######## block 1 ########
Fig. 1: block 1, M2 wires
Drawn at 3 px/um. Cells faint in the background.
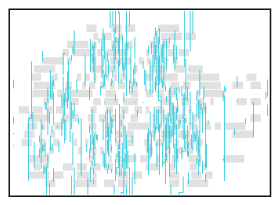

### config.mk
export PLATFORM = sky130hd
export DESIGN_NAME = johnson_phase_decoder
export DESIGN_NICKNAME = d
export VERILOG_FILES = /design/src/rtl/johnson_phase_decoder.sv
export SDC_FILE = /design/constraint.sdc
export NUM_CORES = 1
export LEC_CHECK = 0
export ABC_CLOCK_PERIOD_IN_PS = 2500
export CELL_PAD_IN_SITES_DETAIL_PLACEMENT = 1
export CELL_PAD_IN_SITES_GLOBAL_PLACEMENT = 2
export CORE_ASPECT_RATIO = 0.7
export CORE_MARGIN = 2
export CORE_UTILIZATION = 27
export CTS_CLUSTER_DIAMETER = 40
export DETAILED_ROUTE_END_ITERATION = 12
export PLACE_DENSITY = 0.81
export REMOVE_ABC_BUFFERS = 1
export SLEW_MARGIN = 20
export SYNTH_ARGS = -nofsm -noshare
export SYNTH_HDL_FRONTEND = slang
export SYNTH_SLANG_ARGS = --single-unit
### constraint.sdc
create_clock -name clk -period 2.5 [get_ports clk]
set_input_delay 0.375 -clock clk [delete_from_list [all_inputs] [get_ports clk]]
set_output_delay 0.375 -clock clk [all_outputs]
set_load 0.005 [all_outputs]
### src/rtl/johnson_phase_decoder.sv
// johnson_phase_decoder
//   Samples an N-bit Johnson counter state each valid cycle. It checks that the
//   code is one of the 2N legal codes and that each step advances by one phase.
//   It decodes the code to a phase index and a one-hot phase enable. Illegal
//   codes and out-of-sequence steps are pulsed, counted with saturation, and
//   held in a sticky flag. All outputs are registered, one cycle after the sample.
// Ports
//   clk, reset          rising-edge clock, synchronous active-high reset
//   jc_valid, jc_load   sample strobe; load suppresses the step check
//   jc_in[N]            Johnson counter state
//   clr_err             clears err_sticky / err_count (an error the same cycle wins)
//   phase_valid         phase_idx / phase_onehot hold a legal decoded phase
//   phase_idx[IW]       decoded phase 0..2N-1
//   phase_onehot[2N]    one bit per phase, zero when not valid
//   wrap_pulse          in-sequence step 2N-1 -> 0
//   illegal_code        sampled code is not a legal Johnson code
//   seq_error           legal code that is not prev+1 (mod 2N)
//   locked              decoder is tracking the counter
//   err_sticky          any error since the last clear
//   err_count[ERR_W]    saturating error count
module johnson_phase_decoder #(
   parameter int N     = 4,
   parameter int ERR_W = 8
) (
   input  logic                   clk,
   input  logic                   reset,
   input  logic                   jc_valid,
   input  logic                   jc_load,
   input  logic [N-1:0]           jc_in,
   input  logic                   clr_err,
   output logic                   phase_valid,
   output logic [$clog2(2*N)-1:0] phase_idx,
   output logic [2*N-1:0]         phase_onehot,
   output logic                   wrap_pulse,
   output logic                   illegal_code,
   output logic                   seq_error,
   output logic                   locked,
   output logic                   err_sticky,
   output logic [ERR_W-1:0]       err_count
);

   localparam int P  = 2 * N;
   localparam int IW = $clog2(P);
   localparam logic [IW-1:0] LAST = IW'(P - 1);

   typedef enum logic {SYNC, LOCKED} state_t;
   state_t state;

   // Phase p <= N: p ones filled from the MSB; phase N+m: m zeros from the MSB.
   function automatic logic [N-1:0] phase_code(input int p);
      logic [N-1:0] c;
      for (int i = 0; i < N; i++)
         c[i] = (p <= N) ? (i >= N - p) : (i < P - p);
      return c;
   endfunction

   logic          dec_legal;
   logic [IW-1:0] dec_idx;
   logic [IW-1:0] next_idx;
   logic          step_ok;
   logic          err_ev;

   always_comb begin
      dec_legal = 1'b0;
      dec_idx   = '0;
      for (int p = 0; p < P; p++) begin
         if (jc_in == phase_code(p)) begin
            dec_legal = 1'b1;
            dec_idx   = IW'(p);
         end
      end
   end

   // 2N need not be a power of two, so wrap explicitly rather than by overflow.
   assign next_idx = (phase_idx == LAST) ? '0 : phase_idx + 1'b1;
   assign step_ok  = (dec_idx == next_idx);
   assign err_ev   = jc_valid & (~dec_legal |
                     ((state == LOCKED) & ~jc_load & ~step_ok));
   assign locked   = (state == LOCKED);

   always_ff @(posedge clk) begin
      if (reset) begin
         state        <= SYNC;
         phase_valid  <= 1'b0;
         phase_idx    <= '0;
         phase_onehot <= '0;
         wrap_pulse   <= 1'b0;
         illegal_code <= 1'b0;
         seq_error    <= 1'b0;
         err_sticky   <= 1'b0;
         err_count    <= '0;
      end else begin
         wrap_pulse   <= 1'b0;
         illegal_code <= 1'b0;
         seq_error    <= 1'b0;

         if (jc_valid) begin
            if (!dec_legal) begin
               // phase_idx intentionally holds; only the valid/enable drop.
               illegal_code <= 1'b1;
               phase_valid  <= 1'b0;
               phase_onehot <= '0;
               state        <= SYNC;
            end else begin
               if (state == LOCKED && !jc_load) begin
                  if (step_ok) wrap_pulse <= (phase_idx == LAST);
                  else         seq_error  <= 1'b1;
               end
               phase_idx    <= dec_idx;
               phase_onehot <= P'(1) << dec_idx;
               phase_valid  <= 1'b1;
               state        <= LOCKED;
            end
         end

         // A same-cycle error beats the clear: the count restarts at one.
         if (err_ev) begin
            err_sticky <= 1'b1;
            if (clr_err)                      err_count <= ERR_W'(1);
            else if (err_count != {ERR_W{1'b1}}) err_count <= err_count + 1'b1;
         end else if (clr_err) begin
            err_sticky <= 1'b0;
            err_count  <= '0;
         end
      end
   end

endmodule
######## block 2 ########
`config.mk`:
```
export PLATFORM = sky130hd
export DESIGN_NAME = dma_seq_2940
export DESIGN_NICKNAME = d
export VERILOG_FILES = /design/src/rtl/dma_seq_2940.sv
export SDC_FILE = /design/constraint.sdc
export NUM_CORES = 1
export LEC_CHECK = 0
export CAP_MARGIN = 20
export CELL_PAD_IN_SITES_DETAIL_PLACEMENT = 1
export CELL_PAD_IN_SITES_GLOBAL_PLACEMENT = 1
export CORE_UTILIZATION = 35
export DETAILED_ROUTE_END_ITERATION = 10
export HOLD_SLACK_MARGIN = 0.05
export PLACE_DENSITY = 0.88
export REMOVE_ABC_BUFFERS = 1
export SLEW_MARGIN = 20
export SYNTH_ARGS = -nofsm -noshare
export SYNTH_HDL_FRONTEND = slang
export SYNTH_SLANG_ARGS = --single-unit
export TNS_END_PERCENT = 10
```
`constraint.sdc`:
```
create_clock -name clk -period 2.51 [get_ports clk]
set_input_delay 0.753 -clock clk [delete_from_list [all_inputs] [get_ports clk]]
set_output_delay 0.753 -clock clk [all_outputs]
set_load 0.02 [all_outputs]
```
`src/rtl/dma_seq_2940.sv`:
```
// DMA transfer sequencer driving an Am2940-style address generator.
// Programs CR, address and word count, then steps the generator once per acknowledged word.
module dma_seq_2940 (
    input  logic       clk,
    input  logic       rst,
    input  logic       start,
    input  logic       abort,
    input  logic [2:0] cfg_mode,
    input  logic [7:0] cfg_addr,
    input  logic [7:0] cfg_count,
    output logic       busy,
    output logic       done,
    output logic       aborted,
    output logic       err,
    output logic [7:0] final_addr,
    output logic [7:0] xfer_cnt,
    output logic       xfer_req,
    input  logic       xfer_ack,
    output logic [2:0] gen_instr,
    output logic [7:0] gen_data,
    output logic       gen_aci,
    output logic       gen_wci,
    input  logic       gen_wco,
    input  logic [7:0] gen_dout
);

    localparam int unsigned DW = 8;
    localparam int unsigned IW = 3;

    localparam logic [IW-1:0] I_WCR  = 3'b000;
    localparam logic [IW-1:0] I_RDA  = 3'b011;
    localparam logic [IW-1:0] I_LADR = 3'b101;
    localparam logic [IW-1:0] I_LWC  = 3'b110;
    localparam logic [IW-1:0] I_EN   = 3'b111;

    typedef enum logic [3:0] {
        S_IDLE, S_WCR, S_LADR, S_LWC, S_REQ, S_STEP, S_CHK, S_RDA, S_CAP
    } state_t;

    state_t        r_state;
    state_t        w_next;
    logic [IW-1:0] w_instr;
    logic [DW-1:0] w_data;
    logic          w_en_n;
    logic          w_req;
    logic          w_cnt_match;
    logic          w_abort_hit;

    logic [DW-1:0] r_cfg_addr;
    logic [DW-1:0] r_cfg_count;
    logic [DW-1:0] r_xfer_cnt;
    logic [DW-1:0] r_final_addr;
    logic          r_err_pend;
    logic          r_busy;
    logic          r_done;
    logic          r_aborted;
    logic          r_err;
    logic          r_xfer_req;
    logic [IW-1:0] r_gen_instr;
    logic [DW-1:0] r_gen_data;
    logic          r_gen_en_n;

    assign w_cnt_match = (r_xfer_cnt == r_cfg_count);
    assign w_abort_hit = abort && (r_state != S_IDLE);

    // Next state, then generator/handshake outputs decoded from it so the
    // registered outputs line up with the state they belong to.
    always_comb begin
        w_next  = r_state;
        w_instr = I_EN;
        w_data  = '0;
        w_en_n  = 1'b1;
        w_req   = 1'b0;
        case (r_state)
            S_IDLE:  if (start && !abort) w_next = S_WCR;
            S_WCR:   w_next = S_LADR;
            S_LADR:  w_next = S_LWC;
            S_LWC:   w_next = (r_cfg_count != '0) ? S_REQ : S_RDA;
            S_REQ:   if (xfer_ack) w_next = S_STEP;
            S_STEP:  w_next = S_CHK;
            S_CHK:   w_next = (!gen_wco || w_cnt_match) ? S_RDA : S_REQ;
            S_RDA:   w_next = S_CAP;
            S_CAP:   w_next = S_IDLE;
            default: w_next = S_IDLE;
        endcase
        if (w_abort_hit) w_next = S_IDLE;

        case (w_next)
            S_WCR:  begin w_instr = I_WCR;  w_data = DW'(cfg_mode); end
            S_LADR: begin w_instr = I_LADR; w_data = r_cfg_addr;    end
            S_LWC:  begin w_instr = I_LWC;  w_data = r_cfg_count;   end
            S_REQ:  w_req   = 1'b1;
            S_STEP: w_en_n  = 1'b0;
            S_RDA:  w_instr = I_RDA;
            default: ;
        endcase
    end

    always_ff @(posedge clk) begin
        if (rst) begin
            r_state      <= S_IDLE;
            r_cfg_addr   <= '0;
            r_cfg_count  <= '0;
            r_xfer_cnt   <= '0;
            r_final_addr <= '0;
            r_err_pend   <= 1'b0;
            r_busy       <= 1'b0;
            r_done       <= 1'b0;
            r_aborted    <= 1'b0;
            r_err        <= 1'b0;
            r_xfer_req   <= 1'b0;
            r_gen_instr  <= I_EN;
            r_gen_data   <= '0;
            r_gen_en_n   <= 1'b1;
        end else begin
            r_state     <= w_next;
            r_busy      <= (w_next != S_IDLE);
            r_xfer_req  <= w_req;
            r_gen_instr <= w_instr;
            r_gen_data  <= w_data;
            r_gen_en_n  <= w_en_n;
            r_done      <= 1'b0;
            r_aborted   <= 1'b0;
            r_err       <= 1'b0;
            if (w_abort_hit) begin
                r_aborted <= 1'b1;
            end else begin
                case (r_state)
                    S_IDLE: if (start && !abort) begin
                        r_cfg_addr  <= cfg_addr;
                        r_cfg_count <= cfg_count;
                        r_xfer_cnt  <= '0;
                        r_err_pend  <= 1'b0;
                    end
                    S_STEP: if (r_xfer_cnt != '1) r_xfer_cnt <= r_xfer_cnt + DW'(1);
                    // Generator terminal count and our own count must agree.
                    S_CHK:  r_err_pend <= (!gen_wco) ^ w_cnt_match;
                    S_CAP: begin
                        r_done       <= 1'b1;
                        r_err        <= r_err_pend;
                        r_final_addr <= gen_dout;
                    end
                    default: ;
                endcase
            end
        end
    end

    assign busy       = r_busy;
    assign done       = r_done;
    assign aborted    = r_aborted;
    assign err        = r_err;
    assign final_addr = r_final_addr;
    assign xfer_cnt   = r_xfer_cnt;
    assign xfer_req   = r_xfer_req;
    assign gen_instr  = r_gen_instr;
    assign gen_data   = r_gen_data;
    assign gen_aci    = r_gen_en_n;
    assign gen_wci    = r_gen_en_n;

endmodule

```
######## block 3 ########
<file path="src/rtl/matdet_stream_loader_pkg.sv">
// mat_pkg: shared FSM state type and index-width helper for the matdet stream loader
package mat_pkg;
    typedef enum logic [1:0] {LOAD, SETTLE, OUTPUT} state_e;
    function automatic int idx_width(input int n);
        return (n * n > 1) ? $clog2(n * n) : 1;
    endfunction
endpackage

</file>
<file path="src/rtl/matdet_stream_loader.sv">
// matdet_stream_loader: packs streamed elements into a matdetN bus, settles, and returns the determinant
module matdet_stream_loader
    import mat_pkg::*;
#(
    parameter int DATA_WIDTH    = 8,
    parameter int MATRIX_SIZE   = 3,
    parameter int SETTLE_CYCLES = 1
) (
    input  logic                                      clk,
    input  logic                                      rst,
    input  logic [DATA_WIDTH-1:0]                     in_data,
    input  logic                                      in_valid,
    input  logic                                      in_last,
    output logic                                      in_ready,
    output logic [MATRIX_SIZE*MATRIX_SIZE*DATA_WIDTH-1:0] mat,
    input  logic [DATA_WIDTH-1:0]                     core_det,
    output logic [DATA_WIDTH-1:0]                     out_det,
    output logic                                      out_valid,
    input  logic                                      out_ready,
    output logic                                      frame_err
);
    localparam int NN = MATRIX_SIZE * MATRIX_SIZE;
    localparam int IW = idx_width(MATRIX_SIZE);
    localparam int CW = SETTLE_CYCLES > 1 ? $clog2(SETTLE_CYCLES) : 1;
    localparam int MW = NN * DATA_WIDTH;

    state_e                state_q, state_d;
    logic [IW-1:0]         idx_q, idx_d;
    logic [CW-1:0]         cnt_q, cnt_d;
    logic [MW-1:0]         mat_q, mat_d;
    logic [DATA_WIDTH-1:0] det_q, det_d;
    logic                  err_q, err_d;
    logic                  rdy_q;
    logic                  acc;

    assign acc       = in_valid && rdy_q && state_q == LOAD;
    assign in_ready  = rdy_q;
    assign mat       = mat_q;
    assign out_det   = det_q;
    assign out_valid = state_q == OUTPUT;
    assign frame_err = err_q;

    // next-state: element packing, settle countdown, result handshake
    always_comb begin
        state_d = state_q;
        idx_d   = idx_q;
        cnt_d   = cnt_q;
        mat_d   = mat_q;
        det_d   = det_q;
        err_d   = err_q;
        case (state_q)
            LOAD: if (acc) begin
                mat_d[idx_q*DATA_WIDTH +: DATA_WIDTH] = in_data;
                if (idx_q == IW'(NN - 1)) begin
                    state_d = SETTLE;
                    cnt_d   = CW'(SETTLE_CYCLES - 1);
                    idx_d   = '0;
                    err_d   = err_q | ~in_last;
                end else if (in_last) begin
                    idx_d = '0;
                    err_d = 1'b1;
                end else begin
                    idx_d = idx_q + 1'b1;
                end
            end
            SETTLE: if (cnt_q != '0) begin
                cnt_d = cnt_q - 1'b1;
            end else begin
                det_d   = core_det;
                state_d = OUTPUT;
            end
            OUTPUT: state_d = out_ready ? LOAD : OUTPUT;
            default: state_d = LOAD;
        endcase
    end

    // state and datapath registers; in_ready is registered so it rises on the first edge after reset
    always_ff @(posedge clk or posedge rst) begin
        if (rst) begin
            state_q <= LOAD;
            idx_q   <= '0;
            cnt_q   <= '0;
            mat_q   <= '0;
            det_q   <= '0;
            err_q   <= 1'b0;
            rdy_q   <= 1'b0;
        end else begin
            state_q <= state_d;
            idx_q   <= idx_d;
            cnt_q   <= cnt_d;
            mat_q   <= mat_d;
            det_q   <= det_d;
            err_q   <= err_d;
            rdy_q   <= state_d == LOAD;
        end
    end
endmodule
</file>
<file path="config.mk">
export PLATFORM = sky130hd
export DESIGN_NAME = matdet_stream_loader
export DESIGN_NICKNAME = d
export VERILOG_FILES = /design/src/rtl/matdet_stream_loader_pkg.sv /design/src/rtl/matdet_stream_loader.sv
export SDC_FILE = /design/constraint.sdc
export NUM_CORES = 1
export LEC_CHECK = 0
export CORE_UTILIZATION = 35
export CTS_CLUSTER_DIAMETER = 80
export CTS_CLUSTER_SIZE = 30
export DETAILED_ROUTE_END_ITERATION = 8
export HOLD_SLACK_MARGIN = 0.1
export SYNTH_ARGS = -nofsm -noshare
export SYNTH_HDL_FRONTEND = slang
export SYNTH_SLANG_ARGS = --single-unit
</file>
<file path="constraint.sdc">
create_clock -name clk -period 2.9 [get_ports clk]
set_clock_uncertainty 0.05 [all_clocks]
set_input_delay 0.29 -clock clk [delete_from_list [all_inputs] [get_ports clk]]
set_output_delay 0.29 -clock clk [all_outputs]
set_load 0.02 [all_outputs]
</file>
######## block 4 ########
--- config.mk ---
export PLATFORM = sky130hd
export DESIGN_NAME = serial_sequencer
export DESIGN_NICKNAME = d
export VERILOG_FILES = /design/src/rtl/serial_sequencer.sv
export SDC_FILE = /design/constraint.sdc
export NUM_CORES = 1
export LEC_CHECK = 0
export CAP_MARGIN = 10
export CORE_MARGIN = 4
export CORE_UTILIZATION = 40
export CTS_BUF_LIST = sky130_fd_sc_hd__clkbuf_16
export CTS_CLUSTER_DIAMETER = 40
export DETAILED_ROUTE_END_ITERATION = 10
export GPL_TIMING_DRIVEN = 0
export HOLD_SLACK_MARGIN = 0.02
export PLACE_DENSITY = 0.56
export REMOVE_ABC_BUFFERS = 1
export SYNTH_ARGS = -nofsm -noshare
export SYNTH_HDL_FRONTEND = slang
export SYNTH_SLANG_ARGS = --single-unit
--- constraint.sdc ---
create_clock -name in_clk -period 4.4 [get_ports in_clk]
set_input_delay 0.88 -clock in_clk [delete_from_list [all_inputs] [get_ports in_clk]]
set_output_delay 0.88 -clock in_clk [all_outputs]
set_load 0.1 [all_outputs]
--- src/rtl/serial_sequencer.sv ---
// rtl/serial_sequencer.sv - word-level TX/RX buffer sequencer feeding a 3-wire serial controller
// Streams LEN buffered words into the controller and captures each returned word.

module serial_sequencer #(
  parameter int BITS  = 8,
  parameter int DEPTH = 16,
  parameter int AW    = $clog2(DEPTH)
) (
  input  logic            in_clk,
  input  logic            in_rst,
  input  logic            in_wr_en,
  input  logic [AW-1:0]   in_wr_addr,
  input  logic [BITS-1:0] in_wr_data,
  input  logic [AW-1:0]   in_rd_addr,
  output logic [BITS-1:0] out_rd_data,
  input  logic            in_start,
  input  logic [AW:0]     in_len,
  output logic            out_busy,
  output logic            out_done,
  output logic            out_ser_enable,
  output logic [BITS-1:0] out_ser_parallel,
  input  logic            in_ser_ready,
  input  logic            in_ser_next_word,
  input  logic            in_ser_word_finished,
  input  logic [BITS-1:0] in_ser_parallel
);

  typedef enum logic [1:0] {IDLE, WAIT_READY, TRANSFER, DRAIN} state_t;

  localparam logic [AW:0] DEPTH_W = (AW+1)'(DEPTH);

  state_t          state, state_nxt;
  logic [BITS-1:0] tx_buf [DEPTH];
  logic [BITS-1:0] rx_buf [DEPTH];
  logic [AW:0]     tx_idx, tx_idx_nxt, rx_idx, len_q, len_clamped;
  logic            nw_q1, nw_q2, wf_q1, wf_q2;
  logic            nw_rise, wf_rise, last_tx, launch, capture, done_nxt;

  // Serial-side strobes may span many in_clk cycles; only their rising edge counts.
  assign nw_rise     = nw_q1 & ~nw_q2;
  assign wf_rise     = wf_q1 & ~wf_q2;
  assign len_clamped = (in_len > DEPTH_W) ? DEPTH_W : in_len;
  assign last_tx     = (tx_idx == len_q - 1'b1);
  assign launch      = (state == IDLE) && in_start && (in_len != '0);
  assign capture     = ((state == TRANSFER) || (state == DRAIN)) && wf_rise && (rx_idx < len_q);

  always_ff @(posedge in_clk or negedge in_rst) begin
    if (!in_rst) state <= IDLE;
    else         state <= state_nxt;
  end

  always_comb begin
    state_nxt = state;
    case (state)
      IDLE:       if (launch) state_nxt = WAIT_READY;
      WAIT_READY: if (in_ser_ready) state_nxt = TRANSFER;
      TRANSFER:   if (nw_rise && last_tx) state_nxt = DRAIN;
      DRAIN:      if ((rx_idx == len_q) && in_ser_ready) state_nxt = IDLE;
      default:    state_nxt = IDLE;
    endcase
  end

  always_comb begin
    out_busy       = (state != IDLE);
    out_ser_enable = (state == TRANSFER);
    done_nxt       = ((state == IDLE) && in_start && (in_len == '0)) ||
                     ((state == DRAIN) && (rx_idx == len_q) && in_ser_ready);
    tx_idx_nxt     = tx_idx;
    if (launch)
      tx_idx_nxt = '0;
    else if ((state == TRANSFER) && nw_rise && !last_tx)
      tx_idx_nxt = tx_idx + 1'b1;
  end

  always_ff @(posedge in_clk or negedge in_rst) begin
    if (!in_rst) begin
      nw_q1            <= 1'b0;
      nw_q2            <= 1'b0;
      wf_q1            <= 1'b0;
      wf_q2            <= 1'b0;
      tx_idx           <= '0;
      rx_idx           <= '0;
      len_q            <= '0;
      out_done         <= 1'b0;
      out_ser_parallel <= '0;
      out_rd_data      <= '0;
    end else begin
      nw_q1       <= in_ser_next_word;
      nw_q2       <= nw_q1;
      wf_q1       <= in_ser_word_finished;
      wf_q2       <= wf_q1;
      tx_idx      <= tx_idx_nxt;
      out_done    <= done_nxt;
      out_rd_data <= rx_buf[in_rd_addr];
      // Look up with the next index so the word is ready the cycle tx_idx moves.
      out_ser_parallel <= tx_buf[tx_idx_nxt[AW-1:0]];
      if (launch) begin
        len_q  <= len_clamped;
        rx_idx <= '0;
      end else if (capture) begin
        rx_idx <= rx_idx + 1'b1;
      end
    end
  end

  always_ff @(posedge in_clk) begin
    if (in_wr_en && !out_busy) tx_buf[in_wr_addr] <= in_wr_data;
    if (capture) rx_buf[rx_idx[AW-1:0]] <= in_ser_parallel;
  end

endmodule


## Gallery

The metal 1 layer.
shot_01.png
Drawn at 4 px/um. Supply wires on this layer in grey.
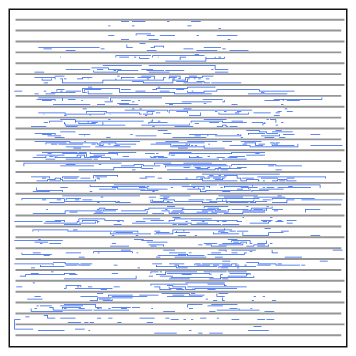
shot_02.png
Drawn at 2 px/um. Supply wires on this layer in grey.
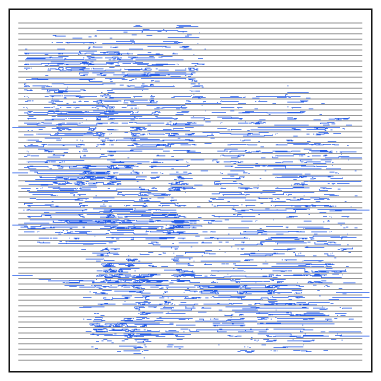
shot_03.png
Drawn at 4 px/um. Supply wires on this layer in grey.
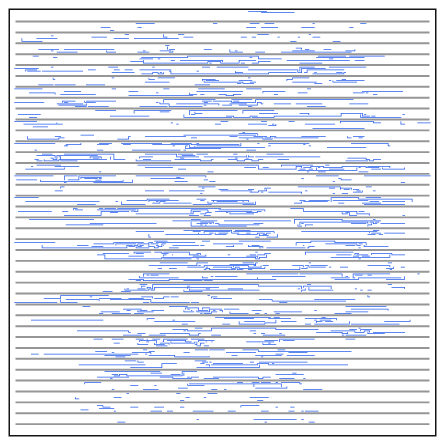
shot_04.png
Drawn at 4 px/um. Supply wires on this layer in grey.
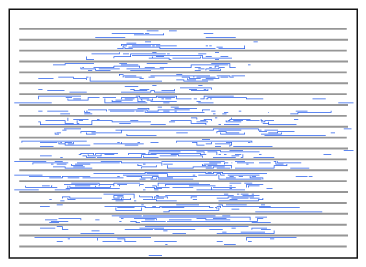
The one with the smallest die is shot_04.png.
The one with the largest die is shot_02.png.
shot_01.png comes from block 2.
shot_04.png comes from block 1.
shot_03.png comes from block 3.
shot_02.png comes from block 4.

Fig. 2: block 1, cell placement
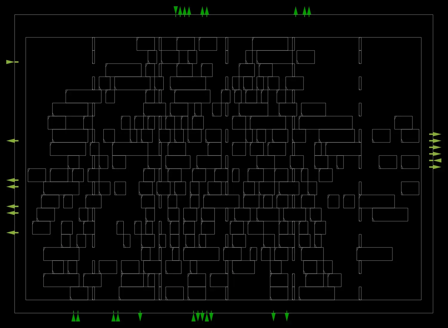
final cell count without fillers: 260
floorplan row count: 20
tap cell instance count: 55
end-of-flow core utilization: 42.1%

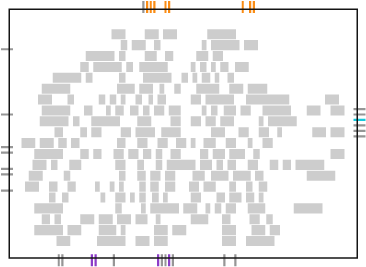
Fig. 3. Pin placement (block 1).
Drawn at 4 px/um. Pins as bars across the die edge, other pins in grey.
legend:
  err_count:
    colour: orange
    pins: 8
    direction: output
    edge: top
  seq_error:
    colour: cyan
    pins: 1
    direction: output
    edge: right
  jc_in:
    colour: purple
    pins: 4
    direction: input
    edge: bottom
all pins by edge: 12 bottom, 9 top, 7 left, 6 right
vertical extent of the die: 61.8 um
Port Buffers: 33
die x size: 86.6 um

## Picture notes: Fig. 1
wire length on this layer: 1,810 um
nets with wire on the layer: 200
share of all routed wire: 44%
longest straight run: 28.4 um
routed wire length: 4.13 mm
global-route met2 utilization: 26.7%
via count: 1,348

==> flow_metrics.tcl, block 1 <==
# yosys + openroad results
set metrics [dict create \
    final_layout_size_suffix_gt1_share_pct 16.1 \
    seq_power_share_pct 43.4 \
    sequential_cell_area_um2 480 \
    fin_hold_ws_ps 478 \
    placed_cells 256 \
    ys_seq_elements 24 \
    numClockSinks 24 \
    critical_path_class "flop to flop" \
    synth.cellmix.compoundShare_pct 21.9 \
    clock_cell_area_share_pct 3.81 \
    p_clk_share_pct 38.2 \
    largest_registers "err_count (8), phase_onehot (8), phase_idx (3)" \
    vias_in_the_first_global_route 1392 \
    met3WireLength_um 104 \
    p_sw_share_pct 24.8 \
    path_cells "ha_1, and3_1, o2111a_1, a311o_1, o211a_1, or4_1, a21oi_1" \
    run_status "complete, no violations" \
    warnings 25 \
    layout.area.comb_um2 757 \
    synth.distinct_cells 47 \
    combPwrFrac_pct 18.4 \
    multiInputCombCellCount 121 \
    design.die.area_um2 5360 \
    clock_slew_seen_by_the_registers_of_the_worst_setup_and_hold_paths_ps 100 \
    layout.clock_buffers 3 \
    netlist_logic_family_top "simple AND/OR/NAND/NOR gates" \
    worstPathArrival_ps 2580 \
    power_switching_uw 228 \
    lay_top_count "sky130_fd_sc_hd__clkdlybuf4s50_1" \
]
block 1: worst max-delay path by stage:
stage / startpoint / to / slack, ps / cells after the start
3_3_place_gp: jc_in[1] / err_count[5] / -140 / 7
6_report: phase_idx[1] / err_count[5] / 130 / 7
3_5_place_dp: jc_in[1] / err_count[6] / -210 / 8
2_1_floorplan: phase_idx[0] / err_count[5] / 140 / 7
4_1_cts: jc_in[1] / err_count[5] / 70 / 7
5_1_grt: phase_idx[1] / err_count[7] / -0.7 / 8
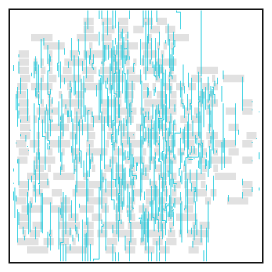
Fig. 4. M2 wires (block 2).
Drawn at 3 px/um. Cells faint in the background.
wire length on this layer: 3,230 um
nets with wire on the layer: 321
main direction: vertical
longest straight run: 32.0 um
share of all routed wire: 49%
global-route met2 utilization: 32.6%
routed wire length: 6.56 mm
via count: 2,177

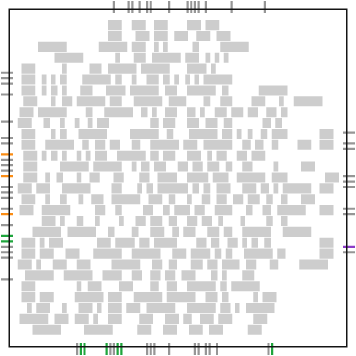
Fig. 5. Pin placement (block 2).
Drawn at 4 px/um. Pins as bars across the die edge, other pins in grey.
legend:
  final_addr:
    colour: green
    pins: 8
    direction: output
    edge: 6 bottom, 2 left
  err:
    colour: purple
    pins: 1
    direction: output
    edge: right
  cfg_mode:
    colour: orange
    pins: 3
    direction: input
    edge: left
all pins by edge: 24 left, 19 bottom, 14 top, 10 right

==> flow_metrics.tcl, block 2 <==
# yosys + openroad results
set metrics [dict create \
    cp_num_buf_inv 1 \
    detail-route-antenna-nets 0 \
    critPathSlowestCell "sky130_fd_sc_hd__clkdlybuf4s50_1" \
    insertedDiodeCount 0 \
    lay_top_count "sky130_fd_sc_hd__clkdlybuf4s50_1" \
    clkLatencyLatePin_ps 320 \
    grt_max_degree 19 \
    power_switching_uw 484 \
    warnings 25 \
    top_layer_used "met4" \
    drv_slew 0 \
    violations "design-rule violations" \
    chipHeight_um 84.0 \
    initial_utilization_pct 36.7 \
    worst_hold_path.endpoint "r_cfg_addr[6]" \
    residual_drc_count 4 \
    run_status "complete, but fails checks" \
    wl_per_cell_um 16.1 \
]
## block 2: flip-flops by register name, indices dropped and copies added, names as in the netlist
| signal | cells |
|---|---|
| done | 1 |
| err | 1 |
| aborted | 1 |
| r_err_pend | 1 |
| xfer_req | 1 |
| gen_instr | 3 |
| xfer_cnt | 8 |
| final_addr | 8 |
| r_state | 4 |
| busy | 1 |
| gen_aci | 1 |
| r_cfg_addr | 8 |
| r_cfg_count | 8 |
| gen_data | 8 |
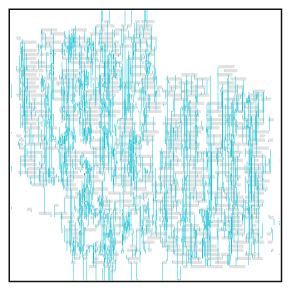
Fig. 6. M2 wires (block 4).
Drawn at 1.5 px/um. Cells faint in the background.
nets with wire on the layer: 710
longest straight run: 90.1 um
global-route met2 utilization: 26.0%
via count: 6,246

==> flow_metrics.tcl, block 4 <==
# yosys + openroad results
set metrics [dict create \
    biggestCellCategory "sequential cells" \
    sh_seq_area_pct 60.2 \
    hold_viol 0 \
    final_layout_size_suffix_gt1_share_pct 17.1 \
    clock_slew_seen_by_the_registers_of_the_worst_setup_and_hold_paths_ps 60 \
    globalRouteMet3Util_pct 2.75 \
    cts_inserted_buffers 40 \
    synth_area_per_cell_um2 16.5 \
    yosys_most_used_dff "sky130_fd_sc_hd__edfxtp_1" \
    met3WireLength_mm 1.00 \
    p_per_area_nw_per_um2 591 \
    grt_max_degree 51 \
    fin_hold_ws_ps 230 \
    run_status "complete, no violations" \
    critical_path_class "flop to flop" \
    placement.setup.worst_slack_ps -82.2 \
    edf_count 256 \
]
-- block 4: cell families after synthesis --
group,count (synthesis),synth area share [%]
flops,294,72.6
mux,70,10.3
xor+xnor,10,0.736
compound gates,108,5.37
buf+inv,59,2.14
fa+ha+maj,16,1.68
simple gates,164,7.21
-- block 4: power breakdown --
group | leakage (nW) | internal (mW) | switching (mW)
Sequential | 2.77 | 3.17 | 0.0905
Combinational | 1.37 | 0.613 | 1.25
Clock | 0.693 | 2.18 | 1.17
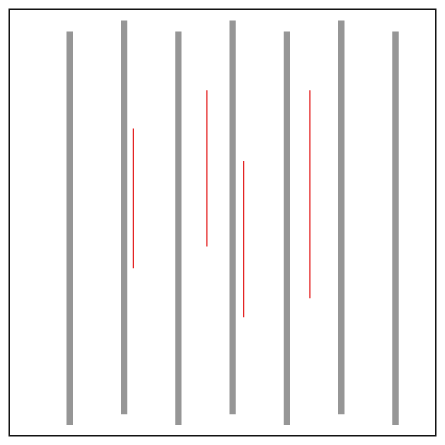
Fig. 7. The metal 4 layer (block 3).
Drawn at 4 px/um. Supply wires on this layer in grey.
main direction: vertical
wire length on this layer: 164 um
share of all routed wire: 1.8%
via count: 2,639
routed wire length: 9.22 mm

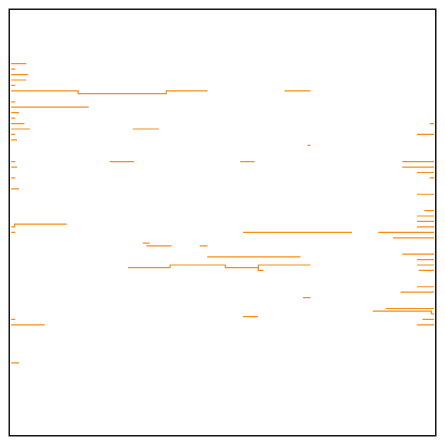
Fig. 8. Met3 routing (block 3).
Drawn at 4 px/um.
wire length on this layer: 389 um
share of all routed wire: 4.2%
nets with wire on the layer: 51
main direction: horizontal
longest straight run: 26.9 um

==> flow_metrics.tcl, block 3 <==
# yosys + openroad results
set metrics [dict create \
    run_status "complete, no violations" \
    wl_per_cell_um 16.8 \
    gr-usage-met1_pct 23.7 \
    r2r_slack_ps 380 \
    grt_max_degree 43 \
    chipHeight_um 106 \
    power_switching_mw 1.82 \
    ys_seq_elements 88 \
    crit_required_ps 3070 \
    postSynthCellCount 297 \
    comb_power_mw 2.13 \
    sequential_cell_area_um2 2200 \
    worst_hold_path_type "input port to asynchronous set/reset pin" \
    timing.critical_path.from_type "flop" \
    critPathSlowestCell "sky130_fd_sc_hd__dfrtp_1" \
    post_drt_via_cell_ratio 4.81 \
    synth.top_cell.area_share_pct 57.9 \
    sh_seq_area_pct 42.5 \
    most_common_cell "sky130_fd_sc_hd__dfrtp_1" \
    syn_area_um2 3800 \
    buffers 110 \
    yosys.stat.chipArea_um2 3800 \
    critical_path_cell_count 6 \
    cts_tree "built" \
    grt_pass1_wl_mm 15.0 \
    final_layout_top_logic_cells "sky130_fd_sc_hd__clkdlybuf4s50_1, sky130_fd_sc_hd__dfrtp_1, sky130_fd_sc_hd__nand2_1, sky130_fd_sc_hd__mux2_2, sky130_fd_sc_hd__o21ai_0" \
    cp_num_buf_inv 0 \
    synth.distinct_cells 46 \
]
block 3: stage by stage:
step	setup WS (ps)	hold WS [ps]	instances
after global placement	570	410	533
after CTS	384	309	549
after detailed placement	398	408	533
after global routing	39.4	360	549
after floorplan	281	367	297
final	377	296	549
block 3: logic make-up after synthesis:
group,Yosys count,share of synthesized area (%)
buffers and inverters,25,3.19
AND-OR/OR-AND,53,10.7
XOR/XNOR,3,0.691
multiplexers,40,12.6
AND/OR/NAND/NOR,83,13.3
flip-flops,88,57.9
adder cells (fa/ha/maj),5,1.64

######## block 5 ########
File: src/rtl/calc_pkg.sv
// Shared calculator definitions: operator codes, scanner states and the keypad decode table.
package calc_pkg;

  localparam logic [2:0] OP_ADD = 3'b001;
  localparam logic [2:0] OP_SUB = 3'b010;
  localparam logic [2:0] OP_MUL = 3'b100;

  typedef enum logic [2:0] {SCAN, DEBOUNCE, LOAD, STROBE, RELEASE} scan_state_t;

  typedef enum logic [2:0] {DIGIT, OPER, EQUAL, CLEAR, NONE} key_kind_t;

  typedef struct packed {
    key_kind_t  kind;
    logic [3:0] val;
  } key_entry_t;

  // Indexed by {row, col}; operators carry their one-hot code in val[2:0].
  localparam key_entry_t KEY_MAP [16] = '{
    '{DIGIT, 4'd1}, '{DIGIT, 4'd2}, '{DIGIT, 4'd3}, '{OPER, {1'b0, OP_ADD}},
    '{DIGIT, 4'd4}, '{DIGIT, 4'd5}, '{DIGIT, 4'd6}, '{OPER, {1'b0, OP_SUB}},
    '{DIGIT, 4'd7}, '{DIGIT, 4'd8}, '{DIGIT, 4'd9}, '{OPER, {1'b0, OP_MUL}},
    '{CLEAR, 4'd0}, '{DIGIT, 4'd0}, '{EQUAL, 4'd0}, '{NONE, 4'd0}
  };

endpackage

File: src/rtl/sync_2ff.sv
// Two-flop synchroniser for asynchronous inputs, with a configurable reset value.
module sync_2ff #(
  parameter int unsigned     WIDTH     = 1,
  parameter logic [WIDTH-1:0] RESET_VAL = '0
) (
  input  logic             clk,
  input  logic             rst,
  input  logic [WIDTH-1:0] d,
  output logic [WIDTH-1:0] q
);

  logic [WIDTH-1:0] meta_q;

  always_ff @(posedge clk or posedge rst) begin
    if (rst) begin
      meta_q <= RESET_VAL;
      q      <= RESET_VAL;
    end else begin
      meta_q <= d;
      q      <= meta_q;
    end
  end

endmodule

File: src/rtl/keypad_scanner.sv
// 4x4 active-low keypad scanner: column scan, row debounce, and decode into gencon's
// digit/operator/equal/clear interface.
module keypad_scanner
  import calc_pkg::*;
#(
  parameter int unsigned SCAN_DIV        = 1000,
  parameter int unsigned DEBOUNCE_CYCLES = 20000
) (
  input  logic       clk,
  input  logic       RST,
  input  logic [3:0] row_in,
  output logic [3:0] col_out,
  output logic [3:0] keypad_input,
  output logic       read_input,
  output logic [2:0] operator_input,
  output logic       equal_input,
  output logic       clear_pulse
);

  localparam int unsigned CntMax = (SCAN_DIV > DEBOUNCE_CYCLES) ? SCAN_DIV : DEBOUNCE_CYCLES;
  localparam int unsigned CntW   = $clog2(CntMax);
  localparam logic [CntW-1:0] ScanLast = CntW'(SCAN_DIV - 1);
  localparam logic [CntW-1:0] DebLast  = CntW'(DEBOUNCE_CYCLES - 1);

  logic [3:0]      rs;
  scan_state_t     state_q, state_d;
  logic [CntW-1:0] cnt_q, cnt_d;
  logic [1:0]      col_q, col_d;
  logic [1:0]      row_q, row_d;
  logic [3:0]      digit_q;
  logic [2:0]      op_q;
  logic            one_low;
  logic [1:0]      low_row;
  logic [3:0]      row_pattern;
  key_entry_t      key;
  logic            clear_now;

  sync_2ff #(
    .WIDTH     (4),
    .RESET_VAL (4'hF)
  ) u_row_sync (
    .clk (clk),
    .rst (RST),
    .d   (row_in),
    .q   (rs)
  );

  // Exactly one row low identifies a single key; anything else is treated as no key.
  always_comb begin
    one_low = 1'b1;
    low_row = 2'd0;
    unique case (rs)
      4'b1110: low_row = 2'd0;
      4'b1101: low_row = 2'd1;
      4'b1011: low_row = 2'd2;
      4'b0111: low_row = 2'd3;
      default: one_low = 1'b0;
    endcase
  end

  assign row_pattern = ~(4'b0001 << row_q);
  assign key         = KEY_MAP[{row_q, col_q}];

  always_ff @(posedge clk or posedge RST) begin
    if (RST) begin
      state_q <= SCAN;
      cnt_q   <= '0;
      col_q   <= 2'd0;
      row_q   <= 2'd0;
    end else begin
      state_q <= state_d;
      cnt_q   <= cnt_d;
      col_q   <= col_d;
      row_q   <= row_d;
    end
  end

  always_comb begin
    state_d = state_q;
    cnt_d   = cnt_q;
    col_d   = col_q;
    row_d   = row_q;
    unique case (state_q)
      SCAN: begin
        if (cnt_q == ScanLast) begin
          cnt_d = '0;
          if (one_low) begin
            row_d   = low_row;
            state_d = DEBOUNCE;
          end else begin
            col_d = col_q + 2'd1;
          end
        end else begin
          cnt_d = cnt_q + 1'b1;
        end
      end
      DEBOUNCE: begin
        if (rs != row_pattern) begin
          cnt_d   = '0;
          col_d   = col_q + 2'd1;
          state_d = SCAN;
        end else if (cnt_q == DebLast) begin
          cnt_d   = '0;
          state_d = LOAD;
        end else begin
          cnt_d = cnt_q + 1'b1;
        end
      end
      LOAD:   state_d = STROBE;
      STROBE: state_d = RELEASE;
      RELEASE: begin
        if (rs != 4'hF) begin
          cnt_d = '0;
        end else if (cnt_q == DebLast) begin
          cnt_d   = '0;
          col_d   = col_q + 2'd1;
          state_d = SCAN;
        end else begin
          cnt_d = cnt_q + 1'b1;
        end
      end
      default: begin
        cnt_d   = '0;
        state_d = SCAN;
      end
    endcase
  end

  // Values load on entry to LOAD so they are visible a full cycle ahead of the strobe.
  always_ff @(posedge clk or posedge RST) begin
    if (RST) begin
      digit_q <= 4'd0;
      op_q    <= 3'd0;
    end else if (state_q == DEBOUNCE && state_d == LOAD) begin
      if (key.kind == DIGIT) digit_q <= key.val;
      if (key.kind == OPER)  op_q    <= key.val[2:0];
    end else if (clear_now) begin
      op_q <= 3'd0;
    end
  end

  assign clear_now = (state_q == STROBE) && (key.kind == CLEAR);

  always_comb begin
    col_out        = ~(4'b0001 << col_q);
    keypad_input   = digit_q;
    read_input     = (state_q == STROBE) && (key.kind == DIGIT);
    equal_input    = (state_q == STROBE) && (key.kind == EQUAL);
    clear_pulse    = clear_now;
    // Operator drops in the clear cycle itself; the register follows on the next edge.
    operator_input = clear_now ? 3'd0 : op_q;
  end

endmodule

File: config.mk
export PLATFORM = sky130hd
export DESIGN_NAME = keypad_scanner
export DESIGN_NICKNAME = d
export VERILOG_FILES = /design/src/rtl/calc_pkg.sv /design/src/rtl/sync_2ff.sv /design/src/rtl/keypad_scanner.sv
export SDC_FILE = /design/constraint.sdc
export NUM_CORES = 1
export LEC_CHECK = 0
export ABC_AREA = 1
export CORE_UTILIZATION = 59
export CTS_CLUSTER_SIZE = 14
export DETAILED_ROUTE_END_ITERATION = 7
export MAX_ROUTING_LAYER = met4
export PLACE_DENSITY = 0.8
export SLEW_MARGIN = 10
export SYNTH_ARGS = -nofsm -noshare
export SYNTH_HDL_FRONTEND = slang
export SYNTH_SLANG_ARGS = --single-unit
export TNS_END_PERCENT = 10
File: constraint.sdc
create_clock -name clk -period 1.8 [get_ports clk]
set_input_delay 0.36 -clock clk [delete_from_list [all_inputs] [get_ports clk]]
set_output_delay 0.36 -clock clk [all_outputs]
set_load 0.03 [all_outputs]
######## block 6 ########
### src/rtl/instr_fetch.sv
// Instruction fetch unit: a pc register drives a combinational instruction
// memory, and fetched {pc, instr} pairs are buffered in a small FIFO that the
// decode stage drains with a valid/ready handshake. A redirect flushes the
// queue and restarts fetch at the new target.
// Optional feature: define IFU_HALT_ON_ZERO_EN to make an all-zero
// instruction word stop fetching until the next redirect or reset.
module instr_fetch #(
    parameter logic [31:0] RESET_PC = 32'h0000_0000,
    parameter int unsigned FQ_DEPTH = 2
) (
    input  logic        clk,
    input  logic        rst_n,
    output logic [31:0] imem_addr,
    input  logic [31:0] imem_data,
    input  logic        redirect_valid,
    input  logic [31:0] redirect_pc,
    output logic        out_valid,
    input  logic        out_ready,
    output logic [31:0] out_instr,
    output logic [31:0] out_pc,
    output logic        halted
);

    localparam int unsigned PW = (FQ_DEPTH > 1) ? $clog2(FQ_DEPTH) : 1;
    localparam int unsigned CW = PW + 1;

    logic [31:0]   pc_q, pc_d;
    logic [PW-1:0] head_q, head_d;
    logic [PW-1:0] tail_q, tail_d;
    logic [CW-1:0] count_q, count_d;
    logic          halted_q, halted_d;

    logic [31:0]   fq_pc_q    [FQ_DEPTH];
    logic [31:0]   fq_instr_q [FQ_DEPTH];

    logic          deq_c;
    logic          fetch_c;

    // Memory address and head-of-queue view, all derived from registers.
    assign imem_addr = {2'b00, pc_q[31:2]};
    assign out_valid = (count_q != '0);
    assign out_pc    = out_valid ? fq_pc_q[head_q]    : 32'h0;
    assign out_instr = out_valid ? fq_instr_q[head_q] : 32'h0;
    assign halted    = halted_q;

    // Handshake and fetch-enable decode; a full queue may still fetch when
    // the head leaves on the same edge.
    assign deq_c   = out_valid & out_ready;
    assign fetch_c = ~halted_q & ~redirect_valid &
                     ((count_q < CW'(FQ_DEPTH)) | deq_c);

    // Next-state for pc, pointers, occupancy and halt flag.
    always_comb begin
        pc_d     = pc_q;
        head_d   = head_q;
        tail_d   = tail_q;
        count_d  = count_q;
        halted_d = halted_q;

        if (redirect_valid) begin
            // Redirect wins: every queued entry is dropped.
            pc_d     = {redirect_pc[31:2], 2'b00};
            head_d   = '0;
            tail_d   = '0;
            count_d  = '0;
            halted_d = 1'b0;
        end else begin
            if (deq_c) begin
                head_d = head_q + PW'(1);
            end
            if (fetch_c) begin
                tail_d = tail_q + PW'(1);
                pc_d   = pc_q + 32'd4;
`ifdef IFU_HALT_ON_ZERO_EN
                if (imem_data == 32'h0) begin
                    halted_d = 1'b1;
                end
`endif
            end
            case ({fetch_c, deq_c})
                2'b10:   count_d = count_q + CW'(1);
                2'b01:   count_d = count_q - CW'(1);
                default: count_d = count_q;
            endcase
        end
    end

    // Control state register with asynchronous reset.
    always_ff @(posedge clk or negedge rst_n) begin
        if (!rst_n) begin
            pc_q     <= RESET_PC;
            head_q   <= '0;
            tail_q   <= '0;
            count_q  <= '0;
            halted_q <= 1'b0;
        end else begin
            pc_q     <= pc_d;
            head_q   <= head_d;
            tail_q   <= tail_d;
            count_q  <= count_d;
            halted_q <= halted_d;
        end
    end

    // Queue storage; contents are only observed through out_valid gating.
    always_ff @(posedge clk) begin
        if (fetch_c) begin
            fq_pc_q[tail_q]    <= pc_q;
            fq_instr_q[tail_q] <= imem_data;
        end
    end

endmodule

### config.mk
export PLATFORM = sky130hd
export DESIGN_NAME = instr_fetch
export DESIGN_NICKNAME = d
export VERILOG_FILES = /design/src/rtl/instr_fetch.sv
export SDC_FILE = /design/constraint.sdc
export NUM_CORES = 1
export LEC_CHECK = 0
export ABC_CLOCK_PERIOD_IN_PS = 5900
export CORE_ASPECT_RATIO = 1.25
export CORE_MARGIN = 2
export CORE_UTILIZATION = 40
export DETAILED_ROUTE_END_ITERATION = 6
export PLACE_DENSITY = 0.7
export RECOVER_POWER = 100
export SKIP_CTS_REPAIR_TIMING = 1
export SYNTH_ARGS = -nofsm -noshare
export SYNTH_HDL_FRONTEND = slang
export SYNTH_SLANG_ARGS = --single-unit
export TNS_END_PERCENT = 20
### constraint.sdc
create_clock -name clk -period 5.9 [get_ports clk]
set_input_delay 1.18 -clock clk [delete_from_list [all_inputs] [get_ports clk]]
set_output_delay 1.18 -clock clk [all_outputs]
set_load 0.1 [all_outputs]
######## block 7 ########
`src/rtl/rv32i_mc_ctrl.sv`:
```
// ============================================================================
// Module      : rv32i_mc_ctrl
// Description : Multicycle Moore-FSM control unit for the RV32I core.
// Revision    : 1.0 - initial release
// ============================================================================
`default_nettype none

module rv32i_mc_ctrl #(
    parameter int MEM_HANDSHAKE   = 1,
    parameter int CNT_W           = 32,
    parameter int TRAP_ON_ILLEGAL = 1
) (
    input  logic             clk,
    input  logic             rst_n,
    input  logic [31:0]      instr,
    input  logic             zero,
    input  logic             lt,
    input  logic             mem_ready,
    output logic             mem_req,
    output logic             adr_src,
    output logic             mem_write,
    output logic             ir_write,
    output logic             pc_write,
    output logic             reg_write,
    output logic [1:0]       alu_src_a,
    output logic [1:0]       alu_src_b,
    output logic [2:0]       alu_control,
    output logic [2:0]       imm_src,
    output logic [1:0]       result_src,
    output logic             halt,
    output logic [CNT_W-1:0] retired
);

    typedef enum logic [3:0] {
        S_FETCH    = 4'd0,
        S_DECODE   = 4'd1,
        S_MEMADR   = 4'd2,
        S_MEMREAD  = 4'd3,
        S_MEMWB    = 4'd4,
        S_MEMWRITE = 4'd5,
        S_EXEC_R   = 4'd6,
        S_EXEC_I   = 4'd7,
        S_ALUWB    = 4'd8,
        S_BRANCH   = 4'd9,
        S_JALR_ADR = 4'd10,
        S_JAL      = 4'd11,
        S_LUI      = 4'd12,
        S_TRAP     = 4'd13
    } state_t;

    state_t           r_state;
    state_t           w_dec_nx;
    state_t           w_illegal_nx;
    logic [CNT_W-1:0] r_retired;
    logic             w_ready;
    logic             w_retire;
    logic             w_alu_f3_ok;
    logic             w_r_ok;
    logic             w_br_ok;
    logic             w_taken;
    logic [2:0]       w_alu_ctl;
    logic             w_unused;

    logic [6:0] w_op;
    logic [2:0] w_f3;
    logic [6:0] w_f7;

    assign w_op = instr[6:0];
    assign w_f3 = instr[14:12];
    assign w_f7 = instr[31:25];

    // Register/immediate fields are consumed by the datapath, not here.
    assign w_unused = ^{instr[24:15], instr[11:7]};

    assign w_ready      = (MEM_HANDSHAKE == 0) || mem_ready;
    assign w_illegal_nx = (TRAP_ON_ILLEGAL != 0) ? S_TRAP : S_FETCH;

    assign w_alu_f3_ok = (w_f3 == 3'b000) || (w_f3 == 3'b010) || (w_f3 == 3'b100) ||
                         (w_f3 == 3'b110) || (w_f3 == 3'b111);
    assign w_r_ok      = w_alu_f3_ok &&
                         ((w_f7 == 7'h00) || ((w_f7 == 7'h20) && (w_f3 == 3'b000)));
    assign w_br_ok     = (w_f3 == 3'b000) || (w_f3 == 3'b001) ||
                         (w_f3 == 3'b100) || (w_f3 == 3'b101);

    assign w_retire = (r_state == S_MEMWB) || (r_state == S_ALUWB) ||
                      (r_state == S_BRANCH) || ((r_state == S_MEMWRITE) && w_ready);

    always_comb begin
        w_taken = 1'b0;
        case (w_f3)
            3'b000:  w_taken = zero;
            3'b001:  w_taken = !zero;
            3'b100:  w_taken = lt;
            3'b101:  w_taken = !lt;
            default: w_taken = 1'b0;
        endcase
    end

    always_comb begin
        w_alu_ctl = 3'b000;
        case (w_f3)
            3'b000:  w_alu_ctl = ((r_state == S_EXEC_R) && w_f7[5]) ? 3'b001 : 3'b000;
            3'b100:  w_alu_ctl = 3'b100;
            3'b110:  w_alu_ctl = 3'b011;
            3'b111:  w_alu_ctl = 3'b010;
            3'b010:  w_alu_ctl = 3'b101;
            default: w_alu_ctl = 3'b000;
        endcase
    end

    always_comb begin
        w_dec_nx = w_illegal_nx;
        case (w_op)
            7'b0000011, 7'b0100011: w_dec_nx = S_MEMADR;
            7'b0110011: w_dec_nx = w_r_ok      ? S_EXEC_R : w_illegal_nx;
            7'b0010011: w_dec_nx = w_alu_f3_ok ? S_EXEC_I : w_illegal_nx;
            7'b1100011: w_dec_nx = w_br_ok     ? S_BRANCH : w_illegal_nx;
            7'b1101111: w_dec_nx = S_JAL;
            7'b1100111: w_dec_nx = S_JALR_ADR;
            7'b0110111: w_dec_nx = S_LUI;
            default:    w_dec_nx = w_illegal_nx;
        endcase
    end

    always_ff @(posedge clk) begin
        if (!rst_n) begin
            r_state   <= S_FETCH;
            r_retired <= '0;
        end else begin
            case (r_state)
                S_FETCH:    if (w_ready) r_state <= S_DECODE;
                S_DECODE:   r_state <= w_dec_nx;
                S_MEMADR:   r_state <= instr[5] ? S_MEMWRITE : S_MEMREAD;
                S_MEMREAD:  if (w_ready) r_state <= S_MEMWB;
                S_MEMWRITE: if (w_ready) r_state <= S_FETCH;
                S_MEMWB, S_ALUWB, S_BRANCH: r_state <= S_FETCH;
                S_EXEC_R, S_EXEC_I, S_JAL, S_LUI: r_state <= S_ALUWB;
                S_JALR_ADR: r_state <= S_JAL;
                S_TRAP:     r_state <= S_TRAP;
                default:    r_state <= S_FETCH;
            endcase
            if (w_retire) r_retired <= r_retired + {{(CNT_W-1){1'b0}}, 1'b1};
        end
    end

    assign retired = rst_n ? r_retired : '0;

    // Moore decode; only FETCH handshake strobes and branch pc_write see inputs.
    always_comb begin
        mem_req     = 1'b0;
        adr_src     = 1'b0;
        mem_write   = 1'b0;
        ir_write    = 1'b0;
        pc_write    = 1'b0;
        reg_write   = 1'b0;
        alu_src_a   = 2'b00;
        alu_src_b   = 2'b00;
        alu_control = 3'b000;
        imm_src     = 3'b000;
        result_src  = 2'b00;
        halt        = 1'b0;
        if (rst_n) begin
            case (r_state)
                S_FETCH: begin
                    mem_req    = 1'b1;
                    alu_src_b  = 2'b10;
                    result_src = 2'b10;
                    ir_write   = w_ready;
                    pc_write   = w_ready;
                end
                S_DECODE: begin
                    alu_src_a = 2'b01;
                    alu_src_b = 2'b01;
                    imm_src   = 3'b010;
                end
                S_MEMADR: begin
                    alu_src_a = 2'b10;
                    alu_src_b = 2'b01;
                    imm_src   = instr[5] ? 3'b001 : 3'b000;
                end
                S_MEMREAD: begin
                    mem_req = 1'b1;
                    adr_src = 1'b1;
                end
                S_MEMWB: begin
                    result_src = 2'b01;
                    reg_write  = 1'b1;
                end
                S_MEMWRITE: begin
                    mem_req   = 1'b1;
                    mem_write = 1'b1;
                    adr_src   = 1'b1;
                end
                S_EXEC_R: begin
                    alu_src_a   = 2'b10;
                    alu_control = w_alu_ctl;
                end
                S_EXEC_I: begin
                    alu_src_a   = 2'b10;
                    alu_src_b   = 2'b01;
                    alu_control = w_alu_ctl;
                end
                S_ALUWB: reg_write = 1'b1;
                S_BRANCH: begin
                    alu_src_a   = 2'b10;
                    alu_control = 3'b001;
                    pc_write    = w_taken;
                end
                S_JALR_ADR: begin
                    alu_src_a = 2'b10;
                    alu_src_b = 2'b01;
                end
                S_JAL: begin
                    alu_src_a = 2'b01;
                    alu_src_b = 2'b10;
                    pc_write  = 1'b1;
                end
                S_LUI: begin
                    alu_src_a = 2'b11;
                    alu_src_b = 2'b01;
                    imm_src   = 3'b100;
                end
                S_TRAP:  halt = 1'b1;
                default: halt = 1'b0;
            endcase
        end
    end

endmodule

`default_nettype wire

```
`config.mk`:
```
export PLATFORM = sky130hd
export DESIGN_NAME = rv32i_mc_ctrl
export DESIGN_NICKNAME = d
export VERILOG_FILES = /design/src/rtl/rv32i_mc_ctrl.sv
export SDC_FILE = /design/constraint.sdc
export NUM_CORES = 1
export LEC_CHECK = 0
export ABC_AREA = 1
export CORE_MARGIN = 3
export CORE_UTILIZATION = 44
export DETAILED_ROUTE_END_ITERATION = 7
export PLACE_DENSITY = 0.76
export SKIP_CTS_REPAIR_TIMING = 1
export SKIP_LAST_GASP = 1
export SLEW_MARGIN = 20
export SYNTH_ARGS = -nofsm -noshare
export SYNTH_HDL_FRONTEND = slang
export SYNTH_SLANG_ARGS = --single-unit
```
`constraint.sdc`:
```
create_clock -name clk -period 3.7 [get_ports clk]
set_input_delay 0.74 -clock clk [delete_from_list [all_inputs] [get_ports clk]]
set_output_delay 0.74 -clock clk [all_outputs]
set_load 0.05 [all_outputs]
```

==> notes/layouts.md <==
Pictures saved along the way, in no particular order.

The metal 1 layer.
Plate I
Drawn at 4 px/um. Supply wires on this layer in grey.
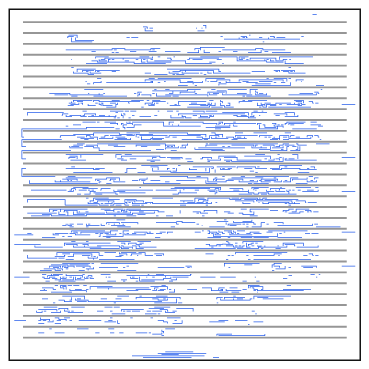
Plate II
Drawn at 2 px/um. Supply wires on this layer in grey.
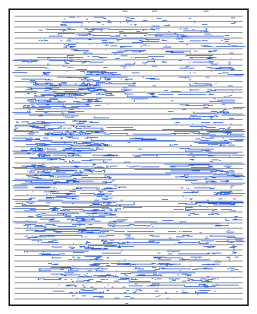
Plate III
Drawn at 6 px/um. Supply wires on this layer in grey.
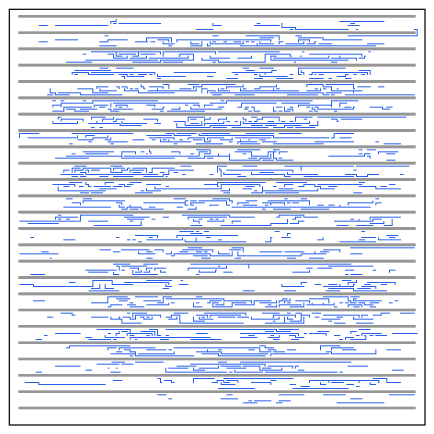
Plate II is block 6.
Plate I is block 7.
Plate III is block 5.

Fig. 9: block 6, met3 routing
Drawn at 2 px/um.
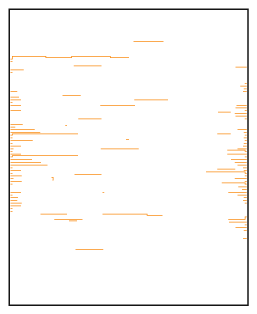
longest straight run: 32.7 um
nets with wire on the layer: 95
wire length on this layer: 697 um
share of all routed wire: 4.9%
via count: 4,199
met3 layer usage reported by global route: 4.27%

==> flow_metrics.tcl, block 6 <==
# yosys + openroad results
set metrics [dict create \
    grt_util_all_layers_pct 16.7 \
    maxCapViolations 5 \
    cp_max_fo 63 \
    irDropWorstVdd_uv 188 \
    synthMuxAreaShare_pct 9.93 \
    violations "max-capacitance violations, max-slew violations" \
    synth.cellmix.compoundShare_pct 2.29 \
    detail-route-antenna-nets 0 \
    cp_top_family "flip-flops" \
    drt_iter0_markers 225 \
    topCellsByArea "sky130_fd_sc_hd__edfxtp_1, sky130_fd_sc_hd__dfrtp_1, sky130_fd_sc_hd__mux2i_1" \
    yosysSeqAreaShare_pct 69.7 \
    multiInputCombCellCount 294 \
    p_per_area_nw_per_um2 384 \
    sh_seq_area_pct 51.4 \
    drv_slew 233 \
    internal_power_mw 2.19 \
    num_tap_cells 216 \
    fillCellCount 1415 \
    p_clk_share_pct 32.3 \
    dpl-instance-area_um2 8350 \
    run_status "complete, but fails checks" \
]
block 6: layer usage:
layer,global-route usage (%),part of all wire [%],vias to the layer above
met5,0,0,-
met3,4.27,4.9,11
met2,30.1,52,120
met1,19.4,42,2034
li1,-,-,2034
met4,4.76,1.0,0
block 6: sequential cells by signal, indices dropped and copies added (netlist names):
| signal | cells |
|---|---|
| fq_instr_q | 64 |
| fq_pc_q | 60 |
| pc_q | 30 |
| count_q | 2 |
| head_q | 1 |
| tail_q | 1 |
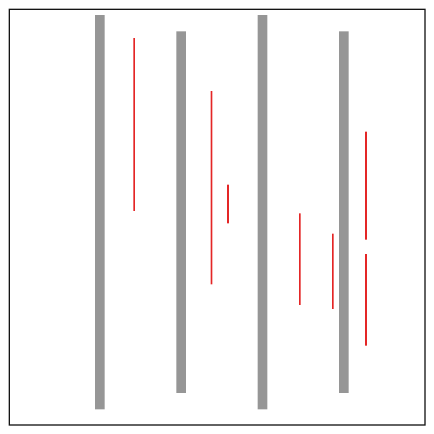
Fig. 10. The metal 4 layer (block 5).
Drawn at 6 px/um. Supply wires on this layer in grey.
wire length on this layer: 127 um
main direction: vertical
share of all routed wire: 2.0%
nets with wire on the layer: 7

==> flow_metrics.tcl, block 5 <==
# yosys + openroad results
set metrics [dict create \
    core.rowCount 24 \
    synth.top_cell.area_share_pct 27.4 \
    warnings 33 \
    grt_util_all_layers_pct 28.7 \
    placed_cells 465 \
    violations "negative setup slack" \
    delay_of_the_slowest_critical_path_stage_ps 440 \
    power.leakage_nw 1.73 \
    portBuffers 19 \
    crit_path_setup_slack_layout_ps -326 \
    setup_viol 6 \
    run_status "complete, but fails checks" \
    buffers 46 \
    wl_per_cell_um 13.6 \
    top_power_group "registers" \
    cp_top_family "buffers and inverters" \
    r2r_slack_ps 70 \
    dp_hpwl_mm 4.54 \
    critPathSlowestCell "sky130_fd_sc_hd__dfrtp_1" \
    internal_power_mw 1.29 \
    initial_utilization_pct 61.3 \
]
## block 5: cell usage after synthesis (all sizes together)
cell type	instances
nor3	4
nand2	121
dfrtp	29
ha	7
nor4	1
clkbuf	1
nor2	49
dfstp	8
a31oi	2
clkinv	2
xor2	3
nand3	50
o21ai	7
nand4	23
a21oi	3
buf	4
xnor2	1
a21o	1
nand3b	1
inv	57
o22ai	2
## block 5: state kept, by name (all words and copies together) (netlist names)
register and cells:
cnt_q 15, col_q 2, keypad_input 4, op_q 3, row_q 2, state_q 3, u_row_sync.meta_q 4, u_row_sync.q 4
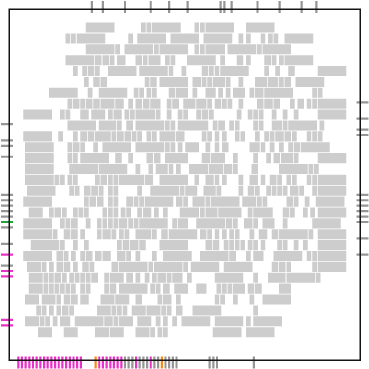
Fig. 11. Pin placement (block 7).
Drawn at 4 px/um. Pins as bars across the die edge, other pins in grey.
legend:
  instr:
    colour: magenta
    pins: 32
    direction: input
    edge: 27 bottom, 5 left
  mem_ready:
    colour: green
    pins: 1
    direction: input
    edge: left
  alu_src_b:
    colour: orange
    pins: 2
    direction: output
    edge: bottom
all pins by edge: 45 bottom, 18 left, 13 top, 12 right
die x size: 87.3 um
Port Buffers: 72
vertical extent of the die: 87.3 um

==> flow_metrics.tcl, block 7 <==
# yosys + openroad results
set metrics [dict create \
    run_status "complete, no violations" \
    fin_hold_ws_ps 488 \
    vias_in_the_first_global_route 3069 \
    power_switching_uw 650 \
    worst-r2r-cell-count 9 \
    worst_hold_path_type "flop to flop" \
    initial_utilization_pct 45.6 \
    power.leakage_nw 1.91 \
    clock_slew_seen_by_the_registers_of_the_worst_setup_and_hold_paths_ps 80 \
    p_per_area_nw_per_um2 339 \
    tightest_slew_ps 601 \
    synth.distinct_cells 37 \
    grt_pass1_wl_mm 13.6 \
    comb_power_uw 722 \
    setup_viol 0 \
    final_layout_top_logic_cells "sky130_fd_sc_hd__nand2_1, sky130_fd_sc_hd__nor2_1, sky130_fd_sc_hd__inv_1, sky130_fd_sc_hd__buf_12, sky130_fd_sc_hd__dfxtp_1" \
    seq_power_share_pct 30.5 \
    cp_max_fo 21 \
    timing.final.crit_period_ps 2910 \
    dpl-instance-area_um2 4200 \
    worst_hold_path.endpoint "r_retired[29]" \
    postLayoutCellArea_um2 4300 \
    internal_power_uw 807 \
    antenna_found_initial 0 \
]
## block 7: area by class of cell
type                    instances  area [um2]
inverters                      83         314
multi-input cells             379        1820
flip-flops and latches         36         721
repair buffers                 75        1250
clock buffers                   5        68.8
fillers                       554        2090
clock inverters                 3        23.8
well taps                      77        96.3
## block 7: registers in the layout, indices dropped and copies added, names as in the netlist
register,cells
r_retired,32
r_state,4
## block 7: critical path, stage by stage
cell and delay (ps):
sky130_fd_sc_hd__clkdlybuf4s50_1 490, sky130_fd_sc_hd__inv_1 270, sky130_fd_sc_hd__nor3_1 460, sky130_fd_sc_hd__buf_12 190

######## block 8 ########
Fig. 12: block 8, the metal 1 layer
Drawn at 2 px/um. Supply wires on this layer in grey.
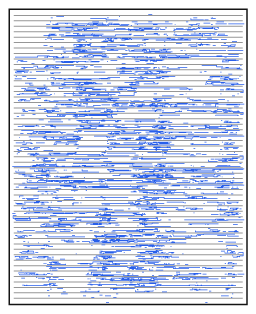

## src/rtl/axi4_wr_slave.sv

```systemverilog
// AXI4 write-channel slave: AW/W/B in, one registered memory write per beat.
// Define AXI4_WR_SLAVE_WRAP_EN to support WRAP bursts (otherwise rejected).
module axi4_wr_slave #(
   parameter int ID_W   = 4,
   parameter int ADDR_W = 32,
   parameter int DATA_W = 32
) (
   input  logic                ACLK,
   input  logic                ARESET,
   input  logic [ID_W-1:0]     AWID,
   input  logic [ADDR_W-1:0]   AWADDR,
   input  logic [7:0]          AWLEN,
   input  logic [2:0]          AWSIZE,
   input  logic [1:0]          AWBURST,
   input  logic                AWLOCK,
   input  logic [3:0]          AWCACHE,
   input  logic [2:0]          AWPROT,
   input  logic [3:0]          AWQOS,
   input  logic [3:0]          AWREGION,
   input  logic                AWUSER,
   input  logic                AWVALID,
   output logic                AWREADY,
   input  logic [DATA_W-1:0]   WDATA,
   input  logic [DATA_W/8-1:0] WSTRB,
   input  logic                WLAST,
   input  logic                WUSER,
   input  logic                WVALID,
   output logic                WREADY,
   output logic [ID_W-1:0]     BID,
   output logic [1:0]          BRESP,
   output logic                BUSER,
   output logic                BVALID,
   input  logic                BREADY,
   output logic                mem_we,
   output logic [ADDR_W-1:0]   mem_addr,
   output logic [DATA_W-1:0]   mem_wdata,
   output logic [DATA_W/8-1:0] mem_wstrb
);

   localparam logic [2:0] SZ_MAX = 3'($clog2(DATA_W/8));

   localparam logic [1:0] S_IDLE = 2'd0;
   localparam logic [1:0] S_DATA = 2'd1;
   localparam logic [1:0] S_RESP = 2'd2;

   logic [1:0]        r_state;
   logic [ID_W-1:0]   r_id;
   logic [ADDR_W-1:0] r_addr;
   logic [7:0]        r_len;
   logic [7:0]        r_cnt;
   logic [2:0]        r_size;
   logic [1:0]        r_burst;
   logic              r_rej;
   logic [ID_W-1:0]   r_bid;
   logic [1:0]        r_bresp;

   logic              w_aw_hs;
   logic              w_w_hs;
   logic              w_b_hs;
   logic              w_rej;
   logic              w_last_cnt;
   logic              w_done;
   logic              w_err_end;
   logic [ADDR_W-1:0] w_beat;
   logic [ADDR_W-1:0] w_incr;
   logic [ADDR_W-1:0] w_next;
   logic              w_unused;

   assign AWREADY = (r_state == S_IDLE) & ~ARESET;
   assign WREADY  = (r_state == S_DATA);
   assign BVALID  = (r_state == S_RESP);
   assign BID     = r_bid;
   assign BRESP   = r_bresp;
   assign BUSER   = 1'b0;

   assign w_aw_hs = AWVALID & AWREADY;
   assign w_w_hs  = WVALID & WREADY;
   assign w_b_hs  = BVALID & BREADY;

   assign w_unused = ^{AWLOCK, AWCACHE, AWPROT,
                       AWQOS, AWREGION, AWUSER, WUSER};

   always_comb begin
      w_rej = (AWSIZE > SZ_MAX) | (AWBURST == 2'b11);
`ifdef AXI4_WR_SLAVE_WRAP_EN
      if (AWBURST == 2'b10)
         w_rej = w_rej | ~((AWLEN == 8'd1) | (AWLEN == 8'd3) |
                           (AWLEN == 8'd7) | (AWLEN == 8'd15));
`else
      if (AWBURST == 2'b10)
         w_rej = 1'b1;
`endif
   end

   assign w_beat = ADDR_W'(1) << r_size;
   assign w_incr = (r_addr & ~(w_beat - ADDR_W'(1))) + w_beat;

`ifdef AXI4_WR_SLAVE_WRAP_EN
   logic [2:0]        w_wlog;
   logic [ADDR_W-1:0] w_mask;

   always_comb begin
      case (r_len[3:0])
         4'd1:    w_wlog = 3'd1;
         4'd3:    w_wlog = 3'd2;
         4'd7:    w_wlog = 3'd3;
         default: w_wlog = 3'd4;
      endcase
   end

   // container is a power of two, so wrapping is base | offset
   assign w_mask = (w_beat << w_wlog) - ADDR_W'(1);
`endif

   always_comb begin
      w_next = r_addr;
      case (r_burst)
         2'b01:   w_next = w_incr;
`ifdef AXI4_WR_SLAVE_WRAP_EN
         2'b10:   w_next = (r_addr & ~w_mask) | (w_incr & w_mask);
`endif
         default: w_next = r_addr;
      endcase
   end

   assign w_last_cnt = (r_cnt == r_len);
   assign w_done     = w_last_cnt | WLAST;
   assign w_err_end  = r_rej | (w_last_cnt != WLAST);

   always_ff @(posedge ACLK) begin
      if (ARESET) begin
         r_state   <= S_IDLE;
         r_id      <= '0;
         r_addr    <= '0;
         r_len     <= '0;
         r_cnt     <= '0;
         r_size    <= '0;
         r_burst   <= '0;
         r_rej     <= 1'b0;
         r_bid     <= '0;
         r_bresp   <= 2'b00;
         mem_we    <= 1'b0;
         mem_addr  <= '0;
         mem_wdata <= '0;
         mem_wstrb <= '0;
      end else begin
         mem_we <= 1'b0;
         case (r_state)
            S_IDLE: begin
               if (w_aw_hs) begin
                  r_state <= S_DATA;
                  r_id    <= AWID;
                  r_addr  <= AWADDR;
                  r_len   <= AWLEN;
                  r_size  <= AWSIZE;
                  r_burst <= AWBURST;
                  r_cnt   <= 8'd0;
                  r_rej   <= w_rej;
               end
            end
            S_DATA: begin
               if (w_w_hs) begin
                  if (!r_rej) begin
                     mem_we    <= 1'b1;
                     mem_addr  <= r_addr;
                     mem_wdata <= WDATA;
                     mem_wstrb <= WSTRB;
                  end
                  r_addr <= w_next;
                  r_cnt  <= r_cnt + 8'd1;
                  if (w_done) begin
                     r_state <= S_RESP;
                     r_bid   <= r_id;
                     r_bresp <= w_err_end ? 2'b10 : 2'b00;
                  end
               end
            end
            S_RESP: begin
               if (w_b_hs)
                  r_state <= S_IDLE;
            end
            default: r_state <= S_IDLE;
         endcase
      end
   end

endmodule
```

## config.mk

```make
export PLATFORM = sky130hd
export DESIGN_NAME = axi4_wr_slave
export DESIGN_NICKNAME = d
export VERILOG_FILES = /design/src/rtl/axi4_wr_slave.sv
export SDC_FILE = /design/constraint.sdc
export NUM_CORES = 1
export LEC_CHECK = 0
export CELL_PAD_IN_SITES_DETAIL_PLACEMENT = 1
export CELL_PAD_IN_SITES_GLOBAL_PLACEMENT = 2
export CORE_ASPECT_RATIO = 1.25
export CORE_MARGIN = 1.5
export CORE_UTILIZATION = 38
export CTS_CLUSTER_SIZE = 25
export DETAILED_ROUTE_END_ITERATION = 6
export DONT_BUFFER_PORTS = 1
export PLACE_DENSITY_LB_ADDON = 0.2
export REMOVE_ABC_BUFFERS = 1
export SLEW_MARGIN = 20
export SYNTH_ARGS = -nofsm -noshare
export SYNTH_HDL_FRONTEND = slang
export SYNTH_SLANG_ARGS = --single-unit
```

## constraint.sdc

```tcl
create_clock -name ACLK -period 9.5 [get_ports ACLK]
set_input_delay 1.425 -clock ACLK [delete_from_list [all_inputs] [get_ports ACLK]]
set_output_delay 1.425 -clock ACLK [all_outputs]
set_load 0.1 [all_outputs]
```

######## block 9 ########
### config.mk
export PLATFORM = sky130hd
export DESIGN_NAME = cache
export DESIGN_NICKNAME = d
export VERILOG_FILES = /design/src/rtl/cache_pkg.sv /design/src/rtl/cache_array.sv /design/src/rtl/cache.sv
export SDC_FILE = /design/constraint.sdc
export NUM_CORES = 2
export LEC_CHECK = 0
export CORE_MARGIN = 2
export CORE_UTILIZATION = 45
export CTS_BUF_LIST = sky130_fd_sc_hd__clkbuf_4 sky130_fd_sc_hd__clkbuf_8
export CTS_CLUSTER_DIAMETER = 80
export DETAILED_ROUTE_END_ITERATION = 16
export SLEW_MARGIN = 20
export SYNTH_ARGS = -nofsm -noshare
export SYNTH_HDL_FRONTEND = slang
export SYNTH_SLANG_ARGS = --single-unit
### constraint.sdc
create_clock -name clk -period 7.1 [get_ports clk]
set_input_delay 1.42 -clock clk [delete_from_list [all_inputs] [get_ports clk]]
set_output_delay 1.42 -clock clk [all_outputs]
set_load 0.1 [all_outputs]
### src/rtl/cache_pkg.sv
// Shared widths and command encoding for the direct-mapped cache data/tag store.
package cache_pkg;

    localparam int DATA_W  = 16;
    localparam int TAG_W   = 5;
    localparam int INDEX_W = 4;
    localparam int WORD_W  = 2;

    // Encoded as {cmp, write} so the request pins cast straight onto it.
    typedef enum logic [1:0] {
        ACC_RD = 2'b00,
        ACC_WR = 2'b01,
        CMP_RD = 2'b10,
        CMP_WR = 2'b11
    } cache_cmd_e;

endpackage

### src/rtl/cache_array.sv
// Per-line tag/valid/dirty registers plus word storage; one synchronous write
// port and a combinational read of the addressed line/word.
module cache_array
    import cache_pkg::*;
(
    input  logic              clk,
    input  logic              rst,
    input  logic              we,
    input  logic [INDEX_W-1:0] index,
    input  logic [WORD_W-1:0] word,
    input  logic [TAG_W-1:0]  wtag,
    input  logic              wvalid,
    input  logic              wdirty,
    input  logic [DATA_W-1:0] wdata,
    output logic [TAG_W-1:0]  rtag,
    output logic              rvalid,
    output logic              rdirty,
    output logic [DATA_W-1:0] rdata
);

    localparam int LINES = 1 << INDEX_W;
    localparam int WORDS = 1 << WORD_W;

    logic [TAG_W-1:0]  tag_q   [LINES];
    logic [LINES-1:0]  valid_q;
    logic [LINES-1:0]  dirty_q;
    logic [DATA_W-1:0] data_q  [LINES][WORDS];

    always_ff @(posedge clk) begin
        if (!rst) begin
            valid_q <= '0;
            dirty_q <= '0;
            for (int l = 0; l < LINES; l++) begin
                tag_q[l] <= '0;
                for (int w = 0; w < WORDS; w++) begin
                    data_q[l][w] <= '0;
                end
            end
        end else if (we) begin
            tag_q[index]         <= wtag;
            valid_q[index]       <= wvalid;
            dirty_q[index]       <= wdirty;
            data_q[index][word]  <= wdata;
        end
    end

    assign rtag   = tag_q[index];
    assign rvalid = valid_q[index];
    assign rdirty = dirty_q[index];
    assign rdata  = data_q[index][word];

endmodule

### src/rtl/cache.sv
// Direct-mapped write-back cache store: command decode, tag match and the
// registered response (hit/dirty/tag_out/data_out/valid/ack).
module cache
    import cache_pkg::*;
(
    input  logic               clk,
    input  logic               rst,
    input  logic               enable,
    input  logic [INDEX_W-1:0] index,
    input  logic [WORD_W-1:0]  word,
    input  logic               cmp,
    input  logic               write,
    input  logic [TAG_W-1:0]   tag,
    input  logic [DATA_W-1:0]  data_in,
    input  logic               valid_in,
    output logic               hit,
    output logic               dirty,
    output logic [TAG_W-1:0]   tag_out,
    output logic [DATA_W-1:0]  data_out,
    output logic               valid,
    output logic               ack
);

    // Handshake: a request is taken on every rising edge with enable=1 and
    // rst=1; ack is high for the cycle after each taken request, so it stays
    // high across back-to-back requests and the other outputs hold otherwise.

    cache_cmd_e        cmd;
    logic              match;
    logic              we;
    logic [TAG_W-1:0]  wtag;
    logic              wvalid;
    logic [TAG_W-1:0]  rtag;
    logic              rvalid;
    logic              rdirty;
    logic [DATA_W-1:0] rdata;

    assign cmd   = cache_cmd_e'({cmp, write});
    assign match = rvalid && (rtag == tag);

    // Compare-write rewrites the existing tag/valid so only the word and dirty change.
    assign we     = rst && enable && ((cmd == ACC_WR) || ((cmd == CMP_WR) && match));
    assign wtag   = (cmd == ACC_WR) ? tag      : rtag;
    assign wvalid = (cmd == ACC_WR) ? valid_in : rvalid;

    cache_array u_array (
        .clk    (clk),
        .rst    (rst),
        .we     (we),
        .index  (index),
        .word   (word),
        .wtag   (wtag),
        .wvalid (wvalid),
        .wdirty (cmd == CMP_WR),
        .wdata  (data_in),
        .rtag   (rtag),
        .rvalid (rvalid),
        .rdirty (rdirty),
        .rdata  (rdata)
    );

    always_ff @(posedge clk) begin
        if (!rst) begin
            hit      <= 1'b0;
            dirty    <= 1'b0;
            tag_out  <= '0;
            data_out <= '0;
            valid    <= 1'b0;
            ack      <= 1'b0;
        end else if (enable) begin
            ack <= 1'b1;
            case (cmd)
                CMP_RD, CMP_WR: begin
                    hit      <= match;
                    tag_out  <= rtag;
                    valid    <= rvalid;
                    data_out <= rdata;
                    dirty    <= (cmd == CMP_WR && match) ? 1'b1 : rdirty;
                end
                ACC_RD: begin
                    hit      <= 1'b0;
                    tag_out  <= rtag;
                    valid    <= rvalid;
                    data_out <= rdata;
                    dirty    <= rdirty;
                end
                default: begin
                    hit      <= 1'b0;
                    tag_out  <= tag;
                    valid    <= valid_in;
                    data_out <= data_in;
                    dirty    <= 1'b0;
                end
            endcase
        end else begin
            ack <= 1'b0;
        end
    end

endmodule

######## block 10 ########
## src/rtl/uart_tx_frame.sv

```systemverilog
// uart_tx_frame: UART transmitter. Accepts one parallel byte per request and
// serializes it as start bit (0), data LSB first, optional parity, stop bit (1).
// Bit timing comes from a per-frame prescale count latched at acceptance.
//
// Ports:
//   clk        system clock, all logic on the rising edge
//   RST        synchronous active-low reset
//   P_DATA     parallel data to send
//   Data_Valid request strobe; P_DATA and config are sampled with it
//   PAR_EN     1 = append parity bit
//   PAR_TYP    0 = even parity, 1 = odd parity
//   Prescale   clk cycles per bit; 0 is treated as 1
//   TX_OUT     registered serial line, idles high
//   busy       registered, high while a frame is in progress
//
// Optional feature: define UART_TX_STOP2_EN for two stop bits (STOP lasts 2*N).
module uart_tx_frame #(
  parameter int unsigned DATA_WIDTH = 8,
  parameter int unsigned PRESCALE_W = 6
) (
  input  logic                  clk,
  input  logic                  RST,
  input  logic [DATA_WIDTH-1:0] P_DATA,
  input  logic                  Data_Valid,
  input  logic                  PAR_EN,
  input  logic                  PAR_TYP,
  input  logic [PRESCALE_W-1:0] Prescale,
  output logic                  TX_OUT,
  output logic                  busy
);

  localparam int unsigned IdxW = (DATA_WIDTH > 1) ? $clog2(DATA_WIDTH) : 1;
  localparam logic [IdxW-1:0] LastIdx = IdxW'(DATA_WIDTH - 1);

  typedef enum logic [2:0] {StIdle, StStart, StData, StParity, StStop} state_e;

  state_e                state_q;
  logic [DATA_WIDTH-1:0] shift_q;
  logic                  par_bit_q;
  logic                  par_en_q;
  logic [PRESCALE_W-1:0] presc_q;
  // One extra bit so a double-length stop bit fits in the same counter.
  logic [PRESCALE_W:0]   cnt_q;
  logic [IdxW-1:0]       bit_idx_q;

  logic [PRESCALE_W:0]   bit_end;
  logic [PRESCALE_W:0]   stop_end;
  logic                  cnt_last;
  logic [DATA_WIDTH-1:0] shift_nxt;

  always_comb begin
    bit_end = {1'b0, presc_q} - (PRESCALE_W + 1)'(1);
`ifdef UART_TX_STOP2_EN
    stop_end = {presc_q, 1'b0} - (PRESCALE_W + 1)'(1);
`else
    stop_end = bit_end;
`endif
    cnt_last  = (state_q == StStop) ? (cnt_q == stop_end) : (cnt_q == bit_end);
    shift_nxt = shift_q >> 1;
  end

  always_ff @(posedge clk) begin
    if (!RST) begin
      state_q   <= StIdle;
      shift_q   <= '0;
      par_bit_q <= 1'b0;
      par_en_q  <= 1'b0;
      presc_q   <= '0;
      cnt_q     <= '0;
      bit_idx_q <= '0;
      TX_OUT    <= 1'b1;
      busy      <= 1'b0;
    end else if (state_q == StIdle) begin
      if (Data_Valid) begin
        shift_q   <= P_DATA;
        par_bit_q <= (^P_DATA) ^ PAR_TYP;
        par_en_q  <= PAR_EN;
        presc_q   <= (Prescale == '0) ? PRESCALE_W'(1) : Prescale;
        cnt_q     <= '0;
        bit_idx_q <= '0;
        state_q   <= StStart;
        TX_OUT    <= 1'b0;
        busy      <= 1'b1;
      end
    end else if (!cnt_last) begin
      cnt_q <= cnt_q + (PRESCALE_W + 1)'(1);
    end else begin
      // End of the current bit: TX_OUT is loaded with the next bit's value.
      cnt_q <= '0;
      case (state_q)
        StStart: begin
          state_q <= StData;
          TX_OUT  <= shift_q[0];
        end
        StData: begin
          if (bit_idx_q == LastIdx) begin
            if (par_en_q) begin
              state_q <= StParity;
              TX_OUT  <= par_bit_q;
            end else begin
              state_q <= StStop;
              TX_OUT  <= 1'b1;
            end
          end else begin
            bit_idx_q <= bit_idx_q + IdxW'(1);
            shift_q   <= shift_nxt;
            TX_OUT    <= shift_nxt[0];
          end
        end
        StParity: begin
          state_q <= StStop;
          TX_OUT  <= 1'b1;
        end
        StStop: begin
          state_q <= StIdle;
          TX_OUT  <= 1'b1;
          busy    <= 1'b0;
        end
        default: begin
          state_q <= StIdle;
          TX_OUT  <= 1'b1;
          busy    <= 1'b0;
        end
      endcase
    end
  end

endmodule

```

## config.mk

```make
export PLATFORM = sky130hd
export DESIGN_NAME = uart_tx_frame
export DESIGN_NICKNAME = d
export VERILOG_FILES = /design/src/rtl/uart_tx_frame.sv
export SDC_FILE = /design/constraint.sdc
export NUM_CORES = 1
export LEC_CHECK = 0
export ABC_AREA = 0
export CORE_MARGIN = 4
export CORE_UTILIZATION = 39
export CTS_CLUSTER_DIAMETER = 30
export DETAILED_ROUTE_END_ITERATION = 10
export PLACE_DENSITY_LB_ADDON = 0.05
export REMOVE_ABC_BUFFERS = 1
export SETUP_SLACK_MARGIN = 0.02
export SYNTH_ARGS = -nofsm -noshare
export SYNTH_HDL_FRONTEND = slang
export SYNTH_SLANG_ARGS = --single-unit
```

## constraint.sdc

```tcl
create_clock -name clk -period 2.9 [get_ports clk]
set_input_delay 0.58 -clock clk [delete_from_list [all_inputs] [get_ports clk]]
set_output_delay 0.58 -clock clk [all_outputs]
set_load 0.03 [all_outputs]
```


==> notes/layouts.md <==
Pictures saved along the way, in no particular order.

M2 wires.
image #1
Drawn at 4 px/um. Cells faint in the background.
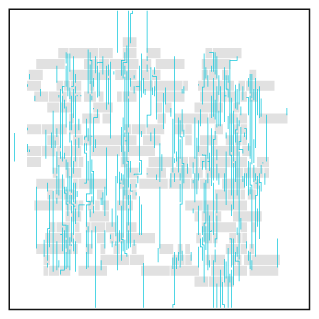
image #2
Drawn at 1 px/um. Cells faint in the background.
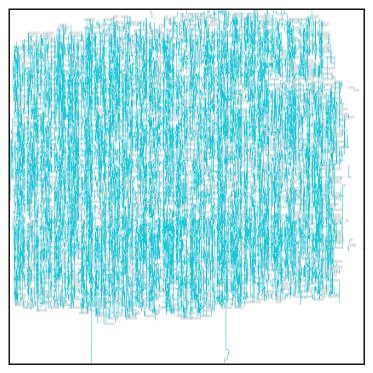
image #3
Drawn at 2 px/um. Cells faint in the background.
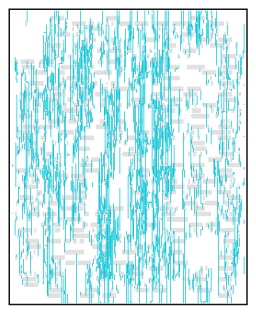
- image #1 = block 10
- image #3 = block 8
- image #2 = block 9
- smallest die: image #1
- largest die: image #2

Key to image #1:
main direction: vertical
wire length on this layer: 2,150 um
nets with wire on the layer: 207
share of all routed wire: 49%

Fig. 13: block 10, the metal 1 layer
Drawn at 4 px/um. Supply wires on this layer in grey.
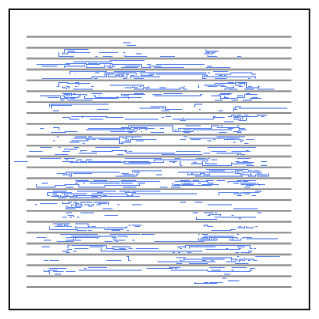
share of all routed wire: 46%
wire length on this layer: 2,010 um
nets with wire on the layer: 235
main direction: horizontal
longest straight run: 25.3 um

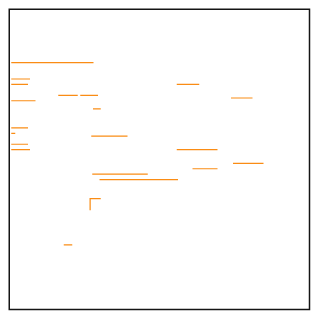
Fig. 14. Met3 routing (block 10).
Drawn at 4 px/um.
nets with wire on the layer: 16
share of all routed wire: 3.2%
longest straight run: 20.2 um
wire length on this layer: 140 um

==> flow_metrics.tcl, block 10 <==
# yosys + openroad results
set metrics [dict create \
    run_status "complete, no violations" \
    final_layout_top_logic_cells "sky130_fd_sc_hd__dfxtp_1, sky130_fd_sc_hd__nand2_1, sky130_fd_sc_hd__clkdlybuf4s50_1, sky130_fd_sc_hd__a21oi_1" \
    finalClockSkew_ps 4.98 \
    cp_top_family "simple AND/OR/NAND/NOR gates" \
    timing.critical_path.from "presc_q[0]" \
    p_per_area_nw_per_um2 533 \
    synthesis.yosys.warnings 0 \
    cts_resized 0 \
    area_of_the_core_region_um2 4140 \
    fin_hold_ws_ps 456 \
    number_of_buffers_inserted_to_repair_setup_after_cts 0 \
    ctsRootBufferMaster "sky130_fd_sc_hd__clkbuf_8" \
    synth.top_cell.area_share_pct 35.8 \
    antenna_found_initial 0 \
    yosysSeqAreaShare_pct 35.8 \
    i_o_pin_total 21 \
    synth_area_per_cell_um2 8.19 \
    reg2reg_to "bit_idx_q[2]" \
    critical_path_class "flop to flop" \
    placement.setup.worst_slack_ps 344 \
]
-- block 10: final cells by class --
type | count | area, um2 | area share, %
Inverter | 10 | 37.5 | 1.79
Timing Repair Buffer | 24 | 230 | 11.0
Tap cell | 50 | 62.6 | 2.99
Sequential cell | 31 | 621 | 29.6
Multi-Input combinational cell | 158 | 1030 | 49.0
Clock inverter | 2 | 35.0 | 1.67
Clock buffer | 6 | 82.6 | 3.94
-- block 10: power by group --
part	switching, mW	total, mW	leakage, nW	internal [mW]
Sequential	0.0209	0.470	0.254	0.449
Combinational	0.111	0.206	0.450	0.0957
Clock	0.164	0.441	0.0612	0.278
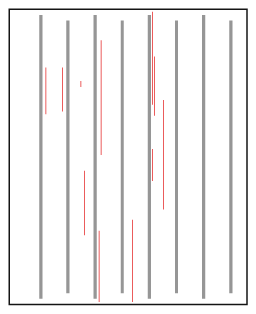
Fig. 15. The metal 4 layer (block 8).
Drawn at 2 px/um. Supply wires on this layer in grey.
longest straight run: 57.1 um
share of all routed wire: 1.9%
main direction: vertical
nets with wire on the layer: 9

Notes on Fig. 12 above:
nets with wire on the layer: 784
main direction: horizontal
longest straight run: 45.1 um
global routing met1 resource utilization: 24.6%
routed wire length: 18.5 mm

==> flow_metrics.tcl, block 8 <==
# yosys + openroad results
set metrics [dict create \
    worst_hold_path_type "flop to flop" \
    drv_slew 0 \
    met3WireLength_mm 1.19 \
    run_status "complete, no violations" \
    dp_hpwl_mm 12.4 \
    netlist_logic_family_top "simple AND/OR/NAND/NOR gates" \
    crit_end "r_addr[20]" \
    p_clk_share_pct 47.2 \
    finalWeightedCongestion 0.846 \
    crit_required_ps 9810 \
    combPwrFrac_pct 8.0 \
    whs_path_depth 2 \
    hold_viol 0 \
    detailedRoute.firstPassIterationCount 4 \
    grt_max_degree 125 \
    p_clk_uw 720 \
    finish.cell_count_without_fillers 1002 \
    clock_slew_seen_by_the_registers_of_the_worst_setup_and_hold_paths_ps 60 \
    antenna_found_initial 2 \
    vias 5689 \
    initial_utilization_pct 38.8 \
    finalClockSkew_ps 5.26 \
    top_power_group "the clock network" \
    seq_power_uw 685 \
]
[block 8: area by class of cell]
type,count,share of cell area (%)
clock buffers,22,6.86
flip-flops and latches,134,38.0
well taps,216,3.83
multi-input cells,599,47.1
diodes,2,0.0709
inverters,11,0.585
clock inverters,10,2.39
repair buffers,8,1.13
[block 8: registers in the layout, indices dropped and copies added, names as in the netlist, 2 cells and up]
| name | cells |
|---|---|
| r_id | 4 |
| mem_wdata | 32 |
| r_addr | 32 |
| mem_wstrb | 4 |
| r_cnt | 8 |
| r_state | 2 |
| mem_addr | 32 |
| BID | 4 |
| r_size | 3 |
| r_len | 8 |
| r_burst | 2 |
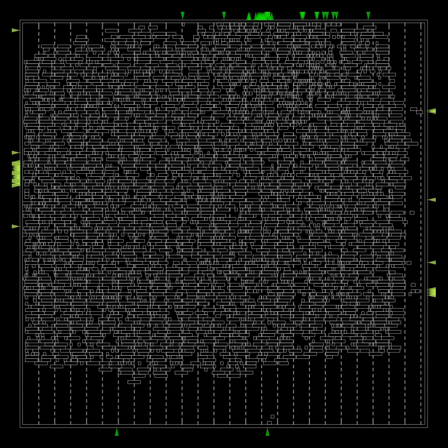
Fig. 16. Cell placement (block 9).
final cell count without fillers: 5,521
tap cell instance count: 1,625
layout sequential cell count: 1,161

==> flow_metrics.tcl, block 9 <==
# yosys + openroad results
set metrics [dict create \
    worst_hold_path.endpoint "u_array.valid_q[13]" \
    multiInputCombCellCount 2164 \
    layout.clock_buffers 285 \
    synthToLayoutAreaGrowth_pct 12.2 \
    run_status "complete, no violations" \
    synthesis.yosys.warnings 0 \
    insertedDiodeCount 2 \
    p_sw_share_pct 26.4 \
    timing.critical_path.from_type "input port" \
    number_of_buffers_inserted_to_repair_setup_after_cts 0 \
    whs_path_depth 2 \
    finalClockSkew_ps 44.3 \
    final_layout_size_suffix_gt1_share_pct 24.2 \
    fillCellCount 10474 \
    internal_power_mw 11.5 \
]
block 9: routing by layer:
layer	GRT usage, %	share of wire (%)
met5	0	0.037
met1	43.7	39
met3	8.10	14
met2	43.3	45
met4	7.94	2.4
block 9: registers in the layout (all words and copies together) (netlist names):
register and count:
ack 1, u_array.dirty_q 16, valid 1, u_array.tag_q 80, tag_out 5, hit 1, u_array.data_q 1024, dirty 1
data_out 16, u_array.valid_q 16

######## block 11 ########
## config.mk

```make
export PLATFORM = sky130hd
export DESIGN_NAME = imem_boot_loader
export DESIGN_NICKNAME = d
export VERILOG_FILES = /design/src/rtl/boot_pkg.sv /design/src/rtl/boot_csum_acc.sv /design/src/rtl/imem_boot_loader.sv
export SDC_FILE = /design/constraint.sdc
export NUM_CORES = 1
export LEC_CHECK = 0
export CAP_MARGIN = 20
export CORE_MARGIN = 5
export CORE_UTILIZATION = 47
export DETAILED_ROUTE_END_ITERATION = 7
export GPL_TIMING_DRIVEN = 0
export PLACE_DENSITY = 0.7
export SKIP_LAST_GASP = 1
export SLEW_MARGIN = 10
export SYNTH_ARGS = -nofsm -noshare
export SYNTH_HDL_FRONTEND = slang
export SYNTH_HIERARCHICAL = 1
export SYNTH_SLANG_ARGS = --single-unit
```

## constraint.sdc

```tcl
create_clock -name clk -period 6.5 [get_ports clk]
set_input_delay 1.95 -clock clk [delete_from_list [all_inputs] [get_ports clk]]
set_output_delay 1.95 -clock clk [all_outputs]
set_load 0.01 [all_outputs]
```

## src/rtl/boot_pkg.sv

```systemverilog
// Shared types and constants for the instruction-memory boot loader.
// Frame: LEN_HI, LEN_LO, 2N data bytes (MSB first), XOR checksum.
package boot_pkg;

  localparam int WORD_W = 16;

  // Length and each data word arrive most-significant byte first.
  localparam bit MSB_FIRST = 1'b1;

  typedef enum logic [2:0] {
    IDLE    = 3'd0,
    LEN_HI  = 3'd1,
    LEN_LO  = 3'd2,
    DATA_HI = 3'd3,
    DATA_LO = 3'd4,
    CSUM    = 3'd5,
    DONE    = 3'd6,
    ERR     = 3'd7
  } boot_state_t;

  function automatic logic [WORD_W-1:0] pack_word(
    input logic [7:0] first,
    input logic [7:0] second
  );
    return MSB_FIRST ? {first, second} : {second, first};
  endfunction

endpackage

```

## src/rtl/boot_csum_acc.sv

```systemverilog
// Running XOR over the accepted frame bytes.
// match compares the current input byte against the running value.
module boot_csum_acc (
  input  logic       clk,
  input  logic       rst,
  input  logic       clr,
  input  logic       en,
  input  logic [7:0] din,
  output logic       match
);

  logic [7:0] acc;

  // Accumulate XOR of every enabled byte; clear wins over enable.
  always_ff @(posedge clk or posedge rst) begin
    if (rst) begin
      acc <= 8'h00;
    end else if (clr) begin
      acc <= 8'h00;
    end else if (en) begin
      acc <= acc ^ din;
    end
  end

  assign match = (din == acc);

endmodule

```

## src/rtl/imem_boot_loader.sv

```systemverilog
// Boot loader: holds the CPU in reset while a framed byte stream
// is checked and written into instruction memory as 16-bit words.
module imem_boot_loader
  import boot_pkg::*;
#(
  parameter int          MAX_WORDS = 256,
  parameter logic [15:0] BASE_ADDR = 16'h0000
) (
  input  logic              clk,
  input  logic              rst,
  input  logic              start,
  input  logic              rx_valid,
  input  logic [7:0]        rx_data,
  output logic              rx_ready,
  output logic              imem_we,
  output logic [15:0]       imem_addr,
  output logic [WORD_W-1:0] imem_wdata,
  output logic              cpu_hold,
  output logic              done,
  output logic              error,
  output logic [15:0]       words_loaded
);

  localparam int LAST_ADDR = int'(BASE_ADDR) + 2 * (MAX_WORDS - 1);

  if (MAX_WORDS < 1 || MAX_WORDS > 32768 || LAST_ADDR > 65535) begin : g_bad_cfg
    $error("imem_boot_loader: program window wraps the 16-bit address space");
  end

  boot_state_t state;
  logic [7:0]  len_hi;
  logic [15:0] len;
  logic [7:0]  data_hi;

  logic take;
  logic idle_like;
  logic start_ok;
  logic csum_en;
  logic csum_ok;

  assign take      = rx_valid & rx_ready;
  assign idle_like = (state == IDLE) | (state == DONE) | (state == ERR);
  assign start_ok  = start & idle_like;
  assign csum_en   = take & (state != CSUM);

  boot_csum_acc u_csum (
    .clk   (clk),
    .rst   (rst),
    .clr   (start_ok),
    .en    (csum_en),
    .din   (rx_data),
    .match (csum_ok)
  );

  // Frame FSM with registered handshake, write port and status outputs.
  always_ff @(posedge clk or posedge rst) begin
    if (rst) begin
      state        <= IDLE;
      rx_ready     <= 1'b0;
      imem_we      <= 1'b0;
      imem_addr    <= BASE_ADDR;
      imem_wdata   <= '0;
      cpu_hold     <= 1'b1;
      done         <= 1'b0;
      error        <= 1'b0;
      words_loaded <= '0;
      len_hi       <= '0;
      len          <= '0;
      data_hi      <= '0;
    end else begin
      imem_we <= 1'b0;
      unique case (state)
        IDLE, DONE, ERR: begin
          if (start) begin
            state        <= LEN_HI;
            rx_ready     <= 1'b1;
            cpu_hold     <= 1'b1;
            done         <= 1'b0;
            error        <= 1'b0;
            words_loaded <= '0;
          end
        end
        LEN_HI: begin
          if (take) begin
            len_hi <= rx_data;
            state  <= LEN_LO;
          end
        end
        LEN_LO: begin
          if (take) begin
            len <= pack_word(len_hi, rx_data);
            if (int'(pack_word(len_hi, rx_data)) > MAX_WORDS) begin
              state    <= ERR;
              rx_ready <= 1'b0;
              error    <= 1'b1;
            end else if (pack_word(len_hi, rx_data) == 16'd0) begin
              state <= CSUM;
            end else begin
              state <= DATA_HI;
            end
          end
        end
        DATA_HI: begin
          if (take) begin
            data_hi <= rx_data;
            state   <= DATA_LO;
          end
        end
        DATA_LO: begin
          if (take) begin
            imem_we      <= 1'b1;
            imem_wdata   <= pack_word(data_hi, rx_data);
            imem_addr    <= BASE_ADDR + {words_loaded[14:0], 1'b0};
            words_loaded <= words_loaded + 16'd1;
            if (words_loaded + 16'd1 < len) begin
              state <= DATA_HI;
            end else begin
              state <= CSUM;
            end
          end
        end
        CSUM: begin
          if (take) begin
            rx_ready <= 1'b0;
            if (csum_ok) begin
              state    <= DONE;
              done     <= 1'b1;
              cpu_hold <= 1'b0;
            end else begin
              state <= ERR;
              error <= 1'b1;
            end
          end
        end
        default: begin
          state    <= IDLE;
          rx_ready <= 1'b0;
        end
      endcase
    end
  end

endmodule

```

######## block 12 ########
`config.mk`:
```
export PLATFORM = sky130hd
export DESIGN_NAME = key_debounce_edge
export DESIGN_NICKNAME = d
export VERILOG_FILES = /design/src/rtl/key_pkg.sv /design/src/rtl/key_chan.sv /design/src/rtl/key_debounce_edge.sv
export SDC_FILE = /design/constraint.sdc
export NUM_CORES = 1
export LEC_CHECK = 0
export CAP_MARGIN = 20
export CORE_AREA = 2 2 115 117
export CTS_CLUSTER_SIZE = 10
export DETAILED_ROUTE_END_ITERATION = 8
export DIE_AREA = 0 0 117 119
export GPL_TIMING_DRIVEN = 0
export PLACE_DENSITY = 0.65
export SETUP_SLACK_MARGIN = 0.02
export SLEW_MARGIN = 30
export SYNTH_ARGS = -nofsm -noshare
export SYNTH_HDL_FRONTEND = slang
export SYNTH_SLANG_ARGS = --single-unit
```
`constraint.sdc`:
```
create_clock -name clk -period 2.1 [get_ports clk]
set_clock_uncertainty 0.1 [all_clocks]
set_input_delay 0.315 -clock clk [delete_from_list [all_inputs] [get_ports clk]]
set_output_delay 0.315 -clock clk [all_outputs]
set_load 0.01 [all_outputs]
```
`src/rtl/key_pkg.sv`:
```
// Shared definitions for the key conditioner: board-clock default timings,
// channel index names, repeat phase type and a counter-width helper.
package key_pkg;

   // Default timings for a 100 MHz board clock.
   localparam int DEF_DEB_CYCLES    = 1_000_000;   // 10 ms stable time
   localparam int DEF_REPEAT_DELAY  = 50_000_000;  // 500 ms before first repeat
   localparam int DEF_REPEAT_PERIOD = 10_000_000;  // 100 ms between repeats

   // Channel assignment of the board push-buttons.
   localparam int KEY_UP    = 0;
   localparam int KEY_DOWN  = 1;
   localparam int KEY_LEFT  = 2;
   localparam int KEY_RIGHT = 3;

   // Auto-repeat phase: waiting for the long first delay, or repeating.
   typedef enum logic {
      PH_FIRST    = 1'b0,
      PH_PERIODIC = 1'b1
   } rpt_phase_t;

   // Width of a counter that must reach max_count-1, with one bit of headroom.
   function automatic int cnt_width(input int max_count);
      return $clog2(max_count) + 1;
   endfunction

endpackage

```
`src/rtl/key_chan.sv`:
```
// Single key channel: two-flop synchroniser, stable-count debounce filter,
// registered press/release pulses and optional auto-repeat.
// Auto-repeat is built only when KEY_REPEAT_EN is defined.
module key_chan
   import key_pkg::*;
#(
   parameter int DEB_CYCLES    = DEF_DEB_CYCLES,
   parameter bit ACTIVE_LOW    = 1'b0,
   parameter int REPEAT_DELAY  = DEF_REPEAT_DELAY,
   parameter int REPEAT_PERIOD = DEF_REPEAT_PERIOD
) (
   input  logic clk,
   input  logic rst_n,
   input  logic key_raw,
   output logic level,
   output logic pos,
   output logic neg,
   output logic pos_next
);

   localparam int CW = cnt_width(DEB_CYCLES);
   localparam logic [CW-1:0] DEB_LAST = CW'(DEB_CYCLES - 1);

   logic          d0, d1;
   logic [CW-1:0] cnt, cnt_next;
   logic          level_next;
   logic          flip;
   logic          neg_next;
   logic          rpt_fire;

   // Synchronise the polarity-corrected pin into the clock domain.
   always_ff @(posedge clk or negedge rst_n) begin
      // NOTE: sequential state uses non-blocking assignments so every flop
      // samples the pre-edge value of the others (d1 gets the old d0).
      if (!rst_n) begin
         d0 <= 1'b0;
         d1 <= 1'b0;
      end else begin
         d0 <= key_raw ^ ACTIVE_LOW;
         d1 <= d0;
      end
   end

   // Debounce: accept d1 once it has differed from level for DEB_CYCLES edges.
   always_comb begin
      // NOTE: every combinational output gets a default first, so no path
      // leaves a variable unassigned and no latch is inferred.
      cnt_next   = cnt;
      level_next = level;
      flip       = 1'b0;
      if (d1 == level) begin
         cnt_next = '0;
      end else if (cnt == DEB_LAST) begin
         flip       = 1'b1;
         level_next = d1;
         cnt_next   = '0;
      end else begin
         cnt_next = cnt + CW'(1);
      end
   end

`ifdef KEY_REPEAT_EN
   localparam int RMAX = (REPEAT_DELAY > REPEAT_PERIOD) ? REPEAT_DELAY : REPEAT_PERIOD;
   localparam int RW   = cnt_width(RMAX);
   localparam logic [RW-1:0] DELAY_LAST  = RW'(REPEAT_DELAY - 1);
   localparam logic [RW-1:0] PERIOD_LAST = RW'(REPEAT_PERIOD - 1);

   rpt_phase_t    phase, phase_next;
   logic [RW-1:0] rcnt, rcnt_next;

   // Repeat timing: long first delay after the press, then a fixed period.
   always_comb begin
      rcnt_next  = rcnt;
      phase_next = phase;
      rpt_fire   = 1'b0;
      if (flip || !level) begin
         // A press flip restarts the delay; a release flip suppresses repeats.
         rcnt_next  = '0;
         phase_next = PH_FIRST;
      end else if (phase == PH_FIRST && rcnt == DELAY_LAST) begin
         rpt_fire   = 1'b1;
         rcnt_next  = '0;
         phase_next = PH_PERIODIC;
      end else if (phase == PH_PERIODIC && rcnt == PERIOD_LAST) begin
         rpt_fire  = 1'b1;
         rcnt_next = '0;
      end else begin
         rcnt_next = rcnt + RW'(1);
      end
   end

   // Repeat state register.
   always_ff @(posedge clk or negedge rst_n) begin
      if (!rst_n) begin
         rcnt  <= '0;
         phase <= PH_FIRST;
      end else begin
         rcnt  <= rcnt_next;
         phase <= phase_next;
      end
   end
`else
   // Without auto-repeat the timing parameters have no effect.
   logic unused_repeat_cfg;
   assign rpt_fire          = 1'b0;
   assign unused_repeat_cfg = (REPEAT_DELAY + REPEAT_PERIOD) != 0;
`endif

   assign pos_next = (flip & d1) | rpt_fire;
   assign neg_next = flip & ~d1;

   // Debounce state and registered output pulses.
   always_ff @(posedge clk or negedge rst_n) begin
      if (!rst_n) begin
         cnt   <= '0;
         level <= 1'b0;
         pos   <= 1'b0;
         neg   <= 1'b0;
      end else begin
         cnt   <= cnt_next;
         level <= level_next;
         pos   <= pos_next;
         neg   <= neg_next;
      end
   end

endmodule

```
`src/rtl/key_debounce_edge.sv`:
```
// Multi-channel key conditioner: N_KEYS independent key_chan instances plus a
// registered any_pos that pulses in the same cycle as any key_pos.
// Define KEY_REPEAT_EN to build hardware auto-repeat into every channel.
module key_debounce_edge
   import key_pkg::*;
#(
   parameter int N_KEYS        = 4,
   parameter int DEB_CYCLES    = DEF_DEB_CYCLES,
   parameter bit ACTIVE_LOW    = 1'b0,
   parameter int REPEAT_DELAY  = DEF_REPEAT_DELAY,
   parameter int REPEAT_PERIOD = DEF_REPEAT_PERIOD
) (
   input  logic              clk,
   input  logic              rst_n,
   input  logic [N_KEYS-1:0] key_raw,
   output logic [N_KEYS-1:0] key_level,
   output logic [N_KEYS-1:0] key_pos,
   output logic [N_KEYS-1:0] key_neg,
   output logic              any_pos
);

   logic [N_KEYS-1:0] pos_next;

   for (genvar i = 0; i < N_KEYS; i++) begin : g_chan
      key_chan #(
         .DEB_CYCLES   (DEB_CYCLES),
         .ACTIVE_LOW   (ACTIVE_LOW),
         .REPEAT_DELAY (REPEAT_DELAY),
         .REPEAT_PERIOD(REPEAT_PERIOD)
      ) u_chan (
         .clk     (clk),
         .rst_n   (rst_n),
         .key_raw (key_raw[i]),
         .level   (key_level[i]),
         .pos     (key_pos[i]),
         .neg     (key_neg[i]),
         .pos_next(pos_next[i])
      );
   end

   // Register the OR of the next-cycle press pulses so any_pos lines up with key_pos.
   always_ff @(posedge clk or negedge rst_n) begin
      if (!rst_n) any_pos <= 1'b0;
      else        any_pos <= |pos_next;
   end

endmodule

```
######## block 13 ########
$ cat src/rtl/vgatiming_gen.sv
// VGA raster timing generator with pixel-source handshake and a 2-clock output pipeline.
// Optional macro VGATIMING_SYNC_POS_EN selects active-high syncs (default: active-low).
module vgatiming_gen #(
    parameter int BITS_PER_COLOR = 4,
    parameter int HW             = 12,
    parameter int VW             = 12
) (
    input  logic                        i_pixclk,
    input  logic                        i_reset,
    input  logic [HW-1:0]               i_hm_width,
    input  logic [HW-1:0]               i_hm_porch,
    input  logic [HW-1:0]               i_hm_synch,
    input  logic [HW-1:0]               i_hm_raw,
    input  logic [VW-1:0]               i_vm_height,
    input  logic [VW-1:0]               i_vm_porch,
    input  logic [VW-1:0]               i_vm_synch,
    input  logic [VW-1:0]               i_vm_raw,
    output logic                        o_rd,
    output logic                        o_newline,
    output logic                        o_newframe,
    input  logic [3*BITS_PER_COLOR-1:0] i_pixel,
    output logic                        o_vga_hsync,
    output logic                        o_vga_vsync,
    output logic [BITS_PER_COLOR-1:0]   o_vga_red,
    output logic [BITS_PER_COLOR-1:0]   o_vga_grn,
    output logic [BITS_PER_COLOR-1:0]   o_vga_blu
);

    localparam int BPC = BITS_PER_COLOR;
    localparam int BPP = 3 * BPC;

`ifdef VGATIMING_SYNC_POS_EN
    localparam logic SYNC_ACTIVE = 1'b1;
`else
    localparam logic SYNC_ACTIVE = 1'b0;
`endif

    logic [HW-1:0]  sh_width, sh_porch, sh_synch, sh_raw;
    logic [VW-1:0]  sh_height, sh_vporch, sh_vsynch, sh_vraw;
    logic           reload;
    logic           mode_ok;
    logic [HW-1:0]  hpos, h_last;
    logic [VW-1:0]  vpos, v_last;
    logic           hs_raw, vs_raw;

    logic           rd_d, hs_d, vs_d;
    logic [BPP-1:0] colour_q;
    logic           hs_q, vs_q;

    assign mode_ok = (sh_width  != '0) && (sh_width  < sh_porch)  &&
                     (sh_porch  < sh_synch)  && (sh_synch  < sh_raw) &&
                     (sh_height != '0) && (sh_height < sh_vporch) &&
                     (sh_vporch < sh_vsynch) && (sh_vsynch < sh_vraw);

    assign h_last = sh_raw  - HW'(1);
    assign v_last = sh_vraw - VW'(1);

    // Shadow mode: reloads after reset, at frame end, and every clock while invalid
    always_ff @(posedge i_pixclk or posedge i_reset) begin
        if (i_reset) begin
            reload    <= 1'b1;
            sh_width  <= '0;
            sh_porch  <= '0;
            sh_synch  <= '0;
            sh_raw    <= '0;
            sh_height <= '0;
            sh_vporch <= '0;
            sh_vsynch <= '0;
            sh_vraw   <= '0;
        end else begin
            reload <= 1'b0;
            if (reload || o_newframe || !mode_ok) begin
                sh_width  <= i_hm_width;
                sh_porch  <= i_hm_porch;
                sh_synch  <= i_hm_synch;
                sh_raw    <= i_hm_raw;
                sh_height <= i_vm_height;
                sh_vporch <= i_vm_porch;
                sh_vsynch <= i_vm_synch;
                sh_vraw   <= i_vm_raw;
            end
        end
    end

    always_ff @(posedge i_pixclk or posedge i_reset) begin
        if (i_reset) begin
            hpos <= '0;
            vpos <= '0;
        end else if (!mode_ok) begin
            hpos <= '0;
            vpos <= '0;
        end else if (hpos == h_last) begin
            hpos <= '0;
            vpos <= (vpos == v_last) ? '0 : vpos + VW'(1);
        end else begin
            hpos <= hpos + HW'(1);
        end
    end

    always_comb begin
        o_rd       = 1'b0;
        o_newline  = 1'b0;
        o_newframe = 1'b0;
        hs_raw     = 1'b0;
        vs_raw     = 1'b0;
        if (mode_ok) begin
            o_rd       = (hpos < sh_width) && (vpos < sh_height);
            o_newline  = (hpos == h_last);
            o_newframe = (hpos == h_last) && (vpos == v_last);
            hs_raw     = (hpos >= sh_porch)  && (hpos < sh_synch);
            vs_raw     = (vpos >= sh_vporch) && (vpos < sh_vsynch);
        end
    end

    // Syncs travel the pipeline as active-high flags; polarity is applied at the pins
    always_ff @(posedge i_pixclk or posedge i_reset) begin
        if (i_reset) begin
            rd_d     <= 1'b0;
            hs_d     <= 1'b0;
            vs_d     <= 1'b0;
            colour_q <= '0;
            hs_q     <= 1'b0;
            vs_q     <= 1'b0;
        end else begin
            rd_d     <= o_rd;
            hs_d     <= hs_raw;
            vs_d     <= vs_raw;
            colour_q <= rd_d ? i_pixel : '0;
            hs_q     <= hs_d;
            vs_q     <= vs_d;
        end
    end

    assign o_vga_hsync = hs_q ? SYNC_ACTIVE : ~SYNC_ACTIVE;
    assign o_vga_vsync = vs_q ? SYNC_ACTIVE : ~SYNC_ACTIVE;
    assign o_vga_red   = colour_q[BPP-1   -: BPC];
    assign o_vga_grn   = colour_q[2*BPC-1 -: BPC];
    assign o_vga_blu   = colour_q[BPC-1:0];

endmodule

$ cat config.mk
export PLATFORM = sky130hd
export DESIGN_NAME = vgatiming_gen
export DESIGN_NICKNAME = d
export VERILOG_FILES = /design/src/rtl/vgatiming_gen.sv
export SDC_FILE = /design/constraint.sdc
export NUM_CORES = 1
export LEC_CHECK = 0
export ABC_AREA = 1
export CAP_MARGIN = 20
export CORE_MARGIN = 1
export CORE_UTILIZATION = 57
export CTS_CLUSTER_DIAMETER = 150
export CTS_CLUSTER_SIZE = 8
export DETAILED_ROUTE_END_ITERATION = 6
export GPL_ROUTABILITY_DRIVEN = 0
export PLACE_DENSITY = 0.82
export RECOVER_POWER = 100
export SKIP_CTS_REPAIR_TIMING = 1
export SLEW_MARGIN = 10
export SYNTH_ARGS = -nofsm -noshare
export SYNTH_HDL_FRONTEND = slang
export SYNTH_SLANG_ARGS = --single-unit
export TNS_END_PERCENT = 20
$ cat constraint.sdc
create_clock -name i_pixclk -period 5.54 [get_ports i_pixclk]
set_input_delay 1.108 -clock i_pixclk [delete_from_list [all_inputs] [get_ports i_pixclk]]
set_output_delay 1.108 -clock i_pixclk [all_outputs]
set_load 0.005 [all_outputs]
######## block 14 ########
`src/rtl/bit_serial_adder.sv`:
```
// Bit-serial WIDTH-bit adder: one full-adder stage with a registered carry, LSB first.
// Define SERIAL_ADD_SUB_EN to add the sub port (A - B via inverted addend and carry-in of 1).
`timescale 1ns/1ps

module bit_serial_adder #(
   parameter int WIDTH = 8
) (
   input  logic             clk,
   input  logic             rst_n,
   input  logic             start,
   input  logic [WIDTH-1:0] A,
   input  logic [WIDTH-1:0] B,
   input  logic             Cin,
`ifdef SERIAL_ADD_SUB_EN
   input  logic             sub,
`endif
   output logic             busy,
   output logic             done,
   output logic [WIDTH-1:0] Sum,
   output logic             Carry
);

   localparam int CW = $clog2(WIDTH);
   localparam logic [CW-1:0] CNT_LAST = CW'(WIDTH - 1);

   typedef enum logic [1:0] {IDLE, SHIFT, DONE} state_t;

   state_t           state_q, state_d;
   logic [WIDTH-1:0] a_sr_q, a_sr_d;
   logic [WIDTH-1:0] b_sr_q, b_sr_d;
   logic [WIDTH-1:0] s_sr_q, s_sr_d;
   logic             c_q, c_d;
   logic [CW-1:0]    cnt_q, cnt_d;
   logic [WIDTH-1:0] sum_q, sum_d;
   logic             carry_q, carry_d;
   logic             busy_q, busy_d;
   logic             done_q, done_d;

   logic [WIDTH-1:0] b_load;
   logic             c_load;
   logic             s_bit;
   logic             c_next;

   // Subtraction is A + ~B + 1, so Carry reads as "no borrow".
`ifdef SERIAL_ADD_SUB_EN
   assign b_load = sub ? ~B : B;
   assign c_load = sub ? 1'b1 : Cin;
`else
   assign b_load = B;
   assign c_load = Cin;
`endif

   assign s_bit  = a_sr_q[0] ^ b_sr_q[0] ^ c_q;
   assign c_next = (a_sr_q[0] & b_sr_q[0]) | (a_sr_q[0] & c_q) | (b_sr_q[0] & c_q);

   always_comb begin
      // NOTE: every _d starts from its held value, so no branch can infer a latch.
      state_d = state_q;
      a_sr_d  = a_sr_q;
      b_sr_d  = b_sr_q;
      s_sr_d  = s_sr_q;
      c_d     = c_q;
      cnt_d   = cnt_q;
      sum_d   = sum_q;
      carry_d = carry_q;

      case (state_q)
         IDLE, DONE: begin
            state_d = IDLE;
            if (start) begin
               state_d = SHIFT;
               a_sr_d  = A;
               b_sr_d  = b_load;
               c_d     = c_load;
               cnt_d   = CNT_LAST;
            end
         end
         SHIFT: begin
            a_sr_d = a_sr_q >> 1;
            b_sr_d = b_sr_q >> 1;
            s_sr_d = {s_bit, s_sr_q[WIDTH-1:1]};
            c_d    = c_next;
            if (cnt_q == '0) begin
               state_d = DONE;
               sum_d   = {s_bit, s_sr_q[WIDTH-1:1]};
               carry_d = c_next;
            end else begin
               cnt_d = cnt_q - CW'(1);
            end
         end
         default: state_d = IDLE;
      endcase

      // Moore outputs are decoded from the next state and registered alongside it.
      busy_d = (state_d == SHIFT);
      done_d = (state_d == DONE);
   end

   // NOTE: sequential state uses non-blocking assignments only, so all flops update together.
   always_ff @(posedge clk or negedge rst_n) begin
      if (!rst_n) begin
         state_q <= IDLE;
         a_sr_q  <= '0;
         b_sr_q  <= '0;
         s_sr_q  <= '0;
         c_q     <= 1'b0;
         cnt_q   <= '0;
         sum_q   <= '0;
         carry_q <= 1'b0;
         busy_q  <= 1'b0;
         done_q  <= 1'b0;
      end else begin
         state_q <= state_d;
         a_sr_q  <= a_sr_d;
         b_sr_q  <= b_sr_d;
         s_sr_q  <= s_sr_d;
         c_q     <= c_d;
         cnt_q   <= cnt_d;
         sum_q   <= sum_d;
         carry_q <= carry_d;
         busy_q  <= busy_d;
         done_q  <= done_d;
      end
   end

   assign busy  = busy_q;
   assign done  = done_q;
   assign Sum   = sum_q;
   assign Carry = carry_q;

endmodule
```
`config.mk`:
```
export PLATFORM = sky130hd
export DESIGN_NAME = bit_serial_adder
export DESIGN_NICKNAME = d
export VERILOG_FILES = /design/src/rtl/bit_serial_adder.sv
export SDC_FILE = /design/constraint.sdc
export NUM_CORES = 1
export LEC_CHECK = 0
export CORE_MARGIN = 4
export CORE_UTILIZATION = 51
export CTS_BUF_LIST = sky130_fd_sc_hd__clkbuf_4 sky130_fd_sc_hd__clkbuf_8 sky130_fd_sc_hd__clkbuf_16
export DETAILED_ROUTE_END_ITERATION = 8
export PLACE_DENSITY = 0.8
export SETUP_SLACK_MARGIN = 0.05
export SLEW_MARGIN = 20
export SYNTH_ARGS = -nofsm -noshare
export SYNTH_HDL_FRONTEND = slang
export SYNTH_SLANG_ARGS = --single-unit
```
`constraint.sdc`:
```
create_clock -name clk -period 1.58 [get_ports clk]
set_clock_uncertainty 0.1 [all_clocks]
set_input_delay 0.316 -clock clk [delete_from_list [all_inputs] [get_ports clk]]
set_output_delay 0.316 -clock clk [all_outputs]
set_load 0.02 [all_outputs]
```
######## block 15 ########
**config.mk**
```make
export PLATFORM = sky130hd
export DESIGN_NAME = ifu
export DESIGN_NICKNAME = d
export VERILOG_FILES = /design/src/rtl/ifu.sv
export SDC_FILE = /design/constraint.sdc
export NUM_CORES = 1
export LEC_CHECK = 0
export ABC_CLOCK_PERIOD_IN_PS = 3400
export CORE_MARGIN = 2
export CORE_UTILIZATION = 32
export DETAILED_ROUTE_END_ITERATION = 10
export GPL_ROUTABILITY_DRIVEN = 0
export GPL_TIMING_DRIVEN = 0
export SLEW_MARGIN = 20
export SYNTH_ARGS = -nofsm -noshare
export SYNTH_HDL_FRONTEND = slang
export SYNTH_SLANG_ARGS = --single-unit
```
**constraint.sdc**
```tcl
create_clock -name clk -period 3.4 [get_ports clk]
set_input_delay 0.68 -clock clk [delete_from_list [all_inputs] [get_ports clk]]
set_output_delay 0.68 -clock clk [all_outputs]
set_load 0.01 [all_outputs]
```
**src/rtl/ifu.sv**
```systemverilog
// ifu: fetch PC owner feeding a 2-entry {pc, instr} buffer to decode over valid/ready.
module ifu #(
  parameter int ADDR_WIDTH = 32,
  parameter int DATA_WIDTH = 32,
  parameter logic [ADDR_WIDTH-1:0] RESET_PC = 32'h8000_0000
) (
  input  logic                  clk,
  input  logic                  rst,
  output logic [ADDR_WIDTH-1:0] instr_addr_ifu_o,
  input  logic [DATA_WIDTH-1:0] instr_ifu_i,
  input  logic                  redirect_valid_i,
  input  logic [ADDR_WIDTH-1:0] redirect_pc_i,
  input  logic                  halt_i,
  output logic                  instr_valid_o,
  output logic [DATA_WIDTH-1:0] instr_o,
  output logic [ADDR_WIDTH-1:0] pc_o,
  input  logic                  instr_ready_i,
  output logic                  halted_o
);
  typedef enum logic [1:0] {IDLE, RUN, HALT} state_t;
  state_t                state;
  logic [ADDR_WIDTH-1:0] fetch_pc;
  logic [ADDR_WIDTH-1:0] buf_pc [2];
  logic [DATA_WIDTH-1:0] buf_instr [2];
  logic                  head, tail;
  logic [1:0]            count;
  logic                  deq, redir, fire;
  assign instr_addr_ifu_o = fetch_pc;
  assign instr_valid_o    = count != 2'd0;
  assign instr_o          = buf_instr[head];
  assign pc_o             = buf_pc[head];
  assign halted_o         = state == HALT;
  assign deq   = instr_valid_o && instr_ready_i;
  assign redir = redirect_valid_i && state != IDLE;
  assign fire  = state == RUN && !halt_i && !redirect_valid_i && (count != 2'd2 || deq);
  always_ff @(posedge clk) begin
    if (rst) begin
      state     <= IDLE;
      fetch_pc  <= RESET_PC;
      head      <= 1'b0;
      tail      <= 1'b0;
      count     <= 2'd0;
      buf_pc    <= '{default: '0};
      buf_instr <= '{default: '0};
    end else begin
      state <= state == IDLE ? RUN : (state == RUN && halt_i) ? HALT : state;
      if (redir) begin
        fetch_pc <= {redirect_pc_i[ADDR_WIDTH-1:2], 2'b00};
        head     <= 1'b0;
        tail     <= 1'b0;
        count    <= 2'd0;
      end else begin
        if (fire) begin
          buf_pc[tail]    <= fetch_pc;
          buf_instr[tail] <= instr_ifu_i;
          tail            <= ~tail;
          fetch_pc        <= fetch_pc + ADDR_WIDTH'(4);
        end
        if (deq) head <= ~head;
        count <= count + {1'b0, fire} - {1'b0, deq};
      end
    end
  end
endmodule

```

==> notes/layouts.md <==
Pictures saved along the way, in no particular order.

Met3 routing.
(a)
Drawn at 3 px/um.
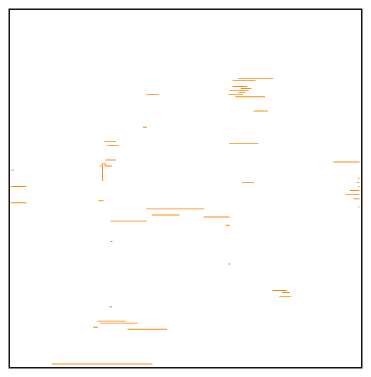
(b)
Drawn at 3 px/um.
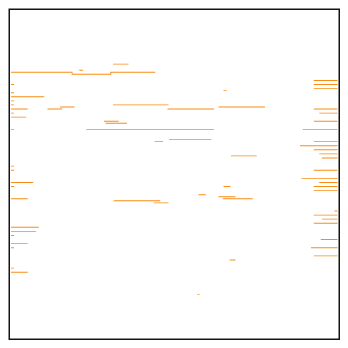
(c)
Drawn at 6 px/um.
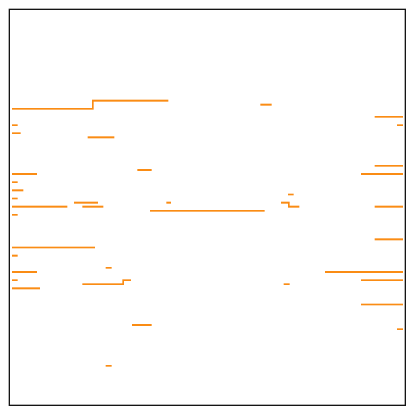
(d)
Drawn at 3 px/um.
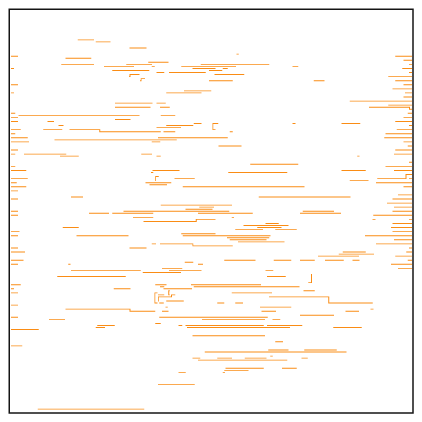
(e)
Drawn at 2 px/um.
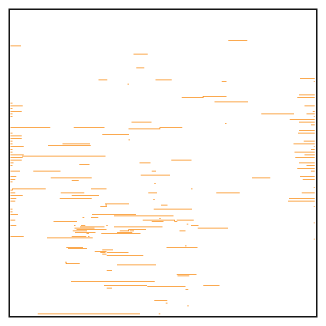
block 12 -> (a)
block 15 -> (e)
block 13 -> (d)
block 14 -> (c)
block 11 -> (b)

Fig. 17: block 13, cell placement
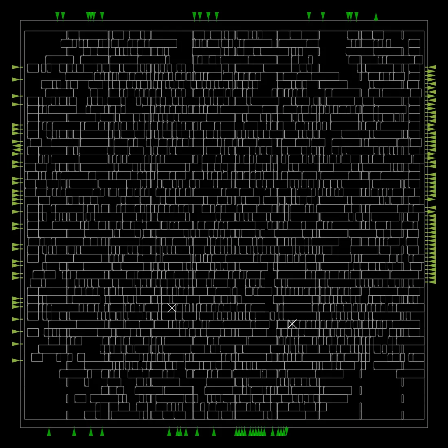
final cell count without fillers: 1,671
Fill cells: 1,400
floorplan row count: 47
layout sequential cell count: 138

==> flow_metrics.tcl, block 13 <==
# yosys + openroad results
set metrics [dict create \
    violations "design-rule violations, max-capacitance violations, max-slew violations" \
    sequential_cell_area_um2 3450 \
    run_status "complete, but fails checks" \
    final_layout_top_logic_cells "sky130_fd_sc_hd__nand2_1, sky130_fd_sc_hd__inv_1, sky130_fd_sc_hd__ha_1, sky130_fd_sc_hd__dfrtp_1, sky130_fd_sc_hd__nand4_1" \
    power_mw 2.80 \
    synth_area_per_cell_um2 7.44 \
    comb_share_pct 47.1 \
    drv_slew 188 \
    p_sw_share_pct 29.9 \
    maxCapViolations 3 \
    sh_seq_area_pct 29.1 \
    biggestCellCategory "multi-input combinational cells" \
    critical_path_cell_count 18 \
    ys_seq_elements 138 \
    synth.distinct_cells 33 \
    residual_drc_count 6 \
    dpl-instance-area_um2 11300 \
    worst_hold_path.endpoint "vs_q" \
    final_core_utilization_pct 70.6 \
    design.die.area_um2 18000 \
    clock_slew_seen_by_the_registers_of_the_worst_setup_and_hold_paths_ps 60 \
    syn_area_um2 9940 \
    num_tap_cells 220 \
]
## block 13: metal layers
metal  track usage [%]  up-vias  wire (um)
met5                 0        -          0
met1              43.7     4306      12400
met3              4.91       48       2050
met2              45.0      411      11200
li1                  -     4612          -
met4              11.0        0        524
## block 13: power groups by stage
| stage | clock [mW] | sequential, mW | combinational [mW] |
|---|---|---|---|
| final | 1.12 | 1.15 | 0.530 |
| after global routing | 1.17 | 1.16 | 0.607 |
| after global placement | 0 | 1.16 | 0.508 |
| after CTS | 1.13 | 1.15 | 0.534 |
| after detailed placement | 0 | 1.17 | 0.528 |
| after floorplan | 0 | 1.14 | 0.351 |
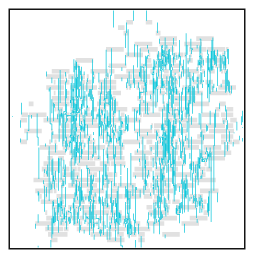
Fig. 18. M2 wires (block 12).
Drawn at 2 px/um. Cells faint in the background.
nets with wire on the layer: 483
share of all routed wire: 48%
longest straight run: 42.5 um
wire length on this layer: 4,720 um
main direction: vertical

==> flow_metrics.tcl, block 12 <==
# yosys + openroad results
set metrics [dict create \
    critical_path_cell_count 5 \
    irDropWorstVdd_uv 302 \
    synth.top_cell.area_share_pct 52.5 \
    violations "negative setup slack" \
    synthMuxAreaShare_pct 0.675 \
    chipHeight_um 119 \
    finalWeightedCongestion 0.794 \
    hold_viol 0 \
    cts_inserted_buffers 9 \
    ys_top_cells_by_count "sky130_fd_sc_hd__dfrtp_1, sky130_fd_sc_hd__nor2_1, sky130_fd_sc_hd__xnor2_1, sky130_fd_sc_hd__xor2_1, sky130_fd_sc_hd__nand3_1" \
    placed_cells 692 \
    grt_pass1_wl_mm 17.1 \
    core.rowCount 42 \
    detail-route-antenna-nets 0 \
    final_layout_size_suffix_gt1_share_pct 17.6 \
    p_clk_share_pct 43.3 \
    ctsHtreeMaxLevel 3 \
    top_power_group "registers" \
    whs_path_depth 0 \
    run_status "complete, but fails checks" \
    crit_path_setup_slack_layout_ps -34.2 \
    detailedRoute.firstPassIterationCount 4 \
    fin_nets 551 \
    netlist_logic_family_top "simple AND/OR/NAND/NOR gates" \
    setup_viol 21 \
]
block 12: layout make-up:
| type | instances | area, um2 |
|---|---|---|
| plain buffers | 23 | 171 |
| fillers | 1209 | 6850 |
| well taps | 176 | 220 |
| multi-input cells | 352 | 2310 |
| inverters | 15 | 56.3 |
| flip-flops and latches | 105 | 2630 |
| clock inverters | 7 | 77.6 |
| repair buffers | 35 | 335 |
| clock buffers | 9 | 225 |
block 12: per-layer routing:
layer	wire (um)	vias to the layer above	GRT usage, %
met5	0	-	0
met4	171	0	6.47
met3	252	15	2.34
met2	4720	72	24.5
met1	4590	1871	20.2
li1	-	1849	-
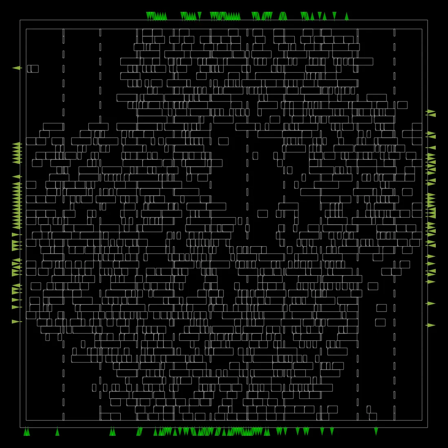
Fig. 19. Cell placement (block 15).
area of the core region: 21,800 um2
tap cell instance count: 280
end-of-flow core utilization: 44.4%
layout sequential cell count: 160
final cell count without fillers: 1,367

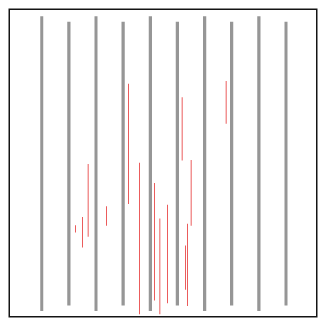
Fig. 20. The metal 4 layer (block 15).
Drawn at 2 px/um. Supply wires on this layer in grey.
main direction: vertical
nets with wire on the layer: 10

==> flow_metrics.tcl, block 15 <==
# yosys + openroad results
set metrics [dict create \
    slew-limit-headroom_pct 32.3 \
    placement.setup.worst_slack_ps -10.3 \
    dp_hpwl_mm 16.5 \
    reg2reg_to "count[1]" \
    timing.final.crit_share_pct 95.7 \
    p_sw_share_pct 25.2 \
    power_mw 4.54 \
    dpl-instance-area_um2 9050 \
    chipHeight_um 153 \
    run_status "complete, no violations" \
    comb_share_pct 36.8 \
    synth-cells-yosys 893 \
    crit_path_setup_slack_layout_ps 147 \
    yosys.area.top_type "sky130_fd_sc_hd__dfxtp_1" \
    cts_resized 3 \
    worst_r2r_startpoint "state[1]" \
    setup.worst_path.end_class "output pin" \
    whs_path_depth 2 \
    initial_utilization_pct 32.5 \
    detail-route-antenna-nets 0 \
    sequential_cell_area_um2 3200 \
    timing.critical_path.from_type "flop" \
    synth.cellmix.compoundShare_pct 15.7 \
]
## block 15: registers in the layout, indices dropped and copies added (netlist names)
| name | count |
|---|---|
| buf_instr | 64 |
| buf_pc | 60 |
| instr_addr_ifu_o | 30 |
| count | 2 |
| state | 2 |
| head | 1 |
| tail | 1 |
## block 15: cells by family (layout without fill, tap and decap cells)
logic type | Yosys count | in the layout
compound gates | 202 | 202
xor+xnor | 7 | 7
fa+ha+maj | 3 | 3
buf+inv | 78 | 269
flops | 160 | 160
mux | 67 | 67
other cells | 1 | 4
simple gates | 375 | 375
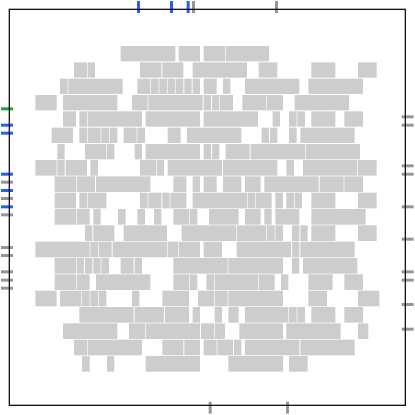
Fig. 21. Pin placement (block 14).
Drawn at 6 px/um. Pins as bars across the die edge, other pins in grey.
legend:
  A:
    colour: blue
    pins: 8
    direction: input
    edge: 5 left, 3 top
  clk:
    colour: green
    pins: 1
    direction: input
    edge: left
all pins by edge: 14 left, 10 right, 5 top, 2 bottom
Port Buffers: 30
vertical extent of the die: 65.8 um
die x size: 65.8 um

==> flow_metrics.tcl, block 14 <==
# yosys + openroad results
set metrics [dict create \
    run_status "complete, no violations" \
    finalWeightedCongestion 0.815 \
    cp_num_buf_inv 1 \
    cts_tree "built" \
    synth-cells-yosys 165 \
    design.die.area_um2 4320 \
    irDropWorstVdd_uv 1070 \
    routed_wl_mm 3.59 \
    wl_per_cell_um 14.4 \
    most_common_cell "sky130_fd_sc_hd__nand2_1" \
    reg2reg_to "Sum[5]" \
    ys_seq_elements 40 \
    cp_top_family "flip-flops" \
    edf_count 0 \
    globalRouteMet3Util_pct 4.27 \
    synth.cellmix.compoundShare_pct 8.38 \
    worst-r2r-cell-count 5 \
    final_core_utilization_pct 71.3 \
    timing.critical_path.from "cnt_q[1]" \
    yosys.area_share.adder_pct 2.65 \
    numClockSinks 40 \
    postSynth.asyncResetShare_pct 100 \
    crit_required_ps 1710 \
    ctsRootBufferMaster "sky130_fd_sc_hd__clkbuf_4" \
    i_o_pin_total 31 \
    final_layout_top_logic_cells "sky130_fd_sc_hd__nand2_1, sky130_fd_sc_hd__dfrtp_1, sky130_fd_sc_hd__nor2_1, sky130_fd_sc_hd__clkdlybuf4s50_1, sky130_fd_sc_hd__a31oi_1" \
    antenna_found_initial 0 \
    delay_of_the_slowest_critical_path_stage_ps 420 \
    synthToLayoutAreaGrowth_pct 31.0 \
    detailedRoute.firstPassIterationCount 4 \
]
[block 14: through the flow]
step | power [mW] | setup WS [ps] | setup TNS [ps]
finish | 4.52 | 94.9 | 0
global route | 4.88 | 34.3 | 0
CTS | 4.37 | 54.9 | 0
detailed placement | 3.81 | -62.6 | -449
global placement | 3.70 | -31.8 | -245
floorplan | 3.13 | 132 | 0
[block 14: layout make-up]
class | count | area, um2
well taps | 44 | 55.1
multi-input cells | 114 | 671
fillers | 235 | 898
repair buffers | 42 | 429
inverters | 2 | 7.51
clock buffers | 8 | 66.3
flip-flops and latches | 40 | 1000
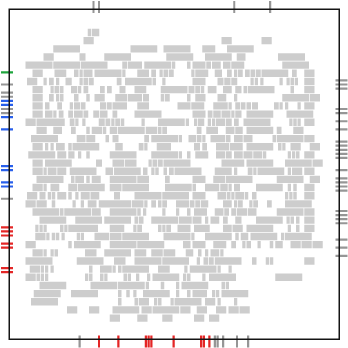
Fig. 22. Pin placement (block 11).
Drawn at 3 px/um. Pins as bars across the die edge, other pins in grey.
legend:
  imem_wdata:
    colour: red
    pins: 16
    direction: output
    edge: 9 bottom, 7 left
  clk:
    colour: green
    pins: 1
    direction: input
    edge: left
  rx_data:
    colour: blue
    pins: 8
    direction: input
    edge: left

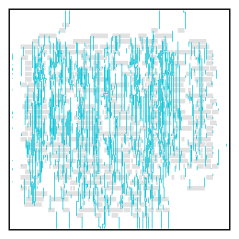
Fig. 23. M2 wires (block 11).
Drawn at 2 px/um. Cells faint in the background.
main direction: vertical
wire length on this layer: 5,080 um
nets with wire on the layer: 482

==> flow_metrics.tcl, block 11 <==
# yosys + openroad results
set metrics [dict create \
    p_per_area_nw_per_um2 338 \
    drt_iter0_markers 193 \
    comb_power_uw 650 \
    yosys.stat.chipArea_um2 4650 \
    vias_in_the_first_global_route 3582 \
    layout.clock_buffers 10 \
    core.rowCount 36 \
    lay_top_count "sky130_fd_sc_hd__nand2_1" \
    run_status "complete, no violations" \
    cts_resized 0 \
    top_layer_used "met4" \
    num_tap_cells 133 \
    wl_per_cell_um 14.9 \
    dieWidth_um 110 \
    dpl-instance-area_um2 5480 \
    yosys.area.top_type "sky130_fd_sc_hd__dfrtp_1" \
    i_o_pin_total 65 \
    slew-limit-headroom_pct 65.9 \
    ctsRootBufferMaster "sky130_fd_sc_hd__clkbuf_8" \
    cp_num_buf_inv 1 \
    fmax_mhz 271 \
    detailedRoute.firstPassIterationCount 4 \
    biggestCellCategory "sequential cells" \
    largest_registers "imem_wdata (16), len (16), words_loaded (16)" \
]
-- block 11: final timing paths --
check / from / endpoint / slack [ps] / cells after the start
max reg2reg: words_loaded[0] / state[2] / 3410 / 11
max: rx_data[6] / error / 2810 / 6
min reg2reg: data_hi[2] / imem_wdata[10] / 470 / 2
min: data_hi[2] / imem_wdata[10] / 470 / 2
min in group asynchronous: rst / imem_wdata[6] / 1910 / 2
max in group asynchronous: rst / len[5] / 3970 / 3

######## block 16 ########
Fig. 24: block 16, M2 wires
Drawn at 2 px/um. Cells faint in the background.
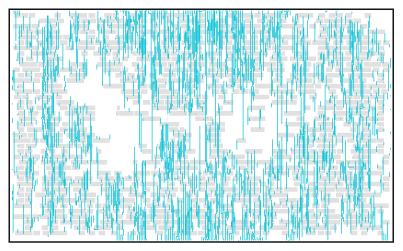

## config.mk

```make
export PLATFORM = sky130hd
export DESIGN_NAME = ex_mem_reg_flat
export DESIGN_NICKNAME = d
export VERILOG_FILES = /design/src/rtl/core_pkg.sv /design/src/rtl/ex_mem_reg_if.sv /design/src/rtl/ex_mem_skid.sv /design/src/rtl/ex_mem_reg.sv /design/src/flat_wrapper.sv
export SDC_FILE = /design/constraint.sdc
export NUM_CORES = 1
export LEC_CHECK = 0
export CAP_MARGIN = 20
export CORE_ASPECT_RATIO = 0.6
export CORE_UTILIZATION = 46
export DETAILED_ROUTE_END_ITERATION = 6
export GPL_TIMING_DRIVEN = 0
export HOLD_SLACK_MARGIN = 0.1
export PLACE_DENSITY = 0.77
export SLEW_MARGIN = 40
export SYNTH_ARGS = -nofsm -noshare
export SYNTH_HDL_FRONTEND = slang
export SYNTH_SLANG_ARGS = --single-unit
```

## constraint.sdc

```tcl
create_clock -name clk -period 1.85 [get_ports clk]
set_input_delay 0.37 -clock clk [delete_from_list [all_inputs] [get_ports clk]]
set_output_delay 0.37 -clock clk [all_outputs]
set_load 0.005 [all_outputs]
```

## src/rtl/core_pkg.sv

```systemverilog
// Core-wide widths and the EX/MEM boundary types shared by the pipeline register,
// its skid buffer and the bus interface.
package core_pkg;

  localparam int unsigned DATA_WIDTH     = 32;
  localparam int unsigned REG_ADDR_WIDTH = 5;

  localparam logic [1:0] MEM_BYTE = 2'd0;
  localparam logic [1:0] MEM_HALF = 2'd1;
  localparam logic [1:0] MEM_WORD = 2'd2;

  typedef enum logic [1:0] {
    WB_ALU,
    WB_MEM,
    WB_PC4
  } wb_sel_e;

  typedef enum logic [1:0] {
    StEmpty,
    StOne,
    StTwo
  } ex_mem_state_e;

  typedef struct packed {
    logic [DATA_WIDTH-1:0]     alu_result;
    logic [DATA_WIDTH-1:0]     store_data;
    logic [DATA_WIDTH-1:0]     pc_plus4;
    logic [REG_ADDR_WIDTH-1:0] rd_addr;
    logic                      reg_write;
    logic                      mem_read;
    logic                      mem_write;
    logic [1:0]                mem_size;
    logic                      mem_unsigned;
    wb_sel_e                   wb_sel;
    logic                      misaligned;
  } ex_mem_payload_t;

  localparam int unsigned PAYLOAD_WIDTH = $bits(ex_mem_payload_t);

  // Only loads and stores can be misaligned; byte accesses never are.
  function automatic logic is_misaligned(logic [1:0] addr_lo, logic [1:0] size,
                                         logic mem_access);
    logic mis;
    unique case (size)
      MEM_HALF: mis = addr_lo[0];
      MEM_WORD: mis = |addr_lo;
      default:  mis = 1'b0;
    endcase
    return mem_access & mis;
  endfunction

endpackage

```

## src/rtl/ex_mem_reg_if.sv

```systemverilog
// EX -> MEM boundary bus: producer-side payload and handshake plus the MEM-facing head entry.
interface ex_mem_reg_if;
  import core_pkg::*;

  logic                      ex_valid_i;
  logic                      ex_ready_o;
  logic [DATA_WIDTH-1:0]     alu_result_i;
  logic [DATA_WIDTH-1:0]     store_data_i;
  logic [DATA_WIDTH-1:0]     pc_plus4_i;
  logic [REG_ADDR_WIDTH-1:0] rd_addr_i;
  logic                      reg_write_i;
  logic                      mem_read_i;
  logic                      mem_write_i;
  logic [1:0]                mem_size_i;
  logic                      mem_unsigned_i;
  wb_sel_e                   wb_sel_i;
  logic                      mem_valid_o;
  logic                      mem_ready_i;
  ex_mem_payload_t           mem_payload_o;
  logic                      misaligned_o;

  modport master (
    output ex_valid_i, alu_result_i, store_data_i, pc_plus4_i, rd_addr_i, reg_write_i,
           mem_read_i, mem_write_i, mem_size_i, mem_unsigned_i, wb_sel_i, mem_ready_i,
    input  ex_ready_o, mem_valid_o, mem_payload_o, misaligned_o
  );

  modport slave (
    input  ex_valid_i, alu_result_i, store_data_i, pc_plus4_i, rd_addr_i, reg_write_i,
           mem_read_i, mem_write_i, mem_size_i, mem_unsigned_i, wb_sel_i, mem_ready_i,
    output ex_ready_o, mem_valid_o, mem_payload_o, misaligned_o
  );

endinterface

```

## src/rtl/ex_mem_skid.sv

```systemverilog
// Two-entry skid buffer with a registered upstream ready; the main register is the head and
// drives the outputs, the skid register absorbs the one accept that arrives before ready drops.
module ex_mem_skid
  import core_pkg::*;
#(
  parameter int unsigned Width = 8
) (
  input  logic             clk,
  input  logic             rst_n,
  input  logic             flush,
  input  logic             in_valid,
  output logic             in_ready,
  input  logic [Width-1:0] in_data,
  output logic             out_valid,
  input  logic             out_ready,
  output logic [Width-1:0] out_data
);

  ex_mem_state_e    state_q;
  logic             ready_q;
  logic [Width-1:0] main_q;
  logic [Width-1:0] skid_q;
  logic             accept;
  logic             drain;

  assign accept    = in_valid & ready_q;
  assign drain     = (state_q != StEmpty) & out_ready;
  assign in_ready  = ready_q;
  assign out_valid = (state_q != StEmpty);
  assign out_data  = main_q;

  // Flush leaves payload registers stale; only the state and ready are restored.
  always_ff @(posedge clk or negedge rst_n) begin
    if (!rst_n) begin
      state_q <= StEmpty;
      ready_q <= 1'b1;
      main_q  <= '0;
      skid_q  <= '0;
    end else if (flush) begin
      state_q <= StEmpty;
      ready_q <= 1'b1;
    end else begin
      unique case (state_q)
        StEmpty: begin
          if (accept) begin
            main_q  <= in_data;
            state_q <= StOne;
          end
        end
        StOne: begin
          if (accept && drain) begin
            main_q <= in_data;
          end else if (accept) begin
            skid_q  <= in_data;
            state_q <= StTwo;
            ready_q <= 1'b0;
          end else if (drain) begin
            state_q <= StEmpty;
          end
        end
        StTwo: begin
          if (drain) begin
            main_q  <= skid_q;
            state_q <= StOne;
            ready_q <= 1'b1;
          end
        end
        default: begin
          state_q <= StEmpty;
          ready_q <= 1'b1;
        end
      endcase
    end
  end

endmodule

```

## src/rtl/ex_mem_reg.sv

```systemverilog
// EX/MEM pipeline register: packs the EX-stage payload, tags misaligned memory accesses on
// entry, and hands it to MEM through a registered-ready skid buffer.
module ex_mem_reg
  import core_pkg::*;
(
  input  logic         clk,
  input  logic         rst_n,
  input  logic         flush_i,
  ex_mem_reg_if.slave  bus
);

  ex_mem_payload_t          in_payload;
  logic [PAYLOAD_WIDTH-1:0] out_bits;
  ex_mem_payload_t          out_payload;

  always_comb begin
    in_payload              = '0;
    in_payload.alu_result   = bus.alu_result_i;
    in_payload.store_data   = bus.store_data_i;
    in_payload.pc_plus4     = bus.pc_plus4_i;
    in_payload.rd_addr      = bus.rd_addr_i;
    in_payload.reg_write    = bus.reg_write_i;
    in_payload.mem_read     = bus.mem_read_i;
    in_payload.mem_write    = bus.mem_write_i;
    in_payload.mem_size     = bus.mem_size_i;
    in_payload.mem_unsigned = bus.mem_unsigned_i;
    in_payload.wb_sel       = bus.wb_sel_i;
    in_payload.misaligned   = is_misaligned(bus.alu_result_i[1:0], bus.mem_size_i,
                                            bus.mem_read_i | bus.mem_write_i);
  end

  ex_mem_skid #(
    .Width (PAYLOAD_WIDTH)
  ) u_skid (
    .clk       (clk),
    .rst_n     (rst_n),
    .flush     (flush_i),
    .in_valid  (bus.ex_valid_i),
    .in_ready  (bus.ex_ready_o),
    .in_data   (in_payload),
    .out_valid (bus.mem_valid_o),
    .out_ready (bus.mem_ready_i),
    .out_data  (out_bits)
  );

  assign out_payload       = ex_mem_payload_t'(out_bits);
  assign bus.mem_payload_o = out_payload;
  assign bus.misaligned_o  = out_payload.misaligned;

endmodule

```

## src/flat_wrapper.sv

```systemverilog
// flat-port wrapper written by rule: the top's interface ports become plain ports
module ex_mem_reg_flat import core_pkg::*;
  (clk, rst_n, flush_i, bus_ex_valid_i, bus_alu_result_i, bus_store_data_i, bus_pc_plus4_i, bus_rd_addr_i, bus_reg_write_i, bus_mem_read_i, bus_mem_write_i, bus_mem_size_i, bus_mem_unsigned_i, bus_wb_sel_i, bus_mem_ready_i, bus_ex_ready_o, bus_mem_valid_o, bus_mem_payload_o, bus_misaligned_o);
  ex_mem_reg_if bus_i ();
  input  logic clk;
  input  logic rst_n;
  input  logic flush_i;
  input wire logic [$bits(bus_i.ex_valid_i)-1:0] bus_ex_valid_i;
  input wire logic [$bits(bus_i.alu_result_i)-1:0] bus_alu_result_i;
  input wire logic [$bits(bus_i.store_data_i)-1:0] bus_store_data_i;
  input wire logic [$bits(bus_i.pc_plus4_i)-1:0] bus_pc_plus4_i;
  input wire logic [$bits(bus_i.rd_addr_i)-1:0] bus_rd_addr_i;
  input wire logic [$bits(bus_i.reg_write_i)-1:0] bus_reg_write_i;
  input wire logic [$bits(bus_i.mem_read_i)-1:0] bus_mem_read_i;
  input wire logic [$bits(bus_i.mem_write_i)-1:0] bus_mem_write_i;
  input wire logic [$bits(bus_i.mem_size_i)-1:0] bus_mem_size_i;
  input wire logic [$bits(bus_i.mem_unsigned_i)-1:0] bus_mem_unsigned_i;
  input wire logic [$bits(bus_i.wb_sel_i)-1:0] bus_wb_sel_i;
  input wire logic [$bits(bus_i.mem_ready_i)-1:0] bus_mem_ready_i;
  output wire logic [$bits(bus_i.ex_ready_o)-1:0] bus_ex_ready_o;
  output wire logic [$bits(bus_i.mem_valid_o)-1:0] bus_mem_valid_o;
  output wire logic [$bits(bus_i.mem_payload_o)-1:0] bus_mem_payload_o;
  output wire logic [$bits(bus_i.misaligned_o)-1:0] bus_misaligned_o;
  assign bus_i.ex_valid_i = bus_ex_valid_i;
  assign bus_i.alu_result_i = bus_alu_result_i;
  assign bus_i.store_data_i = bus_store_data_i;
  assign bus_i.pc_plus4_i = bus_pc_plus4_i;
  assign bus_i.rd_addr_i = bus_rd_addr_i;
  assign bus_i.reg_write_i = bus_reg_write_i;
  assign bus_i.mem_read_i = bus_mem_read_i;
  assign bus_i.mem_write_i = bus_mem_write_i;
  assign bus_i.mem_size_i = bus_mem_size_i;
  assign bus_i.mem_unsigned_i = bus_mem_unsigned_i;
  assign bus_i.wb_sel_i = bus_wb_sel_i;
  assign bus_i.mem_ready_i = bus_mem_ready_i;
  assign bus_ex_ready_o = bus_i.ex_ready_o;
  assign bus_mem_valid_o = bus_i.mem_valid_o;
  assign bus_mem_payload_o = bus_i.mem_payload_o;
  assign bus_misaligned_o = bus_i.misaligned_o;
  ex_mem_reg u_core (.clk(clk), .rst_n(rst_n), .flush_i(flush_i), .bus(bus_i));
endmodule
```

######## block 17 ########
$ cat src/rtl/up_counter_pkg.sv
// Shared definitions for the up_counter block: the controller state
// encoding and the default counter width.
package up_counter_pkg;

  localparam int DEFAULT_WIDTH = 8;

  typedef enum logic [1:0] {
    IDLE  = 2'd0,
    COUNT = 2'd1,
    DONE  = 2'd2
  } state_t;

  // Clamp a requested load value to the terminal value.
  function automatic logic [DEFAULT_WIDTH-1:0] clamp_default(
    input logic [DEFAULT_WIDTH-1:0] val,
    input logic [DEFAULT_WIDTH-1:0] lim
  );
    return (val > lim) ? lim : val;
  endfunction

endpackage

$ cat src/rtl/up_counter.sv
// Programmable up-counter with terminal value, wrap or one-shot stop,
// synchronous clear/load and a registered terminal-count pulse.
// Control priority on each edge: clear, then load, then enabled increment,
// otherwise hold. busy/done are pure state decodes.
module up_counter
  import up_counter_pkg::*;
#(
  parameter int WIDTH = DEFAULT_WIDTH
) (
  input  logic             clk,
  input  logic             reset,
  input  logic             enable,
  input  logic             clear,
  input  logic             load,
  input  logic [WIDTH-1:0] load_val,
  input  logic [WIDTH-1:0] max_val,
  input  logic             one_shot,
  output logic [WIDTH-1:0] count,
  output logic             tc,
  output logic             busy,
  output logic             done
);

  state_t           state_reg, state_next;
  logic [WIDTH-1:0] count_reg, count_next;
  logic             tc_reg, tc_next;
  logic             at_max;

  // Terminal compare plus next-state / next-count selection.
  always_comb begin
    state_next = state_reg;
    count_next = count_reg;
    tc_next    = 1'b0;
    // ">=" rather than "==" so a max_val lowered below the count still
    // terminates at the next enabled edge.
    at_max     = (count_reg >= max_val);

    if (clear) begin
      count_next = '0;
      state_next = IDLE;
    end else if (load) begin
      count_next = (load_val > max_val) ? max_val : load_val;
      state_next = IDLE;
    end else if (state_reg != DONE) begin
      if (enable) begin
        if (!at_max) begin
          count_next = count_reg + WIDTH'(1);
          state_next = COUNT;
        end else if (one_shot) begin
          count_next = max_val;
          state_next = DONE;
          tc_next    = 1'b1;
        end else begin
          count_next = '0;
          state_next = COUNT;
          tc_next    = 1'b1;
        end
      end else if (state_reg == COUNT) begin
        state_next = IDLE;
      end
    end
  end

  // Single registered process for state, count and terminal-count pulse.
  always_ff @(posedge clk or negedge reset) begin
    if (!reset) begin
      state_reg <= IDLE;
      count_reg <= '0;
      tc_reg    <= 1'b0;
    end else begin
      state_reg <= state_next;
      count_reg <= count_next;
      tc_reg    <= tc_next;
    end
  end

  assign count = count_reg;
  assign tc    = tc_reg;
  assign busy  = (state_reg == COUNT);
  assign done  = (state_reg == DONE);

endmodule

$ cat config.mk
export PLATFORM = sky130hd
export DESIGN_NAME = up_counter
export DESIGN_NICKNAME = d
export VERILOG_FILES = /design/src/rtl/up_counter_pkg.sv /design/src/rtl/up_counter.sv
export SDC_FILE = /design/constraint.sdc
export NUM_CORES = 1
export LEC_CHECK = 0
export CORE_MARGIN = 3
export CORE_UTILIZATION = 48
export CTS_CLUSTER_SIZE = 25
export DETAILED_ROUTE_END_ITERATION = 12
export GPL_ROUTABILITY_DRIVEN = 0
export PLACE_DENSITY = 0.78
export SKIP_LAST_GASP = 1
export SYNTH_ARGS = -nofsm -noshare
export SYNTH_HDL_FRONTEND = slang
export SYNTH_SLANG_ARGS = --single-unit
$ cat constraint.sdc
create_clock -name clk -period 2.5 [get_ports clk]
set_input_delay 0.5 -clock clk [delete_from_list [all_inputs] [get_ports clk]]
set_output_delay 0.5 -clock clk [all_outputs]
set_load 0.02 [all_outputs]
######## block 18 ########
--- src/rtl/seq_div.sv ---
// seq_div: iterative radix-2 restoring divider, one quotient bit per clock.
// Inverse of the 28x28 multiplier; normalises r_ii in the QR stage.
// Optional build macro: SEQ_DIV_SIGNED_EN (two's-complement operands,
// truncate-toward-zero; sign fix applied on DONE, latency unchanged).
// Ports:
//   clk_i        rising-edge clock
//   rst_i        asynchronous active-high reset
//   start_i      request, sampled only in IDLE
//   dividend_i   numerator (DIVIDEND_W), captured on accept
//   divisor_i    denominator (DIVISOR_W), captured on accept
//   busy_o       high from the cycle after accept through the done cycle
//   done_o       one-cycle pulse, results valid
//   quotient_o   quotient (DIVIDEND_W), held until the next result
//   remainder_o  remainder (DIVISOR_W), held until the next result
//   div_zero_o   divisor was zero, held with results
module seq_div #(
  parameter int unsigned DIVIDEND_W = 56,
  parameter int unsigned DIVISOR_W  = 28
) (
  input  logic                  clk_i,
  input  logic                  rst_i,
  input  logic                  start_i,
  input  logic [DIVIDEND_W-1:0] dividend_i,
  input  logic [DIVISOR_W-1:0]  divisor_i,
  output logic                  busy_o,
  output logic                  done_o,
  output logic [DIVIDEND_W-1:0] quotient_o,
  output logic [DIVISOR_W-1:0]  remainder_o,
  output logic                  div_zero_o
);

  localparam int unsigned CNT_W = $clog2(DIVIDEND_W);
  localparam int unsigned REM_W = DIVISOR_W + 1;

  typedef enum logic [1:0] {
    S_IDLE,
    S_CALC,
    S_DONE
  } state_e;

  state_e                state_q, state_d;
  logic [CNT_W-1:0]      cnt_q, cnt_d;
  logic [DIVIDEND_W-1:0] dsh_q, dsh_d;     // dividend shifter, collects quotient bits at LSB
  logic [DIVISOR_W-1:0]  rem_q, rem_d;     // partial remainder (always < divisor)
  logic [DIVISOR_W-1:0]  dvs_q, dvs_d;
  logic                  dz_q, dz_d;
  logic                  busy_q, busy_d;
  logic                  done_q, done_d;
  logic [DIVIDEND_W-1:0] quo_q, quo_d;
  logic [DIVISOR_W-1:0]  rmd_q, rmd_d;
  logic                  dzo_q, dzo_d;

  logic [DIVIDEND_W-1:0] dvd_mag_c;
  logic [DIVISOR_W-1:0]  dvs_mag_c;
  logic [REM_W-1:0]      r_sh_c;
  logic [REM_W-1:0]      r_diff_c;
  logic                  r_ge_c;
  logic [DIVIDEND_W-1:0] fin_quo_c;
  logic [DIVISOR_W-1:0]  fin_rmd_c;

`ifdef SEQ_DIV_SIGNED_EN
  localparam logic [DIVIDEND_W-1:0] QMAX = {1'b0, {(DIVIDEND_W-1){1'b1}}};

  logic neg_q_q, neg_q_d;   // quotient must be negated
  logic neg_r_q, neg_r_d;   // dividend was negative: remainder sign, div-zero sign

  // Operand magnitudes; the most-negative values still fit unsigned.
  always_comb begin
    dvd_mag_c = dividend_i[DIVIDEND_W-1] ? -dividend_i : dividend_i;
    dvs_mag_c = divisor_i[DIVISOR_W-1]   ? -divisor_i  : divisor_i;
  end

  // Sign fix-up of the unsigned core result.
  always_comb begin
    fin_quo_c = dsh_q;
    fin_rmd_c = rem_q;
    if (dz_q) begin
      fin_quo_c = neg_r_q ? -QMAX : QMAX;
    end else begin
      // Positive quotient with MSB set only arises from min / -1: saturate.
      if (!neg_q_q && dsh_q[DIVIDEND_W-1]) fin_quo_c = QMAX;
      else if (neg_q_q)                    fin_quo_c = -dsh_q;
      if (neg_r_q)                         fin_rmd_c = -rem_q;
    end
  end
`else
  always_comb begin
    dvd_mag_c = dividend_i;
    dvs_mag_c = divisor_i;
  end

  always_comb begin
    fin_quo_c = dz_q ? {DIVIDEND_W{1'b1}} : dsh_q;
    fin_rmd_c = rem_q;
  end
`endif

  // One restoring step: shift in next dividend bit, subtract if it fits.
  always_comb begin
    r_sh_c   = {rem_q, dsh_q[DIVIDEND_W-1]};
    r_diff_c = r_sh_c - {1'b0, dvs_q};
    r_ge_c   = (r_sh_c >= {1'b0, dvs_q});
  end

  // Next-state and output logic.
  always_comb begin
    state_d = state_q;
    cnt_d   = cnt_q;
    dsh_d   = dsh_q;
    rem_d   = rem_q;
    dvs_d   = dvs_q;
    dz_d    = dz_q;
    busy_d  = busy_q;
    done_d  = 1'b0;
    quo_d   = quo_q;
    rmd_d   = rmd_q;
    dzo_d   = dzo_q;
`ifdef SEQ_DIV_SIGNED_EN
    neg_q_d = neg_q_q;
    neg_r_d = neg_r_q;
`endif
    unique case (state_q)
      S_IDLE: begin
        busy_d = 1'b0;
        if (start_i) begin
          busy_d = 1'b1;
          cnt_d  = '0;
          dsh_d  = dvd_mag_c;
          dvs_d  = dvs_mag_c;
          rem_d  = '0;
`ifdef SEQ_DIV_SIGNED_EN
          neg_q_d = dividend_i[DIVIDEND_W-1] ^ divisor_i[DIVISOR_W-1];
          neg_r_d = dividend_i[DIVIDEND_W-1];
`endif
          if (divisor_i == '0) begin
            // Remainder register carries the raw low dividend bits for div-zero.
            dz_d    = 1'b1;
            rem_d   = dividend_i[DIVISOR_W-1:0];
            state_d = S_DONE;
          end else begin
            dz_d    = 1'b0;
            state_d = S_CALC;
          end
        end
      end
      S_CALC: begin
        busy_d = 1'b1;
        dsh_d  = {dsh_q[DIVIDEND_W-2:0], r_ge_c};
        rem_d  = r_ge_c ? DIVISOR_W'(r_diff_c) : DIVISOR_W'(r_sh_c);
        cnt_d  = CNT_W'(cnt_q + 1'b1);
        if (cnt_q == CNT_W'(DIVIDEND_W - 1)) state_d = S_DONE;
      end
      S_DONE: begin
        busy_d  = 1'b1;
        done_d  = 1'b1;
        quo_d   = fin_quo_c;
        rmd_d   = fin_rmd_c;
        dzo_d   = dz_q;
        state_d = S_IDLE;
      end
      default: begin
        state_d = S_IDLE;
        busy_d  = 1'b0;
      end
    endcase
  end

  // State and output registers.
  always_ff @(posedge clk_i or posedge rst_i) begin
    if (rst_i) begin
      state_q <= S_IDLE;
      cnt_q   <= '0;
      dsh_q   <= '0;
      rem_q   <= '0;
      dvs_q   <= '0;
      dz_q    <= 1'b0;
      busy_q  <= 1'b0;
      done_q  <= 1'b0;
      quo_q   <= '0;
      rmd_q   <= '0;
      dzo_q   <= 1'b0;
`ifdef SEQ_DIV_SIGNED_EN
      neg_q_q <= 1'b0;
      neg_r_q <= 1'b0;
`endif
    end else begin
      state_q <= state_d;
      cnt_q   <= cnt_d;
      dsh_q   <= dsh_d;
      rem_q   <= rem_d;
      dvs_q   <= dvs_d;
      dz_q    <= dz_d;
      busy_q  <= busy_d;
      done_q  <= done_d;
      quo_q   <= quo_d;
      rmd_q   <= rmd_d;
      dzo_q   <= dzo_d;
`ifdef SEQ_DIV_SIGNED_EN
      neg_q_q <= neg_q_d;
      neg_r_q <= neg_r_d;
`endif
    end
  end

  assign busy_o      = busy_q;
  assign done_o      = done_q;
  assign quotient_o  = quo_q;
  assign remainder_o = rmd_q;
  assign div_zero_o  = dzo_q;

endmodule

--- config.mk ---
export PLATFORM = sky130hd
export DESIGN_NAME = seq_div
export DESIGN_NICKNAME = d
export VERILOG_FILES = /design/src/rtl/seq_div.sv
export SDC_FILE = /design/constraint.sdc
export NUM_CORES = 1
export LEC_CHECK = 0
export CAP_MARGIN = 20
export CORE_MARGIN = 4
export CORE_UTILIZATION = 49
export CTS_CLUSTER_DIAMETER = 40
export DETAILED_ROUTE_END_ITERATION = 16
export PLACE_DENSITY = 0.77
export SLEW_MARGIN = 30
export SYNTH_ARGS = -nofsm -noshare
export SYNTH_HDL_FRONTEND = slang
export SYNTH_SLANG_ARGS = --single-unit
--- constraint.sdc ---
create_clock -name clk_i -period 6.61 [get_ports clk_i]
set_clock_uncertainty 0.15 [all_clocks]
set_input_delay 0.9915 -clock clk_i [delete_from_list [all_inputs] [get_ports clk_i]]
set_output_delay 0.9915 -clock clk_i [all_outputs]
set_load 0.01 [all_outputs]
######## block 19 ########
## config.mk

```make
export PLATFORM = sky130hd
export DESIGN_NAME = csi2tx_dphy_lp_rx_lane_mon_flat
export DESIGN_NICKNAME = d
export VERILOG_FILES = /design/src/rtl/csi2tx_dphy_lp_rx_lane_mon_if.sv /design/src/rtl/csi2tx_dphy_lp_rx_lane_mon.sv /design/src/flat_wrapper.sv
export SDC_FILE = /design/constraint.sdc
export NUM_CORES = 1
export LEC_CHECK = 0
export CORE_MARGIN = 3
export CORE_UTILIZATION = 40
export CTS_BUF_LIST = sky130_fd_sc_hd__clkbuf_8
export DETAILED_ROUTE_END_ITERATION = 10
export GPL_TIMING_DRIVEN = 1
export REMOVE_ABC_BUFFERS = 1
export SYNTH_ARGS = -nofsm -noshare
export SYNTH_HDL_FRONTEND = slang
export SYNTH_SLANG_ARGS = --single-unit
```

## constraint.sdc

```tcl
create_clock -name txclkesc -period 2.6 [get_ports txclkesc]
set_clock_uncertainty 0.2 [all_clocks]
set_input_delay 0.52 -clock txclkesc [delete_from_list [all_inputs] [get_ports txclkesc]]
set_output_delay 0.52 -clock txclkesc [all_outputs]
set_load 0.03 [all_outputs]
```

## src/rtl/csi2tx_dphy_lp_rx_lane_mon_if.sv

```systemverilog
// LP line inputs and PPI status outputs for a set of D-PHY lanes.
// The PHY/line side drives through master; the lane monitor sits on slave.
interface csi2tx_dphy_lp_rx_lane_mon_if #(
  parameter int NUM_LANES = 4
);
  logic [NUM_LANES-1:0] lp_rx_cp;
  logic [NUM_LANES-1:0] lp_rx_cn;
  logic [NUM_LANES-1:0] stopstate;
  logic [NUM_LANES-1:0] rxulpsnot;
  logic [NUM_LANES-1:0] ulpsactivenot;
  logic [NUM_LANES-1:0] rxactivehs;
  logic [NUM_LANES-1:0] sot;
  logic [NUM_LANES-1:0] hs_rx_cntrl;
  logic [NUM_LANES-1:0] lp_rx_cntrl;
  logic [NUM_LANES-1:0] lp_seq_err;

  modport master (
    output lp_rx_cp, lp_rx_cn,
    input  stopstate, rxulpsnot, ulpsactivenot, rxactivehs, sot,
           hs_rx_cntrl, lp_rx_cntrl, lp_seq_err
  );

  modport slave (
    input  lp_rx_cp, lp_rx_cn,
    output stopstate, rxulpsnot, ulpsactivenot, rxactivehs, sot,
           hs_rx_cntrl, lp_rx_cntrl, lp_seq_err
  );
endinterface

```

## src/rtl/csi2tx_dphy_lp_rx_lane_mon.sv

```systemverilog
// Per-lane LP line-state receiver: synchroniser, glitch filter and LP sequence FSM
// producing PPI status, transceiver enables and illegal-sequence pulses.
module csi2tx_dphy_lp_rx_lane_mon #(
  parameter int NUM_LANES     = 4,
  parameter int FILT_DEPTH    = 2,
  parameter int HS_SETTLE_CYC = 2
) (
  input  logic        txclkesc,
  input  logic        txescclk_rst,
  input  logic        slave,
  input  logic [15:0] cfg_twakeup,
  csi2tx_dphy_lp_rx_lane_mon_if.slave lane_if
);

  typedef enum logic [2:0] {
    ST_STOP,
    ST_HS_RQST,
    ST_HS_ACTIVE,
    ST_ULPS_RQST,
    ST_ULPS,
    ST_ULPS_EXIT,
    ST_ERR
  } lane_state_e;

  localparam logic [7:0] FILT_N   = 8'(FILT_DEPTH);
  localparam logic [3:0] SETTLE_N = 4'(HS_SETTLE_CYC);

  // Leaving the slave role is treated exactly like a reset of every lane.
  logic lane_rst;
  assign lane_rst = txescclk_rst | ~slave;

  assign lane_if.lp_rx_cntrl = {NUM_LANES{slave}};

  for (genvar g = 0; g < NUM_LANES; g++) begin : g_lane
    logic [1:0]  s1, s2, f, cand;
    logic [7:0]  fcnt;
    lane_state_e state;
    logic        sot_r, err_r;
    logic [3:0]  settle;
    logic [15:0] wake;

    always_ff @(posedge txclkesc) begin
      if (lane_rst) begin
        s1 <= 2'b11;
        s2 <= 2'b11;
      end else begin
        s1 <= {lane_if.lp_rx_cp[g], lane_if.lp_rx_cn[g]};
        s2 <= s1;
      end
    end

    // A new level is accepted only after FILT_DEPTH identical samples in a row.
    always_ff @(posedge txclkesc) begin
      if (lane_rst) begin
        f    <= 2'b11;
        cand <= 2'b11;
        fcnt <= 8'd0;
      end else if (s2 == f) begin
        cand <= f;
        fcnt <= 8'd0;
      end else if ((s2 == cand) && (fcnt != 8'd0)) begin
        if ((fcnt + 8'd1) >= FILT_N) begin
          f    <= s2;
          fcnt <= 8'd0;
        end else begin
          fcnt <= fcnt + 8'd1;
        end
      end else begin
        cand <= s2;
        if (FILT_N <= 8'd1) begin
          f    <= s2;
          fcnt <= 8'd0;
        end else begin
          fcnt <= 8'd1;
        end
      end
    end

    always_ff @(posedge txclkesc) begin
      if (lane_rst) begin
        state  <= ST_STOP;
        sot_r  <= 1'b0;
        err_r  <= 1'b0;
        settle <= 4'd0;
        wake   <= 16'd0;
      end else begin
        sot_r <= 1'b0;
        err_r <= 1'b0;
        if (state == ST_HS_ACTIVE) begin
          if (settle != 4'hF) settle <= settle + 4'd1;
        end else begin
          settle <= 4'd0;
        end

        if (f == 2'b11) begin
          state <= ST_STOP;
          if ((state == ST_ULPS_EXIT) && (wake < cfg_twakeup)) err_r <= 1'b1;
        end else begin
          case (state)
            ST_STOP: begin
              case (f)
                2'b01:   state <= ST_HS_RQST;
                2'b10:   state <= ST_ULPS_RQST;
                default: begin state <= ST_ERR; err_r <= 1'b1; end
              endcase
            end
            ST_HS_RQST: begin
              if (f == 2'b00) begin
                state <= ST_HS_ACTIVE;
                sot_r <= 1'b1;
              end else if (f == 2'b10) begin
                state <= ST_ERR;
                err_r <= 1'b1;
              end
            end
            ST_HS_ACTIVE: begin
              if (f != 2'b00) begin
                state <= ST_ERR;
                err_r <= 1'b1;
              end
            end
            ST_ULPS_RQST: begin
              if (f == 2'b00) begin
                state <= ST_ULPS;
              end else if (f == 2'b01) begin
                state <= ST_ERR;
                err_r <= 1'b1;
              end
            end
            ST_ULPS: begin
              if (f == 2'b10) begin
                state <= ST_ULPS_EXIT;
                wake  <= 16'd0;
              end else if (f == 2'b01) begin
                state <= ST_ERR;
                err_r <= 1'b1;
              end
            end
            ST_ULPS_EXIT: begin
              if (f == 2'b10) begin
                if (wake != 16'hFFFF) wake <= wake + 16'd1;
              end else begin
                state <= ST_ERR;
                err_r <= 1'b1;
              end
            end
            ST_ERR:  state <= ST_ERR;
            default: state <= ST_STOP;
          endcase
        end
      end
    end

    assign lane_if.stopstate[g]     = (state == ST_STOP);
    assign lane_if.rxulpsnot[g]     = (state != ST_ULPS);
    assign lane_if.ulpsactivenot[g] = !((state == ST_ULPS) || (state == ST_ULPS_EXIT));
    assign lane_if.rxactivehs[g]    = (state == ST_HS_ACTIVE);
    assign lane_if.sot[g]           = sot_r;
    assign lane_if.lp_seq_err[g]    = err_r;
    assign lane_if.hs_rx_cntrl[g]   = slave && (state == ST_HS_ACTIVE) && (settle >= SETTLE_N);
  end

endmodule

```

## src/flat_wrapper.sv

```systemverilog
// flat-port wrapper written by rule: the top's interface ports become plain ports
module csi2tx_dphy_lp_rx_lane_mon_flat 
#(
  parameter int NUM_LANES     = 4,
  parameter int FILT_DEPTH    = 2,
  parameter int HS_SETTLE_CYC = 2
)
  (txclkesc, txescclk_rst, slave, cfg_twakeup, lane_if_lp_rx_cp, lane_if_lp_rx_cn, lane_if_stopstate, lane_if_rxulpsnot, lane_if_ulpsactivenot, lane_if_rxactivehs, lane_if_sot, lane_if_hs_rx_cntrl, lane_if_lp_rx_cntrl, lane_if_lp_seq_err);
  csi2tx_dphy_lp_rx_lane_mon_if #(.NUM_LANES(NUM_LANES)) lane_if_i ();
  input  logic txclkesc;
  input  logic txescclk_rst;
  input  logic slave;
  input  logic [15:0] cfg_twakeup;
  input wire logic [$bits(lane_if_i.lp_rx_cp)-1:0] lane_if_lp_rx_cp;
  input wire logic [$bits(lane_if_i.lp_rx_cn)-1:0] lane_if_lp_rx_cn;
  output wire logic [$bits(lane_if_i.stopstate)-1:0] lane_if_stopstate;
  output wire logic [$bits(lane_if_i.rxulpsnot)-1:0] lane_if_rxulpsnot;
  output wire logic [$bits(lane_if_i.ulpsactivenot)-1:0] lane_if_ulpsactivenot;
  output wire logic [$bits(lane_if_i.rxactivehs)-1:0] lane_if_rxactivehs;
  output wire logic [$bits(lane_if_i.sot)-1:0] lane_if_sot;
  output wire logic [$bits(lane_if_i.hs_rx_cntrl)-1:0] lane_if_hs_rx_cntrl;
  output wire logic [$bits(lane_if_i.lp_rx_cntrl)-1:0] lane_if_lp_rx_cntrl;
  output wire logic [$bits(lane_if_i.lp_seq_err)-1:0] lane_if_lp_seq_err;
  assign lane_if_i.lp_rx_cp = lane_if_lp_rx_cp;
  assign lane_if_i.lp_rx_cn = lane_if_lp_rx_cn;
  assign lane_if_stopstate = lane_if_i.stopstate;
  assign lane_if_rxulpsnot = lane_if_i.rxulpsnot;
  assign lane_if_ulpsactivenot = lane_if_i.ulpsactivenot;
  assign lane_if_rxactivehs = lane_if_i.rxactivehs;
  assign lane_if_sot = lane_if_i.sot;
  assign lane_if_hs_rx_cntrl = lane_if_i.hs_rx_cntrl;
  assign lane_if_lp_rx_cntrl = lane_if_i.lp_rx_cntrl;
  assign lane_if_lp_seq_err = lane_if_i.lp_seq_err;
  csi2tx_dphy_lp_rx_lane_mon #(.NUM_LANES(NUM_LANES), .FILT_DEPTH(FILT_DEPTH), .HS_SETTLE_CYC(HS_SETTLE_CYC)) u_core (.txclkesc(txclkesc), .txescclk_rst(txescclk_rst), .slave(slave), .cfg_twakeup(cfg_twakeup), .lane_if(lane_if_i));
endmodule
```

Fig. 25: block 18, the metal 1 layer
Drawn at 2 px/um. Supply wires on this layer in grey.
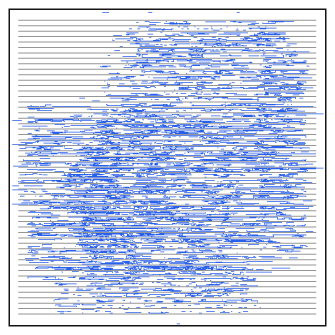
wire length on this layer: 12,900 um
main direction: horizontal
nets with wire on the layer: 1,268
longest straight run: 49.2 um

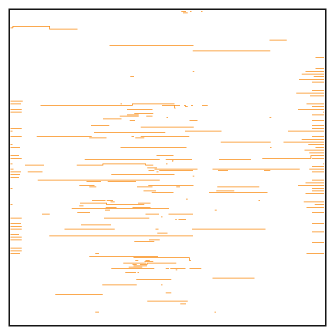
Fig. 26. Met3 routing (block 18).
Drawn at 2 px/um.
nets with wire on the layer: 146
share of all routed wire: 7.0%
wire length on this layer: 2,020 um

==> flow_metrics.tcl, block 18 <==
# yosys + openroad results
set metrics [dict create \
    dpl-instance-area_um2 12800 \
    i_o_pin_total 174 \
    detail-route-antenna-nets 0 \
    sequential_cell_area_um2 5210 \
    maxCapViolations 0 \
    sh_seq_area_pct 37.4 \
    run_status "complete, no violations" \
    grt_util_all_layers_pct 23.1 \
    timing.critical_path.from "fin_rmd_c[17]" \
    groute.layer.met2.usage_pct 36.1 \
    crit_path_setup_slack_layout_ps 3160 \
    buffers 185 \
    portBuffers 173 \
    cp_num_buf_inv 0 \
    synth-cells-yosys 1155 \
    worst_path_most_repeated_cell "sky130_fd_sc_hd__a21oi_1" \
    antenna_found_initial 0 \
    wire_length_on_met2_mm 13.2 \
    yosys_most_used_dff "sky130_fd_sc_hd__dfrtp_1" \
    warnings 29 \
    synth_area_per_cell_um2 9.48 \
    synthToLayoutAreaGrowth_pct 27.4 \
    routed_wl_mm 28.9 \
]
-- block 18: kinds of logic after synthesis --
| kind of cell | share of synthesized area [%] |
|---|---|
| compound gates | 16.8 |
| fa+ha+maj | 3.95 |
| simple gates | 15.3 |
| xor+xnor | 1.36 |
| mux | 10.4 |
| flops | 47.5 |
| buf+inv | 4.59 |
-- block 18: where the power goes --
group | internal (mW) | switching, mW
combinational | 1.99 | 2.50
clock | 1.08 | 0.627
sequential | 1.92 | 0.492
total | 4.99 | 3.62
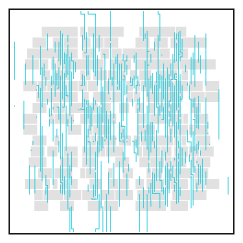
Fig. 27. M2 wires (block 17).
Drawn at 4 px/um. Cells faint in the background.
nets with wire on the layer: 197
share of all routed wire: 49%
wire length on this layer: 1,600 um
longest straight run: 21.1 um
main direction: vertical

==> flow_metrics.tcl, block 17 <==
# yosys + openroad results
set metrics [dict create \
    run_status "complete, no violations" \
    placed_cells 209 \
    irDropWorstVdd_uv 440 \
    cp_max_fo 6 \
    fillCellCount 184 \
    placement.setup.worst_slack_ps -202 \
    p_clk_uw 124 \
    top_layer_used "met4" \
    cp_num_buf_inv 3 \
    grt_pass1_wl_mm 5.64 \
    setup.worst_path.end_class "flop" \
    i_o_pin_total 33 \
    power_switching_uw 219 \
    numClockSinks 11 \
    power_uw 621 \
    antenna_found_initial 0 \
    maxCapViolations 0 \
    wirelength_met1_mm 1.39 \
    design.die.area_um2 3110 \
    worst_hold_path_type "input port to asynchronous set/reset pin" \
    detailedRoute.firstPassIterationCount 4 \
    fin_nets 225 \
    yosys_most_used_dff "sky130_fd_sc_hd__dfrtp_1" \
]
==> block 17: logic make-up (layout without fill, tap and decap cells) <==
group	Yosys count	count (layout)
AOI/OAI and AO/OA	31	31
xor gates and xnor gates	4	4
adders and majority gates	17	17
buffers and inverters	14	63
DFF	11	11
muxes	13	13
and+or+nand+nor	46	46
==> block 17: cell type report <==
class	count	area, um2	area share, %
multi-input combinational	111	858	51.2
timing repair buffer	48	440	26.3
sequential	11	275	16.4
inverter	11	41.3	2.46
tap	28	35.0	2.09
clock buffer	4	26.3	1.57
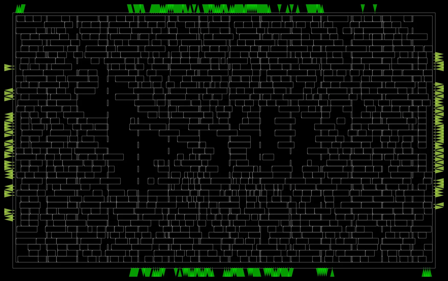
Fig. 28. Cell placement (block 16).
end-of-flow core utilization: 67.1%
floorplan row count: 41
flop share of the area: 39.6%

## Picture notes: Fig. 24
share of all routed wire: 45%
main direction: vertical
via count: 6,045
routed wire length: 23.3 mm
global-route met2 utilization: 31.7%

==> flow_metrics.tcl, block 16 <==
# yosys + openroad results
set metrics [dict create \
    run_status "complete, but fails checks" \
    violations "negative setup slack" \
    postSynth.asyncResetShare_pct 100 \
    p_clk_share_pct 28.8 \
    ctsHtreeMaxLevel 1 \
    postCtsHoldBufs 1 \
    timing.critical_path.from "u_core.u_skid.in_ready" \
    drv_slew 0 \
    timing.critical_path.from_type "flop" \
    antenna_found_initial 0 \
    comb_power_mw 4.05 \
    residual_drc_count 0 \
    warnings 30 \
    grt_most_used_layer "met1" \
    reg2reg_to "u_core.u_skid.skid_q[65]" \
    portBuffers 226 \
    synth_nets 741 \
    crit_path_setup_slack_layout_ps -121 \
    final_layout_top_logic_cells "sky130_fd_sc_hd__mux2_2, sky130_fd_sc_hd__clkdlybuf4s50_1, sky130_fd_sc_hd__dfrtp_1, sky130_fd_sc_hd__mux2_4, sky130_fd_sc_hd__clkbuf_16" \
    synth.distinct_cells 28 \
    critical_path_class "flop to flop" \
    edf_count 0 \
    final_layout_size_suffix_gt1_share_pct 48.2 \
    setup_viol 150 \
]
-- block 16: flip-flops by register name, indices dropped and copies added (netlist names) --
name / count
u_core.u_skid.out_data: 110
u_core.u_skid.skid_q: 110
u_core.u_skid.state_q: 2
u_core.u_skid.in_ready: 1
-- block 16: cell type report --
class,count,area (um2)
buffer,38,458
clock buffer,33,663
clock inverter,7,66.3
fill,1537,6920
inverter,3,11.3
multi-input combinational,359,4140
sequential,223,5580
tap,279,349
timing repair buffer,260,2850
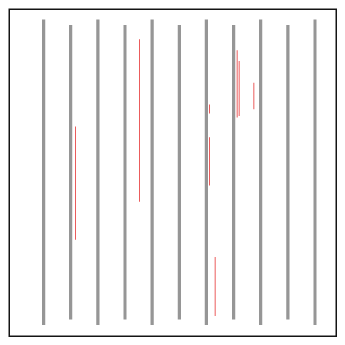
Fig. 29. The metal 4 layer (block 19).
Drawn at 2 px/um. Supply wires on this layer in grey.
share of all routed wire: 1.2%
main direction: vertical
longest straight run: 80.9 um
via count: 8,366
routed wire length: 23.1 mm

==> flow_metrics.tcl, block 19 <==
# yosys + openroad results
set metrics [dict create \
    comb_share_pct 53.5 \
    slew-limit-headroom_pct 61.9 \
    postLayoutCellArea_um2 11600 \
    synth.distinct_cells 80 \
    postSynth.asyncResetShare_pct 0 \
    worst_hold_path.endpoint "u_core.g_lane[2].s2[0]" \
    power.leakage_nw 4.62 \
    cp_top_family "simple AND/OR/NAND/NOR gates" \
    hold_viol 0 \
    largest_registers "u_core.g_lane.wake (64), u_core.g_lane.fcnt (32), u_core.g_lane.settle (16)" \
    r2r_slack_ps 180 \
    fillCellCount 2315 \
    synth.cellmix.compoundShare_pct 16.8 \
    clkLatencyLatePin_ps 460 \
    portBuffers 58 \
    cts_tree "built" \
    finish.cell_count_without_fillers 1589 \
    layout.clock_buffers 19 \
    cts_inserted_buffers 17 \
    sh_seq_area_pct 28.5 \
    setup.worst_path.end_class "output pin" \
    ys_top_cells_by_count "sky130_fd_sc_hd__dfxtp_1, sky130_fd_sc_hd__ha_1, sky130_fd_sc_hd__nor2_1" \
    run_status "complete, no violations" \
    timing.final.crit_period_ps 2510 \
    crit_path_setup_slack_layout_ps 87.1 \
    cp_max_fo 3 \
    synth.top_cell.area_share_pct 33.4 \
]
-- block 19: power breakdown --
part | internal [mW] | leakage [nW] | switching [mW]
logic | 0.127 | 3.08 | 0.139
registers | 2.54 | 1.34 | 0.0288
clock network | 0.918 | 0.207 | 1.01
total | 3.58 | 4.62 | 1.18
-- block 19: routing by layer --
layer,up-vias,wire length (um),GRT usage (%)
li1,4335,-,-
met1,3832,11400,24.4
met2,179,10200,27.3
met3,20,1190,3.56
met4,0,267,4.19
met5,-,0,0
-- block 19: what timing repair did --
action,in CTS,in global routing
buffers inserted,0,4
endpoints found under the setup margin,11,6
resized,16,13

######## block 20 ########
Fig. 30: block 20, the metal 1 layer
Drawn at 4 px/um. Supply wires on this layer in grey.
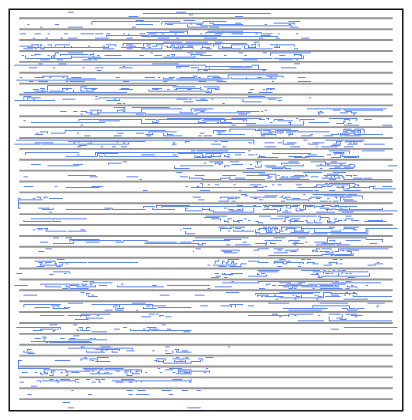

## src/rtl/dmem_arb.sv

```systemverilog
// Data-memory arbiter: one shared synchronous-read memory port, serving the CPU
// memory stage and a DMA/loader master. The CPU normally wins. A DMA request
// that has waited STARVE_LIMIT cycles wins once. The DMA may hold a locked
// burst for up to LOCK_MAX back-to-back grants. A burst that reaches LOCK_MAX
// is followed by one guaranteed CPU slot.
module dmem_arb #(
    parameter int STARVE_LIMIT = 4,
    parameter int LOCK_MAX     = 8
) (
    input  logic        clk,
    input  logic        reset,
    input  logic        cpu_req,
    input  logic        cpu_we,
    input  logic [31:0] cpu_adr,
    input  logic [31:0] cpu_wdata,
    output logic        cpu_stall,
    output logic        cpu_rvalid,
    input  logic        dma_req,
    input  logic        dma_we,
    input  logic [31:0] dma_adr,
    input  logic [31:0] dma_wdata,
    input  logic        dma_lock,
    output logic        dma_gnt,
    output logic        dma_rvalid,
    output logic        MemWrite,
    output logic [31:0] DataAdr,
    output logic [31:0] WriteData,
    input  logic [31:0] mem_rdata,
    output logic [15:0] stall_cnt
);

    localparam int WW = $clog2(STARVE_LIMIT + 1);
    localparam int LW = $clog2(LOCK_MAX + 1);
    localparam logic [WW-1:0] SLIM = WW'(STARVE_LIMIT);
    localparam logic [LW-1:0] LMAX = LW'(LOCK_MAX);

    localparam logic [1:0] IDLE = 2'd0;
    localparam logic [1:0] CPU  = 2'd1;
    localparam logic [1:0] DMA  = 2'd2;
    localparam logic [1:0] LOCK = 2'd3;

    // r_state is LOCK while a burst is open, otherwise the previous owner
    logic [1:0]    r_state;
    logic [WW-1:0] r_wcnt;
    logic [LW-1:0] r_lcnt;
    logic          r_force;
    logic          r_cpu_rvalid;
    logic          r_dma_rvalid;
    logic [15:0]   r_stall_cnt;

    logic [1:0]    w_owner;
    logic          w_cpu_gnt;
    logic          w_dma_gnt;
    logic          w_lock_act;
    logic          w_lock_grant;
    logic [LW-1:0] w_lcnt_inc;
    logic          w_lock_full;
    logic          w_stall;

    // mem_rdata is routed outside this block; the arbiter only tags ownership
    logic          w_unused_rdata;
    assign w_unused_rdata = ^mem_rdata;

    // A burst only continues while the DMA keeps asking for it
    assign w_lock_act   = (r_state == LOCK) & dma_req & dma_lock;
    assign w_lcnt_inc   = r_lcnt + 1'b1;
    assign w_lock_grant = w_dma_gnt & dma_lock;
    assign w_lock_full  = w_lock_grant & (w_lcnt_inc == LMAX);

    // Owner of this cycle's access, decided purely from state and live requests
    always_comb begin
        w_owner = IDLE;
        if (!reset)
            w_owner = IDLE;
        else if (w_lock_act)
            w_owner = LOCK;
        else if (r_force && cpu_req)
            w_owner = CPU;
        else if (cpu_req && dma_req)
            w_owner = (r_wcnt == SLIM) ? DMA : CPU;
        else if (cpu_req)
            w_owner = CPU;
        else if (dma_req)
            w_owner = DMA;
    end

    assign w_cpu_gnt = (w_owner == CPU);
    assign w_dma_gnt = (w_owner == DMA) | (w_owner == LOCK);
    assign w_stall   = reset & cpu_req & ~w_cpu_gnt;

    assign cpu_stall  = w_stall;
    assign dma_gnt    = w_dma_gnt;
    assign MemWrite   = (w_cpu_gnt & cpu_we) | (w_dma_gnt & dma_we);
    assign DataAdr    = w_dma_gnt ? dma_adr : cpu_adr;
    assign WriteData  = w_dma_gnt ? dma_wdata : cpu_wdata;
    assign cpu_rvalid = r_cpu_rvalid;
    assign dma_rvalid = r_dma_rvalid;
    assign stall_cnt  = r_stall_cnt;

    // Ownership state, burst length and the one-shot CPU slot after a full burst
    always_ff @(posedge clk or negedge reset) begin
        if (!reset) begin
            r_state <= IDLE;
            r_lcnt  <= '0;
            r_force <= 1'b0;
        end else begin
            r_force <= w_lock_full;
            if (w_lock_grant && !w_lock_full) begin
                r_state <= LOCK;
                r_lcnt  <= w_lcnt_inc;
            end else begin
                r_state <= (w_owner == LOCK) ? DMA : w_owner;
                r_lcnt  <= '0;
            end
        end
    end

    // DMA starvation counter: counts lost cycles, saturates, clears on a grant
    always_ff @(posedge clk or negedge reset) begin
        if (!reset)
            r_wcnt <= '0;
        else if (w_dma_gnt)
            r_wcnt <= '0;
        else if (dma_req && (r_wcnt != SLIM))
            r_wcnt <= r_wcnt + 1'b1;
    end

    // Read-return tags: one cycle after a granted read, never for writes
    always_ff @(posedge clk or negedge reset) begin
        if (!reset) begin
            r_cpu_rvalid <= 1'b0;
            r_dma_rvalid <= 1'b0;
        end else begin
            r_cpu_rvalid <= w_cpu_gnt & ~cpu_we;
            r_dma_rvalid <= w_dma_gnt & ~dma_we;
        end
    end

    // Saturating count of CPU stall cycles
    always_ff @(posedge clk or negedge reset) begin
        if (!reset)
            r_stall_cnt <= '0;
        else if (w_stall && (r_stall_cnt != 16'hFFFF))
            r_stall_cnt <= r_stall_cnt + 16'd1;
    end

endmodule

```

## config.mk

```make
export PLATFORM = sky130hd
export DESIGN_NAME = dmem_arb
export DESIGN_NICKNAME = d
export VERILOG_FILES = /design/src/rtl/dmem_arb.sv
export SDC_FILE = /design/constraint.sdc
export NUM_CORES = 1
export LEC_CHECK = 0
export ABC_AREA = 1
export CORE_AREA = 2 2 96 98
export DETAILED_ROUTE_END_ITERATION = 16
export DIE_AREA = 0 0 98 100
export PLACE_DENSITY = 0.79
export SYNTH_ARGS = -nofsm -noshare
export SYNTH_HDL_FRONTEND = slang
export SYNTH_SLANG_ARGS = --single-unit
```

## constraint.sdc

```tcl
create_clock -name clk -period 2.91 [get_ports clk]
set_input_delay 0.291 -clock clk [delete_from_list [all_inputs] [get_ports clk]]
set_output_delay 0.291 -clock clk [all_outputs]
set_load 0.1 [all_outputs]
```

######## block 21 ########
$ cat config.mk
export PLATFORM = sky130hd
export DESIGN_NAME = byte_striping_n
export DESIGN_NICKNAME = d
export VERILOG_FILES = /design/src/rtl/byte_striping_n.sv
export SDC_FILE = /design/constraint.sdc
export NUM_CORES = 1
export LEC_CHECK = 0
export CAP_MARGIN = 30
export CORE_MARGIN = 5
export CORE_UTILIZATION = 51
export CTS_CLUSTER_DIAMETER = 150
export CTS_CLUSTER_SIZE = 16
export DETAILED_ROUTE_END_ITERATION = 12
export PLACE_DENSITY = 0.83
export SKIP_CTS_REPAIR_TIMING = 1
export SYNTH_ARGS = -nofsm -noshare
export SYNTH_HDL_FRONTEND = slang
export SYNTH_SLANG_ARGS = --single-unit
$ cat constraint.sdc
create_clock -name clk_2f -period 2.3 [get_ports clk_2f]
set_input_delay 0.345 -clock clk_2f [delete_from_list [all_inputs] [get_ports clk_2f]]
set_output_delay 0.345 -clock clk_2f [all_outputs]
set_load 0.05 [all_outputs]
$ cat src/rtl/byte_striping_n.sv
// Round-robin word striper: one valid-qualified stream onto LANES registered output lanes.
// Latency 1 cycle; no backpressure. Optional stripe counter under BYTE_STRIPING_STRIPE_CNT_EN.
module byte_striping_n #(
    parameter  int LANES  = 4,
    parameter  int DATA_W = 32,
    localparam int LW     = $clog2(LANES) + 1
) (
    input  logic                    clk_2f,
    input  logic                    reset_L,
    input  logic                    valid_in,
    input  logic [DATA_W-1:0]       data_in,
    input  logic [LW-1:0]           active_lanes,
    output logic [LANES*DATA_W-1:0] lane_data,
    output logic [LANES-1:0]        lane_valid,
    output logic [LW-1:0]           lane_ptr,
    output logic                    stripe_done,
    output logic                    frag_err
`ifdef BYTE_STRIPING_STRIPE_CNT_EN
    ,
    output logic [15:0]             stripe_cnt
`endif
);

    typedef enum logic {
        S_IDLE = 1'b0,
        S_RUN  = 1'b1
    } state_t;

    state_t            r_state, w_state_nxt;
    logic [DATA_W-1:0] r_lane     [LANES];
    logic [DATA_W-1:0] w_lane_nxt [LANES];
    logic [LANES-1:0]  r_vld, w_vld_nxt;
    logic [LW-1:0]     r_ptr, w_ptr_nxt;
    logic [LW-1:0]     r_act, w_act_nxt;
    logic [LW-1:0]     w_act_sel;
    logic [LW-1:0]     w_last;
    logic              r_done, w_done_nxt;
    logic              r_frag, w_frag_nxt;

    // Out-of-range lane requests fall back to using every physical lane.
    assign w_act_sel = (active_lanes == '0 || active_lanes > LW'(LANES)) ? LW'(LANES) : active_lanes;
    assign w_last    = r_act - LW'(1);

    always_comb begin
        w_state_nxt = r_state;
        w_lane_nxt  = r_lane;
        w_vld_nxt   = r_vld;
        w_ptr_nxt   = r_ptr;
        w_act_nxt   = r_act;
        w_done_nxt  = 1'b0;
        w_frag_nxt  = 1'b0;
        if (valid_in) begin
            // r_ptr is always 0 in IDLE, so the first word lands in lane 0.
            w_state_nxt = S_RUN;
            for (int i = 0; i < LANES; i++) begin
                if (r_ptr == LW'(i)) begin
                    w_lane_nxt[i] = data_in;
                    w_vld_nxt[i]  = 1'b1;
                end
            end
            if (r_ptr == w_last) begin
                w_ptr_nxt  = '0;
                w_done_nxt = 1'b1;
            end else begin
                w_ptr_nxt = r_ptr + LW'(1);
            end
        end else begin
            w_state_nxt = S_IDLE;
            w_vld_nxt   = '0;
            w_ptr_nxt   = '0;
            if (r_state == S_RUN) begin
                w_frag_nxt = (r_ptr != '0);
            end else begin
                w_act_nxt = w_act_sel;
            end
        end
    end

    always_ff @(posedge clk_2f) begin
        if (!reset_L) begin
            r_state <= S_IDLE;
            for (int i = 0; i < LANES; i++) begin
                r_lane[i] <= '0;
            end
            r_vld  <= '0;
            r_ptr  <= '0;
            r_act  <= LW'(LANES);
            r_done <= 1'b0;
            r_frag <= 1'b0;
        end else begin
            r_state <= w_state_nxt;
            r_lane  <= w_lane_nxt;
            r_vld   <= w_vld_nxt;
            r_ptr   <= w_ptr_nxt;
            r_act   <= w_act_nxt;
            r_done  <= w_done_nxt;
            r_frag  <= w_frag_nxt;
        end
    end

    for (genvar g = 0; g < LANES; g++) begin : g_lane_out
        assign lane_data[g*DATA_W +: DATA_W] = r_lane[g];
    end

    assign lane_valid  = r_vld;
    assign lane_ptr    = r_ptr;
    assign stripe_done = r_done;
    assign frag_err    = r_frag;

`ifdef BYTE_STRIPING_STRIPE_CNT_EN
    logic [15:0] r_cnt;

    // Counted on the same edge that raises stripe_done, saturating at all-ones.
    always_ff @(posedge clk_2f) begin
        if (!reset_L) begin
            r_cnt <= '0;
        end else if (w_done_nxt && r_cnt != 16'hFFFF) begin
            r_cnt <= r_cnt + 16'd1;
        end
    end

    assign stripe_cnt = r_cnt;
`endif

endmodule

Fig. 31: block 21, the metal 1 layer
Drawn at 3 px/um. Supply wires on this layer in grey.
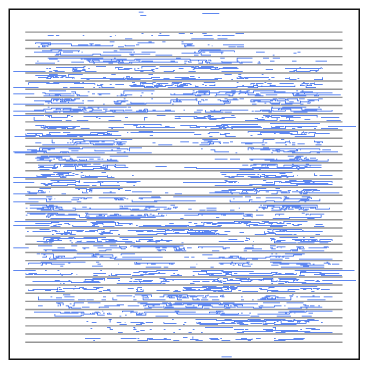
main direction: horizontal
nets with wire on the layer: 718

==> flow_metrics.tcl, block 21 <==
# yosys + openroad results
set metrics [dict create \
    post_drt_via_cell_ratio 5.21 \
    drv_slew 0 \
    edf_count 0 \
    whs_path_depth 2 \
    met3WireLength_mm 1.30 \
    run_status "complete, no violations" \
    power.leakage_nw 2.77 \
    numClockSinks 141 \
    clock_tree.buffer_depth 2 \
    fin_nets 832 \
    wire_length_on_met2_mm 8.18 \
    placement.setup.worst_slack_ps 237 \
    p_clk_mw 2.40 \
    synth_nets 666 \
    biggestCellCategory "sequential cells" \
    lay_top_count "sky130_fd_sc_hd__nand2_1" \
    setup.worst_path.end_class "output pin" \
    timing.critical_path.from_type "flop" \
    p_sw_share_pct 25.6 \
    clock_cell_area_share_pct 6.36 \
    comb_share_pct 32.1 \
    yosysSeqAreaShare_pct 49.1 \
    grt_util_all_layers_pct 24.7 \
    core.rowCount 38 \
]
block 21: routing by layer:
layer	vias up	GRT usage, %
met1	2342	27.1
li1	2323	-
met4	0	7.42
met2	175	44.7
met3	34	8.70
met5	-	0
block 21: worst reg2reg max path: cells and delay by family (launching register included):
kind,cells,cell delay (ps)
AOI/OAI and AO/OA,1,160
adders and majority gates,1,270
and+or+nand+nor,2,380
buffers and inverters,2,340
DFF,1,500
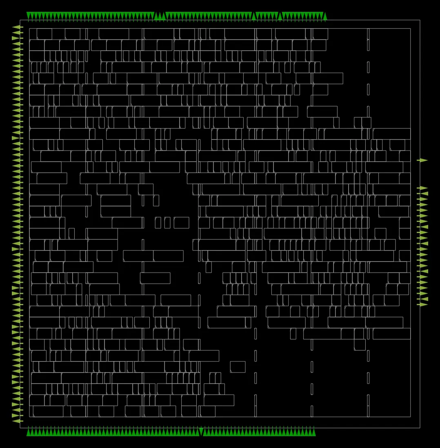
Fig. 32. Cell placement (block 20).
flop share of the area: 13.0%
final cell count without fillers: 749
end-of-flow core utilization: 60.6%
layout sequential cell count: 28

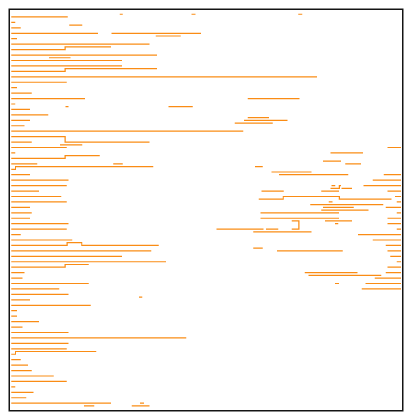
Fig. 33. Met3 routing (block 20).
Drawn at 4 px/um.
wire length on this layer: 1,530 um
main direction: horizontal

## Picture notes: Fig. 30
wire length on this layer: 4,180 um
share of all routed wire: 35%
longest straight run: 59.3 um
nets with wire on the layer: 659
main direction: horizontal
routed wire length: 11.8 mm
global routing met1 resource utilization: 27.0%

==> flow_metrics.tcl, block 20 <==
# yosys + openroad results
set metrics [dict create \
    numClockSinks 28 \
    synth.top_cell.area_share_pct 42.4 \
    sequential_cell_area_um2 701 \
    critical_path_cell_count 11 \
    design.die.area_um2 9800 \
    tns_ps 0 \
    postCtsHoldBufs 0 \
    worstPathArrival_ps 2180 \
    vias_in_the_first_global_route 3564 \
    layout.clock_buffers 3 \
    synth-cells-yosys 429 \
    edf_count 0 \
    path_cells "inv_1, ha_1, nand2_1, nand2_1, nand2_1, nand2_1, nand2_2, buf_4, nand2_1, nand2_1, buf_12" \
    run_status "complete, no violations" \
    setup.worst_path.end_class "output pin" \
    detailedRoute.firstPassIterationCount 5 \
    signal_buffer_area_fraction_pct 53.1 \
    layout.area.comb_um2 1580 \
    power_switching_mw 1.50 \
    hold_viol 0 \
    timing.final.crit_period_ps 2480 \
    clkLatencyLatePin_ps 280 \
    fin_nets 811 \
    fmax_mhz 404 \
    grt_util_all_layers_pct 23.2 \
]
## block 20: routing by layer
metal | track usage (%) | part of all wire [%] | vias up
met5 | 0 | 0 | -
met1 | 27.0 | 35 | 1597
li1 | - | - | 1748
met2 | 39.6 | 50 | 176
met3 | 11.3 | 13 | 23
met4 | 3.85 | 1.9 | 0
## block 20: sequential cells by signal, summed over array words and instances (netlist names)
name        count
stall_cnt      16
r_wcnt          3
r_state         2
r_lcnt          4
cpu_rvalid      1
r_force         1
dma_rvalid      1

######## block 22 ########
**src/rtl/fetch_unit.sv**
```systemverilog
// Instruction fetch front end: PC, imem request/response handshake, in-order queue.
// Optional FETCH_PERF_EN adds saturating fetched/bubble counters.
module fetch_unit #(
  parameter logic [31:0] RESET_PC  = 32'h1000_0000,
  parameter int          QDEPTH    = 2,
  parameter logic [31:0] NOP_INSTR = 32'h7800_0000
) (
  input  logic        clk,
  input  logic        rst_n,
  input  logic        stall,
  input  logic        redirect,
  input  logic [31:0] redirect_pc,
  output logic        imem_req,
  output logic [31:0] imem_addr,
  input  logic        imem_gnt,
  input  logic        imem_rvalid,
  input  logic [31:0] imem_rdata,
  output logic [31:0] instr,
  output logic [31:0] out_PC_next,
  output logic        instr_valid
`ifdef FETCH_PERF_EN
  ,
  output logic [31:0] perf_fetched,
  output logic [31:0] perf_bubbles
`endif
);

  localparam int AW = $clog2(QDEPTH);
  localparam int CW = AW + 1;
  localparam logic [CW:0] QD = (CW+1)'(QDEPTH);

  typedef enum logic [1:0] {
    BOOT,
    RUN,
    FLUSH
  } state_t;

  state_t        state_q, state_d;
  logic [31:0]   fetch_pc_q, fetch_pc_d;
  logic [CW-1:0] outst_q, outst_d;
  logic [CW-1:0] drop_q, drop_d;
  logic [CW-1:0] count_q;
  logic [AW-1:0] q_head, q_tail;
  logic [AW-1:0] a_head, a_tail;
  logic [31:0]   q_word [QDEPTH];
  logic [31:0]   q_pc   [QDEPTH];
  logic [31:0]   a_addr [QDEPTH];

  logic [CW:0] used;
  logic        rsp, issue, push, pop;
  logic        is_boot, flush_rsp;

  assign used = {1'b0, outst_q} + {1'b0, count_q};
  // rvalid with nothing outstanding is spurious and has no effect
  assign rsp  = imem_rvalid && (outst_q != '0);

  assign imem_req  = (state_q == RUN) && (used < QD) && !redirect;
  assign imem_addr = fetch_pc_q;
  assign issue     = imem_req && imem_gnt;

  assign push = rsp && (state_q != FLUSH)
             && (drop_q == '0) && !redirect;

  assign instr_valid = (count_q != '0) && !redirect;
  assign pop         = instr_valid && !stall;
  assign instr       = instr_valid ? q_word[q_head] : NOP_INSTR;
  assign out_PC_next = instr_valid ? q_pc[q_head] : 32'd0;

  assign is_boot   = !redirect && (state_q == BOOT);
  assign flush_rsp = !redirect && (state_q == FLUSH) && rsp;

  always_comb begin
    state_d    = state_q;
    drop_d     = drop_q;
    outst_d    = outst_q + CW'(issue) - CW'(rsp);
    fetch_pc_d = issue ? fetch_pc_q + 32'd4 : fetch_pc_q;
    unique case (1'b1)
      redirect: begin
        fetch_pc_d = {redirect_pc[31:2], 2'b00};
        drop_d     = outst_q - CW'(rsp);
        state_d    = (drop_d != '0) ? FLUSH : RUN;
      end
      is_boot: state_d = RUN;
      flush_rsp: begin
        drop_d = drop_q - 1'b1;
        if (drop_d == '0) state_d = RUN;
      end
      default: ;
    endcase
  end

  always_ff @(posedge clk or negedge rst_n) begin
    if (!rst_n) begin
      state_q    <= BOOT;
      fetch_pc_q <= RESET_PC;
      outst_q    <= '0;
      drop_q     <= '0;
      count_q    <= '0;
      q_head     <= '0;
      q_tail     <= '0;
      a_head     <= '0;
      a_tail     <= '0;
    end else begin
      state_q    <= state_d;
      fetch_pc_q <= fetch_pc_d;
      outst_q    <= outst_d;
      drop_q     <= drop_d;
      if (issue) a_tail <= a_tail + 1'b1;
      if (rsp)   a_head <= a_head + 1'b1;
      if (redirect) begin
        q_head  <= '0;
        q_tail  <= '0;
        count_q <= '0;
      end else begin
        if (push) q_tail <= q_tail + 1'b1;
        if (pop)  q_head <= q_head + 1'b1;
        count_q <= count_q + CW'(push) - CW'(pop);
      end
    end
  end

  // Issued addresses stay queued across redirects so dropped responses stay aligned
  always_ff @(posedge clk) begin
    if (issue) a_addr[a_tail] <= fetch_pc_q;
    if (push) begin
      q_word[q_tail] <= imem_rdata;
      q_pc[q_tail]   <= a_addr[a_head] + 32'd4;
    end
  end

`ifdef FETCH_PERF_EN
  always_ff @(posedge clk or negedge rst_n) begin
    if (!rst_n) begin
      perf_fetched <= '0;
      perf_bubbles <= '0;
    end else begin
      if (pop && (perf_fetched != '1))
        perf_fetched <= perf_fetched + 32'd1;
      if (!instr_valid && !stall && (state_q != BOOT)
          && (perf_bubbles != '1))
        perf_bubbles <= perf_bubbles + 32'd1;
    end
  end
`endif

endmodule

```
**config.mk**
```make
export PLATFORM = sky130hd
export DESIGN_NAME = fetch_unit
export DESIGN_NICKNAME = d
export VERILOG_FILES = /design/src/rtl/fetch_unit.sv
export SDC_FILE = /design/constraint.sdc
export NUM_CORES = 1
export LEC_CHECK = 0
export CAP_MARGIN = 40
export CORE_MARGIN = 1.5
export CORE_UTILIZATION = 40
export CTS_CLUSTER_SIZE = 40
export DETAILED_ROUTE_END_ITERATION = 10
export DONT_BUFFER_PORTS = 1
export GPL_TIMING_DRIVEN = 0
export SLEW_MARGIN = 20
export SYNTH_ARGS = -nofsm -noshare
export SYNTH_HDL_FRONTEND = slang
export SYNTH_SLANG_ARGS = --single-unit
```
**constraint.sdc**
```tcl
create_clock -name clk -period 9.6 [get_ports clk]
set_input_delay 1.44 -clock clk [delete_from_list [all_inputs] [get_ports clk]]
set_output_delay 1.44 -clock clk [all_outputs]
set_load 0.005 [all_outputs]
```
######## block 23 ########
[src/rtl/acc_flag_gen.sv]
// Per-sample acceleration-region classifier: hysteresis/debounce FSM tagging each sample with acc, edge and zero flags.
// Optional statistics counter built only when ACC_FLAG_STAT_EN is defined.
module acc_flag_gen #(
    parameter int unsigned CNT_W = 8
) (
    input  logic             clk_i,
    input  logic             rst_n_i,
    input  logic             acc_en_i,
    input  logic             laser_vld_i,
    input  logic [15:0]      laser_data_i,
    input  logic [15:0]      acc_enter_thr_i,
    input  logic [15:0]      acc_exit_thr_i,
    input  logic [15:0]      zero_thr_i,
    input  logic [CNT_W-1:0] acc_min_len_i,
    input  logic [CNT_W-1:0] edge_guard_len_i,
    output logic             laser_vld_o,
    output logic [15:0]      laser_data_o,
    output logic             filter_acc_flag_o,
    output logic             recover_edge_flag_o,
    output logic             laser_zero_flag_o,
    output logic [15:0]      acc_region_cnt_o
);

    typedef enum logic [1:0] {
        IDLE     = 2'd0,
        EDGE_IN  = 2'd1,
        ACC      = 2'd2,
        EDGE_OUT = 2'd3
    } state_e;

    state_e           state_q, state_d;
    logic [CNT_W-1:0] low_cnt_q, low_cnt_d;
    logic [CNT_W-1:0] high_cnt_q, high_cnt_d;
    logic [CNT_W-1:0] guard_cnt_q, guard_cnt_d;

    logic             vld_q;
    logic [15:0]      data_q;
    logic             acc_flag_q, acc_flag_d;
    logic             edge_flag_q, edge_flag_d;
    logic             zero_flag_q;

    logic             is_low;
    logic             is_high;
    logic             is_zero;
    logic             guard_zero;
    logic [CNT_W-1:0] eff_min;
    logic [CNT_W-1:0] low_cnt_inc;
    logic [CNT_W-1:0] high_cnt_inc;
    logic [CNT_W-1:0] guard_cnt_dec;

    always_comb begin
        is_low        = (laser_data_i <  acc_enter_thr_i);
        is_high       = (laser_data_i >= acc_exit_thr_i);
        is_zero       = (laser_data_i <= zero_thr_i);
        guard_zero    = (edge_guard_len_i == '0);
        eff_min       = (acc_min_len_i == '0) ? CNT_W'(1) : acc_min_len_i;
        low_cnt_inc   = (low_cnt_q  == '1) ? low_cnt_q  : low_cnt_q  + CNT_W'(1);
        high_cnt_inc  = (high_cnt_q == '1) ? high_cnt_q : high_cnt_q + CNT_W'(1);
        guard_cnt_dec = (guard_cnt_q == '0) ? guard_cnt_q : guard_cnt_q - CNT_W'(1);
    end

    // Flags reflect the state the sample arrives in, before any transition it causes.
    always_comb begin
        acc_flag_d  = acc_en_i && (state_q != IDLE);
        edge_flag_d = acc_en_i && ((state_q == EDGE_IN) || (state_q == EDGE_OUT));
    end

    always_comb begin
        state_d     = state_q;
        low_cnt_d   = low_cnt_q;
        high_cnt_d  = high_cnt_q;
        guard_cnt_d = guard_cnt_q;

        if (!acc_en_i) begin
            state_d     = IDLE;
            low_cnt_d   = '0;
            high_cnt_d  = '0;
            guard_cnt_d = '0;
        end else if (laser_vld_i) begin
            case (state_q)
                IDLE: begin
                    if (!is_low) begin
                        low_cnt_d = '0;
                    end else if (low_cnt_inc >= eff_min) begin
                        low_cnt_d = '0;
                        if (guard_zero) begin
                            state_d    = ACC;
                            high_cnt_d = '0;
                        end else begin
                            state_d     = EDGE_IN;
                            guard_cnt_d = edge_guard_len_i;
                        end
                    end else begin
                        low_cnt_d = low_cnt_inc;
                    end
                end

                EDGE_IN: begin
                    // A high sample aborts the entry straight into the exit guard band.
                    if (is_high) begin
                        if (guard_zero) begin
                            state_d     = IDLE;
                            guard_cnt_d = '0;
                        end else begin
                            state_d     = EDGE_OUT;
                            guard_cnt_d = edge_guard_len_i;
                        end
                    end else if (guard_cnt_q <= CNT_W'(1)) begin
                        state_d     = ACC;
                        guard_cnt_d = '0;
                        high_cnt_d  = '0;
                    end else begin
                        guard_cnt_d = guard_cnt_dec;
                    end
                end

                ACC: begin
                    if (!is_high) begin
                        high_cnt_d = '0;
                    end else if (high_cnt_inc >= eff_min) begin
                        high_cnt_d = '0;
                        if (guard_zero) begin
                            state_d = IDLE;
                        end else begin
                            state_d     = EDGE_OUT;
                            guard_cnt_d = edge_guard_len_i;
                        end
                    end else begin
                        high_cnt_d = high_cnt_inc;
                    end
                end

                EDGE_OUT: begin
                    if (guard_cnt_q <= CNT_W'(1)) begin
                        state_d     = IDLE;
                        guard_cnt_d = '0;
                    end else begin
                        guard_cnt_d = guard_cnt_dec;
                    end
                end

                default: begin
                    state_d     = IDLE;
                    low_cnt_d   = '0;
                    high_cnt_d  = '0;
                    guard_cnt_d = '0;
                end
            endcase
        end
    end

    always_ff @(posedge clk_i or negedge rst_n_i) begin
        if (!rst_n_i) begin
            state_q     <= IDLE;
            low_cnt_q   <= '0;
            high_cnt_q  <= '0;
            guard_cnt_q <= '0;
            vld_q       <= 1'b0;
            data_q      <= '0;
            acc_flag_q  <= 1'b0;
            edge_flag_q <= 1'b0;
            zero_flag_q <= 1'b0;
        end else begin
            state_q     <= state_d;
            low_cnt_q   <= low_cnt_d;
            high_cnt_q  <= high_cnt_d;
            guard_cnt_q <= guard_cnt_d;
            vld_q       <= laser_vld_i;
            if (laser_vld_i) begin
                data_q      <= laser_data_i;
                acc_flag_q  <= acc_flag_d;
                edge_flag_q <= edge_flag_d;
                zero_flag_q <= is_zero;
            end
        end
    end

`ifdef ACC_FLAG_STAT_EN
    logic [15:0] region_cnt_q;
    logic        enter_acc;

    always_comb begin
        enter_acc = acc_en_i && laser_vld_i && (state_q != ACC) && (state_d == ACC);
    end

    always_ff @(posedge clk_i or negedge rst_n_i) begin
        if (!rst_n_i) begin
            region_cnt_q <= '0;
        end else if (!acc_en_i) begin
            region_cnt_q <= '0;
        end else if (enter_acc && (region_cnt_q != '1)) begin
            region_cnt_q <= region_cnt_q + 16'd1;
        end
    end

    assign acc_region_cnt_o = region_cnt_q;
`else
    assign acc_region_cnt_o = '0;
`endif

    assign laser_vld_o         = vld_q;
    assign laser_data_o        = data_q;
    assign filter_acc_flag_o   = acc_flag_q;
    assign recover_edge_flag_o = edge_flag_q;
    assign laser_zero_flag_o   = zero_flag_q;

endmodule
[config.mk]
export PLATFORM = sky130hd
export DESIGN_NAME = acc_flag_gen
export DESIGN_NICKNAME = d
export VERILOG_FILES = /design/src/rtl/acc_flag_gen.sv
export SDC_FILE = /design/constraint.sdc
export NUM_CORES = 1
export LEC_CHECK = 0
export CORE_MARGIN = 3
export CORE_UTILIZATION = 51
export CTS_BUF_LIST = sky130_fd_sc_hd__clkbuf_4 sky130_fd_sc_hd__clkbuf_8
export DETAILED_ROUTE_END_ITERATION = 10
export GPL_TIMING_DRIVEN = 0
export PLACE_DENSITY = 0.95
export SLEW_MARGIN = 0
export SYNTH_ARGS = -nofsm -noshare
export SYNTH_HDL_FRONTEND = slang
export SYNTH_SLANG_ARGS = --single-unit
[constraint.sdc]
create_clock -name clk_i -period 3.65 [get_ports clk_i]
set_input_delay 1.095 -clock clk_i [delete_from_list [all_inputs] [get_ports clk_i]]
set_output_delay 1.095 -clock clk_i [all_outputs]
set_load 0.01 [all_outputs]
######## block 24 ########
==> src/rtl/cache_defs.sv <==
// rtl/cache_defs.sv - shared widths, state encoding and address field helpers for the data cache
package cache_defs;

  localparam int ADDR_W     = 10;
  localparam int DATA_W     = 32;
  localparam int TAG_W      = 4;
  localparam int INDEX_W    = 2;
  localparam int WORD_SEL_W = 2;
  localparam int BLOCK_W    = 128;
  localparam int LINES      = 4;

  typedef enum logic [1:0] {IDLE, COMPARE, WRITEBACK, ALLOCATE} state_t;

  // Word address: the byte address with bits[1:0] dropped.
  typedef logic [ADDR_W-3:0] word_addr_t;

  function automatic logic [TAG_W-1:0] tag_of(input word_addr_t a);
    return a[7:4];
  endfunction

  function automatic logic [INDEX_W-1:0] index_of(input word_addr_t a);
    return a[3:2];
  endfunction

  function automatic logic [WORD_SEL_W-1:0] word_of(input word_addr_t a);
    return a[1:0];
  endfunction

  function automatic logic [DATA_W-1:0] get_word(input logic [BLOCK_W-1:0] blk,
                                                 input logic [WORD_SEL_W-1:0] w);
    return blk[w*DATA_W +: DATA_W];
  endfunction

  function automatic logic [BLOCK_W-1:0] put_word(input logic [BLOCK_W-1:0] blk,
                                                  input logic [WORD_SEL_W-1:0] w,
                                                  input logic [DATA_W-1:0] d);
    logic [BLOCK_W-1:0] r;
    r = blk;
    r[w*DATA_W +: DATA_W] = d;
    return r;
  endfunction

endpackage

==> src/rtl/cache_ctrl_fsm_if.sv <==
// rtl/cache_ctrl_fsm_if.sv - CPU request/ready and memory req/ack signals of the cache controller
interface cache_ctrl_fsm_if;
  import cache_defs::*;

  logic                 cpu_req;
  logic                 cpu_rw;
  logic [ADDR_W-1:0]    cpu_addr;
  logic [DATA_W-1:0]    cpu_wdata;
  logic [DATA_W-1:0]    cpu_rdata;
  logic                 cpu_ready;
  logic                 cpu_hit;

  logic                 mem_req;
  logic                 mem_rw;
  logic [ADDR_W-1:0]    mem_addr;
  logic [BLOCK_W-1:0]   mem_wdata;
  logic [BLOCK_W-1:0]   mem_rdata;
  logic                 mem_ack;

  // master: the cache controller; slave: the CPU plus main memory around it
  modport master (
    input  cpu_req, cpu_rw, cpu_addr, cpu_wdata, mem_rdata, mem_ack,
    output cpu_rdata, cpu_ready, cpu_hit, mem_req, mem_rw, mem_addr, mem_wdata
  );

  modport slave (
    output cpu_req, cpu_rw, cpu_addr, cpu_wdata, mem_rdata, mem_ack,
    input  cpu_rdata, cpu_ready, cpu_hit, mem_req, mem_rw, mem_addr, mem_wdata
  );

endinterface

==> src/rtl/cache_line_store.sv <==
// rtl/cache_line_store.sv - valid/dirty/tag/data arrays with combinational lookup and registered write
module cache_line_store
  import cache_defs::*;
(
  input  logic                clk,
  input  logic                rst_n,
  input  logic [INDEX_W-1:0]  idx,
  output logic                rd_valid,
  output logic                rd_dirty,
  output logic [TAG_W-1:0]    rd_tag,
  output logic [BLOCK_W-1:0]  rd_block,
  input  logic                wr_en,
  input  logic                wr_valid,
  input  logic                wr_dirty,
  input  logic [TAG_W-1:0]    wr_tag,
  input  logic [BLOCK_W-1:0]  wr_block
);

  logic [LINES-1:0]   valid;
  logic [LINES-1:0]   dirty;
  logic [TAG_W-1:0]   tag  [LINES];
  logic [BLOCK_W-1:0] data [LINES];

  assign rd_valid = valid[idx];
  assign rd_dirty = dirty[idx];
  assign rd_tag   = tag[idx];
  assign rd_block = data[idx];

  always_ff @(posedge clk or negedge rst_n) begin
    if (!rst_n) begin
      valid <= '0;
      dirty <= '0;
      for (int i = 0; i < LINES; i++) begin
        tag[i]  <= '0;
        data[i] <= '0;
      end
    end else if (wr_en) begin
      valid[idx] <= wr_valid;
      dirty[idx] <= wr_dirty;
      tag[idx]   <= wr_tag;
      data[idx]  <= wr_block;
    end
  end

endmodule

==> src/rtl/cache_ctrl_fsm.sv <==
// rtl/cache_ctrl_fsm.sv - direct-mapped write-back cache controller: lookup, writeback and refill sequencing
module cache_ctrl_fsm
  import cache_defs::*;
(
  input  logic               clk,
  input  logic               rst_n,
  cache_ctrl_fsm_if.master   bus
);

  state_t             state, state_nxt;
  logic               lat_rw;
  word_addr_t         lat_addr;
  logic [DATA_W-1:0]  lat_wdata;
  logic               miss_seen, miss_nxt;
  logic               ready_q, ready_nxt;
  logic               hit_q, hit_nxt;
  logic [DATA_W-1:0]  rdata_q, rdata_nxt;
  logic               take;

  logic               rd_valid, rd_dirty, wr_en, wr_valid, wr_dirty;
  logic [TAG_W-1:0]   rd_tag, wr_tag;
  logic [BLOCK_W-1:0] rd_block, wr_block;
  logic [INDEX_W-1:0] idx;
  logic               lookup_hit;

  assign idx        = index_of(lat_addr);
  assign lookup_hit = rd_valid && (rd_tag == tag_of(lat_addr));

  cache_line_store u_store (
    .clk      (clk),
    .rst_n    (rst_n),
    .idx      (idx),
    .rd_valid (rd_valid),
    .rd_dirty (rd_dirty),
    .rd_tag   (rd_tag),
    .rd_block (rd_block),
    .wr_en    (wr_en),
    .wr_valid (wr_valid),
    .wr_dirty (wr_dirty),
    .wr_tag   (wr_tag),
    .wr_block (wr_block)
  );

  // Memory side decodes purely from state so reset drops mem_req without a clock edge.
  assign bus.mem_req   = (state == WRITEBACK) || (state == ALLOCATE);
  assign bus.mem_rw    = (state == WRITEBACK);
  assign bus.mem_addr  = (state == WRITEBACK) ? {rd_tag, idx, 4'b0000} :
                         (state == ALLOCATE)  ? {lat_addr[7:2], 4'b0000} : '0;
  assign bus.mem_wdata = (state == WRITEBACK) ? rd_block : '0;

  assign bus.cpu_ready = ready_q;
  assign bus.cpu_hit   = hit_q;
  assign bus.cpu_rdata = rdata_q;

  always_comb begin
    state_nxt = state;
    take      = 1'b0;
    miss_nxt  = miss_seen;
    ready_nxt = 1'b0;
    hit_nxt   = hit_q;
    rdata_nxt = rdata_q;
    wr_en     = 1'b0;
    wr_valid  = rd_valid;
    wr_dirty  = rd_dirty;
    wr_tag    = rd_tag;
    wr_block  = rd_block;
    unique case (state)
      IDLE: begin
        if (bus.cpu_req) begin
          take      = 1'b1;
          state_nxt = COMPARE;
        end
      end
      COMPARE: begin
        if (lookup_hit) begin
          ready_nxt = 1'b1;
          hit_nxt   = !miss_seen;
          state_nxt = IDLE;
          if (lat_rw) begin
            wr_en    = 1'b1;
            wr_dirty = 1'b1;
            wr_block = put_word(rd_block, word_of(lat_addr), lat_wdata);
          end else begin
            rdata_nxt = get_word(rd_block, word_of(lat_addr));
          end
        end else begin
          miss_nxt  = 1'b1;
          state_nxt = (rd_valid && rd_dirty) ? WRITEBACK : ALLOCATE;
        end
      end
      WRITEBACK: begin
        if (bus.mem_ack) begin
          wr_en     = 1'b1;
          wr_valid  = 1'b0;
          wr_dirty  = 1'b0;
          state_nxt = ALLOCATE;
        end
      end
      ALLOCATE: begin
        if (bus.mem_ack) begin
          wr_en     = 1'b1;
          wr_valid  = 1'b1;
          wr_dirty  = 1'b0;
          wr_tag    = tag_of(lat_addr);
          wr_block  = bus.mem_rdata;
          state_nxt = COMPARE;
        end
      end
      default: state_nxt = IDLE;
    endcase
  end

  always_ff @(posedge clk or negedge rst_n) begin
    if (!rst_n) begin
      state     <= IDLE;
      lat_rw    <= 1'b0;
      lat_addr  <= '0;
      lat_wdata <= '0;
      miss_seen <= 1'b0;
      ready_q   <= 1'b0;
      hit_q     <= 1'b0;
      rdata_q   <= '0;
    end else begin
      state   <= state_nxt;
      ready_q <= ready_nxt;
      hit_q   <= hit_nxt;
      rdata_q <= rdata_nxt;
      if (take) begin
        lat_rw    <= bus.cpu_rw;
        lat_addr  <= bus.cpu_addr[ADDR_W-1:2];
        lat_wdata <= bus.cpu_wdata;
        miss_seen <= 1'b0;
      end else begin
        miss_seen <= miss_nxt;
      end
    end
  end

endmodule
==> src/flat_wrapper.sv <==
// flat-port wrapper written by rule: the top's interface ports become plain ports
module cache_ctrl_fsm_flat import cache_defs::*;
  (clk, rst_n, bus_cpu_req, bus_cpu_rw, bus_cpu_addr, bus_cpu_wdata, bus_mem_rdata, bus_mem_ack, bus_cpu_rdata, bus_cpu_ready, bus_cpu_hit, bus_mem_req, bus_mem_rw, bus_mem_addr, bus_mem_wdata);
  cache_ctrl_fsm_if bus_i ();
  input  logic clk;
  input  logic rst_n;
  input wire logic [$bits(bus_i.cpu_req)-1:0] bus_cpu_req;
  input wire logic [$bits(bus_i.cpu_rw)-1:0] bus_cpu_rw;
  input wire logic [$bits(bus_i.cpu_addr)-1:0] bus_cpu_addr;
  input wire logic [$bits(bus_i.cpu_wdata)-1:0] bus_cpu_wdata;
  input wire logic [$bits(bus_i.mem_rdata)-1:0] bus_mem_rdata;
  input wire logic [$bits(bus_i.mem_ack)-1:0] bus_mem_ack;
  output wire logic [$bits(bus_i.cpu_rdata)-1:0] bus_cpu_rdata;
  output wire logic [$bits(bus_i.cpu_ready)-1:0] bus_cpu_ready;
  output wire logic [$bits(bus_i.cpu_hit)-1:0] bus_cpu_hit;
  output wire logic [$bits(bus_i.mem_req)-1:0] bus_mem_req;
  output wire logic [$bits(bus_i.mem_rw)-1:0] bus_mem_rw;
  output wire logic [$bits(bus_i.mem_addr)-1:0] bus_mem_addr;
  output wire logic [$bits(bus_i.mem_wdata)-1:0] bus_mem_wdata;
  assign bus_i.cpu_req = bus_cpu_req;
  assign bus_i.cpu_rw = bus_cpu_rw;
  assign bus_i.cpu_addr = bus_cpu_addr;
  assign bus_i.cpu_wdata = bus_cpu_wdata;
  assign bus_i.mem_rdata = bus_mem_rdata;
  assign bus_i.mem_ack = bus_mem_ack;
  assign bus_cpu_rdata = bus_i.cpu_rdata;
  assign bus_cpu_ready = bus_i.cpu_ready;
  assign bus_cpu_hit = bus_i.cpu_hit;
  assign bus_mem_req = bus_i.mem_req;
  assign bus_mem_rw = bus_i.mem_rw;
  assign bus_mem_addr = bus_i.mem_addr;
  assign bus_mem_wdata = bus_i.mem_wdata;
  cache_ctrl_fsm u_core (.clk(clk), .rst_n(rst_n), .bus(bus_i));
endmodule
==> config.mk <==
export PLATFORM = sky130hd
export DESIGN_NAME = cache_ctrl_fsm_flat
export DESIGN_NICKNAME = d
export VERILOG_FILES = /design/src/rtl/cache_defs.sv /design/src/rtl/cache_ctrl_fsm_if.sv /design/src/rtl/cache_line_store.sv /design/src/rtl/cache_ctrl_fsm.sv /design/src/flat_wrapper.sv
export SDC_FILE = /design/constraint.sdc
export NUM_CORES = 1
export LEC_CHECK = 0
export ABC_AREA = 1
export CAP_MARGIN = 10
export CORE_UTILIZATION = 35
export DETAILED_ROUTE_END_ITERATION = 8
export GPL_TIMING_DRIVEN = 0
export PLACE_DENSITY = 0.54
export REMOVE_ABC_BUFFERS = 1
export SETUP_SLACK_MARGIN = 0.1
export SYNTH_ARGS = -nofsm -noshare
export SYNTH_HDL_FRONTEND = slang
export SYNTH_SLANG_ARGS = --single-unit
==> constraint.sdc <==
create_clock -name clk -period 8.6 [get_ports clk]
set_clock_uncertainty 0.05 [all_clocks]
set_input_delay 0.86 -clock clk [delete_from_list [all_inputs] [get_ports clk]]
set_output_delay 0.86 -clock clk [all_outputs]
set_load 0.02 [all_outputs]
######## block 25 ########
==> src/rtl/mem_arbiter_pkg.sv <==
// Shared constants for the memory request arbiter: FSM states,
// grant identifiers, IO region tag and transfer size encodings.
package mem_arbiter_pkg;

    typedef enum logic [1:0] {
        S_IDLE,
        S_ISSUE,
        S_BUSY,
        S_UART_WAIT
    } state_e;

    typedef enum logic [1:0] {
        G_NONE,
        G_FETCH,
        G_LOAD,
        G_STORE
    } grant_e;

    localparam logic [1:0] IO_BASE_HI = 2'b11;

    localparam logic [2:0] SZ_BYTE = 3'd1;
    localparam logic [2:0] SZ_HALF = 3'd2;
    localparam logic [2:0] SZ_WORD = 3'd4;

    function automatic logic is_io(
        input logic [31:0] addr,
        input logic [1:0]  hi
    );
        return addr[17:16] == hi;
    endfunction

endpackage

==> src/rtl/mem_arb_prio.sv <==
// Combinational winner select: store > load > fetch, with fetch
// promoted to the top when it has been starved too long.
module mem_arb_prio
    import mem_arbiter_pkg::*;
(
    input  logic       fetch_req_i,
    input  logic       load_req_i,
    input  logic       store_req_i,
    input  logic [2:0] mask_i,
    input  logic       starve_i,
    output grant_e     win_o,
    output logic       fetch_act_o
);

    logic f_act;
    logic l_act;
    logic s_act;

    // mask_i is {store, load, fetch}
    assign f_act = fetch_req_i & ~mask_i[0];
    assign l_act = load_req_i  & ~mask_i[1];
    assign s_act = store_req_i & ~mask_i[2];

    assign fetch_act_o = f_act;

    always_comb begin
        win_o = G_NONE;
        if (starve_i && f_act) begin
            win_o = G_FETCH;
        end else if (s_act) begin
            win_o = G_STORE;
        end else if (l_act) begin
            win_o = G_LOAD;
        end else if (f_act) begin
            win_o = G_FETCH;
        end
    end

endmodule

==> src/rtl/mem_arbiter.sv <==
// Fetch/load/store scheduler in front of the byte-serial RAM engine.
// Optional perf counters are enabled with `define ARB_PERF_CNT_EN.
module mem_arbiter #(
    parameter int         STARVE_LIMIT = 4,
    parameter logic [1:0] IO_BASE_HI   = mem_arbiter_pkg::IO_BASE_HI
) (
    input  logic        clk,
    input  logic        rst,
    input  logic        rdy,
    input  logic        in_rob_misbranch,
    input  logic        in_uart_full,
    input  logic        in_fetch_req,
    input  logic [31:0] in_fetch_addr,
    output logic        out_fetch_ack,
    input  logic        in_load_req,
    input  logic [31:0] in_load_addr,
    input  logic [2:0]  in_load_size,
    input  logic        in_load_signed,
    output logic        out_load_ack,
    input  logic        in_store_req,
    input  logic [31:0] in_store_addr,
    input  logic [2:0]  in_store_size,
    input  logic [31:0] in_store_data,
    output logic        out_store_ack,
    output logic [31:0] out_rdata,
    output logic        out_eng_valid,
    output logic        out_eng_rw,
    output logic [31:0] out_eng_addr,
    output logic [2:0]  out_eng_size,
    output logic        out_eng_signed,
    output logic [31:0] out_eng_wdata,
    input  logic        in_eng_done,
    input  logic [31:0] in_eng_rdata
`ifdef ARB_PERF_CNT_EN
    ,
    output logic [31:0] out_perf_fetch,
    output logic [31:0] out_perf_load,
    output logic [31:0] out_perf_store,
    output logic [31:0] out_perf_uart_stall
`endif
);

    import mem_arbiter_pkg::*;

    localparam int CW = $clog2(STARVE_LIMIT + 1);

    state_e          state_q, state_d;
    grant_e          grant_q, grant_d;
    logic [31:0]     addr_q, addr_d;
    logic [2:0]      size_q, size_d;
    logic            sgn_q, sgn_d;
    logic [31:0]     wdata_q, wdata_d;
    logic [31:0]     rdata_q, rdata_d;
    logic            fack_q, fack_d;
    logic            lack_q, lack_d;
    logic            sack_q, sack_d;
    logic            kill_q, kill_d;
    logic [CW-1:0]   starve_cnt_q, starve_cnt_d;

    grant_e          win;
    logic            fetch_act;
    logic            starve;
    logic            rd_grant;

    assign starve   = starve_cnt_q == CW'(STARVE_LIMIT);
    assign rd_grant = grant_q != G_STORE;

    mem_arb_prio u_prio (
        .fetch_req_i (in_fetch_req),
        .load_req_i  (in_load_req),
        .store_req_i (in_store_req),
        .mask_i      ({sack_q, lack_q, fack_q}),
        .starve_i    (starve),
        .win_o       (win),
        .fetch_act_o (fetch_act)
    );

    always_comb begin
        state_d      = state_q;
        grant_d      = grant_q;
        addr_d       = addr_q;
        size_d       = size_q;
        sgn_d        = sgn_q;
        wdata_d      = wdata_q;
        rdata_d      = rdata_q;
        fack_d       = fack_q;
        lack_d       = lack_q;
        sack_d       = sack_q;
        kill_d       = kill_q;
        starve_cnt_d = starve_cnt_q;
        if (rdy) begin
            fack_d = 1'b0;
            lack_d = 1'b0;
            sack_d = 1'b0;
            if (in_rob_misbranch) begin
                starve_cnt_d = '0;
            end
            unique case (state_q)
                S_IDLE: begin
                    if (!in_rob_misbranch && win != G_NONE) begin
                        grant_d = win;
                        unique case (win)
                            G_STORE: begin
                                addr_d  = in_store_addr;
                                size_d  = in_store_size;
                                sgn_d   = 1'b0;
                                wdata_d = in_store_data;
                            end
                            G_LOAD: begin
                                addr_d  = in_load_addr;
                                size_d  = in_load_size;
                                sgn_d   = in_load_signed;
                                wdata_d = '0;
                            end
                            G_FETCH: begin
                                addr_d  = in_fetch_addr;
                                size_d  = SZ_WORD;
                                sgn_d   = 1'b0;
                                wdata_d = '0;
                            end
                            default: ;
                        endcase
                        if (win == G_FETCH || !fetch_act) begin
                            starve_cnt_d = '0;
                        end else if (!starve) begin
                            starve_cnt_d = starve_cnt_q + 1'b1;
                        end
                        if (win == G_STORE && in_uart_full &&
                            is_io(in_store_addr, IO_BASE_HI)) begin
                            state_d = S_UART_WAIT;
                        end else begin
                            state_d = S_ISSUE;
                        end
                    end
                end
                S_UART_WAIT: begin
                    if (!in_uart_full) begin
                        state_d = S_ISSUE;
                    end
                end
                S_ISSUE: begin
                    if (in_rob_misbranch && rd_grant) begin
                        state_d = S_IDLE;
                    end else begin
                        state_d = S_BUSY;
                    end
                end
                S_BUSY: begin
                    if (in_rob_misbranch) begin
                        kill_d = 1'b1;
                    end
                    if (in_eng_done) begin
                        state_d = S_IDLE;
                        kill_d  = 1'b0;
                        // a flushed read still drains the engine but is dropped
                        if (!rd_grant) begin
                            sack_d = 1'b1;
                        end else if (!kill_q && !in_rob_misbranch) begin
                            rdata_d = in_eng_rdata;
                            fack_d  = grant_q == G_FETCH;
                            lack_d  = grant_q == G_LOAD;
                        end
                    end
                end
                default: state_d = S_IDLE;
            endcase
        end
    end

    always_ff @(posedge clk or posedge rst) begin
        if (rst) begin
            state_q      <= S_IDLE;
            grant_q      <= G_NONE;
            addr_q       <= '0;
            size_q       <= '0;
            sgn_q        <= 1'b0;
            wdata_q      <= '0;
            rdata_q      <= '0;
            fack_q       <= 1'b0;
            lack_q       <= 1'b0;
            sack_q       <= 1'b0;
            kill_q       <= 1'b0;
            starve_cnt_q <= '0;
        end else begin
            state_q      <= state_d;
            grant_q      <= grant_d;
            addr_q       <= addr_d;
            size_q       <= size_d;
            sgn_q        <= sgn_d;
            wdata_q      <= wdata_d;
            rdata_q      <= rdata_d;
            fack_q       <= fack_d;
            lack_q       <= lack_d;
            sack_q       <= sack_d;
            kill_q       <= kill_d;
            starve_cnt_q <= starve_cnt_d;
        end
    end

    assign out_eng_valid  = (state_q == S_ISSUE) &&
                            !(rdy && in_rob_misbranch && rd_grant);
    assign out_eng_rw     = grant_q == G_STORE;
    assign out_eng_addr   = addr_q;
    assign out_eng_size   = size_q;
    assign out_eng_signed = sgn_q;
    assign out_eng_wdata  = wdata_q;
    assign out_rdata      = rdata_q;
    assign out_fetch_ack  = fack_q;
    assign out_load_ack   = lack_q;
    assign out_store_ack  = sack_q;

`ifdef ARB_PERF_CNT_EN
    logic [31:0] pf_q, pl_q, ps_q, pu_q;

    always_ff @(posedge clk or posedge rst) begin
        if (rst) begin
            pf_q <= '0;
            pl_q <= '0;
            ps_q <= '0;
            pu_q <= '0;
        end else if (rdy) begin
            if (fack_d) pf_q <= pf_q + 32'd1;
            if (lack_d) pl_q <= pl_q + 32'd1;
            if (sack_d) ps_q <= ps_q + 32'd1;
            if (state_q == S_UART_WAIT) pu_q <= pu_q + 32'd1;
        end
    end

    assign out_perf_fetch      = pf_q;
    assign out_perf_load       = pl_q;
    assign out_perf_store      = ps_q;
    assign out_perf_uart_stall = pu_q;
`endif

endmodule

==> config.mk <==
export PLATFORM = sky130hd
export DESIGN_NAME = mem_arbiter
export DESIGN_NICKNAME = d
export VERILOG_FILES = /design/src/rtl/mem_arbiter_pkg.sv /design/src/rtl/mem_arb_prio.sv /design/src/rtl/mem_arbiter.sv
export SDC_FILE = /design/constraint.sdc
export NUM_CORES = 1
export LEC_CHECK = 0
export CORE_ASPECT_RATIO = 2
export CORE_MARGIN = 3
export CORE_UTILIZATION = 43
export DETAILED_ROUTE_END_ITERATION = 16
export PLACE_DENSITY = 0.92
export SYNTH_ARGS = -nofsm -noshare
export SYNTH_HDL_FRONTEND = slang
export SYNTH_SLANG_ARGS = --single-unit
==> constraint.sdc <==
create_clock -name clk -period 6.7 [get_ports clk]
set_input_delay 1.34 -clock clk [delete_from_list [all_inputs] [get_ports clk]]
set_output_delay 1.34 -clock clk [all_outputs]
set_load 0.01 [all_outputs]

==> gallery <==
Met3 routing.
picture 1
Drawn at 1 px/um.
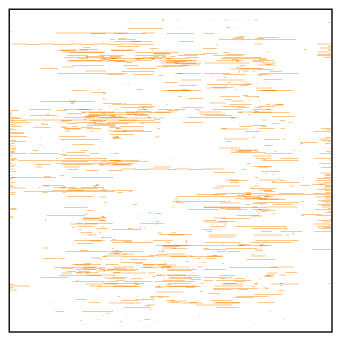
picture 2
Drawn at 4 px/um.
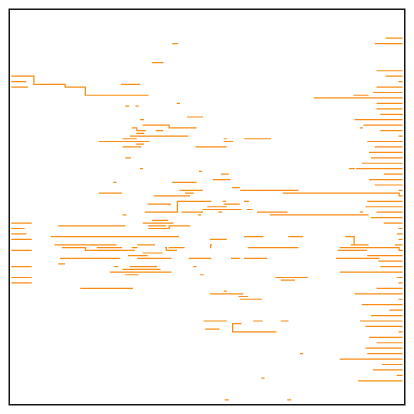
picture 3
Drawn at 2 px/um.
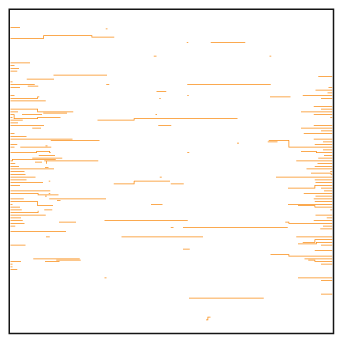
picture 4
Drawn at 3 px/um.
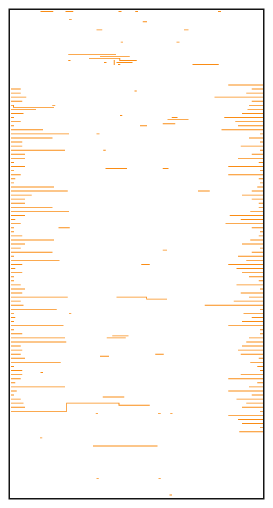
| from | picture |
|---|---|
| block 22 | picture 3 |
| block 23 | picture 2 |
| block 25 | picture 4 |
| block 24 | picture 1 |
Of these, largest die: picture 1

Fig. 34: block 22, the metal 4 layer
Drawn at 2 px/um. Supply wires on this layer in grey.
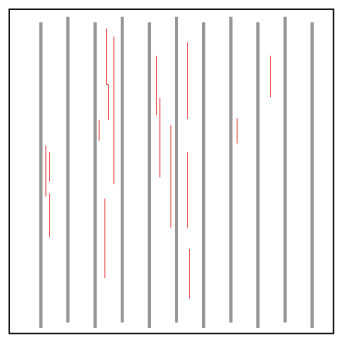
share of all routed wire: 2.3%
wire length on this layer: 483 um
longest straight run: 73.4 um
main direction: vertical
nets with wire on the layer: 8

==> flow_metrics.tcl, block 22 <==
# yosys + openroad results
set metrics [dict create \
    run_status "complete, no violations" \
    irDropWorstVdd_uv 102 \
    wire_length_on_met2_mm 9.40 \
    fmax_mhz 205 \
    top_layer_used "met4" \
    post_drt_via_cell_ratio 5.17 \
    largest_register_ffs 64 \
    hold_viol 0 \
    portBuffers 0 \
    worst_hold_path_type "flop to flop" \
    worst-r2r-cell-count 14 \
    postCtsHoldBufs 0 \
    globalRouteMet3Util_pct 4.57 \
    design.die.area_um2 26100 \
    final_core_utilization_pct 46.8 \
    largest_registers "q_word (64), a_addr (60), q_pc (60)" \
    grt_util_all_layers_pct 16.0 \
    syn_area_um2 10000 \
    placement.setup.worst_slack_ps 4550 \
    clkLatencyLatePin_ps 510 \
    routed_wl_mm 20.8 \
    top_power_group "registers" \
    tightest_slew_ps 726 \
    yosysSeqAreaShare_pct 65.5 \
    final_layout_size_suffix_gt1_share_pct 9.47 \
    timing.critical_path.from "redirect" \
    detail-route-antenna-nets 0 \
    maxCapViolations 0 \
    ys_seq_elements 226 \
    cts_tree "built" \
]
## block 22: worst max-delay path by stage
stage                      endpoint  slack (ps)
floorplan               q_pc[0][10]        4340
global placement      q_word[1][30]        2240
detailed placement  out_PC_next[21]        4550
CTS                 out_PC_next[21]        4560
global route        out_PC_next[21]        4430
finish              out_PC_next[21]        4720
## block 22: layout make-up
cell class	count	area [um2]
Buffer	38	188
Sequential cell	226	6580
Clock buffer	34	669
Fill cell	2194	13000
Inverter	17	63.8
Tap cell	324	405
Timing Repair Buffer	8	196
Multi-Input combinational cell	479	3250
Clock inverter	11	113
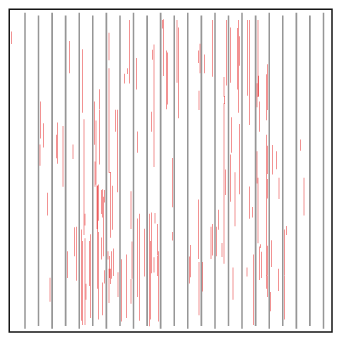
Fig. 35. The metal 4 layer (block 24).
Drawn at 1 px/um. Supply wires on this layer in grey.
wire length on this layer: 6,160 um
main direction: vertical
longest straight run: 160 um

==> flow_metrics.tcl, block 24 <==
# yosys + openroad results
set metrics [dict create \
    run_status "complete, no violations" \
    insertedDiodeCount 0 \
    cp_max_fo 36 \
    design.seq.count 614 \
    power_switching_mw 9.15 \
    met3WireLength_mm 12.7 \
    postSynthCellCount 5509 \
    dp_hpwl_mm 96.3 \
    detail-route-antenna-nets 0 \
    dieWidth_um 321 \
    seq_power_share_pct 28.0 \
    timing.final.crit_period_ps 6220 \
    fin_hold_ws_ps 119 \
    vias_in_the_first_global_route 35712 \
    final_core_utilization_pct 44.0 \
    timing.final.crit_share_pct 72.4 \
    edf_count 0 \
    cts_tree "built" \
    worst_hold_path_type "input port to asynchronous set/reset pin" \
    critical_path_class "flop to flop" \
    drt_iter0_markers 4060 \
    warnings 43 \
    cts_inserted_buffers 75 \
    sequential_cell_area_um2 15400 \
    detailedRoute.firstPassIterationCount 7 \
    setup.worst_path.end_class "flop" \
    initial_utilization_pct 35.5 \
]
block 24: through the flow:
stage	setup slack, ps	instance area, um2	power, mW	instances	setup TNS [ps]
after global placement	-23280	39200	14.0	6849	-
after floorplan	-4530	34100	10.7	5150	-2376840
after global routing	2180	44300	19.6	7079	0
after CTS	2450	44300	18.2	7079	0
final	2380	44300	18.3	7079	0
after detailed placement	2470	41800	14.8	6945	0
block 24: metal layers:
metal  global-route usage, %  up-vias
met4                    12.0        0
met5                       0        -
met1                    40.2    17926
li1                        -    17418
met3                    4.18      320
met2                    48.3     1721
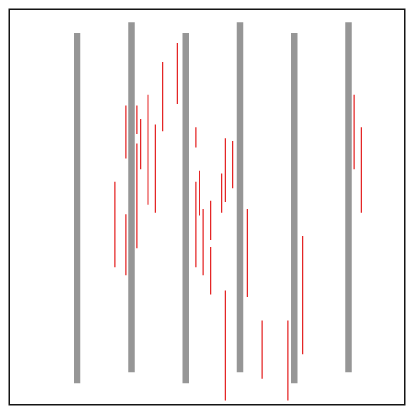
Fig. 36. The metal 4 layer (block 23).
Drawn at 4 px/um. Supply wires on this layer in grey.
wire length on this layer: 437 um
longest straight run: 29.2 um
nets with wire on the layer: 24
main direction: vertical
via count: 4,513
routed wire length: 13.6 mm

==> flow_metrics.tcl, block 23 <==
# yosys + openroad results
set metrics [dict create \
    run_status "complete, no violations" \
    timing.critical_path.from "laser_data_i[9]" \
    comb_power_mw 1.25 \
    seq_power_share_pct 30.4 \
    worst_path_most_repeated_cell "sky130_fd_sc_hd__o2111ai_1" \
    crit_end "high_cnt_q[5]" \
    p_sw_share_pct 41.3 \
    dpl-instance-area_um2 5590 \
    irDropWorstVdd_uv 291 \
    synthToLayoutAreaGrowth_pct 36.8 \
    postSynthCellCount 502 \
    worst_hold_path.endpoint "laser_data_o[13]" \
    initial_utilization_pct 52.8 \
    warnings 28 \
    cp_top_family "AND-OR/OR-AND gates" \
    crit_path_setup_slack_layout_ps 15.4 \
    p_clk_share_pct 14.3 \
    cts_inserted_buffers 5 \
    synth.top_cell.area_share_pct 26.4 \
    grt_pass1_wl_mm 21.2 \
    detail-route-antenna-nets 0 \
    combPwrFrac_pct 55.3 \
    synth_area_per_cell_um2 8.69 \
    finish.cell_count_without_fillers 742 \
    setup.worst_path.end_class "flop" \
    grt_max_degree 40 \
    design.die.area_um2 9700 \
    path_cells "clkdlybuf4s50_1, ha_1, a211oi_1, o21ai_1, o2111ai_1, o2111ai_1, a32o_2, buf_4, nand2b_1, buf_6, mux2_2" \
]
-- block 23: layout make-up --
type	instances	area, um2
Inverter	68	255
Fill cell	569	2290
Timing Repair Buffer	112	1100
Clock buffer	5	68.8
Tap cell	105	131
Clock inverter	3	21.3
Sequential cell	46	1150
Buffer	35	236
Multi-Input combinational cell	368	3000
-- block 23: what timing repair did --
action,4_1_cts,5_1_grt
pin swaps,9,13
hold buffers,0,0
cloned,0,0
endpoints found under the setup margin,18,18
buffers inserted,4,5
resized,42,18
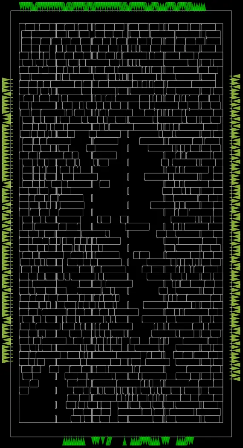
Fig. 37. Cell placement (block 25).
Fill cells: 822
end-of-flow core utilization: 71.3%
layout sequential cell count: 111
final cell count without fillers: 905

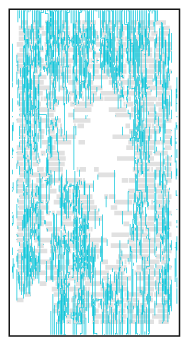
Fig. 38. M2 wires (block 25).
Drawn at 2 px/um. Cells faint in the background.
wire length on this layer: 8,950 um
longest straight run: 78.2 um
nets with wire on the layer: 837

==> flow_metrics.tcl, block 25 <==
# yosys + openroad results
set metrics [dict create \
    run_status "complete, no violations" \
    insertedDiodeCount 0 \
    worst_hold_path_type "flop to flop" \
    critPathSlowestCell "sky130_fd_sc_hd__clkdlybuf4s50_1" \
    i_o_pin_total 281 \
    ys_seq_elements 111 \
    p_clk_share_pct 18.3 \
    non_clock_inverter_count 14 \
    clock_tree.buffer_depth 2 \
    timing.critical_path.from_type "input port" \
    yosys.stat.chipArea_um2 5280 \
    synth.distinct_cells 36 \
    num_tap_cells 145 \
    grt-ovfl-total 0 \
    worstPathArrival_ps 2860 \
    combPwrFrac_pct 43.8 \
]
==> block 25: flip-flops by register name, summed over array words and instances, names as in the netlist <==
signal          cells
grant_q             2
kill_q              1
out_eng_addr       32
out_eng_signed      1
out_eng_size        3
out_eng_wdata      32
out_fetch_ack       1
out_load_ack        1
out_rdata          32
out_store_ack       1
starve_cnt_q        3
state_q             2
==> block 25: metal layers <==
metal  vias up  GRT usage (%)  routed length, um
li1       2260              -                  -
met1      2352           27.2               6070
met2       235           43.9               8950
met5         -              0                  0
met3        39           5.47               1170
met4         0           8.21                513


## Gallery

M2 wires.
panel A
Drawn at 1.5 px/um. Cells faint in the background.
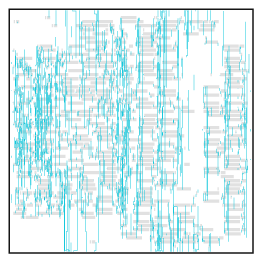
panel B
Drawn at 2 px/um. Cells faint in the background.
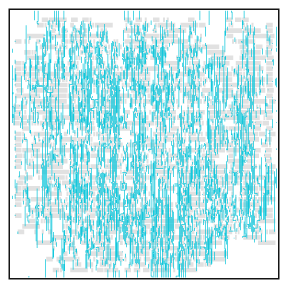
panel C
Drawn at 2 px/um. Cells faint in the background.
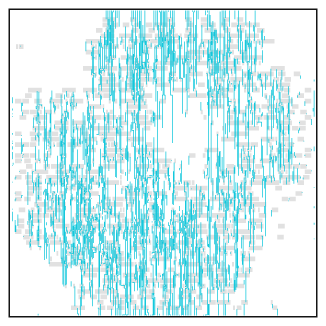
panel D
Drawn at 3 px/um. Cells faint in the background.
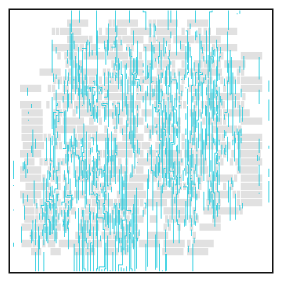
panel E
Drawn at 4 px/um. Cells faint in the background.
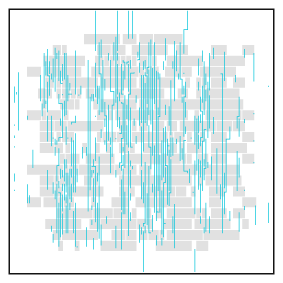
panel F
Drawn at 2 px/um. Cells faint in the background.
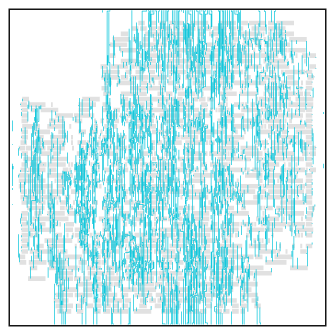
| picture | from |
|---|---|
| panel B | block 13 |
| panel D | block 7 |
| panel E | block 14 |
| panel C | block 15 |
| panel A | block 22 |
| panel F | block 18 |
The one with the smallest die is panel E.

Key to panel A:
longest straight run: 89.4 um
wire length on this layer: 9,400 um
nets with wire on the layer: 689
main direction: vertical


## Gallery

The metal 1 layer.
(a)
Drawn at 3 px/um. Supply wires on this layer in grey.
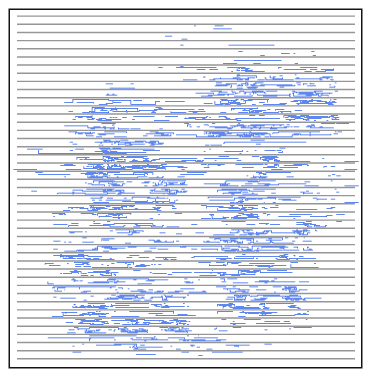
(b)
Drawn at 1 px/um. Supply wires on this layer in grey.
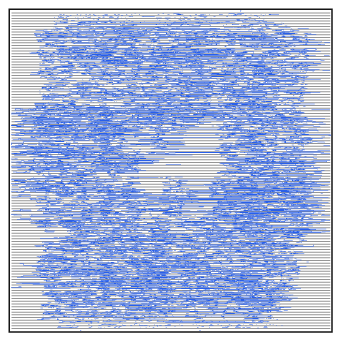
(c)
Drawn at 2 px/um. Supply wires on this layer in grey.
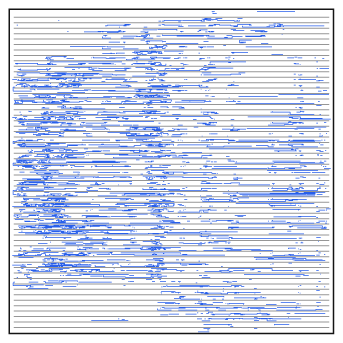
(d)
Drawn at 6 px/um. Supply wires on this layer in grey.
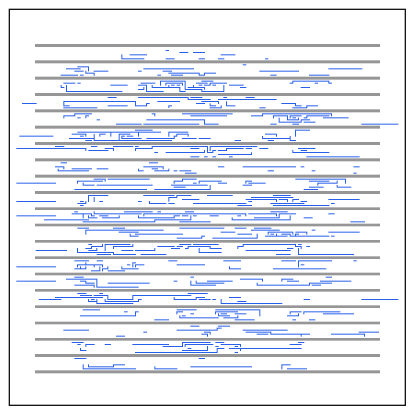
(e)
Drawn at 3 px/um. Supply wires on this layer in grey.
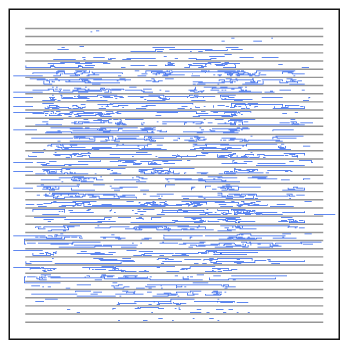
(f)
Drawn at 3 px/um. Supply wires on this layer in grey.
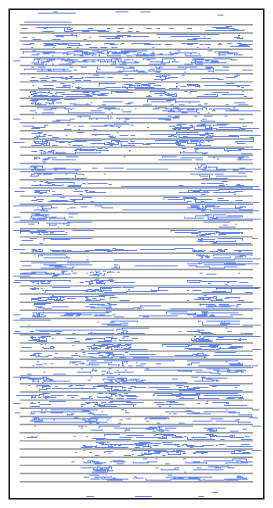
block 24 -> (b)
block 11 -> (e)
block 25 -> (f)
block 22 -> (c)
block 12 -> (a)
block 14 -> (d)
- largest die: (b)
- smallest die: (d)

Key to (a):
longest straight run: 27.6 um
share of all routed wire: 47%
nets with wire on the layer: 514
main direction: horizontal
wire length on this layer: 4,590 um

Power and IR drop assume default switching activity.
